==================== design 1
**src/rtl/hdmi_align_ctrl.sv**
```systemverilog
// Word-phase / PLL fine-delay alignment controller for the HDMI channel-0 receive path.
// Sweeps every phase/delay pair, scores TMDS control words, applies the best and tracks it.
module hdmi_align_ctrl #(
  parameter int WINDOW_BITS   = 12,
  parameter int SETTLE_CYCLES = 64,
  parameter int LOSS_BITS     = 18,
  parameter int MIN_HITS      = 16,
  parameter int NUM_DELAYS    = 16
) (
  input  logic                   clk,
  input  logic                   reset_n,
  input  logic                   pll_locked,
  input  logic [9:0]             d0,
  output logic [3:0]             phase,
  output logic [3:0]             pll_delay,
  output logic                   aligned,
  output logic                   scanning,
  output logic [WINDOW_BITS:0]   best_score,
  output logic [7:0]             rescans
);

  localparam int SW = $clog2(SETTLE_CYCLES + 1);

  localparam logic [SW-1:0]          SETTLE_LAST = SW'(SETTLE_CYCLES - 1);
  localparam logic [SW-1:0]          SETTLE_FULL = SW'(SETTLE_CYCLES);
  localparam logic [WINDOW_BITS-1:0] WIN_LAST    = '1;
  localparam logic [LOSS_BITS-1:0]   LOSS_LAST   = '1;
  localparam logic [WINDOW_BITS:0]   MIN_SCORE   = (WINDOW_BITS + 1)'(MIN_HITS);
  localparam logic [3:0]             LAST_DELAY  = 4'(NUM_DELAYS - 1);
  localparam logic [3:0]             LAST_PHASE  = 4'd9;

  typedef enum logic [2:0] {
    S_IDLE,
    S_SETTLE,
    S_MEASURE,
    S_NEXT,
    S_APPLY,
    S_TRACK
  } state_t;

  state_t                 state_q, state_d;
  logic                   hit_q, hit_d;
  logic [SW-1:0]          settle_cnt_q, settle_cnt_d;
  logic [WINDOW_BITS-1:0] win_cnt_q, win_cnt_d;
  logic [WINDOW_BITS:0]   score_q, score_d;
  logic [WINDOW_BITS:0]   best_q, best_d;
  logic [3:0]             best_phase_q, best_phase_d;
  logic [3:0]             best_delay_q, best_delay_d;
  logic [LOSS_BITS-1:0]   loss_cnt_q, loss_cnt_d;
  logic [3:0]             phase_q, phase_d;
  logic [3:0]             delay_q, delay_d;
  logic                   aligned_q, aligned_d;
  logic                   scanning_q, scanning_d;
  logic [WINDOW_BITS:0]   best_score_q, best_score_d;
  logic [7:0]             rescans_q, rescans_d;
  logic                   rescan_inc;

  // The four TMDS control tokens; registering the match is the one-cycle hit lag.
  always_comb begin
    hit_d = (d0 == 10'h354) || (d0 == 10'h0AB) || (d0 == 10'h154) || (d0 == 10'h2AB);
  end

  always_comb begin
    state_d      = state_q;
    settle_cnt_d = settle_cnt_q;
    win_cnt_d    = win_cnt_q;
    score_d      = score_q;
    best_d       = best_q;
    best_phase_d = best_phase_q;
    best_delay_d = best_delay_q;
    loss_cnt_d   = loss_cnt_q;
    phase_d      = phase_q;
    delay_d      = delay_q;
    best_score_d = best_score_q;
    rescans_d    = rescans_q;
    rescan_inc   = 1'b0;

    if (!pll_locked) begin
      state_d = S_IDLE;
    end else begin
      case (state_q)
        S_IDLE: begin
          best_d       = '0;
          best_phase_d = '0;
          best_delay_d = '0;
          state_d      = S_SETTLE;
        end

        S_SETTLE: begin
          if (settle_cnt_q == SETTLE_LAST) begin
            settle_cnt_d = '0;
            win_cnt_d    = '0;
            score_d      = '0;
            state_d      = S_MEASURE;
          end else begin
            settle_cnt_d = settle_cnt_q + 1'b1;
          end
        end

        S_MEASURE: begin
          score_d   = score_q + (WINDOW_BITS + 1)'(hit_q);
          win_cnt_d = win_cnt_q + 1'b1;
          if (win_cnt_q == WIN_LAST) begin
            state_d = S_NEXT;
          end
        end

        S_NEXT: begin
          // Strict compare keeps the earliest setting in scan order on a tie.
          if (score_q > best_q) begin
            best_d       = score_q;
            best_phase_d = phase_q;
            best_delay_d = delay_q;
          end
          settle_cnt_d = '0;
          if (phase_q == LAST_PHASE) begin
            phase_d = '0;
            if (delay_q == LAST_DELAY) begin
              delay_d = '0;
              state_d = S_APPLY;
            end else begin
              delay_d = delay_q + 1'b1;
              state_d = S_SETTLE;
            end
          end else begin
            phase_d = phase_q + 1'b1;
            state_d = S_SETTLE;
          end
        end

        S_APPLY: begin
          // Count 0 decides; counts 1..SETTLE_CYCLES flush the new setting.
          if (settle_cnt_q == '0) begin
            if (best_q >= MIN_SCORE) begin
              phase_d      = best_phase_q;
              delay_d      = best_delay_q;
              best_score_d = best_q;
              settle_cnt_d = settle_cnt_q + 1'b1;
            end else begin
              rescan_inc = 1'b1;
              state_d    = S_IDLE;
            end
          end else if (settle_cnt_q == SETTLE_FULL) begin
            settle_cnt_d = '0;
            loss_cnt_d   = '0;
            state_d      = S_TRACK;
          end else begin
            settle_cnt_d = settle_cnt_q + 1'b1;
          end
        end

        S_TRACK: begin
          if (hit_q) begin
            loss_cnt_d = '0;
          end else if (loss_cnt_q == LOSS_LAST) begin
            rescan_inc = 1'b1;
            state_d    = S_IDLE;
          end else begin
            loss_cnt_d = loss_cnt_q + 1'b1;
          end
        end

        default: begin
          state_d = S_IDLE;
        end
      endcase
    end

    if (state_d == S_IDLE) begin
      phase_d      = '0;
      delay_d      = '0;
      settle_cnt_d = '0;
      win_cnt_d    = '0;
      loss_cnt_d   = '0;
    end

    if (rescan_inc && (rescans_q != 8'hFF)) begin
      rescans_d = rescans_q + 8'd1;
    end

    aligned_d  = (state_d == S_TRACK);
    scanning_d = (state_d == S_SETTLE) || (state_d == S_MEASURE) || (state_d == S_NEXT);
  end

  always_ff @(posedge clk or negedge reset_n) begin
    if (!reset_n) begin
      state_q      <= S_IDLE;
      hit_q        <= 1'b0;
      settle_cnt_q <= '0;
      win_cnt_q    <= '0;
      score_q      <= '0;
      best_q       <= '0;
      best_phase_q <= '0;
      best_delay_q <= '0;
      loss_cnt_q   <= '0;
      phase_q      <= '0;
      delay_q      <= '0;
      aligned_q    <= 1'b0;
      scanning_q   <= 1'b0;
      best_score_q <= '0;
      rescans_q    <= '0;
    end else begin
      state_q      <= state_d;
      hit_q        <= hit_d;
      settle_cnt_q <= settle_cnt_d;
      win_cnt_q    <= win_cnt_d;
      score_q      <= score_d;
      best_q       <= best_d;
      best_phase_q <= best_phase_d;
      best_delay_q <= best_delay_d;
      loss_cnt_q   <= loss_cnt_d;
      phase_q      <= phase_d;
      delay_q      <= delay_d;
      aligned_q    <= aligned_d;
      scanning_q   <= scanning_d;
      best_score_q <= best_score_d;
      rescans_q    <= rescans_d;
    end
  end

  assign phase      = phase_q;
  assign pll_delay  = delay_q;
  assign aligned    = aligned_q;
  assign scanning   = scanning_q;
  assign best_score = best_score_q;
  assign rescans    = rescans_q;

endmodule

```
**config.mk**
```make
export PLATFORM = sky130hd
export DESIGN_NAME = hdmi_align_ctrl
export DESIGN_NICKNAME = d
export VERILOG_FILES = /design/src/rtl/hdmi_align_ctrl.sv
export SDC_FILE = /design/constraint.sdc
export NUM_CORES = 1
export LEC_CHECK = 0
export CORE_UTILIZATION = 50
export DETAILED_ROUTE_END_ITERATION = 6
export PLACE_DENSITY = 0.7
export RECOVER_POWER = 25
export SYNTH_ARGS = -nofsm -noshare
export SYNTH_HDL_FRONTEND = slang
export SYNTH_SLANG_ARGS = --single-unit
```
**constraint.sdc**
```tcl
create_clock -name clk -period 3.05 [get_ports clk]
set_input_delay 0.7625 -clock clk [delete_from_list [all_inputs] [get_ports clk]]
set_output_delay 0.7625 -clock clk [all_outputs]
set_load 0.02 [all_outputs]
```
Fig. 1: design 1, clock wiring as the flow saved it
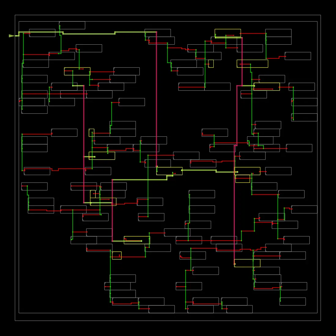
Clock Sink Count: 106
clock group total power: 0.00117 W
clock buffer instance count of the final layout: 10
worst-case clock skew: 0.01129 ns
worst skew pair latency: 0.36 ns

Fig. 2: design 1, met4 routing
Supply wires on this layer in gray.
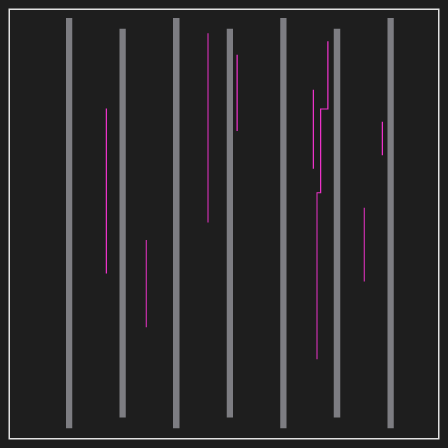
share of all routed wire = 2.0%
wire length on this layer = 259 um
longest straight run = 47.6 um
main direction = vertical
nets with wire on the layer = 6

==> git commit body <==
Log flow metrics for this revision

* Crit share post-route: 96.31%
- Non-clock inverters in the final layout number 19.
- Critical path arrival: around 3.2 ns
- The layout report gives the multi-input gate share of total cell area as 41.95%.
* Proportion of synthesized chip area in sequential cells: 46.88%
* Total gr overflow: 0
* Number of setup buffers added after CTS: 2
* Via total after detailed routing: 4814
- Post-Syn Area per Cell: 9.126 um2
* Worst setup EP type: flip-flop
* Synthesis area per yosys: 0.005658 mm2
- Max-slew check failures listed in the final report amount to 0.
* GR Layer Usage met3: 4.461%
- In this run, synthesis produced a sequential element count of 106.
- The cell that appears most often on the critical path is sky130_fd_sc_hd__buf_4.
- Clock buffer count from CTS: 9
* M1 GR Usage: 31.19%
- Routed length on met2: 6586 um
- Tap insertion was completed with 140 tapcells.
- After synthesis, the netlist uses around 66 different library cells.
* Count of input and output buffers: 42
- Final GP Congestion: 0.8577
- The floorplan has 38 rows.
- Proportion of cell area spent on the clock network: under 10%
- Adding up every negative setup slack in the final design gives 0 ns.
- The number of antenna violations at the first check in global routing was 0.
- Data on the critical path is required at its endpoint by 3.28 ns.
- Detailed placer's ending HPWL: 9180 um
- Dominant combinational cell family by area after synthesis: simple AND/OR/NAND/NOR gates
* Flops: between 100 and 150
- For this block, the routed nets add up to 13260 um of wire.
- Measured slew at the worst slew-check pin: 1.390 ns
- Nets still carrying antenna violations after routing amount to 0.
- Share of layout cells above drive strength 1: 10.74%
- The final timing report derives a shortest allowable period of 2.938 ns.
- The critical path goes through inv_1 -> ha_1 -> or4b_1 -> or3_1 -> o31ai_4 -> a31oi_4 -> buf_4 -> nand4_1 -> buf_4 -> xor2_1 -> nor2_1.
- The synthesized netlist devotes 14.75% of its cell area to compound gates.
* Post-place setup slack: -0.2843 ns
- Outcome: finished, final reports clean
- Max Freq: around 340 MHz
Fig. 3: design 1, metal layers overlaid
Two of the layers only.
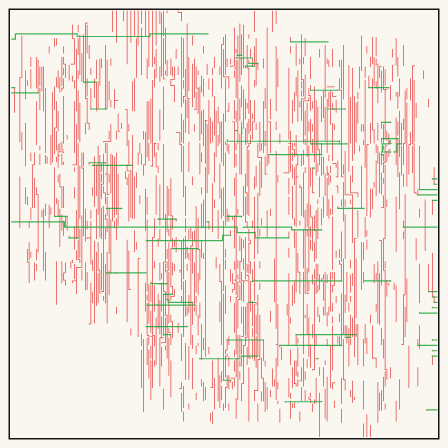
metal 3 -> green  # wire length 522 um
metal 2 -> red  # wire length 6590 um

## power breakdown
group	switching, W	internal (W)
Sequential	0.00000281	0.00141
Combinational	0.0000644	0.0000368
Clock	0.000515	0.000653
Total	0.000582	0.00210
## sequential cells by signal, indices dropped and copies added, names as in the netlist
signal,flops
win_cnt_q,12
score_q,13
loss_cnt_q,18
best_q,13
best_phase_q,4
best_delay_q,4
settle_cnt_q,7
hit_q,1
best_score,13
rescans,8
state_q,3
phase,4
scanning,1
pll_delay,4
aligned,1
## metrics by stage
step | std cells | area [um2]
finish | 829 | 6764
global route | 829 | 6764
CTS | 826 | 6739
detailed placement | 808 | 6415
global placement | 808 | 6415
floorplan | 620 | 5658
## how the worst min path moves through the flow
stage,startpoint,endpoint,slack (ns),cells past startpoint
after floorplan,win_cnt_q[6],win_cnt_q[6],0.46,1
after CTS,reset_n,best_score[3],0.31,1
after global placement,best_score[5],best_score[5],0.46,2
final,best_score[12],best_score[12],0.49,2
after detailed placement,best_score[12],best_score[12],0.48,2
after global routing,best_score[7],best_score[7],0.51,2

==================== design 2
Fig. 4: design 2, metal 1
Supply wires on this layer in gray.
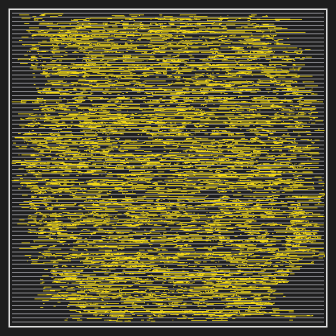
<file path="src/rtl/apb_wait_slave.sv">
// APB completer with a word-addressed register file, per-transfer wait states and PSLVERR.
// Optional byte-lane write strobes are enabled by defining APB_WAIT_SLAVE_PSTRB_EN.
module apb_wait_slave #(
  parameter int DATA_W = 32,
  parameter int ADDR_W = 12,
  parameter int DEPTH  = 16,
  parameter int WAIT_W = 4
) (
  input  logic                clk,
  input  logic                reset,
  input  logic                psel,
  input  logic                penable,
  input  logic                pwrite,
  input  logic [ADDR_W-1:0]   paddr,
  input  logic [DATA_W-1:0]   pwdata,
`ifdef APB_WAIT_SLAVE_PSTRB_EN
  input  logic [DATA_W/8-1:0] pstrb,
`endif
  input  logic [WAIT_W-1:0]   wait_cycles,
  output logic [DATA_W-1:0]   prdata,
  output logic                pready,
  output logic                pslverr
);

  localparam int BYTES = DATA_W / 8;
  localparam int OFF_W = $clog2(BYTES);
  localparam int IDX_W = (DEPTH > 1) ? $clog2(DEPTH) : 1;
  localparam int SPAN  = DEPTH * BYTES;

  typedef enum logic {
    IDLE,
    ACCESS
  } state_t;

  state_t              r_state;
  state_t              w_nextState;
  logic [WAIT_W-1:0]   r_waitQ;
  logic [WAIT_W-1:0]   r_count;
  logic [IDX_W-1:0]    r_index;
  logic                r_err;
  logic                r_write;
  logic [DATA_W-1:0]   r_prdata;
  logic [DATA_W-1:0]   r_mem [DEPTH];

  logic                w_latch;
  logic                w_ready;
  logic                w_complete;
  logic                w_misaligned;
  logic                w_outOfRange;
  logic                w_addrErr;
  logic [IDX_W-1:0]    w_index;

  // Decode is computed on the SETUP address and frozen for the whole transfer.
  assign w_misaligned = (paddr & ADDR_W'(BYTES - 1)) != '0;
  assign w_outOfRange = {1'b0, paddr} >= (ADDR_W + 1)'(SPAN);
  assign w_addrErr    = w_misaligned | w_outOfRange;
  assign w_index      = paddr[OFF_W +: IDX_W];

  always_ff @(posedge clk or posedge reset) begin
    if (reset) begin
      r_state <= IDLE;
    end else begin
      r_state <= w_nextState;
    end
  end

  // pready depends only on registered counter/wait values, never on bus inputs.
  always_comb begin
    w_nextState = r_state;
    w_latch     = 1'b0;
    w_ready     = 1'b0;
    w_complete  = 1'b0;
    case (r_state)
      IDLE: begin
        if (psel && !penable) begin
          w_nextState = ACCESS;
          w_latch     = 1'b1;
        end
      end
      ACCESS: begin
        w_ready = (r_count == r_waitQ);
        if (!psel) begin
          w_nextState = IDLE;
        end else if (penable && w_ready) begin
          w_complete  = 1'b1;
          w_nextState = IDLE;
        end
      end
      default: w_nextState = IDLE;
    endcase
  end

  always_ff @(posedge clk or posedge reset) begin
    if (reset) begin
      r_waitQ  <= '0;
      r_count  <= '0;
      r_index  <= '0;
      r_err    <= 1'b0;
      r_write  <= 1'b0;
      r_prdata <= '0;
    end else if (w_latch) begin
      r_waitQ  <= wait_cycles;
      r_count  <= '0;
      r_index  <= w_index;
      r_err    <= w_addrErr;
      r_write  <= pwrite;
      r_prdata <= (!pwrite && !w_addrErr) ? r_mem[w_index] : '0;
    end else if (r_state == ACCESS) begin
      if (!psel || w_complete) begin
        r_prdata <= '0;
      end else if (penable && !w_ready) begin
        r_count <= r_count + WAIT_W'(1);
      end
    end
  end

  // Writes commit only on the completion edge of a decode-clean transfer.
  always_ff @(posedge clk or posedge reset) begin
    if (reset) begin
      for (int i = 0; i < DEPTH; i++) begin
        r_mem[i] <= '0;
      end
    end else if (w_complete && r_write && !r_err) begin
`ifdef APB_WAIT_SLAVE_PSTRB_EN
      for (int b = 0; b < BYTES; b++) begin
        if (pstrb[b]) begin
          r_mem[r_index][8*b +: 8] <= pwdata[8*b +: 8];
        end
      end
`else
      r_mem[r_index] <= pwdata;
`endif
    end
  end

  assign pready  = w_ready;
  assign pslverr = w_ready & r_err;
  assign prdata  = r_prdata;

endmodule

</file>
<file path="config.mk">
export PLATFORM = sky130hd
export DESIGN_NAME = apb_wait_slave
export DESIGN_NICKNAME = d
export VERILOG_FILES = /design/src/rtl/apb_wait_slave.sv
export SDC_FILE = /design/constraint.sdc
export NUM_CORES = 1
export LEC_CHECK = 0
export CORE_UTILIZATION = 60
export CTS_BUF_LIST = sky130_fd_sc_hd__clkbuf_2
export DETAILED_ROUTE_END_ITERATION = 7
export PLACE_DENSITY = 0.78
export SETUP_SLACK_MARGIN = 0.3
export SYNTH_ARGS = -nofsm -noshare
export SYNTH_HDL_FRONTEND = slang
export SYNTH_SLANG_ARGS = --single-unit
</file>
<file path="constraint.sdc">
create_clock -name clk -period 43.4 [get_ports clk]
set_clock_uncertainty 0.1 [all_clocks]
set_input_delay 13.02 -clock clk [delete_from_list [all_inputs] [get_ports clk]]
set_output_delay 13.02 -clock clk [all_outputs]
set_load 0.005 [all_outputs]
</file>
==> git commit body <==
Log flow metrics for this revision

- The run finished with clean final reports.
* Post_cts resized: 0
* Unique cell type count in the Yosys netlist: roughly 43
* Most used logic cell in the final layout: sky130_fd_sc_hd__dfrtp_1
- The synthesized design contains 0 enable-type register cells.
* Number of synthesized register bits: 559
* CP delay by family, top: simple AND/OR/NAND/NOR gates
* Buffers, non-clock: about 120
* Synth top cell by count: sky130_fd_sc_hd__dfrtp_1
- The clock net in this run drives a total of 559 sinks.
- Worst vdd ir: 21.21 uV
* Share of layout cells above drive strength 1: 47.26%
- The layout contains a multi-input combinational cell count of 911.
- The cell-mix breakdown from Yosys lists the XOR/XNOR area share as 0.1365%.
- Clock buffer instance count of the final layout: between 200 and 250
* Adder-cell share of the synthesized area: 0.04875%
- Post-CTS Hold Buffers: 0
- Sw Share: 27.26%
* Data required time of the critical path: 30.28 ns
- Ordered cell list for the critical path: xnor2_1 -> and4_1 -> and3_1 -> clkdlybuf4s50_1
- The CTS report gives the tree buffer count as 143.
- Global-route wire length before repair: 87660 um
* Area of the core: approximately 0.042 mm2
- TritonCTS built the clock tree.
* Detailed Route Iter0 Violations: 880
* Maximum number of pins on one net before global-route repair: 186
- According to the floorplan log, the row count is 75.
* Via total after detailed routing: 14430
- Global router's overall resource usage: a little over a quarter
- Once layout is complete, the utilization of the core stands at 66.51%.
- The synthesis report gives the async set-or-reset register share as 100.0%.
- Sum of negative setup slack: 0 ns
* Clock input transition at the sequential cells of the worst setup and hold paths: approximately 0.1 ns
- The number of nets in the synthesized netlist is 1664.
- After filler insertion, the fill cell instance count of the layout stands at 3020.
- Post-synthesis, Yosys gives the total cell area as 0.02567 mm2.
* Max-cap violation count: 0
- The worst setup path is launched from a flip-flop.
* Count of input and output buffers: ~86
- For reference, the post-synthesis area per instance comes to 15.94 um2.
- In the floorplan report the effective utilization is 61.05%.
- For the pin with the worst max-slew slack, the measured transition is around 1.2 ns.
- In this run the number of H-tree levels came out at 4.
- Chip area: 0.04361 mm2
* Post-synthesis cell count: 1610
- STA on the placed design reports a worst setup slack of 26.36 ns.
- Clock network power share: 36.7%
- Dividing the detail-routed wire length by the instance count gives 22.96 um.
- Looking at the clock tree report, the maximum root-to-sink buffer count equals 3.
- Critical path arrival: 3.10 ns
* Cell total after placement: 2127
* Via-per-instance ratio: around 6.1
- Type of the tightest min-delay check: flip-flop to flip-flop
- Dominant kind of cell: flip-flops and latches
- The total overflow left after global routing is 0.
- According to the floorplan report, the die height is around 210 um.
- Endpoints with negative setup slack in the final report add up to 0.
* Inserted Diodes: 1
- In this run the horizontal extent of the chip is between 200 and 250 um.
- Worst skew pair latency: about 1.3 ns
- Post-layout min period: 16.22 ns
* Most frequently used flop master after synthesis: sky130_fd_sc_hd__dfrtp_1
- The power report puts the net switching power at 0.0002549 W.
- Detailed placer's ending HPWL: 29510 um
Notes on Fig. 4 above:
wire length on this layer = 24.6 mm
main direction = horizontal
share of all routed wire = 45%
longest straight run = 63.0 um
nets with wire on the layer = 1693

worst paths after layout:
kind,startpoint,end,slack (ns),cells past startpoint
setup / recovery,r_count[3],pslverr,27.18,4
hold / removal,r_mem[10],r_mem[10],0.39,1
setup reg to reg,r_state,r_mem[42],39.55,5
hold reg to reg,r_mem[10],r_mem[10],0.39,1
max in group asynchronous,reset,r_mem[42],29.27,3
min in group asynchronous,reset,r_mem[118],12.25,2
routing by layer:
metal	track usage, %	share of wire [%]	vias up
met5	0	0	-
met4	8.215	1.2	0
met3	6.718	5.5	57
met2	39.83	48	369
met1	37.98	45	7741
li1	-	-	6260
power groups by stage:
stage | Combinational (W) | Clock (W) | Sequential [W]
floorplan | 0.0000437 | 0 | 0.000538
finish | 0.0000638 | 0.000343 | 0.000528
global placement | 0.0000628 | 0 | 0.000538
global route | 0.0000691 | 0.000381 | 0.000529
CTS | 0.0000646 | 0.000355 | 0.000528
detailed placement | 0.0000644 | 0 | 0.000539
state kept, by name (all words and copies together) (netlist names):
signal and cells:
prdata 32, r_count 4, r_err 1, r_index 4
r_mem 512, r_state 1, r_waitQ 4, r_write 1

==================== design 3
`src/rtl/calc_tok_pkg.sv`:
```
// Shared token-code, item-kind, error-code and state definitions for the
// calculator token sequencer and the evaluator's input checker.
package calc_tok_pkg;

    localparam int unsigned IDX_W = 7;

    localparam logic [7:0] DIGIT_MAX = 8'd9;
    localparam logic [7:0] TOK_END   = 8'd10;
    localparam logic [7:0] TOK_ADD   = 8'd20;
    localparam logic [7:0] TOK_SUB   = 8'd21;
    localparam logic [7:0] TOK_MUL   = 8'd22;
    localparam logic [7:0] TOK_DIV   = 8'd23;

    localparam logic [1:0] KIND_NUM = 2'd0;
    localparam logic [1:0] KIND_OP  = 2'd1;
    localparam logic [1:0] KIND_END = 2'd2;

    localparam logic [1:0] ERR_BAD_CODE = 2'd0;
    localparam logic [1:0] ERR_SYNTAX   = 2'd1;
    localparam logic [1:0] ERR_NO_TERM  = 2'd2;
    localparam logic [1:0] ERR_OVERFLOW = 2'd3;

    typedef enum logic [2:0] {
        StIdle,
        StFetch,
        StEmitNum,
        StEmitOp,
        StEmitEnd,
        StDone,
        StErr
    } state_e;

    // Operator tokens are contiguous, so the op code is the offset from TOK_ADD.
    function automatic logic [1:0] tok_to_op(input logic [7:0] code);
        logic [7:0] ofs;
        ofs = code - TOK_ADD;
        return ofs[1:0];
    endfunction

endpackage

```
`src/rtl/rom_token_sequencer_if.sv`:
```
// Token ROM read port and evaluator item handshake, bundled for the sequencer.
interface rom_token_sequencer_if #(
    parameter int unsigned VW = 16
) ();

    logic [6:0]    rom_index;
    logic [7:0]    rom_data;
    logic          item_valid;
    logic          item_ready;
    logic [1:0]    item_kind;
    logic [VW-1:0] item_value;

    modport master (
        output rom_index,
        input  rom_data,
        output item_valid,
        input  item_ready,
        output item_kind,
        output item_value
    );

    modport slave (
        input  rom_index,
        output rom_data,
        input  item_valid,
        output item_ready,
        input  item_kind,
        input  item_value
    );

endinterface

```
`src/rtl/calc_tok_classify.sv`:
```
// Combinational decode of a raw key code; exactly one of the is_* flags is set.
module calc_tok_classify
    import calc_tok_pkg::*;
(
    input  logic [7:0] code_i,
    output logic       is_digit_o,
    output logic [3:0] digit_o,
    output logic       is_op_o,
    output logic [1:0] op_o,
    output logic       is_end_o,
    output logic       is_bad_o
);

    always_comb begin
        is_digit_o = (code_i <= DIGIT_MAX);
        digit_o    = code_i[3:0];
        is_op_o    = (code_i >= TOK_ADD) && (code_i <= TOK_DIV);
        op_o       = tok_to_op(code_i);
        is_end_o   = (code_i == TOK_END);
        is_bad_o   = !(is_digit_o || is_op_o || is_end_o);
    end

endmodule

```
`src/rtl/rom_token_sequencer.sv`:
```
// Walks the token ROM, folds digit runs into operands and emits NUM/OP/END
// items to the evaluator, stopping in ERR on any malformed expression.
module rom_token_sequencer
    import calc_tok_pkg::*;
#(
    parameter int unsigned DEPTH = 100,
    parameter int unsigned VW    = 16
) (
    input  logic                  clk,
    input  logic                  rst_n,
    input  logic                  start,
    rom_token_sequencer_if.master bus,
    output logic                  busy,
    output logic                  done,
    output logic                  err,
    output logic [1:0]            err_code
);

    localparam logic [IDX_W-1:0] LAST_IDX = IDX_W'(DEPTH);

    logic       is_digit, is_op, is_end, is_bad;
    logic [3:0] digit;
    logic [1:0] op_code;

    calc_tok_classify u_classify (
        .code_i     (bus.rom_data),
        .is_digit_o (is_digit),
        .digit_o    (digit),
        .is_op_o    (is_op),
        .op_o       (op_code),
        .is_end_o   (is_end),
        .is_bad_o   (is_bad)
    );

    state_e           state_q, state_d;
    logic [IDX_W-1:0] idx_q, idx_d;
    logic [VW-1:0]    acc_q, acc_d;
    logic             have_num_q, have_num_d;
    logic             pend_end_q, pend_end_d;
    logic [1:0]       pend_op_q, pend_op_d;
    logic             valid_q, valid_d;
    logic [1:0]       kind_q, kind_d;
    logic [VW-1:0]    value_q, value_d;
    logic             busy_q, busy_d;
    logic             done_q, done_d;
    logic             err_q, err_d;
    logic [1:0]       err_code_q, err_code_d;
    logic [VW+3:0]    acc_ext;

    always_comb begin
        state_d    = state_q;
        idx_d      = idx_q;
        acc_d      = acc_q;
        have_num_d = have_num_q;
        pend_end_d = pend_end_q;
        pend_op_d  = pend_op_q;
        err_code_d = err_code_q;
        // acc*10 + d with four guard bits so any overflow is visible above VW.
        acc_ext    = ({4'b0, acc_q} << 3) + ({4'b0, acc_q} << 1) + {{VW{1'b0}}, digit};

        case (state_q)
            StIdle, StErr: begin
                if (start) begin
                    state_d    = StFetch;
                    idx_d      = '0;
                    acc_d      = '0;
                    have_num_d = 1'b0;
                    pend_end_d = 1'b0;
                    pend_op_d  = '0;
                    err_code_d = ERR_BAD_CODE;
                end
            end
            StFetch: begin
                if (idx_q == LAST_IDX) begin
                    state_d    = StErr;
                    err_code_d = ERR_NO_TERM;
                end else begin
                    unique case (1'b1)
                        is_bad: begin
                            state_d    = StErr;
                            err_code_d = ERR_BAD_CODE;
                        end
                        is_digit: begin
                            if (|acc_ext[VW+3:VW]) begin
                                state_d    = StErr;
                                err_code_d = ERR_OVERFLOW;
                            end else begin
                                acc_d      = acc_ext[VW-1:0];
                                have_num_d = 1'b1;
                                idx_d      = idx_q + IDX_W'(1);
                            end
                        end
                        is_op: begin
                            if (!have_num_q) begin
                                state_d    = StErr;
                                err_code_d = ERR_SYNTAX;
                            end else begin
                                pend_op_d  = op_code;
                                pend_end_d = 1'b0;
                                idx_d      = idx_q + IDX_W'(1);
                                state_d    = StEmitNum;
                            end
                        end
                        is_end: begin
                            if (!have_num_q) begin
                                state_d    = StErr;
                                err_code_d = ERR_SYNTAX;
                            end else begin
                                pend_end_d = 1'b1;
                                state_d    = StEmitNum;
                            end
                        end
                        default: ;
                    endcase
                end
            end
            StEmitNum: begin
                if (bus.item_ready) begin
                    acc_d      = '0;
                    have_num_d = 1'b0;
                    state_d    = pend_end_q ? StEmitEnd : StEmitOp;
                end
            end
            StEmitOp:  if (bus.item_ready) state_d = StFetch;
            StEmitEnd: if (bus.item_ready) state_d = StDone;
            StDone:    state_d = StIdle;
            default:   state_d = StIdle;
        endcase

        // Item outputs are a registered function of the next state only.
        valid_d = state_d inside {StEmitNum, StEmitOp, StEmitEnd};
        kind_d  = KIND_NUM;
        value_d = '0;
        case (state_d)
            StEmitNum: value_d = acc_d;
            StEmitOp: begin
                kind_d  = KIND_OP;
                value_d = VW'(pend_op_d);
            end
            StEmitEnd: kind_d = KIND_END;
            default: ;
        endcase
        busy_d = !(state_d inside {StIdle, StErr});
        done_d = (state_d == StDone);
        err_d  = (state_d == StErr);
    end

    always_ff @(posedge clk) begin
        if (!rst_n) begin
            state_q    <= StIdle;
            idx_q      <= '0;
            acc_q      <= '0;
            have_num_q <= 1'b0;
            pend_end_q <= 1'b0;
            pend_op_q  <= '0;
            valid_q    <= 1'b0;
            kind_q     <= '0;
            value_q    <= '0;
            busy_q     <= 1'b0;
            done_q     <= 1'b0;
            err_q      <= 1'b0;
            err_code_q <= '0;
        end else begin
            state_q    <= state_d;
            idx_q      <= idx_d;
            acc_q      <= acc_d;
            have_num_q <= have_num_d;
            pend_end_q <= pend_end_d;
            pend_op_q  <= pend_op_d;
            valid_q    <= valid_d;
            kind_q     <= kind_d;
            value_q    <= value_d;
            busy_q     <= busy_d;
            done_q     <= done_d;
            err_q      <= err_d;
            err_code_q <= err_code_d;
        end
    end

    assign bus.rom_index  = idx_q;
    assign bus.item_valid = valid_q;
    assign bus.item_kind  = kind_q;
    assign bus.item_value = value_q;
    assign busy           = busy_q;
    assign done           = done_q;
    assign err            = err_q;
    assign err_code       = err_code_q;

endmodule

```
`src/flat_wrapper.sv`:
```
// flat-port wrapper written by rule: the top's interface ports become plain ports
module rom_token_sequencer_flat import calc_tok_pkg::*;
#(
    parameter int unsigned DEPTH = 100,
    parameter int unsigned VW    = 16
)
  (clk, rst_n, start, busy, done, err, err_code, bus_rom_index, bus_rom_data, bus_item_valid, bus_item_ready, bus_item_kind, bus_item_value);
  rom_token_sequencer_if #(.VW(VW)) bus_i ();
  input  logic clk;
  input  logic rst_n;
  input  logic start;
  output logic busy;
  output logic done;
  output logic err;
  output logic [1:0] err_code;
  output wire logic [$bits(bus_i.rom_index)-1:0] bus_rom_index;
  input wire logic [$bits(bus_i.rom_data)-1:0] bus_rom_data;
  output wire logic [$bits(bus_i.item_valid)-1:0] bus_item_valid;
  input wire logic [$bits(bus_i.item_ready)-1:0] bus_item_ready;
  output wire logic [$bits(bus_i.item_kind)-1:0] bus_item_kind;
  output wire logic [$bits(bus_i.item_value)-1:0] bus_item_value;
  assign bus_rom_index = bus_i.rom_index;
  assign bus_i.rom_data = bus_rom_data;
  assign bus_item_valid = bus_i.item_valid;
  assign bus_i.item_ready = bus_item_ready;
  assign bus_item_kind = bus_i.item_kind;
  assign bus_item_value = bus_i.item_value;
  rom_token_sequencer #(.DEPTH(DEPTH), .VW(VW)) u_core (.clk(clk), .rst_n(rst_n), .start(start), .bus(bus_i), .busy(busy), .done(done), .err(err), .err_code(err_code));
endmodule
```
`config.mk`:
```
export PLATFORM = sky130hd
export DESIGN_NAME = rom_token_sequencer_flat
export DESIGN_NICKNAME = d
export VERILOG_FILES = /design/src/rtl/calc_tok_pkg.sv /design/src/rtl/rom_token_sequencer_if.sv /design/src/rtl/calc_tok_classify.sv /design/src/rtl/rom_token_sequencer.sv /design/src/flat_wrapper.sv
export SDC_FILE = /design/constraint.sdc
export NUM_CORES = 1
export LEC_CHECK = 0
export ABC_AREA = 1
export CORE_UTILIZATION = 40
export CTS_CLUSTER_DIAMETER = 200
export DETAILED_ROUTE_END_ITERATION = 12
export HOLD_SLACK_MARGIN = 0.15
export PLACE_DENSITY = 0.61
export SLEW_MARGIN = 10
export SYNTH_ARGS = -nofsm -noshare
export SYNTH_HDL_FRONTEND = slang
export SYNTH_SLANG_ARGS = --single-unit
```
`constraint.sdc`:
```
create_clock -name clk -period 4.1 [get_ports clk]
set_input_delay 0.82 -clock clk [delete_from_list [all_inputs] [get_ports clk]]
set_output_delay 0.82 -clock clk [all_outputs]
set_load 0.02 [all_outputs]
```
==> git commit body <==
Log flow metrics for this revision

- The design draws about 0.0016 W.
* Routed wire length: 9258 um
- For this design the static power due to leakage is 2.336 nW.
- The number of antenna violations at the first check in global routing is 0.
- Sw Share: 38.45%
* Logic pwr share: 38.2%
* Worst hold path stage count: 2
- Peak fanout along the critical path: 14
- The horizontal die dimension reported for this design is 98.63 um.
- From synthesis to final layout, the design area changed by 19.56%.
* Total gr overflow: 0
* Fin Hold WS: approximately 0.5 ns
* Main area contributors: sky130_fd_sc_hd__dfxtp_1 29%, sky130_fd_sc_hd__nand2_1 17%, sky130_fd_sc_hd__ha_1 11%
* Data required time of the critical path: 4.30 ns
* Top-Level Pins: 43
- Per STA, the highest per-stage delay on the worst path measures 0.54 ns.
- Floorplan Nets: 619
- Counting both buffers and inverters, the worst setup path holds a total of 4.
- For this run, the total global-route usage over all layers was measured as 20.87%.
* Number of setup buffers added after CTS: 0
- Across the routed clock network, the largest skew measured is 0.009206 ns.
- R2R cell count: 20
* M1 GR Usage: 27.43%
- Across all stage logs, warnings added up to 27.
- Drt pass-1 iters: 4
* Via total after detailed routing: 3595
- Worst setup EP type: flip-flop
* Slew HR: 55.97%
- Ordered cell list for the critical path: clkdlybuf4s50_1 -> inv_1 -> fa_1 -> inv_1 -> fa_1 -> nand2_1 -> nand2_1 -> nand3_1 -> nand2_1 -> nand2_1 -> nand3_1 -> nand2_1 -> nand2_2 -> nor2_4 -> nand4_1 -> nand2_1 -> nand2_2 -> nand2_2 -> nor2_4 -> inv_4 -> nor2_1
- H-tree lvl count: 2
- Combinational cells consume a total of just under 0.0006 W.
- For the finished layout, the period the worst path requires is 3.761 ns.
- The mapped netlist covers about 0.0037 mm2.
- The post-route report lists met1 wire length as about 4500 um.
- The group that draws the most power in this run is sequential cells.
* Area share of the largest cell type after synthesis: 28.94%
* Max Freq: 265.9 MHz
- STA classifies the critical path startpoint as an input port.
* Maximum number of pins on one net before global-route repair: 28
- Most frequent cells in the layout: 171 x sky130_fd_sc_hd__nand2_1, 94 x sky130_fd_sc_hd__inv_1, 54 x sky130_fd_sc_hd__dfxtp_1
- Post-layout net count: 675
* Starting Density: 42.01%
* Cell row count: 34
- From the final report, the count of setup violators was given as 0.
- RSZ-0062 raised after global routing: no
- Across all register-to-register paths, the minimum setup slack is 0.94 ns.
* Beginning of the worst register-to-register path: u_core.acc_q[0]
* Routed length on met2: 4236 um
- Global routing used 4.255% of the available met3 tracks.
- The chip occupies 0.009728 mm2.
* CP delay by family, top: simple AND/OR/NAND/NOR gates
* Clock network power share: 23.3%
* Outcome: finished, final reports clean
- Synth top cell by count: sky130_fd_sc_hd__nand2_1
* Post-synthesis cell count: ~570
- Proportion of synthesized chip area in sequential cells: between 20 and 30%
- Looking at the hold checks, the worst path lands on u_core.err_code[0].
- 0 antenna diodes ended up in the layout.
- In this run the mean area of a mapped cell was ~6.5 um2.
* Final GP Congestion: 0.8826
- Sum of negative setup slack: 0 ns
- The number of global-route vias before repair was 3593.
-- cell type report --
cell class              count  area [um2]
well taps                 108       135.1
fillers                   906        4425
flip-flops and latches     54        1081
repair buffers             60       555.5
clock inverters             2       37.54
multi-input cells         409        2213
clock buffers               6       72.57
inverters                  98       370.4
-- cell families (layout without fill, tap and decap cells) --
| group | Yosys count | count (layout) | synth area share (%) |
|---|---|---|---|
| AND-OR/OR-AND | 60 | 60 | 8.979 |
| adder cells (fa/ha/maj) | 35 | 35 | 12.13 |
| AND/OR/NAND/NOR | 299 | 299 | 34.64 |
| flip-flops | 54 | 54 | 28.94 |
| XOR/XNOR | 15 | 15 | 3.517 |
| buffers and inverters | 109 | 166 | 11.79 |
-- how the worst max path moves through the flow --
stage                               start                        end  slack (ns)  depth (start not counted)
after global routing      bus_rom_data[3]   u_core.bus.item_value[3]        0.07                         21
after global placement    bus_rom_data[3]   u_core.bus.item_value[2]        0.06                         21
after floorplan           bus_rom_data[3]  u_core.bus.item_value[12]        0.69                         21
after detailed placement  bus_rom_data[3]  u_core.bus.item_value[10]        0.02                         21
after CTS                 bus_rom_data[3]  u_core.bus.item_value[10]        0.32                         21
final                     bus_rom_data[3]  u_core.bus.item_value[10]        0.34                         21
Fig. 5: design 3, clock wiring as the flow saved it
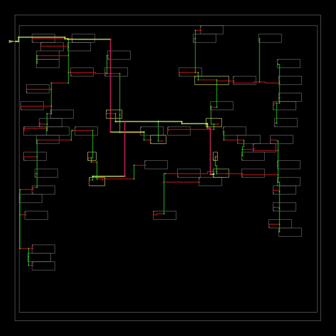
Clock Sink Count: 54
clock group total power: 0.000362 W


==================== design 4
Fig. 6: design 4, metal 1
Supply wires on this layer in gray.
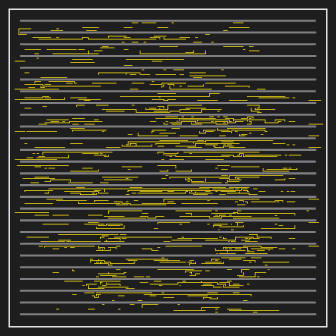
$ cat config.mk
export PLATFORM = sky130hd
export DESIGN_NAME = coef_fetch_sequencer
export DESIGN_NICKNAME = d
export VERILOG_FILES = /design/src/rtl/ann_pkg.sv /design/src/rtl/fetch_word_counter.sv /design/src/rtl/coef_fetch_sequencer.sv
export SDC_FILE = /design/constraint.sdc
export NUM_CORES = 1
export LEC_CHECK = 0
export ABC_AREA = 0
export ABC_CLOCK_PERIOD_IN_PS = 3000
export CAP_MARGIN = 30
export CORE_MARGIN = 2
export CORE_UTILIZATION = 45
export DETAILED_ROUTE_END_ITERATION = 10
export PLACE_DENSITY = 0.76
export SLEW_MARGIN = 5
export SYNTH_ARGS = -nofsm -noshare
export SYNTH_HDL_FRONTEND = slang
export SYNTH_SLANG_ARGS = --single-unit
$ cat constraint.sdc
create_clock -name clk -period 3 [get_ports clk]
set_input_delay 0.45 -clock clk [delete_from_list [all_inputs] [get_ports clk]]
set_output_delay 0.45 -clock clk [all_outputs]
set_load 0.03 [all_outputs]
$ cat src/rtl/ann_pkg.sv
// ann_pkg: shared ANN layer sizes, coefficient region encodings and fetch state type
package ann_pkg;
  localparam logic [1:0] SEL_L0 = 2'b00;
  localparam logic [1:0] SEL_L1 = 2'b01;
  localparam logic [1:0] SEL_L2 = 2'b10;
  localparam logic [1:0] SEL_IMG = 2'b11;
  localparam int N_INPUT = 64;
  localparam int N_HIDDEN0 = 16;
  localparam int N_HIDDEN1 = 8;
  localparam int N_OUTPUT = 10;
  localparam int IMG_WORDS = N_INPUT;
  localparam int L0_WORDS = N_INPUT * N_HIDDEN0;
  localparam int L1_WORDS = N_HIDDEN0 * N_HIDDEN1;
  localparam int L2_WORDS = N_HIDDEN1 * N_OUTPUT;
  typedef enum logic [2:0] {ST_IDLE, ST_ISSUE, ST_WAIT_DATA, ST_STORE, ST_DONE} fetch_state_t;
  function automatic logic [9:0] last_index(input logic [1:0] sel);
    return sel == SEL_IMG ? 10'(IMG_WORDS - 1) :
           sel == SEL_L0  ? 10'(L0_WORDS - 1)  :
           sel == SEL_L1  ? 10'(L1_WORDS - 1)  : 10'(L2_WORDS - 1);
  endfunction
endpackage

$ cat src/rtl/fetch_word_counter.sv
// fetch_word_counter: 10-bit word up-counter; load latches the terminal index and restarts at 0
module fetch_word_counter (
  input  logic       clk,
  input  logic       n_rst,
  input  logic       load,
  input  logic       clr,
  input  logic       en,
  input  logic [9:0] last_idx,
  output logic [9:0] count,
  output logic       tc
);
  logic [9:0] last_q;
  always_ff @(posedge clk or negedge n_rst) begin
    if (!n_rst) begin
      count  <= '0;
      last_q <= '0;
    end else if (load) begin
      count  <= '0;
      last_q <= last_idx;
    end else if (clr) begin
      count  <= '0;
    end else if (en) begin
      count  <= count + 10'd1;
    end
  end
  assign tc = count == last_q;
endmodule

$ cat src/rtl/coef_fetch_sequencer.sv
// coef_fetch_sequencer: streams one coefficient region from SRAM into the weight bank, one read at a time
module coef_fetch_sequencer
  import ann_pkg::*;
#(
  parameter int ADDR_W   = 16,
  parameter int DATA_W   = 16,
  parameter int IMG_BASE = 0,
  parameter int L0_BASE  = 64,
  parameter int L1_BASE  = 1088,
  parameter int L2_BASE  = 1216
) (
  input  logic              clk,
  input  logic              n_rst,
  input  logic              request_coef,
  input  logic [1:0]        coef_select,
  input  logic              abort,
  output logic              mem_read,
  output logic [ADDR_W-1:0] mem_addr,
  input  logic [DATA_W-1:0] mem_rdata,
  input  logic              mem_rvalid,
  output logic              wr_en,
  output logic [9:0]        wr_index,
  output logic [DATA_W-1:0] wr_data,
  output logic              image_weights_loaded,
  output logic              busy,
  output logic              req_overrun
);
  fetch_state_t      state;
  logic [ADDR_W-1:0] base;
  logic [DATA_W-1:0] data_q;
  logic [9:0]        idx;
  logic              tc;
  logic              accept;
  logic [ADDR_W-1:0] sel_base;
  assign accept = state == ST_IDLE && request_coef;
  assign sel_base = coef_select == SEL_IMG ? ADDR_W'(IMG_BASE) :
                    coef_select == SEL_L0  ? ADDR_W'(L0_BASE)  :
                    coef_select == SEL_L1  ? ADDR_W'(L1_BASE)  : ADDR_W'(L2_BASE);
  fetch_word_counter u_cnt (
    .clk      (clk),
    .n_rst    (n_rst),
    .load     (accept),
    .clr      (busy && abort),
    .en       (state == ST_STORE && !tc),
    .last_idx (last_index(coef_select)),
    .count    (idx),
    .tc       (tc)
  );
  // abort outranks every transition, including a read returning in the same cycle
  always_ff @(posedge clk or negedge n_rst) begin
    if (!n_rst) begin
      state       <= ST_IDLE;
      base        <= '0;
      data_q      <= '0;
      req_overrun <= 1'b0;
    end else begin
      if (accept) begin
        base        <= sel_base;
        req_overrun <= 1'b0;
      end else if (busy && request_coef) begin
        req_overrun <= 1'b1;
      end
      if (busy && abort) begin
        state <= ST_IDLE;
      end else begin
        case (state)
          ST_IDLE:      if (request_coef) state <= ST_ISSUE;
          ST_ISSUE:     state <= ST_WAIT_DATA;
          ST_WAIT_DATA: if (mem_rvalid) begin
            data_q <= mem_rdata;
            state  <= ST_STORE;
          end
          ST_STORE:     state <= tc ? ST_DONE : ST_ISSUE;
          default:      state <= ST_IDLE;
        endcase
      end
    end
  end
  assign busy                 = state != ST_IDLE;
  assign mem_read             = state == ST_ISSUE;
  assign mem_addr             = mem_read ? base + ADDR_W'(idx) : '0;
  assign wr_en                = state == ST_STORE;
  assign wr_index             = wr_en ? idx : '0;
  assign wr_data              = wr_en ? data_q : '0;
  assign image_weights_loaded = state == ST_DONE;
endmodule

==> git commit body <==
Log flow metrics for this revision

* Cell row count: 25
* Post-layout net count: approximately 310
- Detailed routing placed a total of between 200 and 250 um of wire on met3.
- STA reports the tightest min-delay check as being of type flip-flop to flip-flop.
- Registers with the most flip-flops: data_q: 16 flops, u_cnt.count: 10 flops, u_cnt.last_q: 4 flops
- In this design, the largest share of critical-path delay is due to buffers and inverters.
- Ranked by instance count, the synthesized netlist is headed by 36 x sky130_fd_sc_hd__dfrtp_1, 32 x sky130_fd_sc_hd__and2_1, 22 x sky130_fd_sc_hd__nand2_1.
- Fraction of the mapped netlist area in compound gates: approximately 6.7%
* Top register by number of flip-flops: data_q
* Measured slew at the worst slew-check pin: 0.5347 ns
- Max-cap violation count: 0
- Critical path arrival: 2.37 ns
- Total of warnings raised by yosys: 0
- Note, the detailed placer reported a final HPWL of 3292 um.
- The final power report lists total power as 0.001928 W.
* Clock buffer count from CTS: 5
- The script computed the net switching share of total power as 36.88%.
- Entering global routing, the biggest net connects 37 pins.
* GR Layer Usage met3: approximately 4.6%
- Unique cell type count in the Yosys netlist: 38
* Cell leakage power: 1.247 nW
* Most frequent cells in the layout: 64 x sky130_fd_sc_hd__clkdlybuf4s50_1, 35 x sky130_fd_sc_hd__dfrtp_1, 32 x sky130_fd_sc_hd__and2_1
- Proportion of synthesized chip area in sequential cells: between 40% and 50%
* Hold path startpoint: data_q[9]
* Drt wl/cell: 13.42 um
* Cell total after placement: between 300 and 400
* Via count of the first global-routing pass: 1683
- Gates resized during post-CTS repair numbered 0.
- Chip height: 73.22 um
- Per the OpenROAD floorplan log, the area of the die is ~0.0054 mm2.
- M1 GR Usage: 24.60%
- Counting buffers and inverters, the worst setup path is 5 cells deep.
- Basic-gate share of the synthesized area counting and, or, nand and nor cells: 24.49%
- Setup-failing EPs final: 0
- Dominant combinational cell family by area after synthesis: simple AND/OR/NAND/NOR gates
- Slew HR: between 60% and 70%
* Starting Density: 46.26%
- In the final timing run, aggregate negative setup slack is 0 ns.
* Die boundary width: 73.22 um
* Clock input transition at the sequential cells of the worst setup and hold paths: roughly 0.080 ns
- Number of setup buffers added after CTS: 0
* Crit share post-route: a little over nine tenths
- Number of flops mapped to enable cells by yosys: 0
- Static timing analysis puts the maximum clock frequency at between 300 and 400 MHz.
* Clock network power share: about 18%
* Worst setup EP type: output port
* Number of flip-flops in the largest register: 16
- The run finished with clean final reports.
- Of all flip-flops after synthesis, the portion carrying an async set or reset was 100.0%.
- Yosys instantiated no cell more often than sky130_fd_sc_hd__dfrtp_1.
- Proportion of power drawn by flip-flops and latches: 39.4%
- Worst hold path stage count: 1
- R2R cell count: 6
- Final GP Congestion: 0.7572
- The critical path endpoint has a required time of 2.55 ns.
- Largest stage delay on the critical path: just under 0.7 ns
- For reference, the critical path is captured by wr_data[0].
- The script computed a power per unit cell area of 656.8 mW/mm2.
- After synthesis, the design contains about 220 cells according to Yosys.
- Area taken by flip-flops and latches: roughly 900 um2
* Global-route wire length before repair: 7707 um
* Top-Level Pins: 70
- Number of OpenROAD warnings: 29
- Across all layers, the routed design uses ~1700 vias.
- After detailed routing, no signal wire sits above met4.
Notes on Fig. 6 above:
main direction = horizontal
wire length on this layer = 2050 um
nets with wire on the layer = 260
longest straight run = 37.3 um
share of all routed wire = 45%

## power by group through the flow
stage / clock (W) / sequential, W / combinational [W]
floorplan: 0 / 0.000726 / 0.000595
global placement: 0 / 0.000761 / 0.000812
finish: 0.000351 / 0.000759 / 0.000818
detailed placement: 0 / 0.000769 / 0.000828
global route: 0.000386 / 0.000786 / 0.000905
CTS: 0.000366 / 0.000758 / 0.000830
## through the flow
| stage | area, um2 | worst slack, ns | utilization (%) |
|---|---|---|---|
| floorplan | 2167 | 0.7079 | - |
| global placement | 2838 | 0.3680 | 60.89 |
| detailed placement | 2838 | 0.3394 | 60.89 |
| CTS | 2932 | 0.03697 | 62.90 |
| global route | 2935 | 0.04467 | 62.98 |
| finish | 2935 | 0.1830 | 62.98 |
## cell type report
type / instances / area share, %
Multi-Input combinational cell: 159 / 38.96
Sequential cell: 36 / 30.73
Timing Repair Buffer: 70 / 23.53
Clock buffer: 7 / 2.941
Tap cell: 54 / 2.302
Inverter: 10 / 1.279
Clock inverter: 1 / 0.2558

==================== design 5
Fig. 7: design 5, layout detail
Scale bar: 10 um. Region (19, 19) to (49, 49) um. Cells in gray, sequential cells in the stronger gray; small squares are vias.
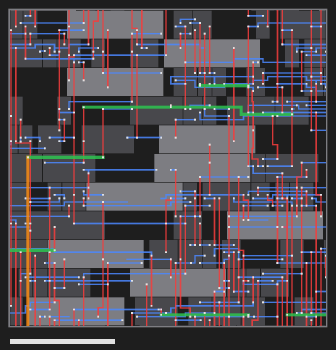
Fig. 8: design 5, port wiring
Scale bar: 20 um.
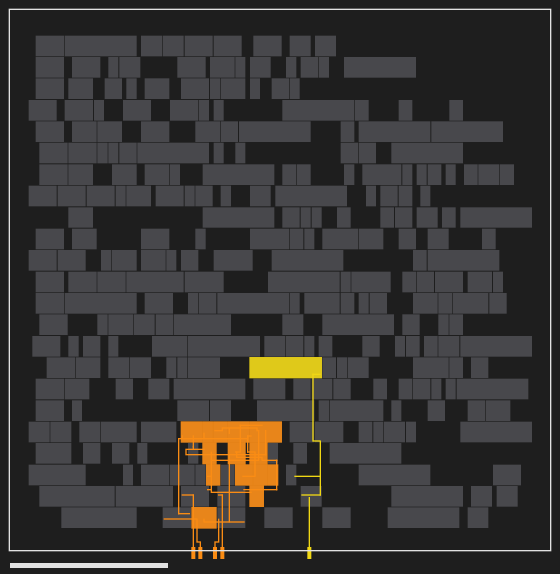
### config.mk
export PLATFORM = sky130hd
export DESIGN_NAME = uart_tx_arbiter_flat
export DESIGN_NICKNAME = d
export VERILOG_FILES = /design/src/rtl/uart_tx_arbiter_if.sv /design/src/rtl/uart_tx_arbiter.sv /design/src/flat_wrapper.sv
export SDC_FILE = /design/constraint.sdc
export NUM_CORES = 1
export LEC_CHECK = 0
export CORE_MARGIN = 2
export CORE_UTILIZATION = 46
export DETAILED_ROUTE_END_ITERATION = 8
export GPL_ROUTABILITY_DRIVEN = 0
export GPL_TIMING_DRIVEN = 1
export PLACE_DENSITY_LB_ADDON = 0.12
export SLEW_MARGIN = 20
export SYNTH_ARGS = -nofsm -noshare
export SYNTH_HDL_FRONTEND = slang
export SYNTH_SLANG_ARGS = --single-unit
### constraint.sdc
create_clock -name clk -period 2.6 [get_ports clk]
set_clock_uncertainty 0.1 [all_clocks]
set_input_delay 0.26 -clock clk [delete_from_list [all_inputs] [get_ports clk]]
set_output_delay 0.26 -clock clk [all_outputs]
set_load 0.1 [all_outputs]
### src/rtl/uart_tx_arbiter_if.sv
// -----------------------------------------------------------------------------
// uart_tx_arbiter_if
// Bundles the requester byte streams, the UART start/done handshake and the
// grant status of the UART TX arbiter.
//   master : the surroundings (requesters + UART TX FSM) -- drives req_* and
//            tx_busy/tx_done, observes grants and the UART-side byte.
//   slave  : the arbiter itself.
// Signals:
//   req_valid[NUM_REQ]    per-requester byte valid
//   req_data[8*NUM_REQ]   per-requester byte, slice i is [8i+7:8i]
//   req_last[NUM_REQ]     final byte of a packet, sampled with the byte
//   req_ready[NUM_REQ]    per-requester accept
//   tx_start              one-cycle frame start pulse to the UART
//   tx_data[8]            byte for the UART, held until tx_done
//   tx_busy               UART frame in progress
//   tx_done               one-cycle pulse at the end of the stop bit
//   grant_active          a requester owns the UART
//   grant_id              owner index, valid while grant_active
//   timeout_err           one-cycle pulse on a forced release
// -----------------------------------------------------------------------------
interface uart_tx_arbiter_if #(
    parameter int NUM_REQ = 4
) ();
    localparam int GID_W = $clog2(NUM_REQ);

    logic [NUM_REQ-1:0]   req_valid;
    logic [8*NUM_REQ-1:0] req_data;
    logic [NUM_REQ-1:0]   req_last;
    logic [NUM_REQ-1:0]   req_ready;
    logic                 tx_start;
    logic [7:0]           tx_data;
    logic                 tx_busy;
    logic                 tx_done;
    logic                 grant_active;
    logic [GID_W-1:0]     grant_id;
    logic                 timeout_err;

    modport master (
        output req_valid, req_data, req_last, tx_busy, tx_done,
        input  req_ready, tx_start, tx_data, grant_active, grant_id, timeout_err
    );

    modport slave (
        input  req_valid, req_data, req_last, tx_busy, tx_done,
        output req_ready, tx_start, tx_data, grant_active, grant_id, timeout_err
    );
endinterface

### src/rtl/uart_tx_arbiter.sv
// -----------------------------------------------------------------------------
// uart_tx_arbiter
// Shares one UART transmitter between NUM_REQ byte-stream requesters.
// Round-robin arbitration, grant locked for a whole packet (until the byte
// flagged req_last has been sent), start/done handshake towards the UART.
// A granted requester that stalls mid-packet loses the grant after TIMEOUT
// idle cycles in FETCH (TIMEOUT=0 disables this).
// Ports:
//   clk    system clock, rising edge
//   rst_n  asynchronous active-low reset
//   bus    uart_tx_arbiter_if.slave (requesters, UART handshake, grant status)
// -----------------------------------------------------------------------------
module uart_tx_arbiter #(
    parameter int NUM_REQ = 4,
    parameter int TIMEOUT = 4096
) (
    input  logic                clk,
    input  logic                rst_n,
    uart_tx_arbiter_if.slave    bus
);
    localparam int GID_W = $clog2(NUM_REQ);
    // The counter only has to reach TIMEOUT-1.
    localparam int CNT_W = (TIMEOUT > 2) ? $clog2(TIMEOUT) : 1;
    localparam logic [CNT_W-1:0] CNT_MAX = CNT_W'((TIMEOUT > 0) ? TIMEOUT - 1 : 0);

    typedef enum logic [1:0] {
        IDLE  = 2'd0,
        FETCH = 2'd1,
        SEND  = 2'd2,
        WAIT  = 2'd3
    } state_t;

    state_t             r_state;
    logic [GID_W-1:0]   r_rr_ptr;
    logic [GID_W-1:0]   r_grant_id;
    logic               r_grant_active;
    logic               r_tx_start;
    logic [7:0]         r_tx_data;
    logic               r_timeout_err;
    logic               r_last_flag;
    logic [CNT_W-1:0]   r_cnt;

    logic               w_fetch_open;
    logic [NUM_REQ-1:0] w_req_ready;
    logic [7:0]         w_sel_data;
    logic               w_sel_last;
    logic               w_xfer;
    logic               w_arb_found;
    logic [GID_W-1:0]   w_arb_idx;
    logic [GID_W-1:0]   w_next_ptr;

    // FETCH withholds ready while the UART is still busy, which protects a
    // frame left running by a reset that hit the arbiter mid-frame.
    assign w_fetch_open = (r_state == FETCH) && !bus.tx_busy;

    always_comb begin
        w_req_ready = '0;
        w_sel_data  = '0;
        w_sel_last  = 1'b0;
        for (int i = 0; i < NUM_REQ; i++) begin
            if (r_grant_id == GID_W'(i)) begin
                w_req_ready[i] = w_fetch_open;
                w_sel_data     = bus.req_data[8*i +: 8];
                w_sel_last     = bus.req_last[i];
            end
        end
    end

    assign w_xfer = |(bus.req_valid & w_req_ready);

    // Round-robin search: first pass covers rr_ptr..NUM_REQ-1, second pass
    // the wrapped part 0..rr_ptr-1.
    always_comb begin
        w_arb_found = 1'b0;
        w_arb_idx   = '0;
        for (int j = 0; j < NUM_REQ; j++) begin
            if (!w_arb_found && bus.req_valid[j] && (GID_W'(j) >= r_rr_ptr)) begin
                w_arb_found = 1'b1;
                w_arb_idx   = GID_W'(j);
            end
        end
        for (int j = 0; j < NUM_REQ; j++) begin
            if (!w_arb_found && bus.req_valid[j] && (GID_W'(j) < r_rr_ptr)) begin
                w_arb_found = 1'b1;
                w_arb_idx   = GID_W'(j);
            end
        end
    end

    // Explicit wrap keeps rr_ptr below NUM_REQ for non-power-of-two counts.
    assign w_next_ptr = (r_grant_id == GID_W'(NUM_REQ - 1)) ? '0 : r_grant_id + GID_W'(1);

    always_ff @(posedge clk or negedge rst_n) begin
        if (!rst_n) begin
            r_state        <= IDLE;
            r_rr_ptr       <= '0;
            r_grant_id     <= '0;
            r_grant_active <= 1'b0;
            r_tx_start     <= 1'b0;
            r_tx_data      <= '0;
            r_timeout_err  <= 1'b0;
            r_last_flag    <= 1'b0;
            r_cnt          <= '0;
        end else begin
            r_tx_start    <= 1'b0;
            r_timeout_err <= 1'b0;
            case (r_state)
                IDLE: begin
                    if (w_arb_found) begin
                        r_grant_id     <= w_arb_idx;
                        r_grant_active <= 1'b1;
                        r_cnt          <= '0;
                        r_state        <= FETCH;
                    end
                end
                FETCH: begin
                    // A transfer always beats an expiring timeout.
                    if (w_xfer) begin
                        r_tx_data   <= w_sel_data;
                        r_last_flag <= w_sel_last;
                        r_cnt       <= '0;
                        r_state     <= SEND;
                    end else if (!bus.tx_busy) begin
                        if ((TIMEOUT != 0) && (r_cnt == CNT_MAX)) begin
                            r_timeout_err  <= 1'b1;
                            r_grant_active <= 1'b0;
                            r_rr_ptr       <= w_next_ptr;
                            r_cnt          <= '0;
                            r_state        <= IDLE;
                        end else begin
                            r_cnt <= r_cnt + CNT_W'(1);
                        end
                    end
                end
                SEND: begin
                    r_tx_start <= 1'b1;
                    r_state    <= WAIT;
                end
                WAIT: begin
                    if (bus.tx_done) begin
                        r_cnt <= '0;
                        if (r_last_flag) begin
                            r_grant_active <= 1'b0;
                            r_rr_ptr       <= w_next_ptr;
                            r_state        <= IDLE;
                        end else begin
                            r_state <= FETCH;
                        end
                    end
                end
                default: r_state <= IDLE;
            endcase
        end
    end

    assign bus.req_ready    = w_req_ready;
    assign bus.tx_start     = r_tx_start;
    assign bus.tx_data      = r_tx_data;
    assign bus.grant_active = r_grant_active;
    assign bus.grant_id     = r_grant_id;
    assign bus.timeout_err  = r_timeout_err;
endmodule

### src/flat_wrapper.sv
// flat-port wrapper written by rule: the top's interface ports become plain ports
module uart_tx_arbiter_flat 
#(
    parameter int NUM_REQ = 4,
    parameter int TIMEOUT = 4096
)
  (clk, rst_n, bus_req_valid, bus_req_data, bus_req_last, bus_tx_busy, bus_tx_done, bus_req_ready, bus_tx_start, bus_tx_data, bus_grant_active, bus_grant_id, bus_timeout_err);
  uart_tx_arbiter_if #(.NUM_REQ(NUM_REQ)) bus_i ();
  input  logic clk;
  input  logic rst_n;
  input wire logic [$bits(bus_i.req_valid)-1:0] bus_req_valid;
  input wire logic [$bits(bus_i.req_data)-1:0] bus_req_data;
  input wire logic [$bits(bus_i.req_last)-1:0] bus_req_last;
  input wire logic [$bits(bus_i.tx_busy)-1:0] bus_tx_busy;
  input wire logic [$bits(bus_i.tx_done)-1:0] bus_tx_done;
  output wire logic [$bits(bus_i.req_ready)-1:0] bus_req_ready;
  output wire logic [$bits(bus_i.tx_start)-1:0] bus_tx_start;
  output wire logic [$bits(bus_i.tx_data)-1:0] bus_tx_data;
  output wire logic [$bits(bus_i.grant_active)-1:0] bus_grant_active;
  output wire logic [$bits(bus_i.grant_id)-1:0] bus_grant_id;
  output wire logic [$bits(bus_i.timeout_err)-1:0] bus_timeout_err;
  assign bus_i.req_valid = bus_req_valid;
  assign bus_i.req_data = bus_req_data;
  assign bus_i.req_last = bus_req_last;
  assign bus_i.tx_busy = bus_tx_busy;
  assign bus_i.tx_done = bus_tx_done;
  assign bus_req_ready = bus_i.req_ready;
  assign bus_tx_start = bus_i.tx_start;
  assign bus_tx_data = bus_i.tx_data;
  assign bus_grant_active = bus_i.grant_active;
  assign bus_grant_id = bus_i.grant_id;
  assign bus_timeout_err = bus_i.timeout_err;
  uart_tx_arbiter #(.NUM_REQ(NUM_REQ), .TIMEOUT(TIMEOUT)) u_core (.clk(clk), .rst_n(rst_n), .bus(bus_i));
endmodule
==> git commit body <==
Log flow metrics for this revision

* Outcome: finished, final reports clean
- Worst skew pair latency: 0.27 ns
- Detailed placer's ending HPWL: 3680 um
- Post-route DRC violation count: 0
- Post-Syn Area per Cell: 8.770 um2
- Routed wire length: 4895 um
- RSZ-0062 raised after global routing: no
* Top-Level Pins: 61
* Global-route wire length before repair: about 8000 um
- The top cell types in the final layout, fill and taps aside, are 43 x sky130_fd_sc_hd__clkdlybuf4s50_1, 28 x sky130_fd_sc_hd__dfrtp_1, 24 x sky130_fd_sc_hd__nand2_1.
* Post-CTS Hold Buffers: 0
- The final timing report derives a shortest allowable period of 2.240 ns.
* Global router's overall resource usage: 22.21%
* Post-synthesis cell count: 218
- Via-per-instance ratio: 5.673
- Slew HR: 68.22%
- Die boundary width: 68.47 um
- Measured slew at the worst slew-check pin: 0.4768 ns
- Clock group total power: 0.000353 W
* H-tree lvl count: 2
- Drt wl/cell: 14.70 um
- R2R cell count: 6
- The largest total area in the synthesized netlist belongs to sky130_fd_sc_hd__dfrtp_1.
- The post-synth count of flops with an enable pin is 0.
- Clock input transition at the sequential cells of the worst setup and hold paths: about 0.06 ns
- The run reported a max-capacitance violation count of 0.
- Logic pwr share: 64.6%
* Setup-failing EPs final: 0
* Largest stage delay on the critical path: approximately 0.42 ns
- Floorplan Nets: 267
* Cell count listed in synth_stat.txt: 218
* Sequential Power: 0.000791 W
* Switching power summed over all nets: 0.001735 W
## Picture notes: Fig. 7
metal 4 -> orange
metal 1 -> blue
metal 2 -> red
metal 3 -> green
most frequent = dfrtp_1 (10), nand2_1 (9), nor2_1 (7)
sequential cells in the window = 10
cells with their middle in the window = 66
netlist names of flops here include = `u_core.r_cnt` (3), `u_core.bus.tx_data` (2), `u_core.r_rr_ptr` (2)

## Picture notes: Fig. 8
`bus_grant_active` -> yellow  # direction output, end cells 1, buffers 1, wire 28.9 um
`bus_req_valid` -> orange  # direction input, end cells 14, buffers 4, wire 137 um

cell families after synthesis:
group / count (synthesis) / share of synthesized area [%]
mux: 3 / 1.702
buf+inv: 24 / 5.693
simple gates: 87 / 23.63
fa+ha+maj: 5 / 3.272
flops: 30 / 39.27
compound gates: 69 / 26.44
per-layer routing:
| metal | vias to the layer above | share of wire (%) |
|---|---|---|
| li1 | 932 | - |
| met1 | 893 | 46 |
| met2 | 62 | 46 |
| met3 | 2 | 7.2 |
| met4 | 0 | 0.39 |
| met5 | - | 0 |
final cells by class:
cell class | instances | area [um2] | share of cell area, %
flip-flops and latches | 30 | 753.2 | 28.25
repair buffers | 68 | 668.1 | 25.06
inverters | 13 | 48.80 | 1.830
clock buffers | 8 | 80.08 | 3.003
multi-input cells | 164 | 1054 | 39.51
well taps | 50 | 62.56 | 2.346
per-stage QoR:
| step | util, % | setup WS, ns | instances |
|---|---|---|---|
| final | 66.66 | 0.3602 | 333 |
| after global routing | 66.66 | 0.2416 | 333 |
| after CTS | 66.66 | 0.3605 | 333 |
| after detailed placement | 64.65 | 0.2648 | 325 |
| after global placement | 64.65 | 0.3196 | 325 |
| after floorplan | - | 0.2074 | 218 |

==================== design 6
### src/rtl/mem_arb_pkg.sv
// Shared types and constants for the two-requester memory arbiter.
// Bus widths, requester indices and the lock FSM encoding live here.
package mem_arb_pkg;

    localparam int ADDR_W = 16;
    localparam int DATA_W = 16;

    localparam int REQ0 = 0;
    localparam int REQ1 = 1;

    typedef enum logic [1:0] {
        IDLE  = 2'd0,
        LOCK0 = 2'd1,
        LOCK1 = 2'd2
    } arb_state_t;

endpackage

### src/rtl/mem_arbiter_if.sv
// Requester and memory-side signals of mem_arbiter bundled in one interface.
// master = environment (requesters plus memory), slave = the arbiter.
interface mem_arbiter_if;
    import mem_arb_pkg::*;

    logic              r0_req;
    logic              r0_we;
    logic              r0_lock;
    logic [ADDR_W-1:0] r0_addr;
    logic [DATA_W-1:0] r0_wdata;
    logic              r0_gnt;
    logic              r0_rvalid;
    logic [DATA_W-1:0] r0_rdata;

    logic              r1_req;
    logic              r1_we;
    logic              r1_lock;
    logic [ADDR_W-1:0] r1_addr;
    logic [DATA_W-1:0] r1_wdata;
    logic              r1_gnt;
    logic              r1_rvalid;
    logic [DATA_W-1:0] r1_rdata;

    logic [ADDR_W-1:0] m_raddr;
    logic [DATA_W-1:0] m_rdata;
    logic              m_wen;
    logic [ADDR_W-1:0] m_waddr;
    logic [DATA_W-1:0] m_wdata;

    modport master (
        output r0_req, r0_we, r0_lock, r0_addr, r0_wdata,
        input  r0_gnt, r0_rvalid, r0_rdata,
        output r1_req, r1_we, r1_lock, r1_addr, r1_wdata,
        input  r1_gnt, r1_rvalid, r1_rdata,
        input  m_raddr, m_wen, m_waddr, m_wdata,
        output m_rdata
    );

    modport slave (
        input  r0_req, r0_we, r0_lock, r0_addr, r0_wdata,
        output r0_gnt, r0_rvalid, r0_rdata,
        input  r1_req, r1_we, r1_lock, r1_addr, r1_wdata,
        output r1_gnt, r1_rvalid, r1_rdata,
        output m_raddr, m_wen, m_waddr, m_wdata,
        input  m_rdata
    );

endinterface

### src/rtl/mem_arbiter_rr_pick2.sv
// Two-way round-robin picker: a lone requester always wins, on contention
// ptr names the winner. Output is one-hot or zero.
module rr_pick2 (
    input  logic [1:0] req,
    input  logic       ptr,
    output logic [1:0] gnt
);

    always_comb begin
        // NOTE: default assignment first so no path through the case leaves gnt unassigned (no latch).
        gnt = 2'b00;
        case (req)
            2'b01:   gnt = 2'b01;
            2'b10:   gnt = 2'b10;
            2'b11:   gnt = ptr ? 2'b10 : 2'b01;
            default: gnt = 2'b00;
        endcase
    end

endmodule

### src/rtl/mem_arbiter.sv
// Arbitrates two requesters onto one single-cycle memory port, with
// round-robin fairness and an optional bus lock that times out when idle.
module mem_arbiter
    import mem_arb_pkg::*;
#(
    parameter int LOCK_TIMEOUT = 8
) (
    input  logic          clk,
    input  logic          rst_n,
    mem_arbiter_if.slave  bus
);

    localparam int CNT_W = $clog2(LOCK_TIMEOUT + 1);

    arb_state_t        state;
    logic              ptr;
    logic [CNT_W-1:0]  cnt;
    logic [1:0]        req_vec;
    logic [1:0]        pick;
    logic [1:0]        gnt;
    logic              owner_lock;
    logic [1:0]        rvalid_q;
    logic [DATA_W-1:0] rdata0_q;
    logic [DATA_W-1:0] rdata1_q;

    assign req_vec = {bus.r1_req, bus.r0_req};

    rr_pick2 u_pick (
        .req (req_vec),
        .ptr (ptr),
        .gnt (pick)
    );

    // Reset masks every grant so no access can reach the memory while rst_n is low.
    always_comb begin
        gnt = 2'b00;
        if (rst_n) begin
            case (state)
                IDLE:    gnt = pick;
                LOCK0:   gnt[REQ0] = bus.r0_req;
                LOCK1:   gnt[REQ1] = bus.r1_req;
                default: gnt = 2'b00;
            endcase
        end
    end

    assign owner_lock = (state == LOCK1) ? bus.r1_lock : bus.r0_lock;

    assign bus.r0_gnt  = gnt[REQ0];
    assign bus.r1_gnt  = gnt[REQ1];
    assign bus.m_raddr = gnt[REQ1] ? bus.r1_addr  : bus.r0_addr;
    assign bus.m_waddr = gnt[REQ1] ? bus.r1_addr  : bus.r0_addr;
    assign bus.m_wdata = gnt[REQ1] ? bus.r1_wdata : bus.r0_wdata;
    assign bus.m_wen   = (gnt[REQ0] & bus.r0_we) | (gnt[REQ1] & bus.r1_we);

    // rvalid is also masked by rst_n so a read granted just before reset never reports.
    assign bus.r0_rvalid = rvalid_q[REQ0] & rst_n;
    assign bus.r1_rvalid = rvalid_q[REQ1] & rst_n;
    assign bus.r0_rdata  = rdata0_q;
    assign bus.r1_rdata  = rdata1_q;

    always_ff @(posedge clk) begin
        // NOTE: non-blocking assignments so every register samples pre-edge values.
        if (!rst_n) begin
            state    <= IDLE;
            ptr      <= 1'b0;
            cnt      <= '0;
            rvalid_q <= 2'b00;
            rdata0_q <= '0;
            rdata1_q <= '0;
        end else begin
            rvalid_q <= {gnt[REQ1] & ~bus.r1_we, gnt[REQ0] & ~bus.r0_we};
            if (gnt[REQ0] && !bus.r0_we) rdata0_q <= bus.m_rdata;
            if (gnt[REQ1] && !bus.r1_we) rdata1_q <= bus.m_rdata;

            case (state)
                IDLE: begin
                    cnt <= '0;
                    if (gnt[REQ0]) begin
                        ptr <= 1'b1;
                        if (bus.r0_lock) state <= LOCK0;
                    end else if (gnt[REQ1]) begin
                        ptr <= 1'b0;
                        if (bus.r1_lock) state <= LOCK1;
                    end
                end
                LOCK0, LOCK1: begin
                    if (gnt != 2'b00) begin
                        cnt <= '0;
                        if (!owner_lock) state <= IDLE;
                    end else if (cnt == CNT_W'(LOCK_TIMEOUT - 1)) begin
                        // Idle owner timed out: hand priority to the waiting side.
                        cnt   <= '0;
                        state <= IDLE;
                        ptr   <= (state == LOCK0);
                    end else begin
                        cnt <= cnt + CNT_W'(1);
                    end
                end
                default: state <= IDLE;
            endcase
        end
    end

endmodule

### src/flat_wrapper.sv
// flat-port wrapper written by rule: the top's interface ports become plain ports
module mem_arbiter_flat import mem_arb_pkg::*;
#(
    parameter int LOCK_TIMEOUT = 8
)
  (clk, rst_n, bus_r0_req, bus_r0_we, bus_r0_lock, bus_r0_addr, bus_r0_wdata, bus_r0_gnt, bus_r0_rvalid, bus_r0_rdata, bus_r1_req, bus_r1_we, bus_r1_lock, bus_r1_addr, bus_r1_wdata, bus_r1_gnt, bus_r1_rvalid, bus_r1_rdata, bus_m_raddr, bus_m_wen, bus_m_waddr, bus_m_wdata, bus_m_rdata);
  mem_arbiter_if bus_i ();
  input  logic clk;
  input  logic rst_n;
  input wire logic [$bits(bus_i.r0_req)-1:0] bus_r0_req;
  input wire logic [$bits(bus_i.r0_we)-1:0] bus_r0_we;
  input wire logic [$bits(bus_i.r0_lock)-1:0] bus_r0_lock;
  input wire logic [$bits(bus_i.r0_addr)-1:0] bus_r0_addr;
  input wire logic [$bits(bus_i.r0_wdata)-1:0] bus_r0_wdata;
  output wire logic [$bits(bus_i.r0_gnt)-1:0] bus_r0_gnt;
  output wire logic [$bits(bus_i.r0_rvalid)-1:0] bus_r0_rvalid;
  output wire logic [$bits(bus_i.r0_rdata)-1:0] bus_r0_rdata;
  input wire logic [$bits(bus_i.r1_req)-1:0] bus_r1_req;
  input wire logic [$bits(bus_i.r1_we)-1:0] bus_r1_we;
  input wire logic [$bits(bus_i.r1_lock)-1:0] bus_r1_lock;
  input wire logic [$bits(bus_i.r1_addr)-1:0] bus_r1_addr;
  input wire logic [$bits(bus_i.r1_wdata)-1:0] bus_r1_wdata;
  output wire logic [$bits(bus_i.r1_gnt)-1:0] bus_r1_gnt;
  output wire logic [$bits(bus_i.r1_rvalid)-1:0] bus_r1_rvalid;
  output wire logic [$bits(bus_i.r1_rdata)-1:0] bus_r1_rdata;
  output wire logic [$bits(bus_i.m_raddr)-1:0] bus_m_raddr;
  output wire logic [$bits(bus_i.m_wen)-1:0] bus_m_wen;
  output wire logic [$bits(bus_i.m_waddr)-1:0] bus_m_waddr;
  output wire logic [$bits(bus_i.m_wdata)-1:0] bus_m_wdata;
  input wire logic [$bits(bus_i.m_rdata)-1:0] bus_m_rdata;
  assign bus_i.r0_req = bus_r0_req;
  assign bus_i.r0_we = bus_r0_we;
  assign bus_i.r0_lock = bus_r0_lock;
  assign bus_i.r0_addr = bus_r0_addr;
  assign bus_i.r0_wdata = bus_r0_wdata;
  assign bus_r0_gnt = bus_i.r0_gnt;
  assign bus_r0_rvalid = bus_i.r0_rvalid;
  assign bus_r0_rdata = bus_i.r0_rdata;
  assign bus_i.r1_req = bus_r1_req;
  assign bus_i.r1_we = bus_r1_we;
  assign bus_i.r1_lock = bus_r1_lock;
  assign bus_i.r1_addr = bus_r1_addr;
  assign bus_i.r1_wdata = bus_r1_wdata;
  assign bus_r1_gnt = bus_i.r1_gnt;
  assign bus_r1_rvalid = bus_i.r1_rvalid;
  assign bus_r1_rdata = bus_i.r1_rdata;
  assign bus_m_raddr = bus_i.m_raddr;
  assign bus_m_wen = bus_i.m_wen;
  assign bus_m_waddr = bus_i.m_waddr;
  assign bus_m_wdata = bus_i.m_wdata;
  assign bus_i.m_rdata = bus_m_rdata;
  mem_arbiter #(.LOCK_TIMEOUT(LOCK_TIMEOUT)) u_core (.clk(clk), .rst_n(rst_n), .bus(bus_i));
endmodule
### config.mk
export PLATFORM = sky130hd
export DESIGN_NAME = mem_arbiter_flat
export DESIGN_NICKNAME = d
export VERILOG_FILES = /design/src/rtl/mem_arb_pkg.sv /design/src/rtl/mem_arbiter_if.sv /design/src/rtl/mem_arbiter_rr_pick2.sv /design/src/rtl/mem_arbiter.sv /design/src/flat_wrapper.sv
export SDC_FILE = /design/constraint.sdc
export NUM_CORES = 1
export LEC_CHECK = 0
export CELL_PAD_IN_SITES_DETAIL_PLACEMENT = 0
export CELL_PAD_IN_SITES_GLOBAL_PLACEMENT = 1
export CORE_UTILIZATION = 20
export CTS_CLUSTER_SIZE = 16
export DETAILED_ROUTE_END_ITERATION = 16
export PLACE_DENSITY_LB_ADDON = 0.1
export SLEW_MARGIN = 15
export SYNTH_ARGS = -nofsm -noshare
export SYNTH_HDL_FRONTEND = slang
export SYNTH_HIERARCHICAL = 1
export SYNTH_SLANG_ARGS = --single-unit
### constraint.sdc
create_clock -name clk -period 1.95 [get_ports clk]
set_input_delay 0.39 -clock clk [delete_from_list [all_inputs] [get_ports clk]]
set_output_delay 0.39 -clock clk [all_outputs]
set_load 0.01 [all_outputs]
Fig. 9: design 6, metal 1
Supply wires on this layer in gray.
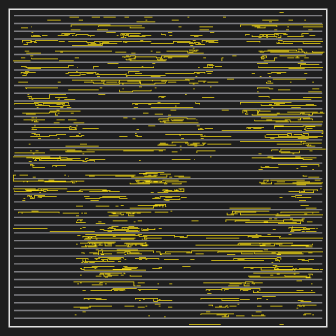
longest straight run = 40.9 um
main direction = horizontal
nets with wire on the layer = 525

==> git commit body <==
Log flow metrics for this revision

- Total cell area at the placement stage: roughly 0.0043 mm2
* Routed Antenna Nets: 0
* Post-route DRC violation count: 0
- STA shows the worst reg2reg path with a cell count of 9.
- Min setup slack post-route: -0.1490 ns
- In the final design database the tool counted 621 nets.
* Outcome: finished with violations
* Via total after detailed routing: 2884
- Violations in the final reports: negative setup slack
- Before antenna repair, the detailed router went through 4 iterations.
- For the worst reg-to-reg path, the endpoint reported by OpenROAD is u_core/state[1].
* Floorplan Nets: between 400 and 500
- The longest incremental delay of any stage on the critical path is reported as 0.35 ns.
- Largest area contributor in the synthesized netlist: sky130_fd_sc_hd__dfxtp_1
* Unique cell type count in the Yosys netlist: 43
- Number of OpenROAD warnings: 32
* Setup-failing EPs final: 51
- Fin Hold WS: 0.4585 ns
- M1 GR Usage: approximately 18%
- The clock drives 41 sinks.
- The worst setup path is launched from a flip-flop.
- Area of all placed cells without fillers: 0.005136 mm2
- Post-synthesis cell count: 338
- Fill cells: 1132
- Summed over its instances, the top area cell type makes up a little over a third of the synthesized netlist area.
- Routed met3 length: 541 um
- Per STA, the startpoint of the critical path is u_core/state[0].
- For this run, the leading register cell type out of synthesis is sky130_fd_sc_hd__dfxtp_1.
* Final GP Congestion: around 0.79
* GR Layer Usage met3: between 2 and 3%
- For the pin with the worst max-slew slack, the measured transition is between 0.2 and 0.3 ns.
- Inserted Diodes: 0
- After routing, the total negative slack on setup checks comes to -6.116 ns.
- Global routing consumed, on the met2 layer, 27.87% of the routing resources.
- Post-CTS Hold Buffers: 0
- According to the floorplan report, the total die area is 0.01228 mm2.
- Busiest layer in global routing: met2
* Synthesized cell area: 0.002367 mm2
- The script computed a power per unit cell area of 816.6 mW/mm2.
- Yosys mapped a number of flops with a built-in enable equal to 0.
- Sorting the synthesized cells by area gives the leading types as sky130_fd_sc_hd__dfxtp_1 35%, sky130_fd_sc_hd__nand2_1 27%, sky130_fd_sc_hd__buf_4 5.1%.
- The tree is rooted in a sky130_fd_sc_hd__clkbuf_16.
- H-tree lvl count: 2
- Starting Density: 20.64%
- Die boundary width: 110.8 um
- Static timing analysis puts the maximum clock frequency at roughly 480 MHz.
- Row generation in the floorplan step produced 39 rows.
- Count of input and output buffers: 172
- Per the timing report, the most critical flop-to-flop path originates at u_core/state[1].
- Worst skew pair latency: 0.28 ns
* Post-layout min period: 2.099 ns
* Peak fanout along the critical path: 8
Fig. 10: design 6, port wiring
Scale bar: 20 um.
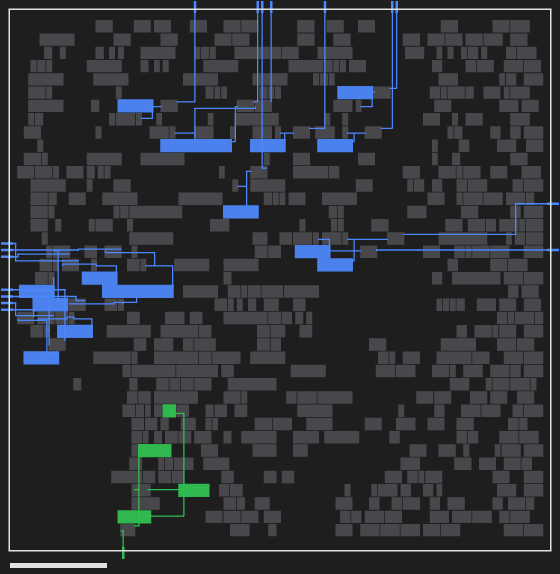
`bus_r1_req` -> green  # direction input, end cells 4, buffers 2, wire 65.7 um
`bus_r0_rdata` -> blue  # direction output, end cells 16, buffers 16, wire 541 um

==> where the power goes <==
group	total [W]	internal, W	leakage, nW	switching, W
registers	0.000981	0.000930	0.335	0.0000514
clock network	0.000910	0.000594	0.0797	0.000316
logic	0.00230	0.00127	1.67	0.00103
==> layout make-up <==
type	count	area [um2]	area share, %
repair buffers	215	2206	42.95
clock inverters	2	35.03	0.6821
well taps	143	178.9	3.484
multi-input cells	257	1720	33.50
inverters	7	43.79	0.8526
flip-flops and latches	41	827.0	16.10
clock buffers	5	125.1	2.436
==> registers in the layout, summed over array words and instances, names as in the netlist <==
register             count
u_core/bus.r0_rdata     16
u_core/bus.r1_rdata     16
u_core/cnt               4
u_core/ptr               1
u_core/rvalid_q          2
u_core/state             2
==> kinds of logic after synthesis <==
kind of cell    count (synthesis)  synth area share, %
simple gates                  190                32.45
compound gates                 59                18.45
flops                          41                34.67
buf+inv                        40                10.46
fa+ha+maj                       6                3.171
xor+xnor                        1               0.3700
mux                             1               0.4228
==> through the flow <==
stage	utilization, %	setup slack [ns]	instances
after global routing	44.79	-0.2050	670
after CTS	41.68	-0.2369	671
after detailed placement	37.88	-0.8886	651
after floorplan	-	0.02064	338
final	44.79	-0.1490	670
after global placement	37.88	-0.8524	651

==================== design 7
Fig. 11: design 7, layout detail
Scale bar: 10 um. Region (71, 71) to (101, 101) um. Cells in gray, sequential cells in the stronger gray; small squares are vias.
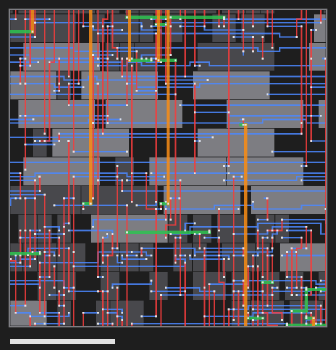
`config.mk`:
```
export PLATFORM = sky130hd
export DESIGN_NAME = dds_waveform_gen
export DESIGN_NICKNAME = d
export VERILOG_FILES = /design/src/rtl/dds_waveform_gen.sv
export SDC_FILE = /design/constraint.sdc
export NUM_CORES = 1
export LEC_CHECK = 0
export CORE_MARGIN = 2
export CORE_UTILIZATION = 58
export CTS_CLUSTER_SIZE = 20
export DETAILED_ROUTE_END_ITERATION = 12
export PLACE_DENSITY = 0.79
export SLEW_MARGIN = 30
export SYNTH_ARGS = -nofsm -noshare
export SYNTH_HDL_FRONTEND = slang
export SYNTH_SLANG_ARGS = --single-unit
```
`constraint.sdc`:
```
create_clock -name clk -period 7.5 [get_ports clk]
set_clock_uncertainty 0.05 [all_clocks]
set_input_delay 1.125 -clock clk [delete_from_list [all_inputs] [get_ports clk]]
set_output_delay 1.125 -clock clk [all_outputs]
set_load 0.02 [all_outputs]
```
`src/rtl/dds_waveform_gen.sv`:
```
// ============================================================================
// Module   : dds_waveform_gen
// Purpose  : Direct digital synthesis stage. A phase accumulator, an
//            arithmetic waveform shaper and an amplitude scaler form a
//            three-stage pipeline that produces the sample stream read back
//            by the UART transmit path. New parameter sets from the UART
//            command block are held in a shadow comparison and committed only
//            at a phase wrap, or at once while the accumulator is stopped.
// Revision : 1.0 - initial release
// ============================================================================
`default_nettype none

module dds_waveform_gen #(
    parameter int ACC_W    = 32,
    parameter int SAMPLE_W = 16
) (
    input  logic             clk,
    input  logic             reset,
    input  logic [7:0]       signalNumber,
    input  logic [ACC_W-1:0] adder,
    input  logic [31:0]      amplitude,
    output logic [31:0]      signal,
    output logic             cycleStart,
    output logic             paramsPending
);

    // ------------------------------------------------------------------------
    // Waveform selector codes and gain limits
    // ------------------------------------------------------------------------
    localparam logic [7:0] c_SEL_OFF     = 8'd0;
    localparam logic [7:0] c_SEL_SQUARE  = 8'd1;
    localparam logic [7:0] c_SEL_SAW     = 8'd2;
    localparam logic [7:0] c_SEL_TRI     = 8'd3;
    localparam logic [7:0] c_SEL_REVSAW  = 8'd4;
    localparam logic [7:0] c_SEL_DC      = 8'd5;

    // Unity gain is 1.0 in a fixed-point format with SAMPLE_W fraction bits.
    localparam logic [31:0]         c_UNITY      = 32'd1 << SAMPLE_W;
    localparam logic [SAMPLE_W:0]   c_UNITY_GAIN = c_UNITY[SAMPLE_W:0];
    localparam logic [SAMPLE_W-1:0] c_WAVE_MAX   = {SAMPLE_W{1'b1}};
    localparam logic [SAMPLE_W-1:0] c_WAVE_ZERO  = {SAMPLE_W{1'b0}};

    // ------------------------------------------------------------------------
    // Stage 0 state: phase accumulator and the active parameter set.
    // The active set is registered on the same edge as the phase, so the
    // selector and gain visible next to a phase value are exactly the ones
    // that belong to that sample.
    // ------------------------------------------------------------------------
    logic [ACC_W-1:0] r_phase;
    logic [7:0]       r_act_sel;
    logic [ACC_W-1:0] r_act_add;
    logic [31:0]      r_act_amp;
    logic             r_pending;
    logic             r_phase_start;

    // Stage 1: shaped waveform plus the gain that travels with it
    logic [SAMPLE_W-1:0] r_wave;
    logic [SAMPLE_W:0]   r_s1_gain;
    logic                r_s1_start;

    // Stage 2: scaled output sample
    logic [SAMPLE_W-1:0] r_sample;
    logic                r_s2_start;

    // ------------------------------------------------------------------------
    // Stage 0 combinational terms
    // ------------------------------------------------------------------------
    logic [ACC_W:0]   w_sum;
    logic [ACC_W-1:0] w_phase_next;
    logic             w_wrap;
    logic             w_differ;
    logic             w_add_zero;
    logic             w_commit;
    logic             w_start_next;

    // The carry out of the accumulator add marks the start of a new period.
    assign w_sum        = {1'b0, r_phase} + {1'b0, r_act_add};
    assign w_wrap       = w_sum[ACC_W];
    assign w_phase_next = w_sum[ACC_W-1:0];

    // Any difference between the command registers and the active set is a
    // pending change.
    assign w_differ   = ({signalNumber, adder, amplitude} !=
                         {r_act_sel, r_act_add, r_act_amp});
    assign w_add_zero = (r_act_add == '0);

    // Commit only on a period boundary so a waveform is never cut mid-cycle;
    // a stopped accumulator never wraps, so it commits immediately instead.
    assign w_commit = r_pending && (w_wrap || w_add_zero);

    // A commit out of the stopped state starts a fresh period as well.
    assign w_start_next = w_wrap || (w_commit && w_add_zero);

    // Phase accumulator, active parameter set and pending flag
    always_ff @(posedge clk) begin
        if (reset) begin
            r_phase       <= '0;
            r_act_sel     <= '0;
            r_act_add     <= '0;
            r_act_amp     <= '0;
            r_pending     <= 1'b0;
            r_phase_start <= 1'b0;
        end else begin
            // The phase always advances with the outgoing increment; a commit
            // only affects the adds that follow it.
            r_phase       <= w_phase_next;
            r_phase_start <= w_start_next;
            if (w_commit) begin
                r_act_sel <= signalNumber;
                r_act_add <= adder;
                r_act_amp <= amplitude;
            end
            // After a commit the active set equals this cycle's inputs, so a
            // difference seen on the next cycle means a fresh change.
            r_pending <= w_commit ? 1'b0 : w_differ;
        end
    end

    // ------------------------------------------------------------------------
    // Stage 1 combinational terms: waveform shaping and gain clamp
    // ------------------------------------------------------------------------
    logic [SAMPLE_W-1:0] w_p;
    logic [SAMPLE_W-1:0] w_t;
    logic                w_half;
    logic [SAMPLE_W-1:0] w_wave;
    logic [SAMPLE_W:0]   w_gain;

    // p is the coarse phase; t is the same window shifted up one bit, which
    // runs twice as fast and folds into the triangle.
    assign w_p    = r_phase[ACC_W-1 -: SAMPLE_W];
    assign w_t    = r_phase[ACC_W-2 -: SAMPLE_W];
    assign w_half = r_phase[ACC_W-1];

    // Waveform shaper selected by the active waveform code
    always_comb begin
        w_wave = c_WAVE_ZERO;
        case (r_act_sel)
            c_SEL_OFF:    w_wave = c_WAVE_ZERO;
            c_SEL_SQUARE: w_wave = w_half ? c_WAVE_ZERO : c_WAVE_MAX;
            c_SEL_SAW:    w_wave = w_p;
            c_SEL_TRI:    w_wave = w_half ? ~w_t : w_t;
            c_SEL_REVSAW: w_wave = ~w_p;
            c_SEL_DC:     w_wave = c_WAVE_MAX;
            default:      w_wave = c_WAVE_ZERO;
        endcase
    end

    // Gains above unity saturate so the scaled sample never overflows.
    assign w_gain = (r_act_amp > c_UNITY) ? c_UNITY_GAIN
                                          : r_act_amp[SAMPLE_W:0];

    // Stage 1 register: shaped sample with its gain and period marker
    always_ff @(posedge clk) begin
        if (reset) begin
            r_wave     <= '0;
            r_s1_gain  <= '0;
            r_s1_start <= 1'b0;
        end else begin
            r_wave     <= w_wave;
            r_s1_gain  <= w_gain;
            r_s1_start <= r_phase_start;
        end
    end

    // ------------------------------------------------------------------------
    // Stage 2: amplitude scaling
    // ------------------------------------------------------------------------
    logic [SAMPLE_W-1:0] w_scaled;

    // wave * gain keeps the integer part of the fixed-point product; with the
    // gain clamped to unity the result always fits in SAMPLE_W bits.
    assign w_scaled = SAMPLE_W'(({{(SAMPLE_W + 1){1'b0}}, r_wave} *
                                 {{SAMPLE_W{1'b0}}, r_s1_gain}) >> SAMPLE_W);

    // Stage 2 register: scaled output sample and its period marker
    always_ff @(posedge clk) begin
        if (reset) begin
            r_sample   <= '0;
            r_s2_start <= 1'b0;
        end else begin
            r_sample   <= w_scaled;
            r_s2_start <= r_s1_start;
        end
    end

    // ------------------------------------------------------------------------
    // Outputs
    // ------------------------------------------------------------------------
    assign signal        = {{(32 - SAMPLE_W){1'b0}}, r_sample};
    assign cycleStart    = r_s2_start;
    assign paramsPending = r_pending;

endmodule

`default_nettype wire

```
==> git commit body <==
Log flow metrics for this revision

* Outcome: finished, final reports clean
- In the global route stage, met3 resource usage came out at 5.459%.
- For this run, design rule violations remaining after detail routing come to 0.
- Post-CTS Hold Buffers: 0
* Fraction of registers with async set/reset: 0%
- The biggest slice of the total power is consumed by combinational cells.
- Post-CTS repair changed the size of 0 cells.
- Busiest layer in global routing: met2
- The synth_stat.txt file lists the number of cells as 1797.
- In this run, CTS created clock tree buffers numbering 17.
* Worst vdd ir: 293.4 uV
- Looking at the clock tree report, the H-tree level count equals 4.
* Count of final hold-check violations: 0
- The clock passes through at most 2 buffers.
* Post-layout net count: between 2000 and 2500
- Global-route wire length before repair: 64090 um
- Max Freq: 148.4 MHz
* Maximum number of pins on one net before global-route repair: 76
* Clock group total power: 0.000874 W
* Chip area: 0.02926 mm2
- Sum of negative setup slack: 0 ns
- Across all layers, the routed design uses ~12000 vias.
- Max-cap violation count: 0
- Number of flops mapped to enable cells by yosys: 0
- Most used logic cell in the final layout: sky130_fd_sc_hd__inv_1
- Across all setup checks in the final design, the least slack found is approximately 0.76 ns.
- Global router's overall resource usage: 28.29%
* XOR/XNOR share of the synthesized area: 7.249%
* Data required time of the critical path: 7.74 ns
- Largest area contributor in the synthesized netlist: sky130_fd_sc_hd__fa_1
* Total power per unit cell area: approximately 250 mW/mm2
- Note, the detailed placer reported a final HPWL of 30490 um.
- The worst setup path is of the flip-flop to flip-flop kind.
* Initial antenna violation count: 4
- In this run, placement finished with an instance count of 2205.
- Per STA, the worst path is made up of nand2_1 -> fa_1 -> fa_1 -> fa_1 -> inv_1 -> fa_1 -> fa_1 -> inv_1 -> fa_1 -> inv_1 -> ha_1 -> nand4_1 -> nor3_1 -> a311oi_1 -> a21oi_1 -> o21ai_1 -> o311ai_1 -> a21oi_1 -> xnor2_1 -> nor2_1.
* Most frequent cells in the layout: 243 x sky130_fd_sc_hd__inv_1, 207 x sky130_fd_sc_hd__fa_1, 179 x sky130_fd_sc_hd__nand2_1
* Drt wl/cell: ~17 um
* Max stage delay cell, worst path: sky130_fd_sc_hd__dfxtp_1
- CP delay by family, top: adder cells
- The synthesized design devotes to its leading area cell type approximately a quarter of total area.
- Cell leakage power: 8.873 nW
- Warnings reported by Yosys during synthesis add up to 0.
About Fig. 11:
metal 4 -> orange
metal 2 -> red
metal 1 -> blue
metal 3 -> green
sequential cells in the window = 16
most frequent = dfxtp_1 (16), a21oi_1 (15), nand2_1 (8)
netlist names of flops here include = `r_s1_gain` (8), `r_wave` (8)
cells with their middle in the window = 65

[layout make-up]
type / instances / area [um2]
Antenna cell: 1 / 2.502
Inverter: 243 / 912.1
Multi-Input combinational cell: 1323 / 11690
Fill cell: 2272 / 9814
Tap cell: 378 / 473.0
Sequential cell: 157 / 3143
Timing Repair Buffer: 104 / 1010
Clock inverter: 8 / 107.6
Clock buffer: 22 / 474.2
[per-stage QoR]
| step | hold slack (ns) | power, W | cell area (um2) | utilization, % |
|---|---|---|---|---|
| 2_1_floorplan | 0.3638 | 0.003317 | 16250 | - |
| 3_3_place_gp | 0.3677 | 0.003555 | 17220 | 62.32 |
| 3_5_place_dp | 0.3810 | 0.003625 | 17230 | 62.36 |
| 4_1_cts | 0.3962 | 0.004518 | 17810 | 64.47 |
| 5_1_grt | 0.4168 | 0.004811 | 17810 | 64.47 |
| 6_report | 0.3890 | 0.004542 | 17810 | 64.48 |
[final timing paths]
kind                            slack (ns)           end          start  depth (start not counted)
worst max-delay path                  0.76  r_sample[15]  r_s1_gain[10]                         20
worst min-delay path                  0.39    cycleStart     r_s1_start                          1
worst max register to register        0.76  r_sample[15]  r_s1_gain[10]                         20
worst min register to register        0.39    cycleStart     r_s1_start                          1

==================== design 8
Fig. 12: design 8, layout detail
Scale bar: 10 um. Region (66, 66) to (96, 96) um. Cells in gray, sequential cells in the stronger gray; small squares are vias.
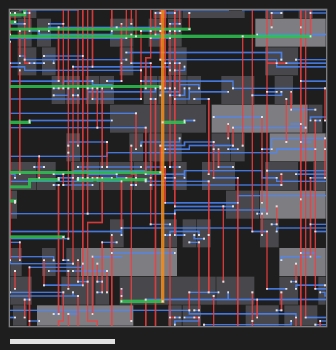
Fig. 13: design 8, clock wiring as the flow saved it
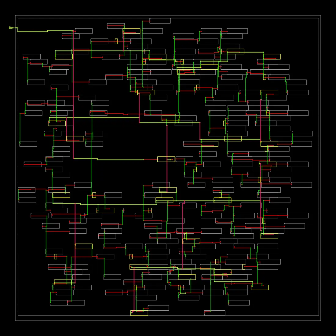
File: config.mk
export PLATFORM = sky130hd
export DESIGN_NAME = hs4_receiver
export DESIGN_NICKNAME = d
export VERILOG_FILES = /design/src/rtl/hs4_receiver.sv
export SDC_FILE = /design/constraint.sdc
export NUM_CORES = 1
export LEC_CHECK = 0
export ABC_AREA = 1
export CORE_UTILIZATION = 38
export CTS_CLUSTER_DIAMETER = 60
export CTS_CLUSTER_SIZE = 8
export DETAILED_ROUTE_END_ITERATION = 8
export GPL_ROUTABILITY_DRIVEN = 0
export GPL_TIMING_DRIVEN = 0
export PLACE_DENSITY_LB_ADDON = 0.12
export SLEW_MARGIN = 20
export SYNTH_ARGS = -nofsm -noshare
export SYNTH_HDL_FRONTEND = slang
export SYNTH_SLANG_ARGS = --single-unit
File: constraint.sdc
create_clock -name clk -period 6 [get_ports clk]
set_input_delay 0.9 -clock clk [delete_from_list [all_inputs] [get_ports clk]]
set_output_delay 0.9 -clock clk [all_outputs]
set_load 0.01 [all_outputs]
File: src/rtl/hs4_receiver.sv
// hs4_receiver: clocked ACK side of a four-phase REQ/ACK link. It feeds a small
// valid/ready FIFO and checks that received words form an incrementing sequence.
module hs4_receiver #(
    parameter int unsigned   DW        = 32,
    parameter int unsigned   DEPTH     = 4,
    parameter int unsigned   CW        = 16,
    parameter logic [DW-1:0] SEQ_START = '0
) (
    input  logic          clk,
    input  logic          rst_n,
    input  logic          req_i,
    input  logic [DW-1:0] data_i,
    output logic          ack_o,
    output logic          out_valid,
    input  logic          out_ready,
    output logic [DW-1:0] out_data,
    output logic          seq_err,
    output logic [DW-1:0] err_data,
    output logic [CW-1:0] rx_count
);
    // state     | meaning
    // S_IDLE    | ack low; capture when synchronized req is high and FIFO has room
    // S_WAIT_LO | word captured, ack high until synchronized req returns low
    typedef enum logic {S_IDLE, S_WAIT_LO} state_t;

    localparam int unsigned AW       = $clog2(DEPTH);
    localparam logic [AW:0] FULL_CNT = (AW+1)'(DEPTH);

    state_t        state_q, state_d;
    logic          req_meta_q, req_s_q;
    logic          ack_q, ack_d;
    logic [AW-1:0] wr_ptr_q, wr_ptr_d;
    logic [AW-1:0] rd_ptr_q, rd_ptr_d;
    logic [AW:0]   count_q, count_d;
    logic [DW-1:0] exp_q, exp_d;
    logic          seq_err_q, seq_err_d;
    logic [DW-1:0] err_data_q, err_data_d;
    logic [CW-1:0] rx_count_q, rx_count_d;
    logic [DW-1:0] mem_q [DEPTH];
    logic          push, pop, full;

    assign full = (count_q == FULL_CNT);
    assign pop  = (count_q != '0) && out_ready;

    always_comb begin
        state_d = state_q;
        ack_d   = ack_q;
        push    = 1'b0;
        case (state_q)
            S_IDLE: begin
                if (req_s_q && !full) begin
                    push    = 1'b1;
                    ack_d   = 1'b1;
                    state_d = S_WAIT_LO;
                end
            end
            S_WAIT_LO: begin
                if (!req_s_q) begin
                    ack_d   = 1'b0;
                    state_d = S_IDLE;
                end
            end
            default: begin
                ack_d   = 1'b0;
                state_d = S_IDLE;
            end
        endcase
    end

    always_comb begin
        wr_ptr_d   = wr_ptr_q;
        rd_ptr_d   = rd_ptr_q;
        count_d    = count_q;
        exp_d      = exp_q;
        seq_err_d  = seq_err_q;
        err_data_d = err_data_q;
        rx_count_d = rx_count_q;
        if (push) begin
            wr_ptr_d = wr_ptr_q + 1'b1;
            // Resync to the incoming stream so one bad word reports one error.
            exp_d = data_i + 1'b1;
            if ((data_i != exp_q) && !seq_err_q) begin
                seq_err_d  = 1'b1;
                err_data_d = data_i;
            end
            if (rx_count_q != {CW{1'b1}}) begin
                rx_count_d = rx_count_q + 1'b1;
            end
        end
        if (pop) begin
            rd_ptr_d = rd_ptr_q + 1'b1;
        end
        case ({push, pop})
            2'b10:   count_d = count_q + 1'b1;
            2'b01:   count_d = count_q - 1'b1;
            default: count_d = count_q;
        endcase
    end

    always_ff @(posedge clk or negedge rst_n) begin
        if (!rst_n) begin
            req_meta_q <= 1'b0;
            req_s_q    <= 1'b0;
            state_q    <= S_IDLE;
            ack_q      <= 1'b0;
            wr_ptr_q   <= '0;
            rd_ptr_q   <= '0;
            count_q    <= '0;
            exp_q      <= SEQ_START;
            seq_err_q  <= 1'b0;
            err_data_q <= '0;
            rx_count_q <= '0;
        end else begin
            req_meta_q <= req_i;
            req_s_q    <= req_meta_q;
            state_q    <= state_d;
            ack_q      <= ack_d;
            wr_ptr_q   <= wr_ptr_d;
            rd_ptr_q   <= rd_ptr_d;
            count_q    <= count_d;
            exp_q      <= exp_d;
            seq_err_q  <= seq_err_d;
            err_data_q <= err_data_d;
            rx_count_q <= rx_count_d;
        end
    end

    // Storage needs no reset; out_valid gates every read of it.
    always_ff @(posedge clk) begin
        if (push) begin
            mem_q[wr_ptr_q] <= data_i;
        end
    end

    assign ack_o     = ack_q;
    assign out_valid = (count_q != '0);
    assign out_data  = mem_q[rd_ptr_q];
    assign seq_err   = seq_err_q;
    assign err_data  = err_data_q;
    assign rx_count  = rx_count_q;

endmodule
==> git commit body <==
Log flow metrics for this revision

* Slack of the worst reg-to-reg path: ~3 ns
- The layout summary lists the proportion of cells stronger than drive strength 1 as 6.732%.
- Counting endpoints that fail hold in the final report gives 0.
* Die boundary width: ~160 um
* Detailed Route Iter0 Violations: 543
- For this block, wires on met1 add up to 11690 um.
- The number of global-route vias before repair is just under 7000.
- Post-Syn Area per Cell: 10.23 um2
- Global-route wire length before repair: 39810 um
- Cell count listed in synth_stat.txt: 951
- Min setup slack post-route: roughly 2.2 ns
* Outcome: finished, final reports clean
* M1 GR Usage: 27.68%
- The filler cells instantiated in the layout total 2321.
* Proportion of cell area spent on the clock network: 6.982%
## Picture notes: Fig. 12
metal 4 -> orange
metal 2 -> red
metal 3 -> green
metal 1 -> blue
sequential cells in the window = 6
netlist names of flops here include = `exp_q` (6)
most frequent = nand2_1 (21), nor2_1 (9), xnor2_1 (7)
cells with their middle in the window = 65

## Picture notes: Fig. 13
worst skew pair latency: 0.54 ns
Flops: 220
worst-case clock skew: 0.01155 ns
clock buffer instance count of the final layout: 53
Clock Sink Count: 220

[synthesized netlist by cell type (2+ instances only)]
master,n
sky130_fd_sc_hd__inv_1,39
sky130_fd_sc_hd__o21ai_0,81
sky130_fd_sc_hd__a31oi_1,2
sky130_fd_sc_hd__nand2_2,2
sky130_fd_sc_hd__nor2_2,2
sky130_fd_sc_hd__dfrtp_1,92
sky130_fd_sc_hd__o21ai_1,6
sky130_fd_sc_hd__buf_2,13
sky130_fd_sc_hd__xor2_1,27
sky130_fd_sc_hd__and2_1,2
sky130_fd_sc_hd__clkbuf_1,30
sky130_fd_sc_hd__o22ai_1,32
sky130_fd_sc_hd__nor3_4,2
sky130_fd_sc_hd__nand3_1,17
sky130_fd_sc_hd__a21oi_1,3
sky130_fd_sc_hd__nand2_1,233
sky130_fd_sc_hd__nand4_1,38
sky130_fd_sc_hd__buf_4,2
sky130_fd_sc_hd__ha_1,7
sky130_fd_sc_hd__nor3_1,12
sky130_fd_sc_hd__buf_6,2
sky130_fd_sc_hd__inv_2,7
sky130_fd_sc_hd__xnor2_1,38
sky130_fd_sc_hd__nor2_1,127
sky130_fd_sc_hd__edfxtp_1,128

==================== design 9
### src/rtl/reg_pipeline_pkg.sv
`default_nettype none
// ============================================================================
// Module      : reg_pipeline_pkg
// Description : Shared types and helpers for reg_pipeline.
//               mode_e selects the input transform. xform_bit computes one
//               output bit of that transform, so the top level can build a
//               word of any WIDTH from a per-bit generate loop.
// Revision    : 1.0 - initial release
// ============================================================================
package reg_pipeline_pkg;

    typedef enum logic [1:0] {
        MODE_PASS  = 2'b00,
        MODE_INV   = 2'b01,
        MODE_DELTA = 2'b10,
        MODE_SWAP  = 2'b11
    } mode_e;

    // One bit of the transform.
    //   d     : in_data bit i
    //   p     : prev bit i (raw in_data of the previously accepted word)
    //   d_rev : in_data bit WIDTH-1-i (mirror bit, used by SWAP)
    function automatic logic xform_bit(input mode_e m, input logic d,
                                       input logic p, input logic d_rev);
        logic r;
        r = d;
        case (m)
            MODE_PASS:  r = d;
            MODE_INV:   r = ~d;
            MODE_DELTA: r = d ^ p;
            MODE_SWAP:  r = d_rev;
            default:    r = d;
        endcase
        return r;
    endfunction

endpackage : reg_pipeline_pkg
`default_nettype wire

### src/rtl/reg_pipe_stage.sv
`default_nettype none
// ============================================================================
// Module      : reg_pipe_stage
// Description : One elastic register stage (valid bit + data register).
//               Loads when empty or when its current word leaves in the same
//               cycle, so bubbles collapse through a chain of these stages.
// Ports       : clk, rst (async, active-low), flush (sync clear of valid)
//               up_valid/up_ready/up_data : upstream handshake
//               dn_valid/dn_ready/dn_data : downstream handshake
// Revision    : 1.0 - initial release
// ============================================================================
module reg_pipe_stage #(
    parameter int WIDTH = 8
) (
    input  logic             clk,
    input  logic             rst,
    input  logic             flush,
    input  logic             up_valid,
    output logic             up_ready,
    input  logic [WIDTH-1:0] up_data,
    output logic             dn_valid,
    input  logic             dn_ready,
    output logic [WIDTH-1:0] dn_data
);

    logic             r_valid;
    logic [WIDTH-1:0] r_data;

    // Ready is combinational from dn_ready: a full stage whose word is
    // leaving this cycle can take a new one.
    assign up_ready = !r_valid || dn_ready;
    assign dn_valid = r_valid;
    assign dn_data  = r_data;

    always_ff @(posedge clk or negedge rst) begin
        if (!rst) begin
            r_valid <= 1'b0;
            r_data  <= '0;
        end else if (flush) begin
            r_valid <= 1'b0;
        end else if (up_valid && up_ready) begin
            r_valid <= 1'b1;
            r_data  <= up_data;
        end else if (dn_ready) begin
            r_valid <= 1'b0;
        end
    end

endmodule : reg_pipe_stage
`default_nettype wire

### src/rtl/reg_pipeline.sv
`default_nettype none
// ============================================================================
// Module      : reg_pipeline
// Description : Elastic WIDTH-bit register pipeline of DEPTH stages with a
//               valid/ready handshake, per-word input transform, synchronous
//               flush and occupancy count.
// Ports       : clk, rst (async, active-low), flush (sync clear)
//               mode     : input transform, sampled on accept
//               in_valid/in_ready/in_data    : upstream handshake
//               out_valid/out_ready/out_data : downstream handshake
//               count    : number of valid stages (0..DEPTH)
// Revision    : 1.0 - initial release
// ============================================================================
module reg_pipeline
    import reg_pipeline_pkg::*;
#(
    parameter int WIDTH = 8,
    parameter int DEPTH = 2
) (
    input  logic                         clk,
    input  logic                         rst,
    input  logic                         flush,
    input  logic [1:0]                   mode,
    input  logic                         in_valid,
    output logic                         in_ready,
    input  logic [WIDTH-1:0]             in_data,
    output logic                         out_valid,
    input  logic                         out_ready,
    output logic [WIDTH-1:0]             out_data,
    output logic [$clog2(DEPTH+1)-1:0]   count
);

    localparam int CW = $clog2(DEPTH+1);
    localparam logic [CW-1:0] c_one = CW'(1);

    logic             w_valid    [DEPTH];
    logic             w_up_ready [DEPTH];
    logic [WIDTH-1:0] w_data     [DEPTH];
    logic [WIDTH-1:0] w_xform;
    logic             w_accept;
    logic             w_deliver;
    logic [WIDTH-1:0] r_prev;
    logic [CW-1:0]    r_count;

    // Flush and reset both block acceptance so the flush cycle cannot load
    // stage 0 or update prev.
    assign in_ready  = !flush && rst && w_up_ready[0];
    assign w_accept  = in_valid && in_ready;
    assign out_valid = w_valid[DEPTH-1];
    assign out_data  = w_data[DEPTH-1];
    assign w_deliver = out_valid && out_ready;
    assign count     = r_count;

    generate
        for (genvar i = 0; i < WIDTH; i++) begin : g_xform
            assign w_xform[i] = xform_bit(mode_e'(mode), in_data[i],
                                          r_prev[i], in_data[WIDTH-1-i]);
        end

        for (genvar k = 0; k < DEPTH; k++) begin : g_stage
            logic             w_in_valid;
            logic [WIDTH-1:0] w_in_data;
            logic             w_dn_ready;

            if (k == 0) begin : g_first
                assign w_in_valid = w_accept;
                assign w_in_data  = w_xform;
            end else begin : g_mid
                assign w_in_valid = w_valid[k-1];
                assign w_in_data  = w_data[k-1];
            end

            if (k == DEPTH-1) begin : g_last
                assign w_dn_ready = out_ready;
            end else begin : g_inner
                assign w_dn_ready = w_up_ready[k+1];
            end

            reg_pipe_stage #(
                .WIDTH (WIDTH)
            ) u_stage (
                .clk      (clk),
                .rst      (rst),
                .flush    (flush),
                .up_valid (w_in_valid),
                .up_ready (w_up_ready[k]),
                .up_data  (w_in_data),
                .dn_valid (w_valid[k]),
                .dn_ready (w_dn_ready),
                .dn_data  (w_data[k])
            );
        end
    endgenerate

    // prev tracks the raw (untransformed) input of every accepted word.
    always_ff @(posedge clk or negedge rst) begin
        if (!rst) begin
            r_prev <= '0;
        end else if (flush) begin
            r_prev <= '0;
        end else if (w_accept) begin
            r_prev <= in_data;
        end
    end

    // Occupancy follows the stage valid bits: +1 on accept, -1 on deliver.
    always_ff @(posedge clk or negedge rst) begin
        if (!rst) begin
            r_count <= '0;
        end else if (flush) begin
            r_count <= '0;
        end else if (w_accept && !w_deliver) begin
            r_count <= r_count + c_one;
        end else if (!w_accept && w_deliver) begin
            r_count <= r_count - c_one;
        end
    end

endmodule : reg_pipeline
`default_nettype wire

### config.mk
export PLATFORM = sky130hd
export DESIGN_NAME = reg_pipeline
export DESIGN_NICKNAME = d
export VERILOG_FILES = /design/src/rtl/reg_pipeline_pkg.sv /design/src/rtl/reg_pipe_stage.sv /design/src/rtl/reg_pipeline.sv
export SDC_FILE = /design/constraint.sdc
export NUM_CORES = 1
export LEC_CHECK = 0
export CELL_PAD_IN_SITES_DETAIL_PLACEMENT = 0
export CELL_PAD_IN_SITES_GLOBAL_PLACEMENT = 2
export CORE_MARGIN = 1.5
export CORE_UTILIZATION = 36
export DETAILED_ROUTE_END_ITERATION = 10
export PLACE_DENSITY_LB_ADDON = 0.1
export SETUP_SLACK_MARGIN = 0.4
export SYNTH_ARGS = -nofsm -noshare
export SYNTH_HDL_FRONTEND = slang
export SYNTH_HIERARCHICAL = 1
export SYNTH_SLANG_ARGS = --single-unit
### constraint.sdc
create_clock -name clk -period 4.7 [get_ports clk]
set_clock_uncertainty 0.15 [all_clocks]
set_input_delay 0.705 -clock clk [delete_from_list [all_inputs] [get_ports clk]]
set_output_delay 0.705 -clock clk [all_outputs]
set_load 0.02 [all_outputs]
Fig. 14: design 9, metal 1
Supply wires on this layer in gray.
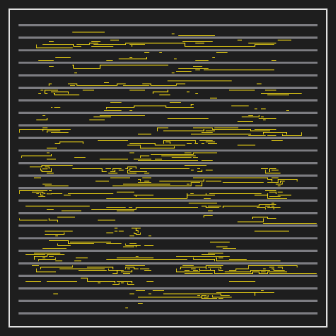
main direction = horizontal
wire length on this layer = 1400 um
longest straight run = 17.5 um

Fig. 15: design 9, port wiring
Scale bar: 20 um.
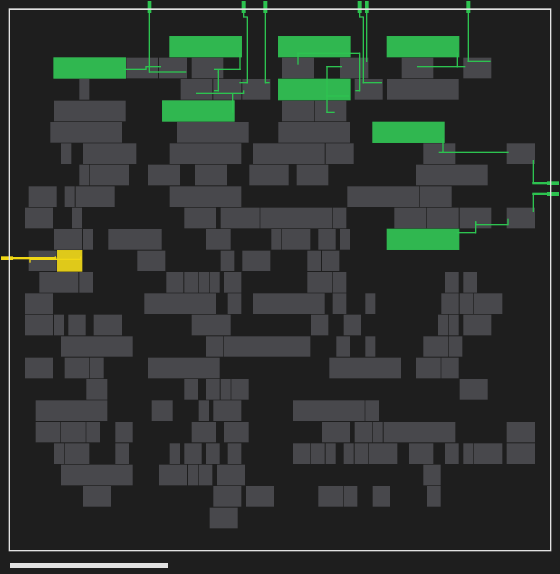
`in_ready` -> yellow  # direction output, end cells 1, buffers 1, wire 12.6 um
`out_data` -> green  # direction output, end cells 8, buffers 8, wire 142 um

Fig. 16: design 9, metal layers overlaid
Two of the layers only.
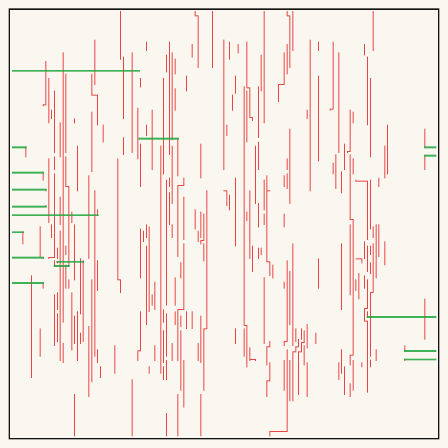
metal 3 -> green  # wire length 99.3 um
metal 2 -> red  # wire length 1610 um

stage by stage:
stage               power (W)  hold WS (ns)  setup slack (ns)
global placement    0.0005140        0.3353             1.378
CTS                 0.0007096        0.3697             1.357
detailed placement  0.0005208        0.3467             1.366
global route        0.0007379        0.3918             1.296
finish              0.0006965        0.3633             1.382
floorplan           0.0004251        0.2594             2.300
worst max-delay path by stage:
stage | endpoint | from | slack [ns] | depth (start not counted)
after floorplan | g_stage[0].u_stage/dn_data[0] | out_ready | 2.30 | 9
after CTS | in_ready | rst | 1.36 | 3
after global routing | in_ready | rst | 1.30 | 3
after detailed placement | g_stage[0].u_stage/dn_data[1] | rst | 1.37 | 4
after global placement | in_ready | rst | 1.38 | 3
final | in_ready | rst | 1.38 | 3
registers in the layout (all words and copies together), names as in the netlist:
register	flops
r_prev	8
g_stage.u_stage/dn_valid	2
count	2
g_stage.u_stage/dn_data	16
power groups by stage:
stage               sequential, W  combinational (W)  clock [W]
detailed placement       0.000321           0.000200          0
global placement         0.000319           0.000195          0
global route             0.000323           0.000214   0.000201
CTS                      0.000316           0.000200   0.000194
finish                   0.000315           0.000196   0.000185
floorplan                0.000349          0.0000761          0
==> git commit body <==
Log flow metrics for this revision

* Outcome: finished, final reports clean
- Slew HR: 28.74%
- The number of antenna violations at the first check in global routing was 0.
- In the synthesized netlist the dominant register cell turns out to be sky130_fd_sc_hd__dfrtp_1.
- Unique cell type count in the Yosys netlist: 25
* Synthesis area per yosys: 0.001548 mm2
- In the synthesized netlist, the dominant kind of combinational cell is simple AND/OR/NAND/NOR gates.
* Data required time of the critical path: 3.85 ns
- Hold-check failures listed in the final report amount to 0.
* Drt pass-1 iters: 6
- Clk root buf: sky130_fd_sc_hd__clkbuf_8
* Top-Level Pins: 27
* M1 WL: 1395 um
- The multi-input combinational cells in the finished layout cover a total of just under 800 um2.
* Post-layout net count: roughly 190
* Cell leakage power: 0.7784 nW
* Number of flops mapped to enable cells by yosys: 0
* Buffers, non-clock: 27
- Power Internal: between 0.0005 and 0.0006 W
* Crit share post-route: 70.59%
- Looking at the clock tree report, the H-tree level count equals 1.
- Of the total power, combinational logic draws 28.2%.
- Global-route wire length before repair: 4968 um
- Worst vdd ir: 162.9 uV
* Crit path buf inv count: 2
- Total cell area at the placement stage: ~0.0018 mm2
- Per the synth stats, the proportion of register bits with asynchronous set or reset is 100.0%.
- Synthesized cell area: 0.001548 mm2
* Logic share of the area: 41.72%
* Largest area contributor in the synthesized netlist: sky130_fd_sc_hd__dfrtp_1
- Crit Path Category: input port to output port
- Total of warnings raised by yosys: 6
* Total gr overflow: 0
- On the critical path the data arrives at 2.46 ns.
- R2R cell count: 7
* Leading cell types by count after synthesis: 28 x sky130_fd_sc_hd__dfrtp_1, 17 x sky130_fd_sc_hd__nand2_1, 16 x sky130_fd_sc_hd__mux2_2
- TritonCTS reports the number of clock sinks as 28.
- Met2 Resource Use GR: around 25%
* Drt wl/cell: 14.09 um
* Post-route DRC violation count: 0
* Proportion of synthesized chip area in sequential cells: 45.27%
- According to the floorplan report, the die width is 68.57 um.
- The number of sequential cells reported for the layout is 28.

==================== design 10
### config.mk
export PLATFORM = sky130hd
export DESIGN_NAME = pc_sequencer
export DESIGN_NICKNAME = d
export VERILOG_FILES = /design/src/rtl/pc_sequencer_pkg.sv /design/src/rtl/pc_sequencer_link_stack.sv /design/src/rtl/pc_sequencer.sv
export SDC_FILE = /design/constraint.sdc
export NUM_CORES = 1
export LEC_CHECK = 0
export CORE_MARGIN = 4
export CORE_UTILIZATION = 45
export CTS_BUF_LIST = sky130_fd_sc_hd__clkbuf_4 sky130_fd_sc_hd__clkbuf_8 sky130_fd_sc_hd__clkbuf_16
export DETAILED_ROUTE_END_ITERATION = 10
export MAX_ROUTING_LAYER = met4
export PLACE_DENSITY = 0.84
export SYNTH_ARGS = -nofsm -noshare
export SYNTH_HDL_FRONTEND = slang
export SYNTH_SLANG_ARGS = --single-unit
### constraint.sdc
create_clock -name i_clk -period 2.77 [get_ports i_clk]
set_input_delay 0.554 -clock i_clk [delete_from_list [all_inputs] [get_ports i_clk]]
set_output_delay 0.554 -clock i_clk [all_outputs]
set_load 0.005 [all_outputs]
### src/rtl/pc_sequencer_pkg.sv
// pc_sequencer_pkg: opcode constants, FSM state encoding and default PC width
package pc_sequencer_pkg;
  localparam int DEFAULT_PC_WIDTH = 12;
  localparam logic [5:0] OP_JMP = 6'h12;
  localparam logic [5:0] OP_JR  = 6'h13;
  localparam logic [5:0] OP_BZ  = 6'h14;
  localparam logic [5:0] OP_BNZ = 6'h15;
  localparam logic [5:0] OP_JAL = 6'h16;
  localparam logic [5:0] OP_HLT = 6'h18;
  localparam logic [5:0] OP_RET = 6'h19;
  typedef enum logic {RUN = 1'b0, HALT = 1'b1} state_t;
endpackage

### src/rtl/pc_sequencer_link_stack.sv
// link_stack: circular return-address LIFO; a push when full overwrites the oldest entry
module link_stack #(
  parameter int WIDTH = 12,
  parameter int DEPTH = 4
) (
  input  logic             i_clk,
  input  logic             i_rst_n,
  input  logic             i_push,
  input  logic             i_pop,
  input  logic [WIDTH-1:0] i_data,
  output logic [WIDTH-1:0] o_data,
  output logic             o_full,
  output logic             o_empty,
  output logic             o_error
);
  localparam int PW = $clog2(DEPTH);
  localparam int CW = $clog2(DEPTH + 1);
  logic [WIDTH-1:0] r_mem [DEPTH];
  logic [PW-1:0]    r_ptr;
  logic [CW-1:0]    r_cnt;
  assign o_full  = r_cnt == CW'(DEPTH);
  assign o_empty = r_cnt == '0;
  assign o_data  = r_mem[r_ptr - 1'b1];
  assign o_error = (i_push && o_full) || (i_pop && o_empty);
  // r_ptr is the next free slot; once full that slot holds the oldest entry
  always_ff @(posedge i_clk or negedge i_rst_n)
    if (!i_rst_n) begin
      r_ptr <= '0;
      r_cnt <= '0;
      for (int i = 0; i < DEPTH; i++) r_mem[i] <= '0;
    end else if (i_push) begin
      r_mem[r_ptr] <= i_data;
      r_ptr <= r_ptr + 1'b1;
      r_cnt <= o_full ? r_cnt : r_cnt + 1'b1;
    end else if (i_pop && !o_empty) begin
      r_ptr <= r_ptr - 1'b1;
      r_cnt <= r_cnt - 1'b1;
    end
endmodule

### src/rtl/pc_sequencer.sv
// pc_sequencer: program counter register, next-PC mux and RUN/HALT FSM.
// Define PC_LINK_STACK_EN to add a hardware return stack for JAL/RET.
module pc_sequencer
  import pc_sequencer_pkg::*;
#(
  parameter int                PC_WIDTH     = DEFAULT_PC_WIDTH,
  parameter logic [PC_WIDTH-1:0] RESET_VECTOR = '0,
  parameter int                STACK_DEPTH  = 4
) (
  input  logic                i_clk,
  input  logic                i_rst_n,
  input  logic                i_enable,
  input  logic [5:0]          i_operation,
  input  logic [PC_WIDTH-1:0] i_immediate,
  input  logic [PC_WIDTH-1:0] i_register_value,
  input  logic                i_zero_flag,
  input  logic                i_resume,
  output logic [PC_WIDTH-1:0] o_program_counter,
  output logic                o_halted,
  output logic                o_stack_error
);
  state_t              r_state, w_next_state;
  logic [PC_WIDTH-1:0] r_pc, w_next_pc, w_pc_inc, w_ret_pc;
  logic                r_stack_error, w_push, w_pop, w_stack_error;
`ifdef PC_LINK_STACK_EN
  logic [PC_WIDTH-1:0] w_pop_data;
  logic                w_full, w_empty;
  link_stack #(.WIDTH(PC_WIDTH), .DEPTH(STACK_DEPTH)) u_link_stack (
    .i_clk   (i_clk),
    .i_rst_n (i_rst_n),
    .i_push  (w_push),
    .i_pop   (w_pop),
    .i_data  (w_pc_inc),
    .o_data  (w_pop_data),
    .o_full  (w_full),
    .o_empty (w_empty),
    .o_error (w_stack_error)
  );
  assign w_ret_pc = w_empty ? i_register_value : w_pop_data;
`else
  assign w_stack_error = 1'b0;
  assign w_ret_pc = i_register_value;
`endif
  assign w_pc_inc = r_pc + 1'b1;
  always_comb begin
    w_next_pc    = r_pc;
    w_next_state = r_state;
    w_push       = 1'b0;
    w_pop        = 1'b0;
    if (r_state == HALT) begin
      w_next_pc    = i_resume ? w_pc_inc : r_pc;
      w_next_state = i_resume ? RUN : HALT;
    end else if (i_enable) begin
      case (i_operation)
        OP_JMP:  w_next_pc = i_immediate;
        OP_JR:   w_next_pc = i_register_value;
        OP_BZ:   w_next_pc = i_zero_flag ? i_immediate : w_pc_inc;
        OP_BNZ:  w_next_pc = i_zero_flag ? w_pc_inc : i_immediate;
        OP_JAL:  begin
          w_next_pc = i_immediate;
          w_push    = 1'b1;
        end
        OP_HLT:  w_next_state = HALT;
        OP_RET:  begin
          w_next_pc = w_ret_pc;
          w_pop     = 1'b1;
        end
        default: w_next_pc = w_pc_inc;
      endcase
    end
  end
  always_ff @(posedge i_clk or negedge i_rst_n)
    if (!i_rst_n) begin
      r_pc          <= RESET_VECTOR;
      r_state       <= RUN;
      r_stack_error <= 1'b0;
    end else begin
      r_pc          <= w_next_pc;
      r_state       <= w_next_state;
      r_stack_error <= w_stack_error;
    end
  assign o_program_counter = r_pc;
  assign o_halted          = r_state == HALT;
  assign o_stack_error     = r_stack_error;
endmodule

Fig. 17: design 10, port wiring
Scale bar: 20 um.
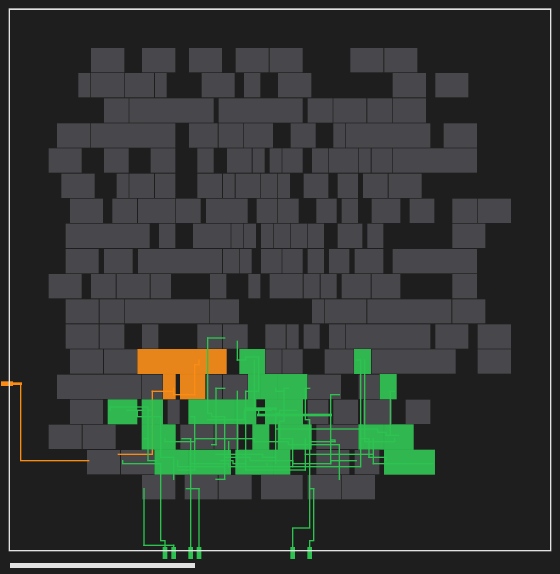
`i_operation` -> green  # direction input, end cells 21, buffers 10, wire 366 um
`i_enable` -> orange  # direction input, end cells 3, buffers 1, wire 36.3 um

Fig. 18: design 10, metal 1
Supply wires on this layer in gray.
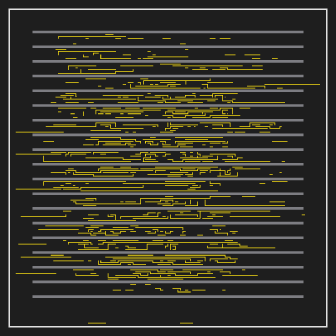
longest straight run = 25.3 um
wire length on this layer = 1520 um
main direction = horizontal
nets with wire on the layer = 194
share of all routed wire = 43%

stage by stage:
stage / setup WS [ns] / util [%] / cells / instance area [um2] / power (W)
final: 0.4365 / 69.52 / 214 / 1707 / 0.0008634
after global routing: 0.3462 / 69.52 / 214 / 1707 / 0.0009252
after CTS: 0.4523 / 69.52 / 214 / 1707 / 0.0008660
after detailed placement: 0.1575 / 68.30 / 210 / 1677 / 0.0007324
after global placement: 0.2242 / 68.30 / 210 / 1677 / 0.0007117
after floorplan: 0.6974 / - / 130 / 1146 / 0.0004946
cell usage after synthesis (3+ instances only):
master	n
sky130_fd_sc_hd__dfrtp_1	13
sky130_fd_sc_hd__a22oi_1	11
sky130_fd_sc_hd__a21oi_1	10
sky130_fd_sc_hd__nand2_1	8
sky130_fd_sc_hd__o221ai_1	8
sky130_fd_sc_hd__nand2b_1	7
sky130_fd_sc_hd__nor2_1	6
sky130_fd_sc_hd__o21ai_1	6
sky130_fd_sc_hd__inv_1	4
sky130_fd_sc_hd__or4_1	4
sky130_fd_sc_hd__buf_6	3
sky130_fd_sc_hd__nand3_1	3
sky130_fd_sc_hd__nor3_1	3
sky130_fd_sc_hd__nor4_1	3
sky130_fd_sc_hd__o21ai_0	3
==> git commit body <==
Log flow metrics for this revision

- The script logs the ratio of routed vias to standard cells as roughly 6.1.
- Area of the core: 0.002455 mm2
* Fin Hold WS: 0.5351 ns
- The detailed router reported a total wirelength of 3520 um.
* Final Max-Slew Violation Tally: 0
- The share of the Yosys chip area taken by registers is 28.38%.
- Across the whole layout, storage elements make up 19.06% of the cell area.
* TritonCTS clock tree: built
- Worst path depth: 5
- Floorplan Nets: 166
- Synthesized cell area: 0.001146 mm2
- Unique cell type count in the Yosys netlist: 48
- Most frequent cells in the layout: 47 x sky130_fd_sc_hd__clkdlybuf4s50_1, 13 x sky130_fd_sc_hd__dfrtp_1, 11 x sky130_fd_sc_hd__a22oi_1
- STA classifies the critical path endpoint as a flip-flop.
* Adder-cell share of the synthesized area: ~1.1%
* Type of the tightest min-delay check: flip-flop to flip-flop
- The floorplan report lists the tap cell count as 30.
- Total of warnings raised by yosys: 0
- For this run, asynchronously set or reset flops after synthesis account for 100.0%.
* Proportion of cell area spent on the clock network: 1.760%
- Cell count listed in synth_stat.txt: 130
- The number of setup buffers added after CTS is 0.
- Outcome: finished, final reports clean
- The signal on the critical path passes through clkdlybuf4s50_1 -> or4b_4 -> o221ai_4 -> nor4_1 -> a211o_1.
- Data required time of the critical path: a little under 3 ns
* Main area contributors: sky130_fd_sc_hd__dfrtp_1 28%, sky130_fd_sc_hd__a22oi_1 7.2%, sky130_fd_sc_hd__o221ai_1 6.1%
- The kind of cell with the highest combined delay along the critical path is AND-OR/OR-AND gates.
* Chip area: 0.003418 mm2
* Setup-failing EPs final: 0
- Clock buffer count from CTS: 3
- Proportion of power drawn by flip-flops and latches: 38.3%
- Initial antenna violation count: 0
- Ranked by total area, the top cell class in this layout is combinational gates.
- Per the GRT log, the top usage layer is met2.

==================== design 11
[config.mk]
export PLATFORM = sky130hd
export DESIGN_NAME = alu_issue
export DESIGN_NICKNAME = d
export VERILOG_FILES = /design/src/rtl/alu_issue.sv
export SDC_FILE = /design/constraint.sdc
export NUM_CORES = 1
export LEC_CHECK = 0
export CORE_UTILIZATION = 43
export DETAILED_ROUTE_END_ITERATION = 6
export PLACE_DENSITY = 0.9
export SKIP_LAST_GASP = 1
export SYNTH_ARGS = -nofsm -noshare
export SYNTH_HDL_FRONTEND = slang
export SYNTH_SLANG_ARGS = --single-unit
[constraint.sdc]
create_clock -name clk -period 1.8 [get_ports clk]
set_input_delay 0.18 -clock clk [delete_from_list [all_inputs] [get_ports clk]]
set_output_delay 0.18 -clock clk [all_outputs]
set_load 0.02 [all_outputs]
[src/rtl/alu_issue.sv]
// rtl/alu_issue.sv - R-type funct decode and three-state issue FSM feeding an external combinational ALU
module alu_issue #(
  parameter int W = 32
) (
  input  logic         clk,
  input  logic         rst_n,
  input  logic         in_valid,
  output logic         in_ready,
  input  logic [5:0]   in_funct,
  input  logic [W-1:0] in_a,
  input  logic [W-1:0] in_b,
  output logic [W-1:0] alu_a,
  output logic [W-1:0] alu_b,
  output logic [2:0]   alu_op,
  input  logic [W-1:0] alu_out,
  input  logic         alu_zero,
  output logic         out_valid,
  input  logic         out_ready,
  output logic [W-1:0] out_res,
  output logic         out_flag,
  output logic         out_err,
  output logic [15:0]  op_count
);

  typedef enum logic [1:0] {IDLE, ISSUE, DONE} state_t;

  state_t       state, state_nxt;
  logic [W-1:0] a_q, b_q;
  logic [2:0]   op_q;
  logic         err_q;
  logic [2:0]   dec_op;
  logic         dec_err;
  logic         accept;
  logic         fire;

  always_comb begin
    dec_op  = 3'd0;
    dec_err = 1'b0;
    case (in_funct)
      6'h20, 6'h21: dec_op = 3'd1;
      6'h22, 6'h23: dec_op = 3'd2;
      6'h24:        dec_op = 3'd3;
      6'h25:        dec_op = 3'd4;
      6'h26:        dec_op = 3'd5;
      6'h27:        dec_op = 3'd6;
      default:      dec_err = 1'b1;
    endcase
  end

  // ALU operands are only presented while ISSUE, zero otherwise
  always_comb begin
    state_nxt = state;
    in_ready  = 1'b0;
    out_valid = 1'b0;
    alu_a     = '0;
    alu_b     = '0;
    alu_op    = 3'd0;
    case (state)
      IDLE: begin
        in_ready = 1'b1;
        if (in_valid) state_nxt = ISSUE;
      end
      ISSUE: begin
        alu_a     = a_q;
        alu_b     = b_q;
        alu_op    = op_q;
        state_nxt = DONE;
      end
      DONE: begin
        out_valid = 1'b1;
        in_ready  = out_ready;
        if (out_ready) state_nxt = in_valid ? ISSUE : IDLE;
      end
      default: state_nxt = IDLE;
    endcase
  end

  assign accept = in_valid && in_ready;
  assign fire   = out_valid && out_ready;

  always_ff @(posedge clk or negedge rst_n) begin
    if (!rst_n) begin
      state    <= IDLE;
      a_q      <= '0;
      b_q      <= '0;
      op_q     <= 3'd0;
      err_q    <= 1'b0;
      out_res  <= '0;
      out_flag <= 1'b0;
      out_err  <= 1'b0;
      op_count <= 16'd0;
    end else begin
      state <= state_nxt;
      if (accept) begin
        a_q   <= in_a;
        b_q   <= in_b;
        op_q  <= dec_op;
        err_q <= dec_err;
      end
      if (state == ISSUE) begin
        out_res  <= alu_out;
        out_flag <= alu_zero;
        out_err  <= err_q;
      end
      if (fire) op_count <= op_count + 16'd1;
    end
  end

endmodule

==> git commit body <==
Log flow metrics for this revision

- Outcome: finished with violations
- Violations in the final reports: negative setup slack
- Global router's overall resource usage: a little over a fifth
- Element type at the critical path start: flip-flop
- In this run the core area contains 40 standard-cell rows.
- Per the detailed placement report, the placed cell area equals 0.007835 mm2.
* Basic-gate share of the synthesized area counting and, or, nand and nor cells: a little under an eighth
- Worst setup endpoint: alu_b[17]
* Largest stage delay on the critical path: 0.37 ns
- In the final report, the number of endpoints failing setup comes to 37.
- Number of setup buffers added after CTS: 7
- The post-synth count of flops with an enable pin is 0.
- The post-CTS hold buffer count recorded in the log is 1.
* Min setup slack post-route: -0.09125 ns
* Post-layout net count: 726
- Detailed placer's ending HPWL: 9201 um
- Max-cap violation count: 0
- Synthesis produced a netlist with a net count of 471.
- In the synthesized netlist the async set-or-reset flop fraction comes to 100.0%.
* Data required time of the critical path: 1.62 ns
- The number of global-route vias before repair is 4086.
- The biggest slice of the area belongs to flip-flops and latches.
- For reference, the top logic cell family by area is multiplexers.
* Synth top cell by count: sky130_fd_sc_hd__dfrtp_1
- Cells with a size suffix above 1 make up 38.19% of the layout.
- In this run the most critical hold path is launched from alu_out[21].
- Post-route period utilization is reported as 105.1%.
- The repair_antennas step left the layout with diodes totalling 0.
- The critical path is of the flip-flop to output port type.
- The final hold violation count recorded for this run is 0.
- Post-layout min period: 1.891 ns
- Counting the buffers created by CTS gives 17.
- In the final layout, flip-flops and latches take up between 30% and 40% of the cell area.
* Total power per unit cell area: 1309 mW/mm2
- Max Freq: between 500 and 600 MHz
- XOR/XNOR share of the synthesized area: 2.582%
* Maximum number of buffers from clock root to sink: 2
## report_power, final
part	internal, W	switching [W]
Clock	0.00228	0.00113
Combinational	0.00221	0.00164
Sequential	0.00345	0.000460
## per-layer routing
| metal | part of all wire (%) | up-vias | global-route usage, % |
|---|---|---|---|
| li1 | - | 1739 | - |
| met1 | 39 | 1908 | 23.20 |
| met2 | 53 | 150 | 37.90 |
| met3 | 5.9 | 25 | 7.464 |
| met4 | 2.1 | 0 | 8.745 |
| met5 | 0 | - | 0 |
## state kept, by name (all words and copies together) (netlist names)
signal,count
a_q,32
out_err,1
out_flag,1
out_res,32
err_q,1
op_count,16
state,2
op_q,3
b_q,32
## cell usage in the layout, fill, tap and decap left out, drive strengths merged, types with 2 or more instances in the layout
master / n
clkdlybuf4s50: 155
dfrtp: 120
mux2: 102
buf: 80
and2: 68
clkbuf: 26
clkdlybuf4s15: 15
xnor2: 10
nand4: 6
xor2: 6
clkinv: 6
nand2: 5
nor2: 4
nor2b: 2
nand2b: 2
and3: 2
nand3: 2
bufinv: 2
dlygate4sd2: 2
nor3: 2
## critical path, delay by kind of cell, from the launching register on
family	cells	cell delay, ns
AND/OR/NAND/NOR	2	0.49
flip-flops	1	0.37
buffers and inverters	2	0.45
Fig. 19: design 11, metal layers overlaid
Two of the layers only.
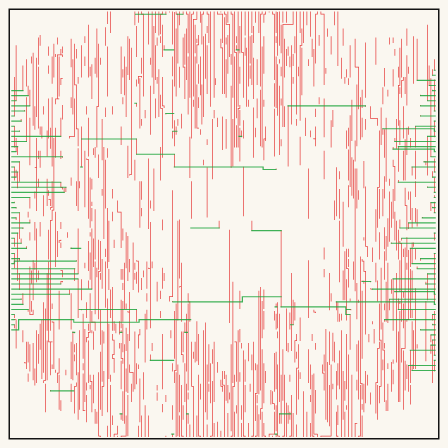
metal 3 -> green  # wire length 814 um
metal 2 -> red  # wire length 7290 um

Fig. 20: design 11, met4 routing
Supply wires on this layer in gray.
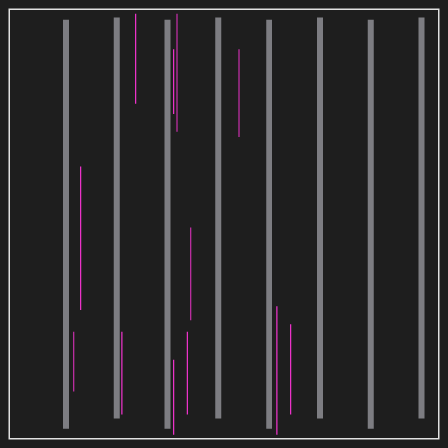
wire length on this layer = 294 um
longest straight run = 38.1 um
share of all routed wire = 2.2%

Fig. 21: design 11, metal 1
Supply wires on this layer in gray.
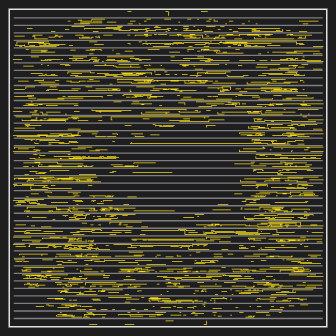
nets with wire on the layer = 645
longest straight run = 49.7 um
share of all routed wire = 39%


==================== design 12
## config.mk

```make
export PLATFORM = sky130hd
export DESIGN_NAME = control_fsm
export DESIGN_NICKNAME = d
export VERILOG_FILES = /design/src/rtl/ctrl_pkg.sv /design/src/rtl/alu_decoder.sv /design/src/rtl/control_fsm.sv
export SDC_FILE = /design/constraint.sdc
export NUM_CORES = 1
export LEC_CHECK = 0
export ABC_AREA = 1
export CAP_MARGIN = 20
export CORE_MARGIN = 2
export CORE_UTILIZATION = 38
export DETAILED_ROUTE_END_ITERATION = 12
export HOLD_SLACK_MARGIN = 0.05
export PLACE_DENSITY = 0.76
export SLEW_MARGIN = 5
export SYNTH_ARGS = -nofsm -noshare
export SYNTH_HDL_FRONTEND = slang
export SYNTH_SLANG_ARGS = --single-unit
```

## constraint.sdc

```tcl
create_clock -name clk -period 2.2 [get_ports clk]
set_clock_uncertainty 0.2 [all_clocks]
set_input_delay 0.55 -clock clk [delete_from_list [all_inputs] [get_ports clk]]
set_output_delay 0.55 -clock clk [all_outputs]
set_load 0.01 [all_outputs]
```

## src/rtl/ctrl_pkg.sv

```systemverilog
// Shared encodings for the RV32I multi-cycle controller: state enum, mux
// selects, ALU operations, opcodes and the immediate-format decode.
package ctrl_pkg;

  typedef enum logic [3:0] {
    S_FETCH,
    S_DECODE,
    S_MEMADR,
    S_MEMREAD,
    S_MEMWB,
    S_MEMWRITE,
    S_EXEC_R,
    S_EXEC_I,
    S_ALUWB,
    S_JAL,
    S_BRANCH
  } state_t;

  localparam logic [2:0] ALU_ADD = 3'b000;
  localparam logic [2:0] ALU_SUB = 3'b001;
  localparam logic [2:0] ALU_AND = 3'b010;
  localparam logic [2:0] ALU_OR  = 3'b011;
  localparam logic [2:0] ALU_XOR = 3'b100;
  localparam logic [2:0] ALU_SLT = 3'b101;
  localparam logic [2:0] ALU_SLL = 3'b110;
  localparam logic [2:0] ALU_SR  = 3'b111;

  localparam logic [1:0] ALUOP_ADD   = 2'b00;
  localparam logic [1:0] ALUOP_SUB   = 2'b01;
  localparam logic [1:0] ALUOP_FUNCT = 2'b10;

  localparam logic [1:0] RES_ALUOUT = 2'b00;
  localparam logic [1:0] RES_DATA   = 2'b01;
  localparam logic [1:0] RES_ALURES = 2'b10;

  localparam logic [1:0] SRCA_PC    = 2'b00;
  localparam logic [1:0] SRCA_OLDPC = 2'b01;
  localparam logic [1:0] SRCA_REGA  = 2'b10;

  localparam logic [1:0] SRCB_REGB  = 2'b00;
  localparam logic [1:0] SRCB_IMM   = 2'b01;
  localparam logic [1:0] SRCB_FOUR  = 2'b10;

  localparam logic [2:0] IMM_I = 3'b000;
  localparam logic [2:0] IMM_S = 3'b001;
  localparam logic [2:0] IMM_B = 3'b010;
  localparam logic [2:0] IMM_J = 3'b011;

  localparam logic [6:0] OP_LOAD   = 7'b0000011;
  localparam logic [6:0] OP_STORE  = 7'b0100011;
  localparam logic [6:0] OP_RTYPE  = 7'b0110011;
  localparam logic [6:0] OP_ITYPE  = 7'b0010011;
  localparam logic [6:0] OP_JAL    = 7'b1101111;
  localparam logic [6:0] OP_BRANCH = 7'b1100011;

  function automatic logic [2:0] imm_src_of(input logic [6:0] op);
    case (op)
      OP_STORE:  return IMM_S;
      OP_BRANCH: return IMM_B;
      OP_JAL:    return IMM_J;
      default:   return IMM_I;
    endcase
  endfunction

endpackage

```

## src/rtl/alu_decoder.sv

```systemverilog
// Combinational ALUOp/funct3/funct7b5/op[5] to ALUControl map, plus the
// arithmetic-vs-logical select for right shifts.
module alu_decoder
  import ctrl_pkg::*;
(
  input  logic [1:0] alu_op,
  input  logic [2:0] funct3,
  input  logic       funct7b5,
  input  logic       op5,
  output logic [2:0] alu_control,
  output logic       shift_right_type
);

  always_comb begin
    alu_control      = ALU_ADD;
    shift_right_type = 1'b0;
    case (alu_op)
      ALUOP_ADD: alu_control = ALU_ADD;
      ALUOP_SUB: alu_control = ALU_SUB;
      ALUOP_FUNCT: begin
        case (funct3)
          // funct7b5 means SUB only for R-type; in addi it is an immediate bit
          3'b000:  alu_control = (op5 && funct7b5) ? ALU_SUB : ALU_ADD;
          3'b001:  alu_control = ALU_SLL;
          3'b010:  alu_control = ALU_SLT;
          3'b011:  alu_control = ALU_SLT;
          3'b100:  alu_control = ALU_XOR;
          3'b101: begin
            alu_control      = ALU_SR;
            shift_right_type = funct7b5;
          end
          3'b110:  alu_control = ALU_OR;
          default: alu_control = ALU_AND;
        endcase
      end
      default: alu_control = ALU_ADD;
    endcase
  end

endmodule

```

## src/rtl/control_fsm.sv

```systemverilog
// Multi-cycle Moore controller for the RV32I datapath.
// Define MEM_WAIT_EN to add the mem_ready handshake in FETCH/MEMREAD/MEMWRITE.
module control_fsm
  import ctrl_pkg::*;
(
  input  logic       clk,
  input  logic       rst,
  input  logic [6:0] op,
  input  logic [2:0] funct3,
  input  logic       funct7b5,
  input  logic       zero,
`ifdef MEM_WAIT_EN
  input  logic       mem_ready,
`endif
  output logic       PCWrite,
  output logic       AdrSrc,
  output logic       IRWrite,
  output logic       MemWrite,
  output logic       RegWrite,
  output logic [1:0] ResultSrc,
  output logic [1:0] ALUSrcA,
  output logic [1:0] ALUSrcB,
  output logic [2:0] ALUControl,
  output logic       shift_right_type,
  output logic [2:0] ImmSrc,
  output logic       illegal_op,
  output logic       instr_done
);

  state_t     state_q, state_d;
  logic       mem_rdy;
  logic [1:0] alu_op;
  logic       pc_we, ir_we, mem_we, reg_we, illegal, done;

`ifdef MEM_WAIT_EN
  assign mem_rdy = mem_ready;
`else
  assign mem_rdy = 1'b1;
`endif

  always_ff @(posedge clk or posedge rst) begin
    if (rst) state_q <= S_FETCH;
    else     state_q <= state_d;
  end

  always_comb begin
    state_d   = state_q;
    pc_we     = 1'b0;
    ir_we     = 1'b0;
    mem_we    = 1'b0;
    reg_we    = 1'b0;
    illegal   = 1'b0;
    done      = 1'b0;
    AdrSrc    = 1'b0;
    ResultSrc = RES_ALUOUT;
    ALUSrcA   = SRCA_PC;
    ALUSrcB   = SRCB_REGB;
    alu_op    = ALUOP_ADD;
    case (state_q)
      S_FETCH: begin
        ALUSrcB   = SRCB_FOUR;
        ResultSrc = RES_ALURES;
        ir_we     = mem_rdy;
        pc_we     = mem_rdy;
        if (mem_rdy) state_d = S_DECODE;
      end
      S_DECODE: begin
        // Precompute the branch/jump target into ALUOut while decoding
        ALUSrcA = SRCA_OLDPC;
        ALUSrcB = SRCB_IMM;
        case (op)
          OP_LOAD, OP_STORE: state_d = S_MEMADR;
          OP_RTYPE:          state_d = S_EXEC_R;
          OP_ITYPE:          state_d = S_EXEC_I;
          OP_JAL:            state_d = S_JAL;
          OP_BRANCH:         state_d = S_BRANCH;
          default: begin
            illegal = 1'b1;
            state_d = S_FETCH;
          end
        endcase
      end
      S_MEMADR: begin
        ALUSrcA = SRCA_REGA;
        ALUSrcB = SRCB_IMM;
        state_d = (op == OP_LOAD) ? S_MEMREAD : S_MEMWRITE;
      end
      S_MEMREAD: begin
        AdrSrc = 1'b1;
        if (mem_rdy) state_d = S_MEMWB;
      end
      S_MEMWB: begin
        ResultSrc = RES_DATA;
        reg_we    = 1'b1;
        done      = 1'b1;
        state_d   = S_FETCH;
      end
      S_MEMWRITE: begin
        AdrSrc = 1'b1;
        mem_we = 1'b1;
        done   = mem_rdy;
        if (mem_rdy) state_d = S_FETCH;
      end
      S_EXEC_R: begin
        ALUSrcA = SRCA_REGA;
        alu_op  = ALUOP_FUNCT;
        state_d = S_ALUWB;
      end
      S_EXEC_I: begin
        ALUSrcA = SRCA_REGA;
        ALUSrcB = SRCB_IMM;
        alu_op  = ALUOP_FUNCT;
        state_d = S_ALUWB;
      end
      S_ALUWB: begin
        reg_we  = 1'b1;
        done    = 1'b1;
        state_d = S_FETCH;
      end
      S_JAL: begin
        ALUSrcA = SRCA_OLDPC;
        ALUSrcB = SRCB_FOUR;
        pc_we   = 1'b1;
        state_d = S_ALUWB;
      end
      S_BRANCH: begin
        ALUSrcA = SRCA_REGA;
        alu_op  = ALUOP_SUB;
        done    = 1'b1;
        case (funct3)
          3'b000:  pc_we = zero;
          3'b001:  pc_we = ~zero;
          default: pc_we = 1'b0;
        endcase
        state_d = S_FETCH;
      end
      default: state_d = S_FETCH;
    endcase
  end

  alu_decoder u_alu_decoder (
    .alu_op           (alu_op),
    .funct3           (funct3),
    .funct7b5         (funct7b5),
    .op5              (op[5]),
    .alu_control      (ALUControl),
    .shift_right_type (shift_right_type)
  );

  assign ImmSrc = imm_src_of(op);

  // Reset overrides every side effect so nothing writes while rst is high
  assign PCWrite    = pc_we   & ~rst;
  assign IRWrite    = ir_we   & ~rst;
  assign MemWrite   = mem_we  & ~rst;
  assign RegWrite   = reg_we  & ~rst;
  assign illegal_op = illegal & ~rst;
  assign instr_done = done    & ~rst;

endmodule
```

Fig. 22: design 12, metal 1
Supply wires on this layer in gray.
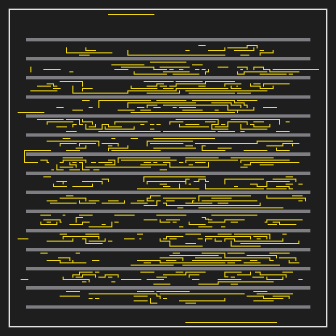
share of all routed wire = 37%
nets with wire on the layer = 184
wire length on this layer = 1170 um
main direction = horizontal
longest straight run = 14.7 um

Fig. 23: design 12, clock wiring as the flow saved it
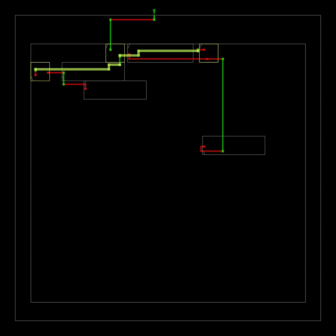
Flops: 4
Clock Sink Count: 4
clock buffer instance count of the final layout: 3
clock group total power: 0.0000940 W

==> git commit body <==
Log flow metrics for this revision

- The first global-routing pass estimated 3988 um of wire.
- Share of final layout cell area taken by non-clock buffers: about two fifths
* Most frequently used flop master after synthesis: sky130_fd_sc_hd__dfrtp_1
- Setup-failing EPs final: 9
- Cell leakage power: 0.7815 nW
* Floorplan Nets: 136
* Total of warnings raised by yosys: 0
- Area of the core: approximately 0.0015 mm2
- After floorplanning, the core was divided into 14 placement rows.
- Crit Path Category: flip-flop to output port
* Proportion of cell area occupied by registers: 7.663%
- Counting the fill cells in the layout gives 94.
* Met2 Resource Use GR: 49.71%
- Routed wire length: between 3000 and 4000 um
* Element type at the critical path start: flip-flop
* M1 WL: 1169 um
- Initial antenna violation count: 0
- The placement stage leaves a total instance area of approximately 0.0012 mm2.
* Highest metal layer with signal wires: met4
* Registers with the most flip-flops: state_q: 4 flops
* Fin Hold WS: 0.3329 ns
- GR Layer Usage met3: 4.000%
* Leading cell types by count after synthesis: 34 x sky130_fd_sc_hd__nand2_1, 21 x sky130_fd_sc_hd__inv_1, 19 x sky130_fd_sc_hd__nor2_1
* Clk root buf: sky130_fd_sc_hd__clkbuf_4
- Synthesis-to-finish area growth: 106.8%
- Multi-input comb cells: 89
* Top-Level Pins: 34
- Area occupied by multi-input gates: 540.5 um2
- Fraction of registers with async set/reset: 100.0%
- Area of all placed cells without fillers: 0.001323 mm2
* Via total after detailed routing: 1112
- The pre-CTS setup check shows a worst slack of -0.6730 ns.
* Clock buffer count from CTS: 3
- R2R cell count: 8
- The chip occupies approximately 0.002 mm2.
- The final power report lists total power as around 0.00066 W.
- Data required time of the critical path: between 1 and 1.5 ns
- TritonCTS clock tree: built
- Via count of the first global-routing pass: 959
- Maximum number of buffers from clock root to sink: 2
- Counting pins that exceed their max-slew limit in the final report gives 0.
- Number of tap cells inserted: 16
- Synth top cell by count: sky130_fd_sc_hd__nand2_1
- Global routing consumed, over all layers together, 26.38% of the routing resources.
* Number of flops mapped to enable cells by yosys: 0
- Maximum number of pins on one net before global-route repair: 7
- After detailed placement, the design holds a cell count of just under 200.
- Main area contributors: sky130_fd_sc_hd__nand2_1 20%, sky130_fd_sc_hd__dfrtp_1 16%, sky130_fd_sc_hd__inv_1 12%
- The script computed a power per unit cell area of 496.0 mW/mm2.
- The critical path in the final layout is reported with a setup slack of -0.1742 ns.
* Clock input transition at the sequential cells of the worst setup and hold paths: roughly 0.04 ns
- Following the worst setup path forward leads to its endpoint at ALUControl[0].
- After detailed routing, the number of vias per cell comes to 5.346.
- Logic share of the area: roughly two fifths
- For this run, the register share of the synthesized area comes to 15.66%.
- Violations in the final reports: negative setup slack
- The DRC violation total left in the routed layout is recorded as 0.
- Share of layout cells above drive strength 1: about 53%
- The flow ran to the end, but the final reports show violations.
Fig. 24: design 12, metal layers overlaid
Two of the layers only.
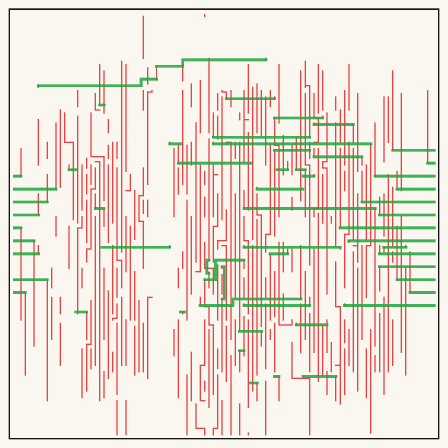
metal 3 -> green  # wire length 266 um
metal 2 -> red  # wire length 1560 um

cell families after synthesis:
group           count (synthesis)  share of synthesized area [%]
other cells                     1                         0.5865
buf+inv                        27                          16.44
flops                           4                          15.66
simple gates                   75                          53.23
compound gates                 11                          10.18
fa+ha+maj                       2                          3.913
timing repair:
item | in CTS | in global routing
endpoints found under the setup margin | 19 | 18
gates cloned | 0 | 0
gates resized | 85 | 41
pin swaps | 12 | 12
setup buffers | 8 | 2
power by group:
part           leakage [nW]  switching [W]  total [W]  internal [W]
Sequential           0.0520      0.0000145   0.000101     0.0000861
Clock                0.0138      0.0000328  0.0000940     0.0000612
Combinational         0.716       0.000256   0.000461      0.000206
Total                 0.782       0.000303   0.000656      0.000353
critical path: stages (launching register included):
cell and delay [ns]:
sky130_fd_sc_hd__dfrtp_2 0.43, sky130_fd_sc_hd__buf_6 0.14, sky130_fd_sc_hd__nor2_4 0.14, sky130_fd_sc_hd__nand2_4 0.08, sky130_fd_sc_hd__buf_6 0.13, sky130_fd_sc_hd__inv_2 0.06, sky130_fd_sc_hd__ha_4 0.12, sky130_fd_sc_hd__inv_2 0.03
sky130_fd_sc_hd__a21oi_2 0.10, sky130_fd_sc_hd__buf_2 0.14

==================== design 13
### src/rtl/adder_pkg.sv
// Shared definitions for the serial adder block: FSM state encodings and
// a helper that sizes the bit counter for a given operand width.
// Latency: n/a (package). Backpressure: n/a (package).
package adder_pkg;

  typedef enum logic [1:0] {
    ST_IDLE = 2'd0,
    ST_RUN  = 2'd1,
    ST_DONE = 2'd2
  } state_t;

  // Counter must be able to hold the value WIDTH, so it needs
  // clog2(WIDTH+1) bits; never narrower than one bit.
  function automatic int cnt_width(input int width);
    return (width < 1) ? 1 : $clog2(width + 1);
  endfunction

endpackage

### src/rtl/full_adder_cell.sv
// One-bit full adder used as the single arithmetic cell of the serial adder.
// Latency: combinational. Backpressure: none.
// Ports: a, b, ci (inputs) -> s (sum bit), co (carry out).
module full_adder_cell (
  input  logic a,
  input  logic b,
  input  logic ci,
  output logic s,
  output logic co
);

  assign s  = a ^ b ^ ci;
  assign co = (a & b) | (a & ci) | (b & ci);

endmodule

### src/rtl/serial_rca_responder.sv
// Bit-serial ripple-carry adder: operands in over valid/ready, added LSB-first
// one bit per clock through one full-adder cell, {cout,sum} out over valid/ready.
// Latency: result valid WIDTH clocks after the input handshake edge; one op per WIDTH+2 clocks.
// Backpressure: result held in DONE until out_ready; in_ready low while RUN/DONE.
// Ports: clk, rst (sync, active-high), in_valid/in_ready/a/b/cin,
//        out_valid/out_ready/sum/cout, and ovf when SERIAL_RCA_OVF_EN is defined.
// Optional feature macro: SERIAL_RCA_OVF_EN (adds registered signed-overflow flag ovf).
module serial_rca_responder
  import adder_pkg::*;
#(
  parameter int WIDTH = 4
) (
  input  logic             clk,
  input  logic             rst,
  input  logic             in_valid,
  output logic             in_ready,
  input  logic [WIDTH-1:0] a,
  input  logic [WIDTH-1:0] b,
  input  logic             cin,
  output logic             out_valid,
  input  logic             out_ready,
  output logic [WIDTH-1:0] sum,
  output logic             cout
`ifdef SERIAL_RCA_OVF_EN
  ,
  output logic             ovf
`endif
);

  localparam int CW = cnt_width(WIDTH);

  state_t           state;
  state_t           state_nxt;
  logic [WIDTH-1:0] a_sh;
  logic [WIDTH-1:0] b_sh;
  logic [WIDTH-1:0] sum_sh;
  logic [WIDTH-1:0] sum_nxt;
  logic             carry;
  logic [CW-1:0]    cnt;
  logic             fa_s;
  logic             fa_co;
  logic             last_bit;
  logic             accept;

  assign accept   = in_valid & in_ready;
  assign last_bit = (cnt == CW'(WIDTH - 1));

  full_adder_cell u_fa (
    .a  (a_sh[0]),
    .b  (b_sh[0]),
    .ci (carry),
    .s  (fa_s),
    .co (fa_co)
  );

  // New sum bit enters at the MSB so that after WIDTH shifts the first
  // (LSB) result bit has arrived at position 0.
  always_comb begin
    sum_nxt            = sum_sh >> 1;
    sum_nxt[WIDTH-1]   = fa_s;
  end

  always_comb begin
    state_nxt = state;
    in_ready  = 1'b0;
    out_valid = 1'b0;
    case (state)
      ST_IDLE: begin
        in_ready = 1'b1;
        if (in_valid) state_nxt = ST_RUN;
      end
      ST_RUN: begin
        if (last_bit) state_nxt = ST_DONE;
      end
      ST_DONE: begin
        out_valid = 1'b1;
        if (out_ready) state_nxt = ST_IDLE;
      end
      default: state_nxt = ST_IDLE;
    endcase
  end

  always_ff @(posedge clk) begin
    if (rst) begin
      state  <= ST_IDLE;
      a_sh   <= '0;
      b_sh   <= '0;
      sum_sh <= '0;
      carry  <= 1'b0;
      cnt    <= '0;
      sum    <= '0;
      cout   <= 1'b0;
`ifdef SERIAL_RCA_OVF_EN
      ovf    <= 1'b0;
`endif
    end else begin
      state <= state_nxt;
      if (accept) begin
        a_sh   <= a;
        b_sh   <= b;
        carry  <= cin;
        cnt    <= '0;
        sum_sh <= '0;
      end else if (state == ST_RUN) begin
        a_sh   <= a_sh >> 1;
        b_sh   <= b_sh >> 1;
        sum_sh <= sum_nxt;
        carry  <= fa_co;
        cnt    <= cnt + CW'(1);
        // Output registers only change when a full result is ready, so
        // sum/cout stay at the previous result throughout RUN.
        if (last_bit) begin
          sum  <= sum_nxt;
          cout <= fa_co;
`ifdef SERIAL_RCA_OVF_EN
          // On the MSB cycle 'carry' is the carry into the MSB.
          ovf  <= carry ^ fa_co;
`endif
        end
      end
    end
  end

endmodule

### config.mk
export PLATFORM = sky130hd
export DESIGN_NAME = serial_rca_responder
export DESIGN_NICKNAME = d
export VERILOG_FILES = /design/src/rtl/adder_pkg.sv /design/src/rtl/full_adder_cell.sv /design/src/rtl/serial_rca_responder.sv
export SDC_FILE = /design/constraint.sdc
export NUM_CORES = 1
export LEC_CHECK = 0
export CORE_UTILIZATION = 45
export DETAILED_ROUTE_END_ITERATION = 10
export PLACE_DENSITY_LB_ADDON = 0.2
export SYNTH_ARGS = -nofsm -noshare
export SYNTH_HDL_FRONTEND = slang
export SYNTH_HIERARCHICAL = 1
export SYNTH_SLANG_ARGS = --single-unit
### constraint.sdc
create_clock -name clk -period 1.4 [get_ports clk]
set_clock_uncertainty 0.1 [all_clocks]
set_input_delay 0.28 -clock clk [delete_from_list [all_inputs] [get_ports clk]]
set_output_delay 0.28 -clock clk [all_outputs]
set_load 0.01 [all_outputs]
Fig. 25: design 13, clock wiring as the flow saved it
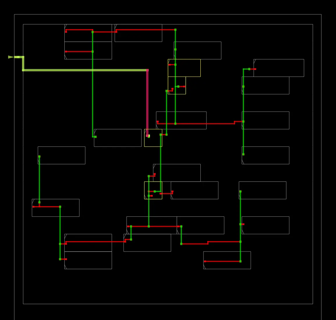
clock group total power: 0.000334 W
Clock Sink Count: 22
clock buffer instance count of the final layout: 4

==> git commit body <==
Log flow metrics for this revision

- In this run, CTS created clock tree buffers numbering 3.
- Yosys reports the multiplexer fraction of the synthesized area as 0%.
- The area fraction of the largest cell type after synthesis is 46.68%.
- Worst vdd ir: 506.4 uV
- The capture point of the critical path was reported as a_sh[2].
- The worst hold path begins at sum[1].
- RSZ-0062 raised after global routing: yes
- Detailed placement ended at an HPWL of 1345 um.
- Routed wire length: around 1900 um
- Worst setup EP type: flip-flop
- The worst setup path is launched from an input port.
- Reported combinational group power: between 0.0002 and 0.00025 W
* Count of final hold-check violations: 0
- Synthesis area per yosys: 943.4 um2
* Slew HR: between 80% and 90%
* Fill cells: 186
- Outcome: finished, final reports clean
- Max-cap violation count: 0
* Beginning of the worst register-to-register path: state[1]
* Drt wl/cell: between 10 and 15 um
- Cell count listed in synth_stat.txt: 110
- Main area contributors: sky130_fd_sc_hd__dfxtp_1 47%, sky130_fd_sc_hd__nand2_1 7.6%, sky130_fd_sc_hd__a21oi_1 7.4%
- The post-synth count of flops with an enable pin is 0.
- Count of input and output buffers: 19
- For this run, the leading register cell type out of synthesis is sky130_fd_sc_hd__dfxtp_1.
- Via-per-instance ratio: 5.024
- Leaving out filler cells and counting taps, the final layout contains 168.
* Proportion of synthesized chip area in sequential cells: 46.68%
- Global-route wire length before repair: 2704 um
* Die boundary width: between 40 and 50 um
* Total of warnings raised by yosys: 6
- Synthesis-to-finish area growth: 39.52%
- Share of final layout cell area taken by non-clock buffers: 23.29%
- Summed over all failing endpoints, the final setup total negative slack is 0 ns.
- R2R cell count: 4
- Clock input transition at the sequential cells of the worst setup and hold paths: between 0.1 and 0.15 ns
* Proportion of cell area spent on the clock network: 2.757%
- Post-CTS repair changed the size of 16 cells.
- Number of setup buffers added after CTS: 4
* Number of tap cells inserted: 27
* Total power per unit cell area: 944.8 mW/mm2
- After layout, the worst setup slack is 0.003795 ns.
- Logic pwr share: 18.4%
- Dominant kind of cell: combinational gates
* Multi-input comb cells: 78
- Per the post-synthesis report, the number of cells in the design is 110.
* Inverter tally of the final layout excluding the clock network: 3
- Worst skew pair latency: ~0.29 ns
* Total gr overflow: 0
==> metrics by stage <==
| step | power, W | cell area (um2) | utilization [%] |
|---|---|---|---|
| after floorplan | 0.0008144 | 943.4 | - |
| after global placement | 0.0008832 | 1201 | 61.22 |
| after detailed placement | 0.0008855 | 1201 | 61.22 |
| after CTS | 0.001244 | 1281 | 65.31 |
| after global routing | 0.001309 | 1316 | 67.09 |
| final | 0.001244 | 1316 | 67.09 |
==> registers in the layout, indices dropped and copies added (netlist names) <==
name and cells:
a_sh 4, b_sh 4, carry 1, cnt 3, cout 1, state 2
sum 4, sum_sh 3
==> critical path, cell delays in order <==
cell and delay [ns]:
sky130_fd_sc_hd__clkdlybuf4s50_1 0.52, sky130_fd_sc_hd__or3b_4 0.45, sky130_fd_sc_hd__nor2_1 0.17, sky130_fd_sc_hd__a211oi_2 0.06
==> layer usage <==
metal / part of all wire, % / vias up / global-route usage [%]
met5: 0 / - / 0
met4: 0.53 / 0 / 6.667
met3: 4.0 / 2 / 3.396
met2: 49 / 19 / 27.84
met1: 46 / 386 / 22.02
li1: - / 437 / -

==================== design 14
Fig. 26: design 14, layout detail
Scale bar: 10 um. Region (30, 30) to (60, 60) um. Cells in gray, sequential cells in the stronger gray; small squares are vias.
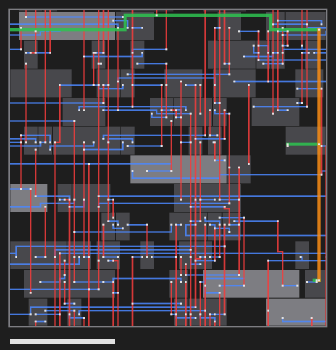
Fig. 27: design 14, clock wiring as the flow saved it
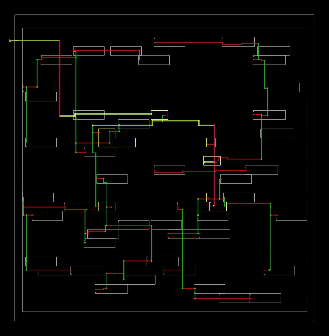
`config.mk`:
```
export PLATFORM = sky130hd
export DESIGN_NAME = seven_seg_scanner_flat
export DESIGN_NICKNAME = d
export VERILOG_FILES = /design/src/rtl/seven_seg_scanner_pkg.sv /design/src/rtl/seven_seg_scanner_if.sv /design/src/rtl/seven_seg_scanner_hex_to_seg.sv /design/src/rtl/seven_seg_scanner.sv /design/src/flat_wrapper.sv
export SDC_FILE = /design/constraint.sdc
export NUM_CORES = 1
export LEC_CHECK = 0
export ABC_AREA = 1
export CORE_AREA = 2 2 87 89
export CTS_BUF_LIST = sky130_fd_sc_hd__clkbuf_8
export CTS_CLUSTER_DIAMETER = 120
export CTS_CLUSTER_SIZE = 10
export DETAILED_ROUTE_END_ITERATION = 8
export DIE_AREA = 0 0 89 91
export PLACE_DENSITY_LB_ADDON = 0.05
export SLEW_MARGIN = 20
export SYNTH_ARGS = -nofsm -noshare
export SYNTH_HDL_FRONTEND = slang
export SYNTH_SLANG_ARGS = --single-unit
```
`constraint.sdc`:
```
create_clock -name clkIn -period 5.4 [get_ports clkIn]
set_input_delay 1.08 -clock clkIn [delete_from_list [all_inputs] [get_ports clkIn]]
set_output_delay 1.08 -clock clkIn [all_outputs]
set_load 0.01 [all_outputs]
```
`src/rtl/seven_seg_scanner_pkg.sv`:
```
// Shared state encoding and active-high segment glyphs for the seven-segment scanner.
// Segment bit order is {g,f,e,d,c,b,a}.
package seven_seg_scanner_pkg;

    typedef enum logic {
        ST_BLANK = 1'b0,
        ST_DRIVE = 1'b1
    } state_e;

    localparam logic [6:0] SEG_0   = 7'h3F;
    localparam logic [6:0] SEG_1   = 7'h06;
    localparam logic [6:0] SEG_2   = 7'h5B;
    localparam logic [6:0] SEG_3   = 7'h4F;
    localparam logic [6:0] SEG_4   = 7'h66;
    localparam logic [6:0] SEG_5   = 7'h6D;
    localparam logic [6:0] SEG_6   = 7'h7D;
    localparam logic [6:0] SEG_7   = 7'h07;
    localparam logic [6:0] SEG_8   = 7'h7F;
    localparam logic [6:0] SEG_9   = 7'h6F;
    localparam logic [6:0] SEG_A   = 7'h77;
    localparam logic [6:0] SEG_B   = 7'h7C;
    localparam logic [6:0] SEG_C   = 7'h39;
    localparam logic [6:0] SEG_D   = 7'h5E;
    localparam logic [6:0] SEG_E   = 7'h79;
    localparam logic [6:0] SEG_F   = 7'h71;
    localparam logic [6:0] SEG_OFF = 7'h00;

endpackage

```
`src/rtl/seven_seg_scanner_if.sv`:
```
// Display-side bundle: scan strobe and value/dp requests in, pin-level anode/segment/dp out.
interface seven_seg_scanner_if #(
    parameter int NUM_DIGITS = 4
);
    logic                      scanClk;
    logic [4*NUM_DIGITS-1:0]   value;
    logic [NUM_DIGITS-1:0]     dpIn;
    logic                      blankLead;
    logic [NUM_DIGITS-1:0]     anodes;
    logic [6:0]                segments;
    logic                      dp;

    modport master (
        output scanClk, value, dpIn, blankLead,
        input  anodes, segments, dp
    );

    modport slave (
        input  scanClk, value, dpIn, blankLead,
        output anodes, segments, dp
    );
endinterface

```
`src/rtl/seven_seg_scanner_hex_to_seg.sv`:
```
// Combinational hex nibble to active-high seven-segment glyph.
module hex_to_seg
    import seven_seg_scanner_pkg::*;
(
    input  logic [3:0] nibble_i,
    output logic [6:0] seg_o
);

    always_comb begin
        seg_o = SEG_OFF;
        case (nibble_i)
            4'h0: seg_o = SEG_0;
            4'h1: seg_o = SEG_1;
            4'h2: seg_o = SEG_2;
            4'h3: seg_o = SEG_3;
            4'h4: seg_o = SEG_4;
            4'h5: seg_o = SEG_5;
            4'h6: seg_o = SEG_6;
            4'h7: seg_o = SEG_7;
            4'h8: seg_o = SEG_8;
            4'h9: seg_o = SEG_9;
            4'hA: seg_o = SEG_A;
            4'hB: seg_o = SEG_B;
            4'hC: seg_o = SEG_C;
            4'hD: seg_o = SEG_D;
            4'hE: seg_o = SEG_E;
            4'hF: seg_o = SEG_F;
        endcase
    end

endmodule

```
`src/rtl/seven_seg_scanner.sv`:
```
// Time-multiplexed N-digit seven-segment driver with dead-time between digits and
// per-frame snapshot of the displayed value.
//
//   state    | meaning
//   ST_BLANK | all anodes off, counting dead-time before lighting digit_idx
//   ST_DRIVE | digit_idx lit from the snapshot until the next scan strobe edge
module seven_seg_scanner
    import seven_seg_scanner_pkg::*;
#(
    parameter int NUM_DIGITS  = 4,
    parameter int DEAD_CYCLES = 2,
    parameter bit ACTIVE_LOW  = 1'b1
)(
    input  logic clkIn,
    input  logic reset,
    seven_seg_scanner_if.slave bus
);

    localparam int                    IDX_W     = $clog2(NUM_DIGITS);
    localparam logic [IDX_W-1:0]      LAST_IDX  = IDX_W'(NUM_DIGITS - 1);
    localparam logic [7:0]            DEAD_LAST = 8'(DEAD_CYCLES - 1);
    localparam logic [NUM_DIGITS-1:0] AN_OFF    = {NUM_DIGITS{ACTIVE_LOW}};
    localparam logic [6:0]            SEG_PIN_OFF = {7{ACTIVE_LOW}};

    state_e                  state_q;
    logic [IDX_W-1:0]        idx_q;
    logic [7:0]              dead_q;
    logic                    scan_q;
    logic                    first_q;
    logic [4*NUM_DIGITS-1:0] snap_val_q, snap_val_d;
    logic [NUM_DIGITS-1:0]   snap_dp_q, snap_dp_d;
    logic                    snap_blank_q, snap_blank_d;
    logic [NUM_DIGITS-1:0]   anodes_q;
    logic [6:0]              segments_q;
    logic                    dp_q;

    logic                    tick;
    logic                    wrap;
    logic                    capture;
    logic [3:0]              nibble;
    logic [6:0]              glyph;
    logic                    zero_above;
    logic                    blank_digit;
    logic [NUM_DIGITS-1:0]   an_on;
    logic [6:0]              seg_on;
    logic                    dp_on;

    assign tick    = bus.scanClk & ~scan_q;
    assign wrap    = (state_q == ST_DRIVE) && tick && (idx_q == LAST_IDX);
    assign capture = first_q | wrap;

    assign snap_val_d   = capture ? bus.value     : snap_val_q;
    assign snap_dp_d    = capture ? bus.dpIn      : snap_dp_q;
    assign snap_blank_d = capture ? bus.blankLead : snap_blank_q;

    // Decode from the next snapshot so a capture and DRIVE entry on the same edge agree.
    assign nibble = snap_val_d[{idx_q, 2'b00} +: 4];

    hex_to_seg u_hex_to_seg (
        .nibble_i (nibble),
        .seg_o    (glyph)
    );

    always_comb begin
        zero_above = 1'b1;
        for (int i = 0; i < NUM_DIGITS; i++) begin
            if (i >= int'(idx_q) && snap_val_d[i*4 +: 4] != 4'h0) begin
                zero_above = 1'b0;
            end
        end
    end

    assign blank_digit = snap_blank_d && (idx_q != '0) && zero_above;
    assign an_on       = AN_OFF ^ (NUM_DIGITS'(1) << idx_q);
    assign seg_on      = (blank_digit ? SEG_OFF : glyph) ^ SEG_PIN_OFF;
    assign dp_on       = snap_dp_d[idx_q] ^ ACTIVE_LOW;

    always_ff @(posedge clkIn or posedge reset) begin
        if (reset) begin
            state_q      <= ST_BLANK;
            idx_q        <= '0;
            dead_q       <= 8'd0;
            scan_q       <= 1'b0;
            first_q      <= 1'b1;
            snap_val_q   <= '0;
            snap_dp_q    <= '0;
            snap_blank_q <= 1'b0;
            anodes_q     <= AN_OFF;
            segments_q   <= SEG_PIN_OFF;
            dp_q         <= ACTIVE_LOW;
        end else begin
            scan_q       <= bus.scanClk;
            first_q      <= 1'b0;
            snap_val_q   <= snap_val_d;
            snap_dp_q    <= snap_dp_d;
            snap_blank_q <= snap_blank_d;
            if (state_q == ST_BLANK) begin
                if (dead_q == DEAD_LAST) begin
                    dead_q     <= 8'd0;
                    state_q    <= ST_DRIVE;
                    anodes_q   <= an_on;
                    segments_q <= seg_on;
                    dp_q       <= dp_on;
                end else begin
                    dead_q <= dead_q + 8'd1;
                end
            end else if (tick) begin
                state_q    <= ST_BLANK;
                idx_q      <= wrap ? '0 : idx_q + 1'b1;
                anodes_q   <= AN_OFF;
                segments_q <= SEG_PIN_OFF;
                dp_q       <= ACTIVE_LOW;
            end
        end
    end

    assign bus.anodes   = anodes_q;
    assign bus.segments = segments_q;
    assign bus.dp       = dp_q;

endmodule
```
`src/flat_wrapper.sv`:
```
// flat-port wrapper written by rule: the top's interface ports become plain ports
module seven_seg_scanner_flat import seven_seg_scanner_pkg::*;
#(
    parameter int NUM_DIGITS  = 4,
    parameter int DEAD_CYCLES = 2,
    parameter bit ACTIVE_LOW  = 1'b1
)
  (clkIn, reset, bus_scanClk, bus_value, bus_dpIn, bus_blankLead, bus_anodes, bus_segments, bus_dp);
  seven_seg_scanner_if #(.NUM_DIGITS(NUM_DIGITS)) bus_i ();
  input  logic clkIn;
  input  logic reset;
  input wire logic [$bits(bus_i.scanClk)-1:0] bus_scanClk;
  input wire logic [$bits(bus_i.value)-1:0] bus_value;
  input wire logic [$bits(bus_i.dpIn)-1:0] bus_dpIn;
  input wire logic [$bits(bus_i.blankLead)-1:0] bus_blankLead;
  output wire logic [$bits(bus_i.anodes)-1:0] bus_anodes;
  output wire logic [$bits(bus_i.segments)-1:0] bus_segments;
  output wire logic [$bits(bus_i.dp)-1:0] bus_dp;
  assign bus_i.scanClk = bus_scanClk;
  assign bus_i.value = bus_value;
  assign bus_i.dpIn = bus_dpIn;
  assign bus_i.blankLead = bus_blankLead;
  assign bus_anodes = bus_i.anodes;
  assign bus_segments = bus_i.segments;
  assign bus_dp = bus_i.dp;
  seven_seg_scanner #(.NUM_DIGITS(NUM_DIGITS), .DEAD_CYCLES(DEAD_CYCLES), .ACTIVE_LOW(ACTIVE_LOW)) u_core (.clkIn(clkIn), .reset(reset), .bus(bus_i));
endmodule
```
==> git commit body <==
Log flow metrics for this revision

- Logic share of the area: 41.44%
* Maximum number of pins on one net before global-route repair: about 47
* Largest area contributor in the synthesized netlist: sky130_fd_sc_hd__dfrtp_1
- The worst setup path is launched from an input port.
- The area taken by sequential standard cells is reported as 0.001167 mm2.
- Routed wire length: 6107 um
- Post-CTS Hold Buffers: 0
- Yosys mapped a number of flops with a built-in enable equal to 0.
- M1 GR Usage: between 20 and 25%
* Global-route wire length before repair: between 10000 and 15000 um
- Outcome: finished, final reports clean
* Routed Antenna Nets: 0
- The data arrival time reported for the critical path is 3.73 ns.
* Met2 Resource Use GR: between 20% and 30%
- Synthesis-to-finish area growth: 18.26%
- Group drawing the most power: combinational cells
- The die is 89 um wide.
* Number of setup buffers added after CTS: 0
- Measured on the final layout, buffering overhead outside the clock network stands at 10.70%.
- Slack of the worst reg-to-reg path: 2.18 ns
- Reported combinational group power: between 0.0007 and 0.0008 W
- The sequential power reported by the tool is 0.000536 W.
- Proportion of cell area occupied by registers: 35.67%
* CP Launch Point: bus_scanClk
- The iteration count recorded for the first detailed-route pass is 5.
- Area occupied by multi-input gates: 0.001356 mm2
* Max Freq: 287.7 MHz
* Type of the tightest min-delay check: flip-flop to flip-flop
- By area, the class that comes first in the final layout consists of combinational gates.
- Hold path startpoint: u_core.dead_q[7]
- The repair_antennas step left the layout with diodes totalling 0.
- Global routing consumed, over all layers together, between 10% and 20% of the routing resources.
- RSZ-0062 raised after global routing: no
- Max stage delay cell, worst path: sky130_fd_sc_hd__clkdlybuf4s50_1
- Sum of negative setup slack: 0 ns
* Largest stage delay on the critical path: ~0.54 ns
* Top-Level Pins: 36
* Chip area: just over 0.008 mm2
* Area of the core: 0.007137 mm2
* Area share of the largest cell type after synthesis: 29.84%
- Crit path buf inv count: 2
About Fig. 26:
metal 2 -> red
metal 4 -> orange
metal 1 -> blue
metal 3 -> green
netlist names of flops here include = `u_core.snap_val_q` (3), `u_core.dead_q` (1)
cells with their middle in the window = 57
sequential cells in the window = 4
most frequent = nand2_1 (17), nand3_2 (5), nand2_2 (5)

About Fig. 27:
worst-case clock skew: 0.006239 ns
clock buffer instance count of the final layout: 5
Clock Sink Count: 46
clock buffer count from CTS: 5

==> cell usage in the layout (no fill, tap or decap), drive strengths merged, types with 2 or more instances in the layout <==
cell	n
dfrtp	33
nand4	3
inv	43
clkdlybuf4s50	35
o21ai	10
dfstp	13
nor4	3
a21oi	12
nor3	2
nor2	25
o22ai	2
xor2	4
ha	12
and2	2
nand2	100
clkbuf	5
or2	3
nand3b	2
nand3	58
==> per-layer routing <==
layer | routed length (um) | share of wire (%)
met5 | 0 | 0
met1 | 3033 | 50
met4 | 46 | 0.75
met2 | 2814 | 46
met3 | 213 | 3.5
==> through the flow <==
stage          hold slack (ns)  util, %  cell area [um2]  setup WS (ns)  power [W]
4_1_cts                 0.5030    45.85             3272          1.900   0.001572
3_3_place_gp            0.4756    44.30             3162          1.628   0.001300
6_report                0.5040    45.86             3273          1.924   0.001551
3_5_place_dp            0.4746    44.30             3162          1.591   0.001303
5_1_grt                 0.5247    45.86             3273          1.682   0.001710
2_1_floorplan           0.4533        -             2768          2.914   0.001087
==> sequential cells by signal, summed over array words and instances (netlist names), 2 cells and up <==
signal and flops:
u_core.snap_val_q 16, u_core.dead_q 8, u_core.bus.segments 7, u_core.bus.anodes 4, u_core.snap_dp_q 4, u_core.idx_q 2

==================== design 15
Fig. 28: design 15, metal 1
Supply wires on this layer in gray.
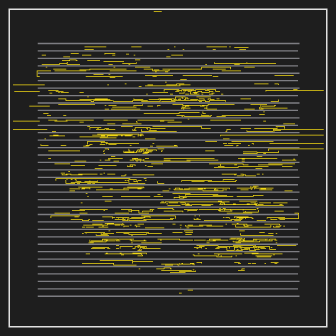
Fig. 29: design 15, layout detail
Scale bar: 10 um. Region (43, 43) to (73, 73) um. Cells in gray, sequential cells in the stronger gray; small squares are vias.
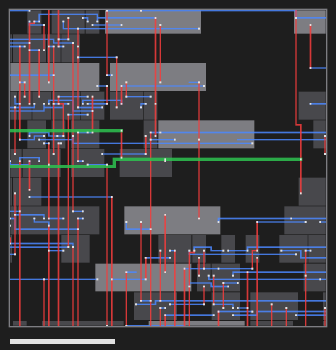
**src/rtl/xintf_pkg.sv**
```systemverilog
// Shared encodings and defaults for the UART<->XINTF frame sequencer.
// Latency: n/a (types and constants only).
// Backpressure: n/a.
package xintf_pkg;

  localparam int FRAME_LEN_DEF = 16;
  localparam int IDLE_TO_DEF   = 50000;

  // T_BUSY cycles spent waiting for a tx_busy that never shows up
  localparam int TX_NOBUSY_WAIT = 3;

  typedef enum logic [1:0] {
    R_IDLE = 2'd0,
    R_FILL = 2'd1,
    R_REQ  = 2'd2
  } rx_state_t;

  typedef enum logic [2:0] {
    T_IDLE = 3'd0,
    T_RD   = 3'd1,
    T_LAT  = 3'd2,
    T_SEND = 3'd3,
    T_BUSY = 3'd4
  } tx_state_t;

endpackage

```
**src/rtl/fifo2_uart_drain.sv**
```systemverilog
// Drains FIFO2 into the UART transmitter one byte per TX handshake.
// Latency: FIFO2 non-empty at n -> f2_rd_en at n+1, tx_start at n+3.
// Backpressure: no read while tx_busy is high; a missing busy ends the handshake after 4 cycles.
module fifo2_uart_drain
  import xintf_pkg::*;
(
  input  logic       clk50M,
  input  logic       rst,
  input  logic       f2_buf_empty,
  input  logic [7:0] f2_buf_out,
  input  logic       tx_busy,
  output logic       f2_rd_en,
  output logic       tx_start,
  output logic [7:0] tx_data
);

  tx_state_t  state, state_nxt;
  logic       busy_seen;
  logic [1:0] wait_cnt;

  // State register
  always_ff @(posedge clk50M or posedge rst) begin
    if (rst) state <= T_IDLE;
    else     state <= state_nxt;
  end

  // Next state and one-cycle strobes decoded from the current state
  always_comb begin
    state_nxt = state;
    f2_rd_en  = 1'b0;
    tx_start  = 1'b0;
    case (state)
      T_IDLE: if (!f2_buf_empty && !tx_busy) state_nxt = T_RD;
      T_RD: begin
        f2_rd_en  = 1'b1;
        state_nxt = T_LAT;
      end
      T_LAT: state_nxt = T_SEND;
      T_SEND: begin
        tx_start  = 1'b1;
        state_nxt = T_BUSY;
      end
      T_BUSY: begin
        if (tx_busy)                                 state_nxt = T_BUSY;
        else if (busy_seen)                          state_nxt = T_IDLE;
        else if (wait_cnt == 2'(TX_NOBUSY_WAIT - 1)) state_nxt = T_IDLE;
      end
      default: state_nxt = T_IDLE;
    endcase
  end

  // Byte capture (held until the next read) and busy handshake tracking
  always_ff @(posedge clk50M or posedge rst) begin
    if (rst) begin
      tx_data   <= 8'd0;
      busy_seen <= 1'b0;
      wait_cnt  <= 2'd0;
    end else begin
      if (state == T_LAT) tx_data <= f2_buf_out;
      if (state == T_SEND) begin
        busy_seen <= 1'b0;
        wait_cnt  <= 2'd0;
      end else if (state == T_BUSY) begin
        if (tx_busy) busy_seen <= 1'b1;
        else         wait_cnt  <= wait_cnt + 2'd1;
      end
    end
  end

endmodule

```
**src/rtl/xintf_frame_ctrl.sv**
```systemverilog
// Packs UART RX bytes into FIFO1 and requests a DSP read per full or idle-closed frame; drains FIFO2 to UART TX.
// Latency: rx_valid at n -> f1_wr_en at n+1; last frame byte at n -> c_xrd_req at n+1; idle close at n+IDLE_TO.
// Backpressure: bytes arriving while FIFO1 is full are dropped and flagged in sticky ovf_err.
module xintf_frame_ctrl
  import xintf_pkg::*;
#(
  parameter int FRAME_LEN = FRAME_LEN_DEF,
  parameter int IDLE_TO   = IDLE_TO_DEF
) (
  input  logic       clk50M,
  input  logic       rst,
  input  logic       rx_valid,
  input  logic [7:0] rx_data,
  output logic       f1_wr_en,
  output logic [7:0] f1_buf_in,
  input  logic       f1_buf_full,
  input  logic       f1_buf_empty,
  output logic       c_xrd_req,
  output logic       f2_rd_en,
  input  logic [7:0] f2_buf_out,
  input  logic       f2_buf_empty,
  output logic       tx_start,
  output logic [7:0] tx_data,
  input  logic       tx_busy,
  output logic       ovf_err
);

  localparam int            IW         = $clog2(IDLE_TO + 1);
  localparam logic [7:0]    FL8        = 8'(FRAME_LEN);
  // idle_cnt value one cycle before the close, so the request lands exactly IDLE_TO after the last byte
  localparam logic [IW-1:0] IDLE_CLOSE = IW'(IDLE_TO - 2);
  localparam logic [IW-1:0] IDLE_MAX   = IW'(IDLE_TO);

  rx_state_t     rx_state, rx_nxt;
  logic [7:0]    byte_cnt;
  logic [IW-1:0] idle_cnt;
  logic          empty_seen;
  logic          accept;
  logic          frame_hit;
  logic          idle_hit;
  logic          drained;

  assign accept    = rx_valid & ~f1_buf_full;
  assign frame_hit = accept && (byte_cnt + 8'd1 == FL8);
  assign idle_hit  = !rx_valid && (idle_cnt == IDLE_CLOSE);
  assign drained   = f1_buf_empty & empty_seen;
  assign c_xrd_req = (rx_state == R_REQ);

  // RX state register
  always_ff @(posedge clk50M or posedge rst) begin
    if (rst) rx_state <= R_IDLE;
    else     rx_state <= rx_nxt;
  end

  // RX next state: a one-byte frame goes straight from idle to request
  always_comb begin
    rx_nxt = rx_state;
    case (rx_state)
      R_IDLE:  if (accept) rx_nxt = frame_hit ? R_REQ : R_FILL;
      R_FILL:  if (frame_hit || idle_hit) rx_nxt = R_REQ;
      R_REQ:   if (drained) rx_nxt = R_IDLE;
      default: rx_nxt = R_IDLE;
    endcase
  end

  // Frame byte count, RX silence count and FIFO1 empty history
  always_ff @(posedge clk50M or posedge rst) begin
    if (rst) begin
      byte_cnt   <= 8'd0;
      idle_cnt   <= '0;
      empty_seen <= 1'b0;
    end else begin
      empty_seen <= (rx_state == R_REQ) && f1_buf_empty;
      case (rx_state)
        R_IDLE: begin
          idle_cnt <= '0;
          if (accept) byte_cnt <= 8'd1;
        end
        R_FILL: begin
          if (rx_valid)                   idle_cnt <= '0;
          else if (idle_cnt != IDLE_MAX)  idle_cnt <= idle_cnt + 1'b1;
          if (accept && byte_cnt != FL8)  byte_cnt <= byte_cnt + 8'd1;
        end
        R_REQ: begin
          idle_cnt <= '0;
          if (drained) byte_cnt <= 8'd0;
        end
        default: begin
          idle_cnt <= '0;
          byte_cnt <= 8'd0;
        end
      endcase
    end
  end

  // Registered FIFO1 write port and sticky overflow flag
  always_ff @(posedge clk50M or posedge rst) begin
    if (rst) begin
      f1_wr_en  <= 1'b0;
      f1_buf_in <= 8'd0;
      ovf_err   <= 1'b0;
    end else begin
      f1_wr_en <= accept;
      if (accept)                  f1_buf_in <= rx_data;
      if (rx_valid && f1_buf_full) ovf_err   <= 1'b1;
    end
  end

  fifo2_uart_drain u_drain (
    .clk50M       (clk50M),
    .rst          (rst),
    .f2_buf_empty (f2_buf_empty),
    .f2_buf_out   (f2_buf_out),
    .tx_busy      (tx_busy),
    .f2_rd_en     (f2_rd_en),
    .tx_start     (tx_start),
    .tx_data      (tx_data)
  );

endmodule

```
**config.mk**
```make
export PLATFORM = sky130hd
export DESIGN_NAME = xintf_frame_ctrl
export DESIGN_NICKNAME = d
export VERILOG_FILES = /design/src/rtl/xintf_pkg.sv /design/src/rtl/fifo2_uart_drain.sv /design/src/rtl/xintf_frame_ctrl.sv
export SDC_FILE = /design/constraint.sdc
export NUM_CORES = 1
export LEC_CHECK = 0
export CORE_MARGIN = 10
export CORE_UTILIZATION = 27
export CTS_BUF_LIST = sky130_fd_sc_hd__clkbuf_2 sky130_fd_sc_hd__clkbuf_4 sky130_fd_sc_hd__clkbuf_8
export CTS_CLUSTER_SIZE = 8
export DETAILED_ROUTE_END_ITERATION = 6
export PLACE_DENSITY = 0.44
export SLEW_MARGIN = 20
export SYNTH_ARGS = -nofsm -noshare
export SYNTH_HDL_FRONTEND = slang
export SYNTH_SLANG_ARGS = --single-unit
export TNS_END_PERCENT = 50
```
**constraint.sdc**
```tcl
create_clock -name clk50M -period 1.5 [get_ports clk50M]
set_input_delay 0.225 -clock clk50M [delete_from_list [all_inputs] [get_ports clk50M]]
set_output_delay 0.225 -clock clk50M [all_outputs]
set_load 0.1 [all_outputs]
```
==> git commit body <==
Log flow metrics for this revision

- With fillers left out, the area of the finished cells amounts to just under 0.004 mm2.
- In this run the horizontal extent of the chip is around 120 um.
* Outcome: finished with violations
- Per the skew report, the later register of the worst-skew pair sees a clock latency of 0.30 ns.
- RSZ-0062 raised after global routing: yes
- Setup-failing EPs final: 10
- met2 is the most crowded layer.
- Reported combinational group power: 0.00385 W
* Number of flops mapped to enable cells by yosys: 0
- The final reports fail on negative setup slack.
- Largest area contributor in the synthesized netlist: sky130_fd_sc_hd__dfrtp_1
- CTS added clock buffers totalling 5.
- Post_cts resized: 23
- After clock tree synthesis, the setup repair step added 3 buffers.
- Slew HR: between 70 and 80%
- For this run, the leading register cell type out of synthesis is sky130_fd_sc_hd__dfrtp_1.
* Post-layout net count: about 360
* Top-Level Pins: between 40 and 50
- The tree is rooted in a sky130_fd_sc_hd__clkbuf_8.
- Ranking logic cells in the layout by count gives the top entries 50 x sky130_fd_sc_hd__dfrtp_1, 41 x sky130_fd_sc_hd__buf_4, 31 x sky130_fd_sc_hd__nor2_1.
* Measured slew at the worst slew-check pin: approximately 0.31 ns
- Cell count listed in synth_stat.txt: 234
- Crit Path Category: flip-flop to flip-flop
- Routability-driven placement finished with a final weighted congestion of 0.7550.
* Initial antenna violation count: 0
- Across the routed clock network, the largest skew measured is 0.007926 ns.
- XOR/XNOR share of the synthesized area: between 7 and 8%
* Final Max-Slew Violation Tally: 0
- Drt pass-1 iters: 4
* Max-cap violation count: 0
* Fill cells: slightly above 800
- The finished layout reports a core utilization of 45.07%.
- Detailed Route Iter0 Violations: 61
- Among the non-sequential cells, simple AND/OR/NAND/NOR gates take the most area.
- The arrival time of data at the worst endpoint is listed as between 1.5 and 2 ns.
* Max stage delay cell, worst path: sky130_fd_sc_hd__or4b_4
- Min setup slack post-route: -0.1823 ns
- GR Layer Usage met3: 2.894%
- Summing all placed instances gives a cell area of 0.003588 mm2.
- Adder-cell share of the synthesized area: 3.548%
* Post-synthesis cell count: 234
* M1 WL: 2821 um
- The critical path contains buffers and inverters numbering 0 combined.
- Most used logic cell in the final layout: sky130_fd_sc_hd__dfrtp_1
* Ordered cell list for the critical path: or4b_4 -> nor3_4 -> nand4_2 -> mux2i_1 -> nor2_1
- Maximum number of buffers from clock root to sink: 2
- Number of flip-flops in the largest register: 16
- The H-tree was split into 2 levels.
- For this run, global-route usage on met2 was measured as 14.53%.
* Switching power summed over all nets: 0.003033 W
- Routed signal wires occupy layers up through met4.
- Chip height: 115.6 um
* Chip area: 0.01337 mm2
* Number of OpenROAD warnings: 33
- Clock group total power: 0.000970 W
* Synthesis area per yosys: 0.002469 mm2
- STA classifies the critical path endpoint as a flip-flop.
About Fig. 28:
main direction = horizontal
wire length on this layer = 2820 um

About Fig. 29:
metal 3 -> green
metal 1 -> blue
metal 2 -> red
sequential cells in the window = 6
cells with their middle in the window = 42
most frequent = nor2_1 (7), dfrtp_1 (6), buf_4 (6)
netlist names of flops here include = `idle_cnt` (4), `rx_state` (2)

## final timing paths
kind / end / slack, ns / start / cells past startpoint
hold reg to reg: u_drain.wait_cnt[0] / 0.53 / u_drain.wait_cnt[0] / 1
setup reg to reg: idle_cnt[1] / -0.18 / idle_cnt[7] / 5
min in group clk50M: empty_seen / 0.52 / f1_buf_empty / 2
max in group asynchronous: u_drain.state[0] / 0.91 / rst / 3
setup / recovery: idle_cnt[1] / -0.18 / idle_cnt[7] / 5
hold / removal: byte_cnt[6] / 0.15 / rst / 2
## layout make-up
class                      instances  area [um2]  share of cell area [%]
tap                              108       135.1                   3.405
sequential                        51        1277                   32.19
inverter                          13       48.80                   1.230
multi-input combinational        163        1324                   33.35
timing repair buffer              93        1071                   26.99
clock buffer                       5       68.82                   1.734
clock inverter                     3       43.79                   1.103
## metrics by stage
stage / setup WS (ns) / hold WS (ns) / setup TNS, ns
floorplan: -0.1759 / 0.3419 / -1.202
global placement: -0.2023 / 0.4969 / -2.553
detailed placement: -0.2347 / 0.4923 / -2.781
CTS: -0.1878 / 0.1404 / -1.064
global route: -0.2967 / 0.1666 / -2.611
finish: -0.1823 / 0.1537 / -0.8645

==================== design 16
Fig. 30: design 16, clock wiring as the flow saved it
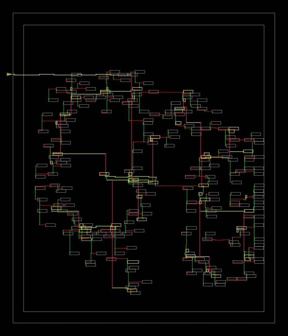
<file path="src/rtl/verlet_node_fx_pkg.sv">
// verlet_node_fx_pkg: shared step FSM encoding for the fixed-point Verlet node
package verlet_node_fx_pkg;
   typedef enum logic [1:0] {S_IDLE, S_CALC, S_UPDATE, S_DONE} state_t;
endpackage

</file>
<file path="src/rtl/verlet_node_fx_sat_add.sv">
// verlet_node_fx_sat_add: signed a+b+c saturated to WIDTH bits with an overflow flag
module verlet_node_fx_sat_add #(
   parameter int WIDTH = 32
) (
   input  logic signed [WIDTH:0]   a,
   input  logic signed [WIDTH:0]   b,
   input  logic signed [WIDTH:0]   c,
   output logic signed [WIDTH-1:0] sum,
   output logic                    ovf
);
   logic signed [WIDTH+2:0] s;
   always_comb begin
      s   = {{2{a[WIDTH]}}, a} + {{2{b[WIDTH]}}, b} + {{2{c[WIDTH]}}, c};
      // in range only when every bit above the WIDTH-bit sign matches it
      ovf = !((&s[WIDTH+2:WIDTH-1]) || !(|s[WIDTH+2:WIDTH-1]));
      sum = ovf ? {s[WIDTH+2], {(WIDTH-1){~s[WIDTH+2]}}} : s[WIDTH-1:0];
   end
endmodule

</file>
<file path="src/rtl/verlet_node_fx.sv">
// verlet_node_fx: one fixed-point Verlet particle with step handshake, pinning,
// floor clamp, saturation and a ready/valid constraint write-back port
module verlet_node_fx
   import verlet_node_fx_pkg::*;
#(
   parameter int                      WIDTH      = 32,
   parameter int                      FRAC       = 12,
   parameter int                      NODE_ID    = 1,
   parameter int                      BASE_X     = 200,
   parameter int                      DIST       = 10,
   parameter logic signed [WIDTH-1:0] GRAVITY    = 'h333,
   parameter int                      DAMP_SHIFT = 0,
   parameter logic signed [WIDTH-1:0] Y_MAX      = 'h7FFFFFFF
) (
   input  logic             clk,
   input  logic             reset,
   input  logic             step_start,
   output logic             step_busy,
   output logic             step_done,
   input  logic             pin_en,
   input  logic             cons_valid,
   output logic             cons_ready,
   input  logic [WIDTH-1:0] cons_x,
   input  logic [WIDTH-1:0] cons_y,
   output logic [WIDTH-1:0] x_pos,
   output logic [WIDTH-1:0] y_pos,
   output logic             sat_err
);
   localparam logic signed [WIDTH-1:0] X0 = WIDTH'(longint'(BASE_X) <<< FRAC);
   localparam logic signed [WIDTH-1:0] Y0 = WIDTH'(longint'(DIST * NODE_ID) <<< FRAC);

   state_t state_q, state_d;
   logic signed [WIDTH-1:0] x_q, x_d, y_q, y_d, px_q, px_d, py_q, py_d, nx, ny;
   logic signed [WIDTH:0] vx_q, vx_d, vy_q, vy_d, dx, dy;
   logic pending_q, pending_d, busy_q, busy_d, done_q, done_d, rdy_q, rdy_d, sat_q, sat_d;
   logic ovx, ovy, hs;

   verlet_node_fx_sat_add #(.WIDTH(WIDTH)) u_add_x (
      .a({x_q[WIDTH-1], x_q}), .b(vx_q), .c('0), .sum(nx), .ovf(ovx));
   verlet_node_fx_sat_add #(.WIDTH(WIDTH)) u_add_y (
      .a({y_q[WIDTH-1], y_q}), .b(vy_q), .c({GRAVITY[WIDTH-1], GRAVITY}), .sum(ny), .ovf(ovy));

   always_comb begin
      state_d   = state_q;
      x_d       = x_q;
      y_d       = y_q;
      px_d      = px_q;
      py_d      = py_q;
      vx_d      = vx_q;
      vy_d      = vy_q;
      pending_d = pending_q;
      sat_d     = sat_q;
      hs        = cons_valid & rdy_q;
      dx        = {x_q[WIDTH-1], x_q} - {px_q[WIDTH-1], px_q};
      dy        = {y_q[WIDTH-1], y_q} - {py_q[WIDTH-1], py_q};
      case (state_q)
         S_IDLE: begin
            if (hs && !pin_en) begin
               x_d = cons_x;
               y_d = cons_y;
            end
            // a step colliding with a constraint write is deferred one cycle, not lost
            if (hs) pending_d = pending_q | step_start;
            else if (step_start || pending_q) begin
               state_d   = S_CALC;
               pending_d = 1'b0;
            end
         end
         S_CALC: begin
            vx_d    = DAMP_SHIFT > 0 ? dx - (dx >>> DAMP_SHIFT) : dx;
            vy_d    = DAMP_SHIFT > 0 ? dy - (dy >>> DAMP_SHIFT) : dy;
            state_d = S_UPDATE;
         end
         S_UPDATE: begin
            sat_d = sat_q | ovx | ovy;
            if (!pin_en) begin
               px_d = x_q;
               x_d  = nx;
               py_d = ny > Y_MAX ? Y_MAX : y_q;
               y_d  = ny > Y_MAX ? Y_MAX : ny;
            end
            state_d = S_DONE;
         end
         default: state_d = S_IDLE;
      endcase
      busy_d = state_d == S_CALC || state_d == S_UPDATE;
      done_d = state_d == S_DONE;
      rdy_d  = state_d == S_IDLE;
   end

   always_ff @(posedge clk or negedge reset) begin
      if (!reset) begin
         state_q   <= S_IDLE;
         x_q       <= X0;
         px_q      <= X0;
         y_q       <= Y0;
         py_q      <= Y0;
         vx_q      <= '0;
         vy_q      <= '0;
         pending_q <= 1'b0;
         busy_q    <= 1'b0;
         done_q    <= 1'b0;
         rdy_q     <= 1'b0;
         sat_q     <= 1'b0;
      end else begin
         state_q   <= state_d;
         x_q       <= x_d;
         px_q      <= px_d;
         y_q       <= y_d;
         py_q      <= py_d;
         vx_q      <= vx_d;
         vy_q      <= vy_d;
         pending_q <= pending_d;
         busy_q    <= busy_d;
         done_q    <= done_d;
         rdy_q     <= rdy_d;
         sat_q     <= sat_d;
      end
   end

   assign step_busy  = busy_q;
   assign step_done  = done_q;
   assign cons_ready = rdy_q;
   assign sat_err    = sat_q;
   assign x_pos      = x_q;
   assign y_pos      = y_q;
endmodule
</file>
<file path="config.mk">
export PLATFORM = sky130hd
export DESIGN_NAME = verlet_node_fx
export DESIGN_NICKNAME = d
export VERILOG_FILES = /design/src/rtl/verlet_node_fx_pkg.sv /design/src/rtl/verlet_node_fx_sat_add.sv /design/src/rtl/verlet_node_fx.sv
export SDC_FILE = /design/constraint.sdc
export NUM_CORES = 1
export LEC_CHECK = 0
export CORE_ASPECT_RATIO = 1.2
export CORE_MARGIN = 10
export CORE_UTILIZATION = 25
export DETAILED_ROUTE_END_ITERATION = 16
export DONT_BUFFER_PORTS = 1
export RECOVER_POWER = 100
export SLEW_MARGIN = 5
export SYNTH_ARGS = -nofsm -noshare
export SYNTH_HDL_FRONTEND = slang
export SYNTH_SLANG_ARGS = --single-unit
</file>
<file path="constraint.sdc">
create_clock -name clk -period 13.2 [get_ports clk]
set_clock_uncertainty 0.05 [all_clocks]
set_input_delay 1.98 -clock clk [delete_from_list [all_inputs] [get_ports clk]]
set_output_delay 1.98 -clock clk [all_outputs]
set_load 0.02 [all_outputs]
</file>
==> git commit body <==
Log flow metrics for this revision

* Worst path depth: 15
* Endpoint of the most critical register-to-register path: y_pos[30]
- Number of synthesized register bits: 201
* Final core occ: 27.69%
- Number of setup buffers added after CTS: 0
* Count of input and output buffers: 0
* CP Launch Point: y_pos[0]
- Starting Density: between 20 and 30%
* Met2 Resource Use GR: 23.22%
- Post-CTS repair changed the size of 0 cells.
- The final route contains 13590 vias.
- After detailed routing, no signal wire sits above met5.
- Per STA, the worst path accumulates the most delay in the family AND-OR/OR-AND gates.
- The synthesized design devotes to its leading area cell type about 30% of total area.
* Routed length on met2: 24840 um
* Routed Antenna Nets: 0
* Beginning of the worst register-to-register path: y_pos[0]
- OpenSTA lists the critical path endpoint as y_pos[30].
- Count of final hold-check violations: 0
- By area the synthesized netlist is led by sky130_fd_sc_hd__dfrtp_1 30%, sky130_fd_sc_hd__ha_1 11%, sky130_fd_sc_hd__o21ai_0 5.9%.
- Outcome: finished with violations
* Most frequently used flop master after synthesis: sky130_fd_sc_hd__dfrtp_1
* Total of warnings raised by yosys: 0
- Of all flip-flops after synthesis, the portion carrying an async set or reset was 100.0%.
- GR Layer Usage met3: under 10%
- Looking at the clock tree report, the H-tree level count equals 1.
* Clk root buf: sky130_fd_sc_hd__clkbuf_16
- Registers with the most flip-flops: vx_q: 33 flops, vy_q: 33 flops
- The final reports fail on max-capacitance violations, max-slew violations.
- Setup repair after global routing left no endpoint under its margin.
- Synthesis handed over a netlist of roughly 1900 instances.
- Busiest layer in global routing: met2
- The run reported a max-capacitance violation count of 6.
- The slowest stage of the critical path belongs to the cell sky130_fd_sc_hd__clkbuf_1.
- Clock buffer count from CTS: 27
- Most used logic cell in the final layout: sky130_fd_sc_hd__dfrtp_1
- Per the final report, max-transition violations number 256.
* Leading cell types by count after synthesis: 191 x sky130_fd_sc_hd__dfrtp_1, 187 x sky130_fd_sc_hd__nand2_1, 187 x sky130_fd_sc_hd__o21ai_0
- Detailed placer's ending HPWL: roughly 37000 um
- The final layout reports a setup TNS of 0 ns.
* Via count of the first global-routing pass: 13840
* Proportion of synthesized chip area in sequential cells: 31.52%
* Synthesis area per yosys: 0.01600 mm2
About Fig. 30:
Clock Sink Count: 201
Flops: 201
clock buffer instance count of the final layout: 38

-- logic make-up after synthesis --
| logic type | Yosys count | synth area share (%) |
|---|---|---|
| AOI/OAI and AO/OA | 648 | 26.70 |
| xor gates and xnor gates | 123 | 6.829 |
| adders and majority gates | 139 | 11.06 |
| buffers and inverters | 198 | 5.045 |
| DFF | 201 | 31.52 |
| muxes | 52 | 3.653 |
| and+or+nand+nor | 501 | 15.19 |
-- through the flow --
stage | hold WS (ns) | setup slack (ns) | cells
global placement | 0.4222 | 7.412 | 2617
finish | 0.4373 | 6.355 | 2669
CTS | 0.4418 | 7.198 | 2667
detailed placement | 0.4292 | 7.200 | 2617
global route | 0.4552 | 5.764 | 2667
floorplan | 0.4004 | 8.369 | 1862
-- cell type report --
cell class | instances | area [um2] | share of cell area, %
multi-input combinational | 1463 | 10050 | 57.35
sequential | 201 | 5042 | 28.76
tap | 824 | 1031 | 5.880
clock buffer | 38 | 777.0 | 4.432
inverter | 116 | 435.4 | 2.483
clock inverter | 12 | 123.9 | 0.7065
timing repair buffer | 13 | 63.81 | 0.3639
antenna | 2 | 5.005 | 0.02854

==================== design 17
Fig. 31: design 17, port wiring
Scale bar: 20 um.
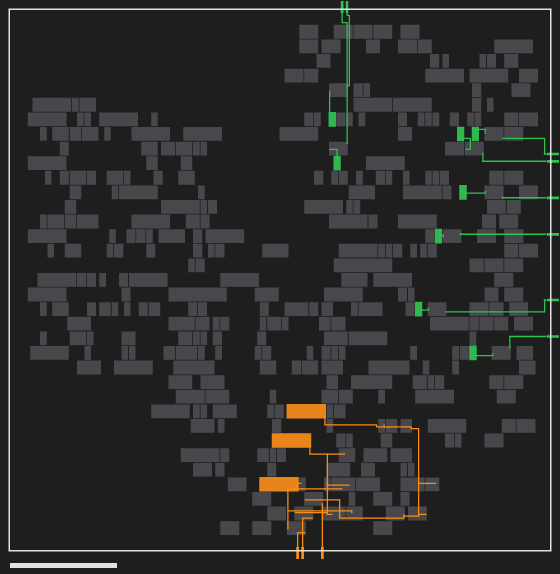
Fig. 32: design 17, metal layers overlaid
Two of the layers only.
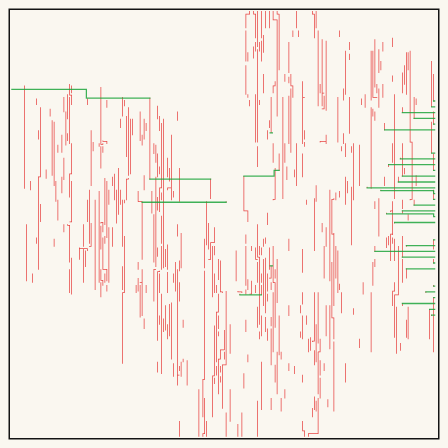
Fig. 33: design 17, layout detail
Scale bar: 10 um. Region (35, 35) to (65, 65) um. Cells in gray, sequential cells in the stronger gray; small squares are vias.
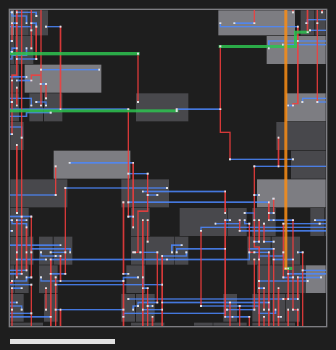
### src/rtl/usb_keyboard_report_arb.sv
`default_nettype none
// ============================================================================
// Module   : usb_keyboard_report_arb
// Purpose  : Round-robin arbiter over N_REQ key sources; each granted key is
//            serialised as an 8-byte HID boot-keyboard press report followed
//            by an 8-byte all-zero release report on the EP81 IN byte stream.
//            Optional USB_KBD_REPORT_CNT_EN adds a completed-report counter.
// Revision : 1.0 - initial release
// ============================================================================
module usb_keyboard_report_arb #(
    parameter int          N_REQ      = 2,
    parameter logic [15:0] GAP_CYCLES = 16'd600
) (
    input  logic                 clk,
    input  logic                 rstn,
    input  logic                 usb_conn,
    input  logic [N_REQ-1:0]     req_valid,
    input  logic [16*N_REQ-1:0]  req_key,
    output logic [N_REQ-1:0]     req_ready,
    output logic [2:0]           grant_idx,
    output logic                 busy,
    output logic [7:0]           out_data,
    output logic                 out_valid,
    input  logic                 out_ready
`ifdef USB_KBD_REPORT_CNT_EN
    ,
    output logic [15:0]          report_cnt
`endif
);

    localparam logic [2:0] c_LAST_IDX = 3'(N_REQ - 1);

    typedef enum logic [1:0] {
        S_IDLE    = 2'd0,
        S_PRESS   = 2'd1,
        S_RELEASE = 2'd2,
        S_GAP     = 2'd3
    } state_t;

    state_t      r_state, w_state_nxt;
    logic [2:0]  r_bcnt, w_bcnt_nxt;
    logic [15:0] r_key, w_key_nxt;
    logic [15:0] r_gap_cnt, w_gap_nxt;
    logic [2:0]  r_grant, w_grant_nxt;

    logic [7:0]  w_req8;
    logic [3:0]  w_idx;
    logic        w_found;
    logic [2:0]  w_winner;
    logic [15:0] w_key_sel;
    logic        w_grant_en;
    logic        w_fire;
    logic        w_last_byte;

    assign w_req8      = 8'(req_valid);
    assign w_fire      = out_valid & out_ready;
    assign w_last_byte = w_fire && (r_bcnt == 3'd7);

    // Rotating search starting just after the previous winner.
    always_comb begin
        w_found  = 1'b0;
        w_winner = r_grant;
        w_idx    = 4'd0;
        for (int k = 1; k <= N_REQ; k++) begin
            w_idx = {1'b0, r_grant} + 4'(k);
            if (w_idx >= 4'(N_REQ)) begin
                w_idx = w_idx - 4'(N_REQ);
            end
            if (!w_found && w_req8[w_idx[2:0]]) begin
                w_found  = 1'b1;
                w_winner = w_idx[2:0];
            end
        end
    end

    always_comb begin
        w_key_sel = 16'h0000;
        for (int i = 0; i < N_REQ; i++) begin
            if (w_winner == 3'(i)) begin
                w_key_sel = req_key[16*i +: 16];
            end
        end
    end

    // req_ready is a same-cycle pulse; it is masked while reset or disconnect
    // is asserted so no key is ever acknowledged without being captured.
    assign w_grant_en = (r_state == S_IDLE) && w_found && usb_conn && rstn;

    always_comb begin
        req_ready = '0;
        for (int i = 0; i < N_REQ; i++) begin
            req_ready[i] = w_grant_en && (w_winner == 3'(i));
        end
    end

    always_comb begin
        w_state_nxt = r_state;
        w_bcnt_nxt  = r_bcnt;
        w_key_nxt   = r_key;
        w_gap_nxt   = r_gap_cnt;
        w_grant_nxt = r_grant;
        case (r_state)
            S_IDLE: begin
                if (w_grant_en) begin
                    w_state_nxt = S_PRESS;
                    w_grant_nxt = w_winner;
                    w_key_nxt   = w_key_sel;
                    w_bcnt_nxt  = 3'd0;
                end
            end
            S_PRESS: begin
                if (w_fire) begin
                    w_bcnt_nxt = r_bcnt + 3'd1;
                    if (r_bcnt == 3'd7) begin
                        w_state_nxt = S_RELEASE;
                    end
                end
            end
            S_RELEASE: begin
                if (w_fire) begin
                    w_bcnt_nxt = r_bcnt + 3'd1;
                    if (r_bcnt == 3'd7) begin
                        w_gap_nxt   = GAP_CYCLES;
                        w_state_nxt = (GAP_CYCLES == 16'd0) ? S_IDLE : S_GAP;
                    end
                end
            end
            S_GAP: begin
                if (r_gap_cnt <= 16'd1) begin
                    w_gap_nxt   = 16'd0;
                    w_state_nxt = S_IDLE;
                end else begin
                    w_gap_nxt = r_gap_cnt - 16'd1;
                end
            end
            default: w_state_nxt = S_IDLE;
        endcase
        // Disconnect drops any report in flight without a release report.
        if (!usb_conn) begin
            w_state_nxt = S_IDLE;
            w_bcnt_nxt  = 3'd0;
            w_gap_nxt   = 16'd0;
            w_grant_nxt = c_LAST_IDX;
        end
    end

    always_ff @(posedge clk) begin
        if (!rstn) begin
            r_state   <= S_IDLE;
            r_bcnt    <= 3'd0;
            r_key     <= 16'h0000;
            r_gap_cnt <= 16'd0;
            r_grant   <= c_LAST_IDX;
        end else begin
            r_state   <= w_state_nxt;
            r_bcnt    <= w_bcnt_nxt;
            r_key     <= w_key_nxt;
            r_gap_cnt <= w_gap_nxt;
            r_grant   <= w_grant_nxt;
        end
    end

    always_comb begin
        out_data = 8'h00;
        if (r_state == S_PRESS) begin
            if (r_bcnt == 3'd0) begin
                out_data = r_key[15:8];
            end else if (r_bcnt == 3'd2) begin
                out_data = r_key[7:0];
            end
        end
    end

    assign out_valid = (r_state == S_PRESS) || (r_state == S_RELEASE);
    assign busy      = (r_state != S_IDLE);
    assign grant_idx = r_grant;

`ifdef USB_KBD_REPORT_CNT_EN
    logic [15:0] r_report_cnt;

    always_ff @(posedge clk) begin
        if (!rstn || !usb_conn) begin
            r_report_cnt <= 16'd0;
        end else if ((r_state == S_RELEASE) && w_last_byte) begin
            r_report_cnt <= r_report_cnt + 16'd1;
        end
    end

    assign report_cnt = r_report_cnt;
`endif

endmodule
`default_nettype wire

### config.mk
export PLATFORM = sky130hd
export DESIGN_NAME = usb_keyboard_report_arb
export DESIGN_NICKNAME = d
export VERILOG_FILES = /design/src/rtl/usb_keyboard_report_arb.sv
export SDC_FILE = /design/constraint.sdc
export NUM_CORES = 1
export LEC_CHECK = 0
export CAP_MARGIN = 25
export CELL_PAD_IN_SITES_DETAIL_PLACEMENT = 0
export CELL_PAD_IN_SITES_GLOBAL_PLACEMENT = 2
export CORE_MARGIN = 2
export CORE_UTILIZATION = 25
export DETAILED_ROUTE_END_ITERATION = 6
export GPL_TIMING_DRIVEN = 0
export PLACE_DENSITY = 0.74
export REMOVE_ABC_BUFFERS = 1
export SYNTH_ARGS = -nofsm -noshare
export SYNTH_HDL_FRONTEND = slang
export SYNTH_SLANG_ARGS = --single-unit
### constraint.sdc
create_clock -name clk -period 4 [get_ports clk]
set_input_delay 1 -clock clk [delete_from_list [all_inputs] [get_ports clk]]
set_output_delay 1 -clock clk [all_outputs]
set_load 0.02 [all_outputs]
==> git commit body <==
Log flow metrics for this revision

* Routed length on met2: 2634 um
- Most frequent cells in the layout: 50 x sky130_fd_sc_hd__clkdlybuf4s50_1, 41 x sky130_fd_sc_hd__nor2_1, 40 x sky130_fd_sc_hd__dfxtp_1
* Element type at the critical path start: input port
* Crit Path Category: input port to output port
- Max-cap violation count: 0
* Power Internal: ~0.00076 W
- Yosys printed 0 warnings.
- Detailed placement ended at an HPWL of between 4000 and 5000 um.
* Count of input and output buffers: 52
- Main area contributors: sky130_fd_sc_hd__dfxtp_1 34%, sky130_fd_sc_hd__ha_1 9.1%, sky130_fd_sc_hd__nor2_1 6.8%
- The repair_antennas step left the layout with diodes totalling 0.
* Area of all placed cells without fillers: between 0.003 and 0.004 mm2
- The worst hold path begins at r_key[13].
- At the end of the flow, the number of nets in the layout was 404.
- Reported combinational group power: 0.000195 W
- Min setup slack post-route: around 0.19 ns
- The most used flip-flop cell after synthesis is sky130_fd_sc_hd__dfxtp_1.
- Largest stage delay on the critical path: 0.57 ns
- Outcome: finished, final reports clean
- Post-route DRC violation count: 0
* Synthesized cell area: 0.002333 mm2
- The synthesized instance count is roughly 300.
- CP Launch Point: usb_conn
- Beginning of the worst register-to-register path: grant_idx[0]
* Die boundary width: 100.6 um
- The critical path goes through clkdlybuf4s50_1 -> nand2_2 -> nor2_2 -> nand2_1 -> o31ai_4 -> dlygate4sd2_1.
- The placement stage leaves a total instance area of around 0.0030 mm2.
* Highest metal layer with signal wires: met4
- Looking at the global route congestion table, the highest-usage layer is met2.
- Cell row count: 35
* Peak fanout along the critical path: 13
* Chip area: 0.01012 mm2
Notes on Fig. 31 above:
`grant_idx` -> orange  # direction output, end cells 3, buffers 3, wire 150 um
`out_data` -> green  # direction output, end cells 8, buffers 8, wire 146 um

Notes on Fig. 32 above:
metal 2 -> red  # wire length 2630 um
metal 3 -> green  # wire length 256 um

Notes on Fig. 33 above:
metal 3 -> green
metal 4 -> orange
metal 2 -> red
metal 1 -> blue
cells with their middle in the window = 43
sequential cells in the window = 6
most frequent = nand2_1 (7), dfxtp_1 (6)
netlist names of flops here include = `r_key` (3), `r_bcnt` (2)

## path summary, 6_finish.rpt
path / endpoint / cells after the start
max reg2reg: r_key[1] / 9
min reg2reg: r_key[13] / 2
max: req_ready[1] / 6
min: r_key[13] / 2
## area by class of cell
class	count	share of cell area [%]
inverter	29	3.511
multi-input combinational	218	44.59
clock buffer	5	2.220
sequential	40	25.83
clock inverter	2	1.937
timing repair buffer	55	17.43
tap	111	4.479
## metrics by stage
| step | setup TNS (ns) | total power (W) | hold slack, ns |
|---|---|---|---|
| finish | 0 | 0.001019 | 0.4726 |
| global route | 0 | 0.001078 | 0.4891 |
| global placement | -2.363 | 0.0006329 | 0.4558 |
| detailed placement | -0.9510 | 0.0006383 | 0.4596 |
| floorplan | 0 | 0.0005502 | 0.4454 |
| CTS | 0 | 0.001038 | 0.4760 |
## kinds of logic after synthesis
kind of cell	count (synthesis)
fa+ha+maj	17
mux	4
xor+xnor	14
simple gates	114
buf+inv	42
flops	40
compound gates	69
## flip-flops by register name, indices dropped and copies added, names as in the netlist
name and count:
grant_idx 3, r_gap_cnt 16, r_bcnt 3, r_key 16
r_state 2

==================== design 18
## config.mk

```make
export PLATFORM = sky130hd
export DESIGN_NAME = lut_neuron_prog
export DESIGN_NICKNAME = d
export VERILOG_FILES = /design/src/rtl/lut_neuron_pkg.sv /design/src/rtl/lut_neuron_table.sv /design/src/rtl/lut_neuron_prog.sv
export SDC_FILE = /design/constraint.sdc
export NUM_CORES = 1
export LEC_CHECK = 0
export ABC_AREA = 1
export CAP_MARGIN = 20
export CORE_MARGIN = 2
export CORE_UTILIZATION = 61
export CTS_BUF_LIST = sky130_fd_sc_hd__clkbuf_16
export DETAILED_ROUTE_END_ITERATION = 10
export PLACE_DENSITY = 0.91
export SYNTH_ARGS = -nofsm -noshare
export SYNTH_HDL_FRONTEND = slang
export SYNTH_SLANG_ARGS = --single-unit
```

## constraint.sdc

```tcl
create_clock -name clk -period 3.2 [get_ports clk]
set_input_delay 0.96 -clock clk [delete_from_list [all_inputs] [get_ports clk]]
set_output_delay 0.96 -clock clk [all_outputs]
set_load 0.1 [all_outputs]
```

## src/rtl/lut_neuron_pkg.sv

```systemverilog
// Shared defaults and state encoding for the runtime-programmable LogicNet neuron.
package lut_neuron_pkg;

   localparam int unsigned DEF_IN_BITS  = 4;
   localparam int unsigned DEF_OUT_BITS = 2;

   typedef enum logic [1:0] {
      EMPTY = 2'd0,
      LOAD  = 2'd1,
      RUN   = 2'd2
   } state_t;

endpackage

```

## src/rtl/lut_neuron_table.sv

```systemverilog
// ENTRIES x OUT_BITS truth-table storage: one write port, combinational read, async clear.
module lut_neuron_table
   import lut_neuron_pkg::*;
#(
   parameter int unsigned IN_BITS  = DEF_IN_BITS,
   parameter int unsigned OUT_BITS = DEF_OUT_BITS
) (
   input  logic                clk,
   input  logic                rst,
   input  logic                we,
   input  logic [IN_BITS-1:0]  waddr,
   input  logic [OUT_BITS-1:0] wdata,
   input  logic [IN_BITS-1:0]  raddr,
   output logic [OUT_BITS-1:0] rdata
);

   localparam int unsigned ENTRIES = 2**IN_BITS;

   logic [OUT_BITS-1:0] mem [ENTRIES];

   always_ff @(posedge clk or posedge rst) begin
      if (rst) begin
         for (int unsigned i = 0; i < ENTRIES; i++) mem[i] <= '0;
      end else if (we) begin
         mem[waddr] <= wdata;
      end
   end

   assign rdata = mem[raddr];

endmodule

```

## src/rtl/lut_neuron_prog.sv

```systemverilog
// Programmable LogicNet neuron: serial table load over cfg stream, then registered lookups.
module lut_neuron_prog
   import lut_neuron_pkg::*;
#(
   parameter int unsigned IN_BITS  = DEF_IN_BITS,
   parameter int unsigned OUT_BITS = DEF_OUT_BITS
) (
   input  logic                clk,
   input  logic                rst,
   input  logic                cfg_start,
   input  logic                cfg_valid,
   output logic                cfg_ready,
   input  logic [OUT_BITS-1:0] cfg_data,
   input  logic                in_valid,
   output logic                in_ready,
   input  logic [IN_BITS-1:0]  in_data,
   output logic                out_valid,
   input  logic                out_ready,
   output logic [OUT_BITS-1:0] out_data,
   output logic                loaded,
   output logic                busy
);

   localparam int unsigned    ENTRIES = 2**IN_BITS;
   localparam logic [IN_BITS:0] LAST  = (IN_BITS+1)'(ENTRIES - 1);

   state_t              state, state_nx;
   logic [IN_BITS:0]    cnt, cnt_nx;
   logic                loaded_nx;
   logic                we;
   logic                in_acc;
   logic [OUT_BITS-1:0] rdata;

   lut_neuron_table #(
      .IN_BITS  (IN_BITS),
      .OUT_BITS (OUT_BITS)
   ) u_table (
      .clk   (clk),
      .rst   (rst),
      .we    (we),
      .waddr (cnt[IN_BITS-1:0]),
      .wdata (cfg_data),
      .raddr (in_data),
      .rdata (rdata)
   );

   // cfg_start masks cfg_ready so a restart never half-accepts a beat
   assign cfg_ready = (state == LOAD) && !cfg_start;
   assign in_ready  = (state == RUN) && (!out_valid || out_ready);
   assign busy      = (state == LOAD);
   assign in_acc    = in_valid && in_ready;

   always_ff @(posedge clk or posedge rst) begin
      if (rst) begin
         state  <= EMPTY;
         cnt    <= '0;
         loaded <= 1'b0;
      end else begin
         state  <= state_nx;
         cnt    <= cnt_nx;
         loaded <= loaded_nx;
      end
   end

   always_comb begin
      state_nx  = state;
      cnt_nx    = cnt;
      loaded_nx = loaded;
      we        = 1'b0;
      case (state)
         EMPTY: begin
            if (cfg_start) begin
               state_nx = LOAD;
               cnt_nx   = '0;
            end
         end
         LOAD: begin
            if (cfg_start) begin
               cnt_nx = '0;
            end else if (cfg_valid) begin
               we     = 1'b1;
               cnt_nx = cnt + 1'b1;
               if (cnt == LAST) begin
                  state_nx  = RUN;
                  loaded_nx = 1'b1;
               end
            end
         end
         RUN: begin
            if (cfg_start) begin
               state_nx  = LOAD;
               cnt_nx    = '0;
               loaded_nx = 1'b0;
            end
         end
         default: state_nx = EMPTY;
      endcase
   end

   // Result register is independent of the FSM so a pending result survives a reload
   always_ff @(posedge clk or posedge rst) begin
      if (rst) begin
         out_valid <= 1'b0;
         out_data  <= '0;
      end else if (in_acc) begin
         out_valid <= 1'b1;
         out_data  <= rdata;
      end else if (out_ready) begin
         out_valid <= 1'b0;
      end
   end

endmodule

```

Fig. 34: design 18, layout detail
Scale bar: 10 um. Region (17, 17) to (47, 47) um. Cells in gray, sequential cells in the stronger gray; small squares are vias.
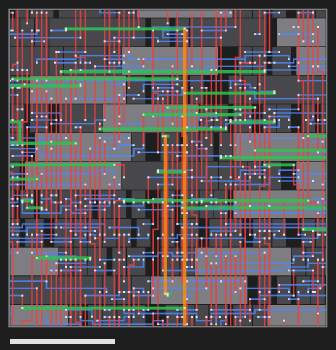
metal 3 -> green
metal 2 -> red
metal 4 -> orange
metal 1 -> blue
most frequent = nand2_1 (52), dfrtp_1 (13)
sequential cells in the window = 13
netlist names of flops here include = `u_table.mem` (12), `cnt` (1)
cells with their middle in the window = 111

==> git commit body <==
Log flow metrics for this revision

* Final GP Congestion: about 0.86
- Slew HR: approximately three fifths
- Counting the fill cells in the layout gives 242.
- Endpoints with negative setup slack in the final report add up to 0.
- Global router's overall resource usage: between 20% and 30%
- Most frequently used flop master after synthesis: sky130_fd_sc_hd__dfrtp_1
- The run finished with clean final reports.
- RSZ-0062 raised after global routing: no
- Basic-gate share of the synthesized area counting and, or, nand and nor cells: 29.18%
- Post_cts resized: 0
- The synthesized netlist was found by Yosys to have 294 cells.
- M1 WL: 2111 um
- Measured slew at the worst slew-check pin: 0.5773 ns
- Per the post-CTS timing run, clock transition at the registers of the reported paths is 0.06 ns.
* Post-Syn Area per Cell: 7.554 um2
* Clock Sink Count: ~43
Fig. 35: design 18, met4 routing
Supply wires on this layer in gray.
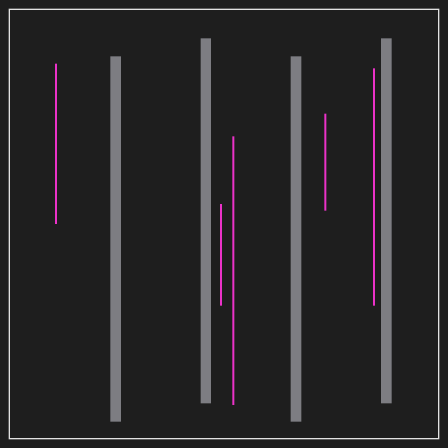
share of all routed wire = 2.5%
nets with wire on the layer = 5
longest straight run = 40.1 um
main direction = vertical
wire length on this layer = 129 um

## sequential cells by signal, indices dropped and copies added (netlist names)
| name | count |
|---|---|
| state | 2 |
| out_valid | 1 |
| cnt | 5 |
| u_table.mem | 32 |
| out_data | 2 |
| loaded | 1 |
## path summary, 6_finish.rpt
path / end / startpoint / slack, ns / depth (start not counted)
setup reg to reg: u_table.mem[10] / state[0] / 1.59 / 7
setup / recovery: cfg_ready / cfg_start / 0.19 / 3
hold / removal: u_table.mem[24] / u_table.mem[24] / 0.49 / 2
hold reg to reg: u_table.mem[24] / u_table.mem[24] / 0.49 / 2
min in group asynchronous: u_table.mem[28] / rst / 1.11 / 3
max in group asynchronous: u_table.mem[16] / rst / 1.71 / 3
## cell type report
cell class	instances	share of cell area (%)
well taps	46	2.196
flip-flops and latches	43	41.05
inverters	47	6.730
clock inverters	2	1.289
multi-input cells	198	35.94
clock buffers	5	4.773
repair buffers	21	8.019
## stage by stage
stage               util [%]  instances  hold slack, ns  total power (W)
finish                 76.74        362          0.4891         0.001394
global route           76.74        362          0.5181         0.001452
CTS                    76.74        362          0.4928         0.001394
detailed placement     72.09        355          0.4783        0.0008390
global placement       72.09        355          0.4713        0.0008302
floorplan                  -        294          0.4586        0.0007763

==================== design 19
## config.mk

```make
export PLATFORM = sky130hd
export DESIGN_NAME = display_scan_controller
export DESIGN_NICKNAME = d
export VERILOG_FILES = /design/src/rtl/display_scan_controller.sv
export SDC_FILE = /design/constraint.sdc
export NUM_CORES = 1
export LEC_CHECK = 0
export ABC_AREA = 1
export CAP_MARGIN = 30
export CORE_AREA = 2 2 80 82
export DETAILED_ROUTE_END_ITERATION = 12
export DIE_AREA = 0 0 82 84
export PLACE_DENSITY = 0.79
export SLEW_MARGIN = 25
export SYNTH_ARGS = -nofsm -noshare
export SYNTH_HDL_FRONTEND = slang
export SYNTH_SLANG_ARGS = --single-unit
```

## constraint.sdc

```tcl
create_clock -name clk -period 2.2 [get_ports clk]
set_clock_uncertainty 0.05 [all_clocks]
set_input_delay 0.55 -clock clk [delete_from_list [all_inputs] [get_ports clk]]
set_output_delay 0.55 -clock clk [all_outputs]
set_load 0.01 [all_outputs]
```

## src/rtl/display_scan_controller.sv

```systemverilog
// display_scan_controller
// Time-multiplexed anode scan for an N-digit seven-segment display.
// Each digit slot shows its nibble and then blanks all anodes for a
// dead-time to suppress ghosting. Digit values arrive through a
// valid/ready port into a pending buffer. The pending buffer is promoted
// to the display register only at the end of a frame, so a frame never
// mixes old and new data.
module display_scan_controller #(
    parameter int CLK_HZ        = 100_000_000,
    parameter int REFRESH_HZ    = 1000,
    parameter int N_DIGITS      = 4,
    parameter int BLANK_CYCLES  = 1000,
    parameter bit ANODE_ACT_LOW = 1'b1
) (
    input  logic                  clk,
    input  logic                  reset,
    input  logic                  load_valid,
    output logic                  load_ready,
    input  logic [4*N_DIGITS-1:0] load_data,
    input  logic [N_DIGITS-1:0]   digit_en,
    output logic [1:0]            scan_idx,
    output logic [3:0]            scan_digit,
    output logic [N_DIGITS-1:0]   anodo,
    output logic                  blank,
    output logic                  frame_done
);

    localparam int DWELL    = CLK_HZ / (REFRESH_HZ * N_DIGITS);
    localparam int SHOW_LEN = DWELL - BLANK_CYCLES;
    localparam int CNT_W    = (DWELL > 1) ? $clog2(DWELL) : 1;

    localparam logic [CNT_W-1:0]    SHOW_LAST  = CNT_W'(SHOW_LEN - 1);
    localparam logic [CNT_W-1:0]    BLANK_LAST = CNT_W'(BLANK_CYCLES - 1);
    localparam logic [1:0]          IDX_LAST   = 2'(N_DIGITS - 1);
    localparam logic [N_DIGITS-1:0] ANODE_OFF  = ANODE_ACT_LOW ? {N_DIGITS{1'b1}} : {N_DIGITS{1'b0}};

    generate
        if ((DWELL <= BLANK_CYCLES) || (BLANK_CYCLES < 1) || (N_DIGITS < 1) || (N_DIGITS > 4)) begin : g_param_check
            $error("display_scan_controller: need DWELL > BLANK_CYCLES >= 1 and 1 <= N_DIGITS <= 4");
        end
    endgenerate

    typedef enum logic [0:0] {
        ST_BLANK = 1'b0,
        ST_SHOW  = 1'b1
    } state_t;

    state_t                state_r, state_s;
    logic [CNT_W-1:0]      cnt_r, cnt_s;
    logic [1:0]            idx_r, idx_s;
    logic                  prime_r, prime_s;      // 1 during the post-reset blank, which does not advance the scan
    logic                  en_r, en_s;            // enable of the current slot, latched on entry to SHOW
    logic [4*N_DIGITS-1:0] disp_r, disp_s;
    logic [4*N_DIGITS-1:0] pend_r, pend_s;
    logic                  pend_vld_r, pend_vld_s;
    logic                  frame_last_s;
    logic                  accept_s;

    logic [N_DIGITS-1:0]   onehot_s;
    logic [N_DIGITS-1:0]   anodo_s;
    logic                  lit_s;
    logic                  blank_s;
    logic [3:0]            scan_digit_s;
    logic                  frame_done_s;
    logic                  ready_s;

    // State and datapath registers
    always_ff @(posedge clk or negedge reset) begin
        if (!reset) begin
            state_r    <= ST_BLANK;
            cnt_r      <= {CNT_W{1'b0}};
            idx_r      <= 2'd0;
            prime_r    <= 1'b1;
            en_r       <= 1'b0;
            disp_r     <= {(4*N_DIGITS){1'b0}};
            pend_r     <= {(4*N_DIGITS){1'b0}};
            pend_vld_r <= 1'b0;
        end else begin
            state_r    <= state_s;
            cnt_r      <= cnt_s;
            idx_r      <= idx_s;
            prime_r    <= prime_s;
            en_r       <= en_s;
            disp_r     <= disp_s;
            pend_r     <= pend_s;
            pend_vld_r <= pend_vld_s;
        end
    end

    // Next-state logic: slot timing, scan index, enable latch and load buffering
    always_comb begin
        state_s    = state_r;
        cnt_s      = cnt_r + {{(CNT_W-1){1'b0}}, 1'b1};
        idx_s      = idx_r;
        prime_s    = prime_r;
        en_s       = en_r;
        disp_s     = disp_r;
        pend_s     = pend_r;
        pend_vld_s = pend_vld_r;

        case (state_r)
            ST_SHOW: begin
                if (cnt_r == SHOW_LAST) begin
                    state_s = ST_BLANK;
                    cnt_s   = {CNT_W{1'b0}};
                end else begin
                    state_s = ST_SHOW;
                end
            end
            ST_BLANK: begin
                if (cnt_r == BLANK_LAST) begin
                    state_s = ST_SHOW;
                    cnt_s   = {CNT_W{1'b0}};
                    prime_s = 1'b0;
                    if (prime_r) begin
                        idx_s = idx_r;
                    end else if (idx_r == IDX_LAST) begin
                        idx_s = 2'd0;
                    end else begin
                        idx_s = idx_r + 2'd1;
                    end
                    en_s = digit_en[idx_s];
                end else begin
                    state_s = ST_BLANK;
                end
            end
            default: begin
                state_s = ST_BLANK;
                cnt_s   = {CNT_W{1'b0}};
            end
        endcase

        // Last blank cycle of the last digit closes the frame
        frame_last_s = (state_r == ST_BLANK) && (cnt_r == BLANK_LAST) &&
                       (idx_r == IDX_LAST) && !prime_r;
        accept_s     = load_valid && load_ready;

        // Acceptance needs an empty pending buffer, so it never coincides with a promotion
        if (frame_last_s && pend_vld_r) begin
            disp_s     = pend_r;
            pend_vld_s = 1'b0;
        end else if (accept_s) begin
            pend_s     = load_data;
            pend_vld_s = 1'b1;
        end else begin
            pend_vld_s = pend_vld_r;
        end
    end

    // Output decode from the next state so outputs register in step with the FSM
    always_comb begin
        onehot_s = {N_DIGITS{1'b0}};
        for (int i = 0; i < N_DIGITS; i++) begin
            onehot_s[i] = (idx_s == 2'(i));
        end

        lit_s = (state_s == ST_SHOW) && en_s;
        if (lit_s) begin
            anodo_s = ANODE_ACT_LOW ? ~onehot_s : onehot_s;
        end else begin
            anodo_s = ANODE_OFF;
        end

        blank_s      = !lit_s;
        scan_digit_s = disp_s[{idx_s, 2'b00} +: 4];
        frame_done_s = (state_s == ST_BLANK) && (cnt_s == BLANK_LAST) &&
                       (idx_s == IDX_LAST) && !prime_s;
        ready_s      = !pend_vld_s;
    end

    // Output registers
    always_ff @(posedge clk or negedge reset) begin
        if (!reset) begin
            anodo      <= ANODE_OFF;
            blank      <= 1'b1;
            scan_digit <= 4'd0;
            scan_idx   <= 2'd0;
            frame_done <= 1'b0;
            load_ready <= 1'b1;
        end else begin
            anodo      <= anodo_s;
            blank      <= blank_s;
            scan_digit <= scan_digit_s;
            scan_idx   <= idx_s;
            frame_done <= frame_done_s;
            load_ready <= ready_s;
        end
    end

endmodule
```

Fig. 36: design 19, layout detail
Scale bar: 10 um. Region (26, 27) to (56, 57) um. Cells in gray, sequential cells in the stronger gray; small squares are vias.
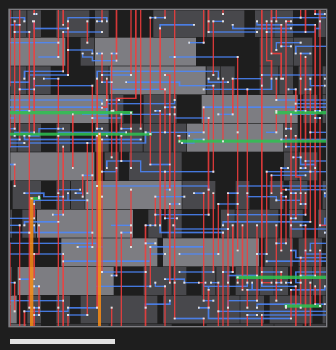
metal 1 -> blue
metal 3 -> green
metal 2 -> red
metal 4 -> orange
most frequent = nand2_1 (17), nor2_1 (9), dfrtp_1 (9)
netlist names of flops here include = `cnt_r` (3), `anodo` (2), `scan_idx` (2)
sequential cells in the window = 12
cells with their middle in the window = 75

Fig. 37: design 19, metal 1
Supply wires on this layer in gray.
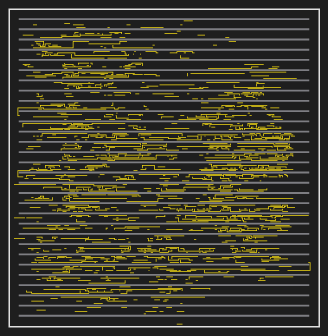
nets with wire on the layer = 437
share of all routed wire = 43%

==> git commit body <==
Log flow metrics for this revision

- Share of layout cells above drive strength 1: around 14%
- Per the synthesis report, the AND-OR/OR-AND share of the synthesized area is 6.735%.
* Worst skew pair latency: 0.34 ns
* Dominant combinational cell family by area after synthesis: simple AND/OR/NAND/NOR gates
- Hold timing on the final database bottoms out at a slack of 0.4226 ns.
- After detailed placement, the total cell area comes to 0.003643 mm2.
- Proportion of power drawn by flip-flops and latches: a little over half
* Cell total after placement: 520
* Beginning of the worst register-to-register path: cnt_r[0]
* Highest metal layer with signal wires: met4
- For the worst reg-to-reg path, the endpoint reported by OpenROAD is scan_digit[2].
* Die boundary width: 82 um
- Unique cell type count in the Yosys netlist: 34
- Summed over its instances, the top area cell type makes up 44.64% of the synthesized netlist area.
- In this run the post-CTS setup repair buffer count came out at 0.
- Post-route DRC violation count: 0
- Maximum number of buffers from clock root to sink: 2
* Clock input transition at the sequential cells of the worst setup and hold paths: 0.07 ns
- RSZ-0062 raised after global routing: no
* Crit Path Category: flip-flop to output port
- The setup check on the worst reg-to-reg path leaves a slack of 0.19 ns.
- Most frequently used flop master after synthesis: sky130_fd_sc_hd__dfrtp_1
- Worst path depth: 1
- The path with the worst hold slack has its endpoint at prime_r.
- Clock buffer count from CTS: 9
- Cell row count: 29
- Area of the core: 0.006096 mm2
* Final GP Congestion: 0.9389
- Combinational power for this build is 0.0000686 W.
* Type of the tightest min-delay check: flip-flop to flip-flop
- Switching power as a fraction of the total was reported as approximately 22%.
- Measured slew at the worst slew-check pin: 0.4411 ns
- Synthesis produced a netlist whose cell count is 408.
- Across all setup checks in the final design, the least slack found is 0.1848 ns.
- For this run, the final setup violation count is recorded as 0.
* Most used logic cell in the final layout: sky130_fd_sc_hd__nand2_1
- Detailed placer's ending HPWL: just over 5000 um
* Tot Pwr: 0.002231 W
- Per the CTS log, the root buffer master is sky130_fd_sc_hd__clkbuf_8.
* Post-CTS Hold Buffers: 1
* Total power per unit cell area: 576.8 mW/mm2
- Clock group total power: 0.000986 W
- Worst setup endpoint: anodo[0]
* Number of flops mapped to enable cells by yosys: 0
- Critical path arrival: 1.42 ns
- After routing, the total negative slack on setup checks comes to 0 ns.
- Crit share post-route: 91.60%
- Of all power groups, the one with the highest power is sequential cells.
* Hold path startpoint: prime_r
- Basic-gate share of the synthesized area counting and, or, nand and nor cells: 32.26%
- In the detailed route, the total length drawn on met3 is between 300 and 400 um.
- The number of global-route vias before repair came to 2596.
- Sequential Power: approximately 0.0012 W
- M1 WL: ~3000 um
- Post-layout net count: 480
- The logs give a warning total of 26.
* Switching power summed over all nets: 0.0004927 W
- Slew HR: 70.37%
* Largest area contributor in the synthesized netlist: sky130_fd_sc_hd__dfrtp_1
- Element type at the critical path start: flip-flop
- The share of total power dissipated in the clock network is between 40% and 50%.
- TritonCTS built the clock tree.
- The number of antenna violations at the first check in global routing came to 0.
* Outcome: finished, final reports clean
- The synthesis report lists the Yosys warning total as 0.
* Via total after detailed routing: about 2700
* Proportion of synthesized chip area in sequential cells: around half
- Cell internal power was estimated by the tool at ~0.0017 W.
-- metal layers --
metal	vias up	track usage [%]
met5	-	0
met4	0	6.515
met3	6	6.277
met2	59	38.43
met1	1249	26.04
li1	1347	-
-- cell type report --
class | count | area, um2
multi-input cells | 272 | 1309
repair buffers | 41 | 405.4
well taps | 77 | 96.34
clock buffers | 9 | 123.9
fillers | 537 | 2227
flip-flops and latches | 64 | 1610
clock inverters | 7 | 71.32
inverters | 67 | 252.7
-- synthesized netlist by cell type (6+ instances only) --
cell type	number
sky130_fd_sc_hd__nor2_1	53
sky130_fd_sc_hd__nand2_1	129
sky130_fd_sc_hd__dfstp_2	7
sky130_fd_sc_hd__inv_1	58
sky130_fd_sc_hd__nand2_2	6
sky130_fd_sc_hd__a21oi_1	6
sky130_fd_sc_hd__nand3_1	17
sky130_fd_sc_hd__inv_2	8
sky130_fd_sc_hd__nand4_1	9
sky130_fd_sc_hd__dfrtp_1	57
sky130_fd_sc_hd__o21ai_1	14
-- tightest hold or removal path, delay by kind of cell, from the launching register on --
family / cells / cell delay [ns]
and+or+nand+nor: 1 / 0.06
buffers and inverters: 1 / 0.03
DFF: 1 / 0.39

==================== design 20
Fig. 38: design 20, layout detail
Scale bar: 10 um. Region (109, 109) to (139, 139) um. Cells in gray, sequential cells in the stronger gray; small squares are vias.
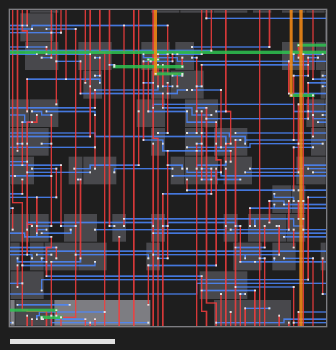
Fig. 39: design 20, metal 1
Supply wires on this layer in gray.
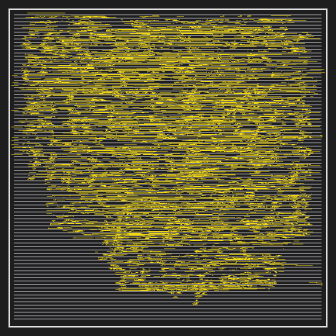
Fig. 40: design 20, met4 routing
Supply wires on this layer in gray.
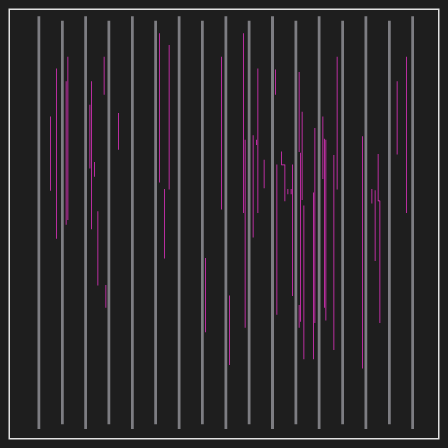
--- src/rtl/execute_muldiv_unit.sv ---
// Iterative RV32M multiply/divide: shift-add multiply, restoring divide, one bit per cycle.
// Latency XLEN+2 cycles from acceptance to out_valid; 1 cycle for early-out special cases.
// One op in flight: in_ready only in IDLE, busy stalls the pipe in CALC/FIX, flush aborts.
module execute_muldiv_unit #(
   parameter int XLEN      = 32,
   parameter bit EARLY_OUT = 1'b1
) (
   input  logic            clk,
   input  logic            reset_n,
   input  logic            in_valid,
   output logic            in_ready,
   input  logic [2:0]      op,
   input  logic [XLEN-1:0] operand_a,
   input  logic [XLEN-1:0] operand_b,
   input  logic            flush,
   output logic            busy,
   output logic            out_valid,
   output logic [XLEN-1:0] result
);

   localparam int CW = $clog2(XLEN);
   localparam logic [XLEN-1:0] MIN_NEG = {1'b1, {(XLEN-1){1'b0}}};

   typedef enum logic [1:0] {S_IDLE, S_CALC, S_FIX, S_DONE} state_t;

   state_t              state_q, state_d;
   logic [2:0]          op_q, op_d;
   logic [CW-1:0]       cnt_q, cnt_d;
   // Multiply: full product. Divide: low half is dividend shifting out / quotient shifting in.
   logic [2*XLEN-1:0]   acc_q, acc_d;
   logic [XLEN-1:0]     rem_q, rem_d;
   // Multiplicand magnitude for multiply, divisor magnitude for divide.
   logic [XLEN-1:0]     opnd_q, opnd_d;
   logic                neg_q, neg_d;
   logic                spec_q, spec_d;
   logic [XLEN-1:0]     spec_res_q, spec_res_d;
   logic [XLEN-1:0]     result_q, result_d;

   logic                a_signed, b_signed, a_neg, b_neg, div0, ovf, neg_in;
   logic [XLEN-1:0]     a_mag, b_mag, spec_val;
   logic [XLEN:0]       mul_sum, rem_shift, rem_diff;
   logic [2*XLEN-1:0]   prod_fix;
   logic [XLEN-1:0]     quo_fix, rem_fix, fix_val;

   // Operand conditioning: magnitudes, result sign and special-case detection for the incoming op.
   always_comb begin
      a_signed = (op == 3'd1) || (op == 3'd2) || (op[2] && !op[0]);
      b_signed = (op == 3'd1) || (op[2] && !op[0]);
      a_neg    = a_signed && operand_a[XLEN-1];
      b_neg    = b_signed && operand_b[XLEN-1];
      a_mag    = a_neg ? -operand_a : operand_a;
      b_mag    = b_neg ? -operand_b : operand_b;
      div0     = op[2] && (operand_b == '0);
      ovf      = op[2] && !op[0] && (operand_a == MIN_NEG) && (operand_b == '1);
      spec_val = div0 ? (op[1] ? operand_a : '1) : (op[1] ? '0 : MIN_NEG);
      neg_in   = 1'b0;
      if (op[2]) begin
         // DIV negates on differing signs; REM takes the dividend's sign; unsigned ops never negate.
         if (!op[0]) neg_in = op[1] ? a_neg : (a_neg ^ b_neg);
      end else begin
         neg_in = a_neg ^ b_neg;
      end
   end

   // One iteration step for each datapath, and the sign-corrected final selection.
   always_comb begin
      mul_sum   = {1'b0, acc_q[2*XLEN-1:XLEN]} + (acc_q[0] ? {1'b0, opnd_q} : '0);
      rem_shift = {rem_q, acc_q[XLEN-1]};
      rem_diff  = rem_shift - {1'b0, opnd_q};
      prod_fix  = neg_q ? -acc_q : acc_q;
      quo_fix   = neg_q ? -acc_q[XLEN-1:0] : acc_q[XLEN-1:0];
      rem_fix   = neg_q ? -rem_q : rem_q;
      fix_val   = '0;
      if (spec_q)                fix_val = spec_res_q;
      else if (!op_q[2])         fix_val = (op_q[1:0] == 2'b00) ? prod_fix[XLEN-1:0] : prod_fix[2*XLEN-1:XLEN];
      else                       fix_val = op_q[1] ? rem_fix : quo_fix;
   end

   // Next-state logic: accept, iterate, fix up, present; flush returns to IDLE from anywhere.
   always_comb begin
      state_d    = state_q;
      op_d       = op_q;
      cnt_d      = cnt_q;
      acc_d      = acc_q;
      rem_d      = rem_q;
      opnd_d     = opnd_q;
      neg_d      = neg_q;
      spec_d     = spec_q;
      spec_res_d = spec_res_q;
      result_d   = result_q;
      case (state_q)
         S_IDLE: begin
            if (in_valid && !flush) begin
               op_d       = op;
               cnt_d      = '0;
               rem_d      = '0;
               opnd_d     = op[2] ? b_mag : a_mag;
               acc_d      = {{XLEN{1'b0}}, (op[2] ? a_mag : b_mag)};
               neg_d      = neg_in;
               spec_d     = div0 || ovf;
               spec_res_d = spec_val;
               if (EARLY_OUT && (div0 || ovf)) begin
                  result_d = spec_val;
                  state_d  = S_DONE;
               end else begin
                  state_d  = S_CALC;
               end
            end
         end
         S_CALC: begin
            if (flush) begin
               state_d = S_IDLE;
            end else begin
               if (!op_q[2]) begin
                  acc_d = {mul_sum, acc_q[XLEN-1:1]};
               end else begin
                  acc_d = {acc_q[2*XLEN-1:XLEN], acc_q[XLEN-2:0], !rem_diff[XLEN]};
                  rem_d = rem_diff[XLEN] ? rem_shift[XLEN-1:0] : rem_diff[XLEN-1:0];
               end
               cnt_d = cnt_q + 1'b1;
               if (cnt_q == CW'(XLEN-1)) state_d = S_FIX;
            end
         end
         S_FIX: begin
            if (flush) begin
               state_d = S_IDLE;
            end else begin
               result_d = fix_val;
               state_d  = S_DONE;
            end
         end
         default: state_d = S_IDLE;
      endcase
   end

   // State register.
   always_ff @(posedge clk or negedge reset_n) begin
      if (!reset_n) state_q <= S_IDLE;
      else          state_q <= state_d;
   end

   // Datapath registers; reset clears counter, accumulators and the result.
   always_ff @(posedge clk or negedge reset_n) begin
      if (!reset_n) begin
         op_q       <= '0;
         cnt_q      <= '0;
         acc_q      <= '0;
         rem_q      <= '0;
         opnd_q     <= '0;
         neg_q      <= 1'b0;
         spec_q     <= 1'b0;
         spec_res_q <= '0;
         result_q   <= '0;
      end else begin
         op_q       <= op_d;
         cnt_q      <= cnt_d;
         acc_q      <= acc_d;
         rem_q      <= rem_d;
         opnd_q     <= opnd_d;
         neg_q      <= neg_d;
         spec_q     <= spec_d;
         spec_res_q <= spec_res_d;
         result_q   <= result_d;
      end
   end

   assign in_ready  = (state_q == S_IDLE);
   assign busy      = (state_q == S_CALC) || (state_q == S_FIX);
   assign out_valid = (state_q == S_DONE) && !flush;
   assign result    = result_q;

endmodule

--- config.mk ---
export PLATFORM = sky130hd
export DESIGN_NAME = execute_muldiv_unit
export DESIGN_NICKNAME = d
export VERILOG_FILES = /design/src/rtl/execute_muldiv_unit.sv
export SDC_FILE = /design/constraint.sdc
export NUM_CORES = 1
export LEC_CHECK = 0
export CORE_MARGIN = 3
export CORE_UTILIZATION = 30
export DETAILED_ROUTE_END_ITERATION = 10
export PLACE_DENSITY_LB_ADDON = 0.12
export SETUP_SLACK_MARGIN = 0.4
export SLEW_MARGIN = 5
export SYNTH_ARGS = -nofsm -noshare
export SYNTH_HDL_FRONTEND = slang
export SYNTH_SLANG_ARGS = --single-unit
--- constraint.sdc ---
create_clock -name clk -period 4 [get_ports clk]
set_input_delay 0.6 -clock clk [delete_from_list [all_inputs] [get_ports clk]]
set_output_delay 0.6 -clock clk [all_outputs]
set_load 0.1 [all_outputs]
==> git commit body <==
Log flow metrics for this revision

- Crit path buf inv count: 2
* Share of layout cells above drive strength 1: 11.85%
* Fin Hold WS: 0.4767 ns
- In the synthesized netlist the async set-or-reset flop fraction comes to 100.0%.
* RSZ-0062 raised after global routing: yes
- According to the I/O placement log, the pin count is 106.
* Proportion of power drawn by flip-flops and latches: 21.6%
* Worst skew pair latency: 0.55 ns
- Initial antenna violation count: 2
- The sequential power reported by the tool is about 0.0035 W.
- The slowest stage of the critical path is the sky130_fd_sc_hd__or4_4 cell.
- The synthesized design contains 204 register bits.
* Routed Antenna Nets: 0
- Crit Path Category: flip-flop to flip-flop
- For this run, the script counts the antenna cells in the layout as 0.
* Synth top cell by count: sky130_fd_sc_hd__o21ai_0
- Number of OpenROAD warnings: 35
* Reported combinational group power: between 0.01 and 0.015 W
- Maximum number of pins on one net before global-route repair: 113
* Buffers, non-clock: approximately 220
- Setup slack on the worst path after placement came out at 0.08746 ns.
* Proportion of cell area occupied by registers: between 20% and 30%
- The detailed router reported a total wirelength of 75480 um.
- Setup-failing EPs final: 0
- The script parses the final routing iteration and logs DRC violations as 0.
* Top register by number of flip-flops: acc_q
* Die boundary width: 248.6 um
* Chip area: 0.06182 mm2
* Unique cell type count in the Yosys netlist: about 84
- Largest stage delay on the critical path: 0.57 ns
- Per the summary, power density relative to cell area is between 700 and 800 mW/mm2.
- Final core occ: 36.66%
- Most used logic cell in the final layout: sky130_fd_sc_hd__o21ai_0
- The run finished with clean final reports.
* Largest area contributor in the synthesized netlist: sky130_fd_sc_hd__dfrtp_1
- Maximum number of buffers from clock root to sink: 3
- Non-clock buffering takes up 9.477% of total cell area after layout.
- The report lists the cells along the critical path as inv_2 -> ha_2 -> or3b_2 -> or4_4 -> nor3_1 -> a21oi_1 -> xnor2_2 -> nor3_1 -> a2111oi_1 -> buf_4 -> a21oi_1.
- The worst setup path is launched from a flip-flop.
- Via-per-instance ratio: between 5 and 6
- Across the whole layout, multi-input logic makes up 56.46% of the cell area.
- Clock buffer count from CTS: 27
- Buffers placed on the I/O ports in this run total 105.
* Cell count listed in synth_stat.txt: approximately 2300
* Total of warnings raised by yosys: 0
* Detailed placer's ending HPWL: about 60000 um
- Dominant kind of cell: combinational gates
- Min setup slack post-route: 0.3502 ns
- The total area inside the core boundary comes to 0.05792 mm2.
- The clock period could shrink to 3.650 ns.
- For this run, the chip area from Yosys synthesis comes to 0.01766 mm2.
- Static timing analysis puts the maximum clock frequency at 274.0 MHz.
* Post-Syn Area per Cell: around 7.8 um2
* Via total after detailed routing: between 15000 and 20000
* Measured slew at the worst slew-check pin: 1.019 ns
- There are between 200 and 250 flip-flops and latches.
- The die is 248.6 um tall.
- Per report_power, the combinational group accounts for 63.4% of the total.
* Post-synthesis cell count: ~2300
* Group drawing the most power: combinational cells
- Post-CTS Hold Buffers: 1
* CP Launch Point: rem_q[0]
* Leading cell types by count after synthesis: 246 x sky130_fd_sc_hd__o21ai_0, 239 x sky130_fd_sc_hd__nand2_1, 204 x sky130_fd_sc_hd__dfrtp_1
* Drt pass-1 iters: 9
- STA puts the critical path data arrival time at 4.08 ns.
* Crit share post-route: between 90% and 100%
- The final layout report lists a filler cell count of 6110.
* Number of flops mapped to enable cells by yosys: 0
* R2R cell count: 11
- Leaving out buffers and inverters, the combinational logic in the layout accounts for approximately 0.012 mm2.
About Fig. 38:
metal 3 -> green
metal 2 -> red
metal 4 -> orange
metal 1 -> blue
cells with their middle in the window = 48
most frequent = o21ai_0 (7), xor2_1 (7)
sequential cells in the window = 1
netlist names of flops here include = `rem_q` (1)

About Fig. 39:
main direction = horizontal
wire length on this layer = 34.8 mm
nets with wire on the layer = 2381
longest straight run = 110 um
share of all routed wire = 46%

About Fig. 40:
nets with wire on the layer = 37
main direction = vertical
longest straight run = 135 um
share of all routed wire = 3.8%
wire length on this layer = 2870 um

layer usage:
layer | vias up | wire length (um) | GRT usage (%)
met2 | 599 | 32390 | 35.05
met4 | 0 | 2867 | 7.737
li1 | 8467 | - | -
met5 | - | 0 | 0
met3 | 105 | 5415 | 4.895
met1 | 8570 | 34810 | 33.54
worst min path at each step:
| stage | startpoint | endpoint | slack (ns) | cells past startpoint |
|---|---|---|---|---|
| floorplan | reset_n | acc_q[0] | 0.30 | 0 |
| global placement | spec_res_q[13] | spec_res_q[13] | 0.46 | 2 |
| detailed placement | spec_res_q[13] | spec_res_q[13] | 0.46 | 2 |
| CTS | spec_res_q[13] | spec_res_q[13] | 0.48 | 2 |
| global route | spec_res_q[9] | spec_res_q[9] | 0.50 | 2 |
| finish | opnd_q[8] | opnd_q[8] | 0.48 | 2 |
kinds of logic after synthesis:
kind of cell               synth area share, %
and+or+nand+nor                          21.11
buffers and inverters                    4.825
DFF                                      28.91
AOI/OAI and AO/OA                        26.23
xor gates and xnor gates                 9.720
muxes                                    3.599
adders and majority gates                5.611

==================== design 21
==> src/rtl/uart_rx.sv <==
// uart_rx: 8N1 UART receive deserializer with runtime baud divisor and mid-bit sampling
module uart_rx (
    input  logic        clk,
    input  logic        rst,
    input  logic        rxd,
    input  logic [15:0] bauddiv,
    output logic [7:0]  rx_data,
    output logic        rx_valid,
    output logic        frame_err,
    output logic        break_det,
    output logic        busy
);
    typedef enum logic [2:0] {IDLE, START, DATA, STOP, WAITHI} state_t;
    state_t      state, state_n;
    logic        s1, rxd_s;
    logic [15:0] d, cnt;
    logic [2:0]  bitcnt;
    logic [7:0]  shreg;
    logic        cnt_zero;
    assign cnt_zero = cnt == 16'd0;
    assign busy     = state != IDLE;
    // state register
    always_ff @(posedge clk) begin
        if (rst) state <= IDLE;
        else     state <= state_n;
    end
    // next-state decode; WAITHI keeps a held-low line from retriggering frames
    always_comb begin
        state_n = state;
        case (state)
            IDLE:    state_n = rxd_s ? IDLE : START;
            START:   state_n = cnt_zero ? (rxd_s ? IDLE : DATA) : START;
            DATA:    state_n = (cnt_zero && bitcnt == 3'd7) ? STOP : DATA;
            STOP:    state_n = cnt_zero ? (rxd_s ? IDLE : WAITHI) : STOP;
            WAITHI:  state_n = rxd_s ? IDLE : WAITHI;
            default: state_n = IDLE;
        endcase
    end
    // synchronizer, bit timing counters, shift register and result strobes
    always_ff @(posedge clk) begin
        if (rst) begin
            s1        <= 1'b1;
            rxd_s     <= 1'b1;
            d         <= '0;
            cnt       <= '0;
            bitcnt    <= '0;
            shreg     <= '0;
            rx_data   <= '0;
            rx_valid  <= 1'b0;
            frame_err <= 1'b0;
            break_det <= 1'b0;
        end else begin
            s1        <= rxd;
            rxd_s     <= s1;
            rx_valid  <= 1'b0;
            frame_err <= 1'b0;
            break_det <= 1'b0;
            case (state)
                IDLE: if (!rxd_s) begin
                    d   <= bauddiv;
                    cnt <= bauddiv >> 1;
                end
                START: begin
                    cnt    <= cnt_zero ? d : cnt - 16'd1;
                    bitcnt <= 3'd0;
                end
                DATA: if (cnt_zero) begin
                    shreg  <= {rxd_s, shreg[7:1]};
                    cnt    <= d;
                    bitcnt <= bitcnt + 3'd1;
                end else begin
                    cnt <= cnt - 16'd1;
                end
                STOP: if (cnt_zero) begin
                    if (rxd_s) begin
                        rx_data  <= shreg;
                        rx_valid <= 1'b1;
                    end else begin
                        frame_err <= |shreg;
                        break_det <= ~|shreg;
                    end
                end else begin
                    cnt <= cnt - 16'd1;
                end
                default: ;
            endcase
        end
    end
endmodule

==> config.mk <==
export PLATFORM = sky130hd
export DESIGN_NAME = uart_rx
export DESIGN_NICKNAME = d
export VERILOG_FILES = /design/src/rtl/uart_rx.sv
export SDC_FILE = /design/constraint.sdc
export NUM_CORES = 1
export LEC_CHECK = 0
export CAP_MARGIN = 20
export CORE_MARGIN = 2
export CORE_UTILIZATION = 40
export CTS_BUF_LIST = sky130_fd_sc_hd__clkbuf_4 sky130_fd_sc_hd__clkbuf_8
export DETAILED_ROUTE_END_ITERATION = 16
export DONT_BUFFER_PORTS = 1
export HOLD_SLACK_MARGIN = 0.06
export PLACE_DENSITY = 0.59
export SYNTH_ARGS = -nofsm -noshare
export SYNTH_HDL_FRONTEND = slang
export SYNTH_SLANG_ARGS = --single-unit
==> constraint.sdc <==
create_clock -name clk -period 2.68 [get_ports clk]
set_input_delay 0.67 -clock clk [delete_from_list [all_inputs] [get_ports clk]]
set_output_delay 0.67 -clock clk [all_outputs]
set_load 0.005 [all_outputs]
Fig. 41: design 21, clock wiring as the flow saved it
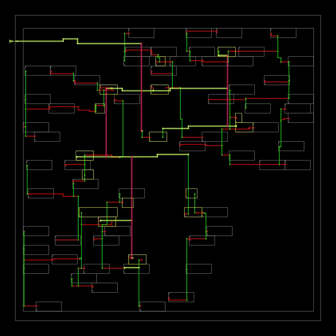
clock buffer instance count of the final layout: 9
Flops: 59
clock group total power: 0.000844 W
worst skew pair latency: 0.36 ns
worst-case clock skew: 0.009369 ns

Fig. 42: design 21, layout detail
Scale bar: 10 um. Region (29, 29) to (59, 59) um. Cells in gray, sequential cells in the stronger gray; small squares are vias.
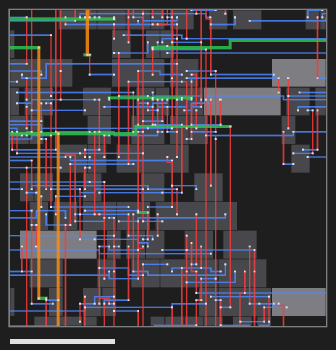
metal 4 -> orange
metal 3 -> green
metal 1 -> blue
metal 2 -> red
cells with their middle in the window = 60
most frequent = nand2_1 (6), a21oi_1 (5)
netlist names of flops here include = `cnt` (3), `bitcnt` (1)
sequential cells in the window = 4

==> git commit body <==
Log flow metrics for this revision

- Synthesized cell area: 0.002826 mm2
- Via total after detailed routing: ~2500
- TritonCTS clock tree: built
* Synthesis-to-finish area growth: 9.606%
- Share of layout cells above drive strength 1: 10.99%
- GR Layer Usage met3: 6.221%
- In the per-layer summary, the met1 wirelength comes to 3237 um.
- The first global-routing pass estimated 11350 um of wire.
- The number of hold buffers added after CTS was 0.
- Final hold analysis gives a worst-case slack of 0.3760 ns.
- The first detailed-routing pass took 5 iterations.
- The setup path with the least slack is of type flip-flop to flip-flop.
* Min setup slack post-route: 0.2809 ns
- In the post-synthesis netlist, the cell with the most instances is sky130_fd_sc_hd__nand2_1.
- Top-Level Pins: 31
- Total power per unit cell area: approximately 680 mW/mm2
- The run finished with clean final reports.
- Yosys reported that registers with async set or reset make up 0%.
- In this run the mean area of a mapped cell was 7.895 um2.
* Area of the core: between 0.006 and 0.007 mm2
- Slew HR: between 50% and 60%
- XOR/XNOR share of the synthesized area: 0.6197%
* Number of OpenROAD warnings: 26
- Global routing used 25.47% of the available met1 tracks.
- Starting Density: 41.37%
- STA classifies the critical path endpoint as a flip-flop.
* Maximum number of pins on one net before global-route repair: 58
- Proportion of power drawn by flip-flops and latches: roughly 44%
* Maximum number of buffers from clock root to sink: 2
- H-tree lvl count: 3
* Area taken by flip-flops and latches: approximately 0.0012 mm2
* Group drawing the most power: sequential cells
- Sequential Power: 0.000939 W
- Inserted Diodes: 0
- The synthesis stat section lists a flop and latch total of 59.
- Proportion of cell area spent on the clock network: under 10%
- The synthesized netlist devotes 27.27% of its cell area to simple gates.
-- critical path, stage by stage, from the launching register on --
cell	delay (ns)
sky130_fd_sc_hd__dfxtp_1	0.33
sky130_fd_sc_hd__inv_1	0.08
sky130_fd_sc_hd__ha_1	0.27
sky130_fd_sc_hd__nor4b_2	0.41
sky130_fd_sc_hd__nand4_4	0.29
sky130_fd_sc_hd__a21oi_4	0.46
sky130_fd_sc_hd__nor2_1	0.08
sky130_fd_sc_hd__a221oi_1	0.23
sky130_fd_sc_hd__a21oi_1	0.10
-- repair_timing --
action	in CTS	in global routing
gates resized	0	3
setup buffers	0	0
endpoints found under the setup margin	0	6
-- worst paths after layout --
kind                              from    endpoint  slack [ns]  cells after the start
worst min-delay path               rst  rx_data[3]        0.38                      1
worst max-delay path            cnt[0]      cnt[1]        0.28                      8
worst max register to register  cnt[0]      cnt[1]        0.28                      8
worst min register to register      s1       rxd_s        0.42                      1
-- registers in the layout, indices dropped and copies added, names as in the netlist --
signal and flops:
bitcnt 3, rxd_s 1, break_det 1, shreg 8
rx_data 8, d 16, s1 1, cnt 16
frame_err 1, state 3, rx_valid 1

==================== design 22
Fig. 43: design 22, met4 routing
Supply wires on this layer in gray.
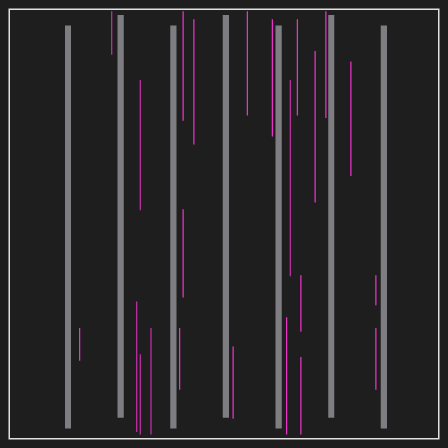
Fig. 44: design 22, metal layers overlaid
Two of the layers only.
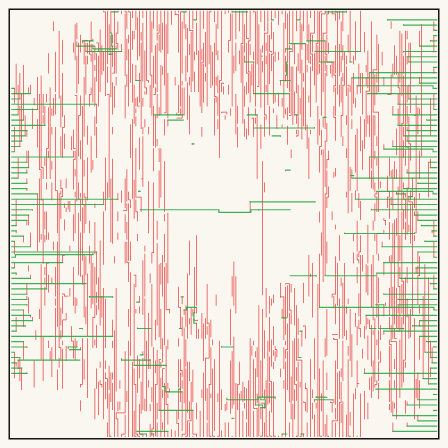
Fig. 45: design 22, layout detail
Scale bar: 10 um. Region (40, 40) to (70, 70) um. Cells in gray, sequential cells in the stronger gray; small squares are vias.
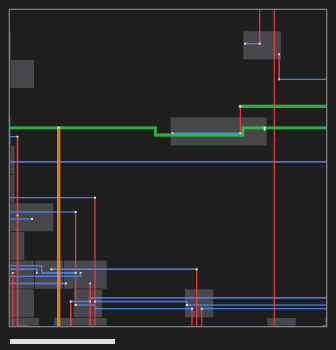
[src/rtl/alu_arbiter.sv]
// Two-requester round-robin front end for a shared combinational ALU (IDLE/EXEC/RESP).
// Define ALU_ARBITER_OPCHECK_EN to respond to opcodes 011/100/101 with rsp_err instead of executing them.
module alu_arbiter #(
  parameter int W = 32
) (
  input  logic         clk,
  input  logic         rst_n,
  input  logic         req0_valid,
  output logic         req0_ready,
  input  logic [W-1:0] req0_a,
  input  logic [W-1:0] req0_b,
  input  logic [2:0]   req0_op,
  input  logic         req1_valid,
  output logic         req1_ready,
  input  logic [W-1:0] req1_a,
  input  logic [W-1:0] req1_b,
  input  logic [2:0]   req1_op,
  output logic [W-1:0] alu_a,
  output logic [W-1:0] alu_b,
  output logic [2:0]   alu_op,
  input  logic [W-1:0] alu_z,
  input  logic         alu_ex,
  output logic         rsp_valid,
  input  logic         rsp_ready,
  output logic         rsp_id,
  output logic [W-1:0] rsp_z,
  output logic         rsp_ex,
  output logic         rsp_err
);

  localparam logic [1:0] IDLE = 2'd0;
  localparam logic [1:0] EXEC = 2'd1;
  localparam logic [1:0] RESP = 2'd2;

  logic [1:0]   state;
  logic         last_gnt;
  logic         gnt_any;
  logic         gnt_id;
  logic [W-1:0] sel_a;
  logic [W-1:0] sel_b;
  logic [2:0]   sel_op;
  logic         illegal;

  // Grant only while out of reset and idle; on contention favour whoever was not served last.
  always_comb begin
    gnt_any = 1'b0;
    gnt_id  = 1'b0;
    if (rst_n && state == IDLE) begin
      if (req0_valid && req1_valid) begin
        gnt_any = 1'b1;
        gnt_id  = ~last_gnt;
      end else if (req0_valid) begin
        gnt_any = 1'b1;
        gnt_id  = 1'b0;
      end else if (req1_valid) begin
        gnt_any = 1'b1;
        gnt_id  = 1'b1;
      end
    end
  end

  assign req0_ready = gnt_any && !gnt_id;
  assign req1_ready = gnt_any && gnt_id;
  assign sel_a      = gnt_id ? req1_a  : req0_a;
  assign sel_b      = gnt_id ? req1_b  : req0_b;
  assign sel_op     = gnt_id ? req1_op : req0_op;
  assign rsp_valid  = (state == RESP);

`ifdef ALU_ARBITER_OPCHECK_EN
  assign illegal = (sel_op == 3'b011) || (sel_op == 3'b100) || (sel_op == 3'b101);

  always_ff @(posedge clk) begin
    if (!rst_n) begin
      rsp_err <= 1'b0;
    end else if (gnt_any) begin
      rsp_err <= illegal;
    end
  end
`else
  assign illegal = 1'b0;
  assign rsp_err = 1'b0;
`endif

  always_ff @(posedge clk) begin
    if (!rst_n) begin
      state    <= IDLE;
      last_gnt <= 1'b1;
      rsp_id   <= 1'b0;
      rsp_z    <= '0;
      rsp_ex   <= 1'b0;
      alu_a    <= '0;
      alu_b    <= '0;
      alu_op   <= 3'b000;
    end else begin
      case (state)
        IDLE: begin
          if (gnt_any) begin
            last_gnt <= gnt_id;
            rsp_id   <= gnt_id;
            if (illegal) begin
              // Rejected ops leave the ALU operands untouched and answer immediately.
              rsp_z  <= '0;
              rsp_ex <= 1'b0;
              state  <= RESP;
            end else begin
              alu_a  <= sel_a;
              alu_b  <= sel_b;
              alu_op <= sel_op;
              state  <= EXEC;
            end
          end
        end
        EXEC: begin
          rsp_z  <= alu_z;
          rsp_ex <= alu_ex;
          state  <= RESP;
        end
        RESP: begin
          if (rsp_ready) begin
            state <= IDLE;
          end
        end
        default: state <= IDLE;
      endcase
    end
  end

endmodule

[config.mk]
export PLATFORM = sky130hd
export DESIGN_NAME = alu_arbiter
export DESIGN_NICKNAME = d
export VERILOG_FILES = /design/src/rtl/alu_arbiter.sv
export SDC_FILE = /design/constraint.sdc
export NUM_CORES = 1
export LEC_CHECK = 0
export CORE_UTILIZATION = 37
export DETAILED_ROUTE_END_ITERATION = 16
export GPL_TIMING_DRIVEN = 0
export PLACE_DENSITY = 0.87
export SLEW_MARGIN = 5
export SYNTH_ARGS = -nofsm -noshare
export SYNTH_HDL_FRONTEND = slang
export SYNTH_SLANG_ARGS = --single-unit
[constraint.sdc]
create_clock -name clk -period 1.6 [get_ports clk]
set_input_delay 0.4 -clock clk [delete_from_list [all_inputs] [get_ports clk]]
set_output_delay 0.4 -clock clk [all_outputs]
set_load 0.02 [all_outputs]
==> git commit body <==
Log flow metrics for this revision

- In the finished design, the share of the clock period the worst path needs comes to 112.6%.
* Reported combinational group power: 0.00200 W
- The count of nets left with antenna violations once routing finished came out at 0.
- The report puts the hold buffer count at CTS at 0.
- Adder-cell share of the synthesized area: 0%
- Looking at the gate-level netlist, the highest instance count belongs to sky130_fd_sc_hd__dfxtp_1.
- The tool flagged a number of max-cap violations equal to 0.
- Most frequently used flop master after synthesis: sky130_fd_sc_hd__dfxtp_1
- The floorplan step set the die height to 110.3 um.
- Peak fanout along the critical path: 3
* Fill cells: 913
* Area share of the largest cell type after synthesis: 47.97%
- The final weighted congestion recorded by global placement is ~0.83.
- Flops: 104
* Worst vdd ir: 546.9 uV
* Proportion of power drawn by flip-flops and latches: between 40% and 50%
* Drt pass-1 iters: 4
- M1 WL: 5848 um
* Number of setup buffers added after CTS: 14
- Cell row count: 39
* Slew HR: 54.26%
- Chip area: 0.01217 mm2
- Share of cell area taken by muxes after synthesis: 0%
- Data required time of the critical path: between 1 and 1.5 ns
* Tally of non-filler cells in the final layout: between 800 and 900
- Multi-input comb cells: 289
* Proportion of cell area occupied by registers: a little over a quarter
- Most used logic cell in the final layout: sky130_fd_sc_hd__clkdlybuf4s50_1
- Per the finish-stage timing summary, setup violations number 2.
- The worst setup path is captured at an output port.
- Number of flops mapped to enable cells by yosys: 0
- For this run, the detailed router reports a per-instance via density of approximately 5.3.
- Final Max-Slew Violation Tally: 0
* Outcome: finished with violations
* Sw Share: 28.40%
- In the Yosys report the total cell count is 439.
- Via count of the first global-routing pass: 4681
- Final core occ: 67.55%
- For this run the detailed placement stage logged an HPWL of ~12000 um.
- Power Internal: 0.005108 W
- Worst-case clock skew: 0.007480 ns
- In this run, the number of DRC markers left after iteration 0 of detailed routing was 243.
* Tot Pwr: 0.007134 W
- Looking at the power breakdown, combinational cells take 28.1% of the total.
* Leading cell types by count after synthesis: 104 x sky130_fd_sc_hd__dfxtp_1, 101 x sky130_fd_sc_hd__nand2_1, 51 x sky130_fd_sc_hd__and3_1
- Initial antenna violation count: 0
* Share of final layout cell area taken by non-clock buffers: 41.14%
* Sequential Power: a little under 0.003 W
* Crit Path Category: flip-flop to output port
- Starting Density: 38.01%
* RSZ-0062 raised after global routing: yes
- The top cell types in the final layout, fill and taps aside, are 168 x sky130_fd_sc_hd__clkdlybuf4s50_1, 103 x sky130_fd_sc_hd__dlygate4sd2_1, 101 x sky130_fd_sc_hd__dfxtp_1.
- The most critical hold endpoint after final layout shows a slack of between 0.2 and 0.3 ns.
* Routed length on met2: just over 8000 um
* Switching power summed over all nets: a little over 0.002 W
- Per the final layout report, the fraction of cells sized above drive strength 1 comes to 15.57%.
- Violations in the final reports: negative setup slack
- TritonCTS clock tree: built
- Min setup slack post-route: -0.2009 ns
- Clock buffer count from CTS: 9
- The floorplan step set the die width to 110.3 um.
- Area occupied by multi-input gates: 0.001974 mm2
* Sum of negative setup slack: -0.3742 ns
- Post-place setup slack: -1.425 ns
* Clock group total power: 0.00216 W
- Per the area breakdown, the dominant cell category is buffers.
- Clock buffer instance count of the final layout: 11
## Picture notes: Fig. 43
wire length on this layer = 563 um
longest straight run = 50.3 um
share of all routed wire = 3.5%
main direction = vertical

## Picture notes: Fig. 44
metal 3 -> green  # wire length 1340 um
metal 2 -> red  # wire length 8160 um

## Picture notes: Fig. 45
metal 2 -> red
metal 4 -> orange
metal 1 -> blue
metal 3 -> green
sequential cells in the window = 0
cells with their middle in the window = 8
most frequent = buf_4 (3)

layer usage:
layer	global-route usage, %	up-vias
met5	0	-
met1	26.70	2169
li1	-	2204
met4	12.59	0
met3	6.820	49
met2	44.10	246
state kept, by name, indices dropped and copies added, names as in the netlist:
name,cells
alu_a,32
alu_b,32
rsp_z,32
alu_op,3
state,2
last_gnt,1
rsp_ex,1
rsp_id,1
worst paths after layout:
path,start,endpoint,slack [ns],cells after the start
setup / recovery,state[0],req0_ready,-0.20,5
hold / removal,rst_n,last_gnt,0.28,2
setup reg to reg,state[1],alu_a[2],0.01,8
hold reg to reg,rsp_z[4],rsp_z[4],0.45,2
logic make-up (layout without fill, tap and decap cells):
family | after synthesis | in the layout
buf+inv | 46 | 352
other cells | 1 | 1
flops | 104 | 104
compound gates | 124 | 124
simple gates | 164 | 164
critical path: stages (launching register included):
cell                      delay, ns
sky130_fd_sc_hd__dfxtp_4       0.35
sky130_fd_sc_hd__nor3b_4       0.21
sky130_fd_sc_hd__and3_1        0.19
sky130_fd_sc_hd__buf_6         0.11
sky130_fd_sc_hd__buf_8         0.10
sky130_fd_sc_hd__buf_6         0.11


==> layout pictures side by side <==
Metal layers overlaid.
Two of the layers only.
(a)
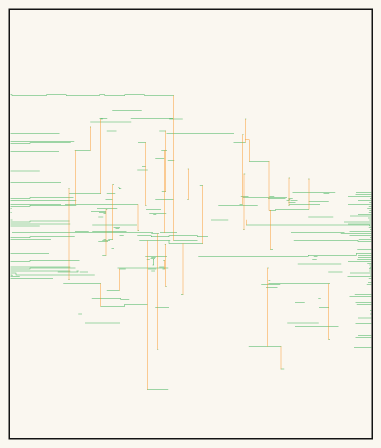
(b)
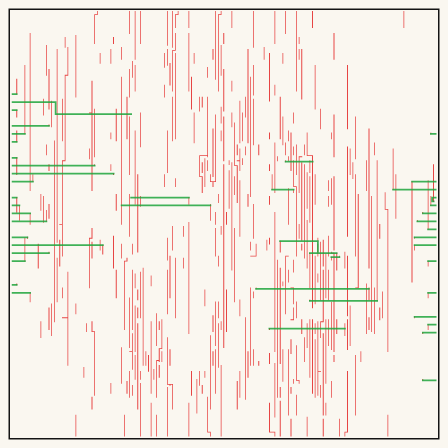
(c)
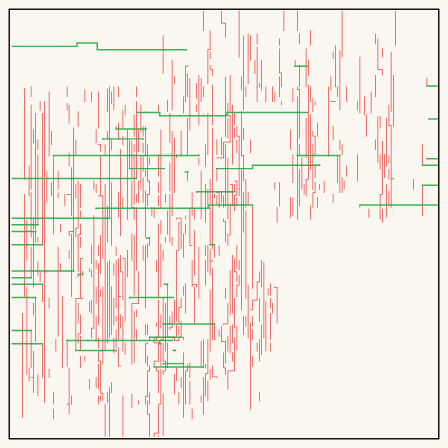
(d)
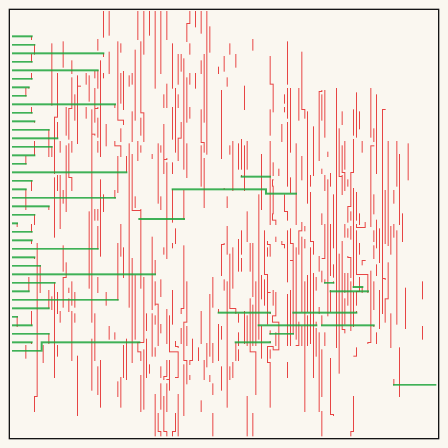
(e)
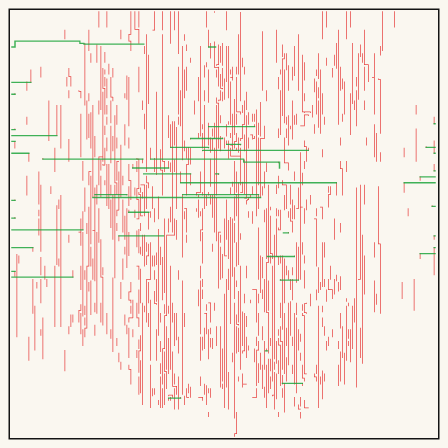
(f)
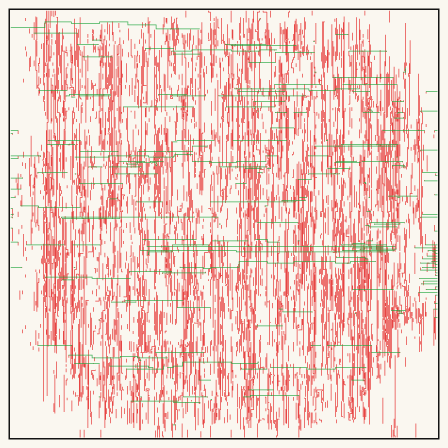
| picture | from |
|---|---|
| (d) | design 5 |
| (e) | design 3 |
| (c) | design 21 |
| (a) | design 16 |
| (b) | design 4 |
| (f) | design 2 |

Key to (e):
metal 3 -> green  # wire length 372 um
metal 2 -> red  # wire length 4240 um


==> gallery <==
Metal 1.
Supply wires on this layer in gray.
panel A
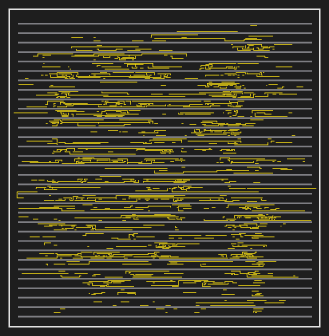
panel B
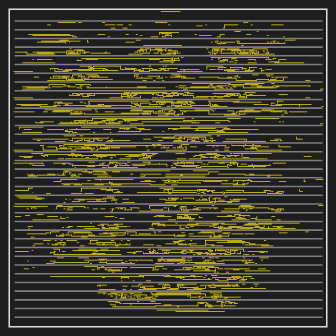
panel C
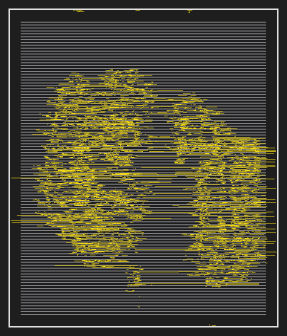
panel D
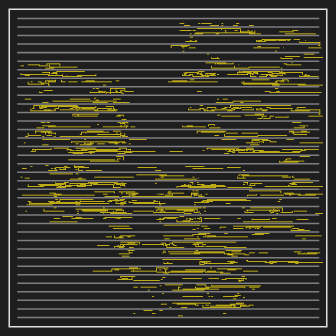
panel E
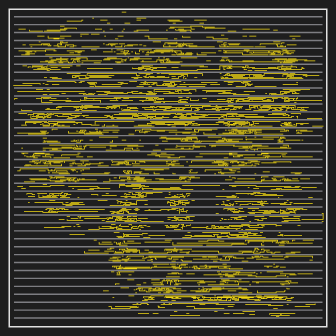
panel F
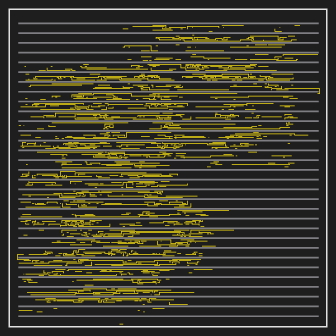
For design 3, see panel B.
For design 14, see panel A.
For design 1, see panel E.
For design 16, see panel C.
For design 17, see panel D.
For design 21, see panel F.

Power is estimated from default activity; no workload was simulated.
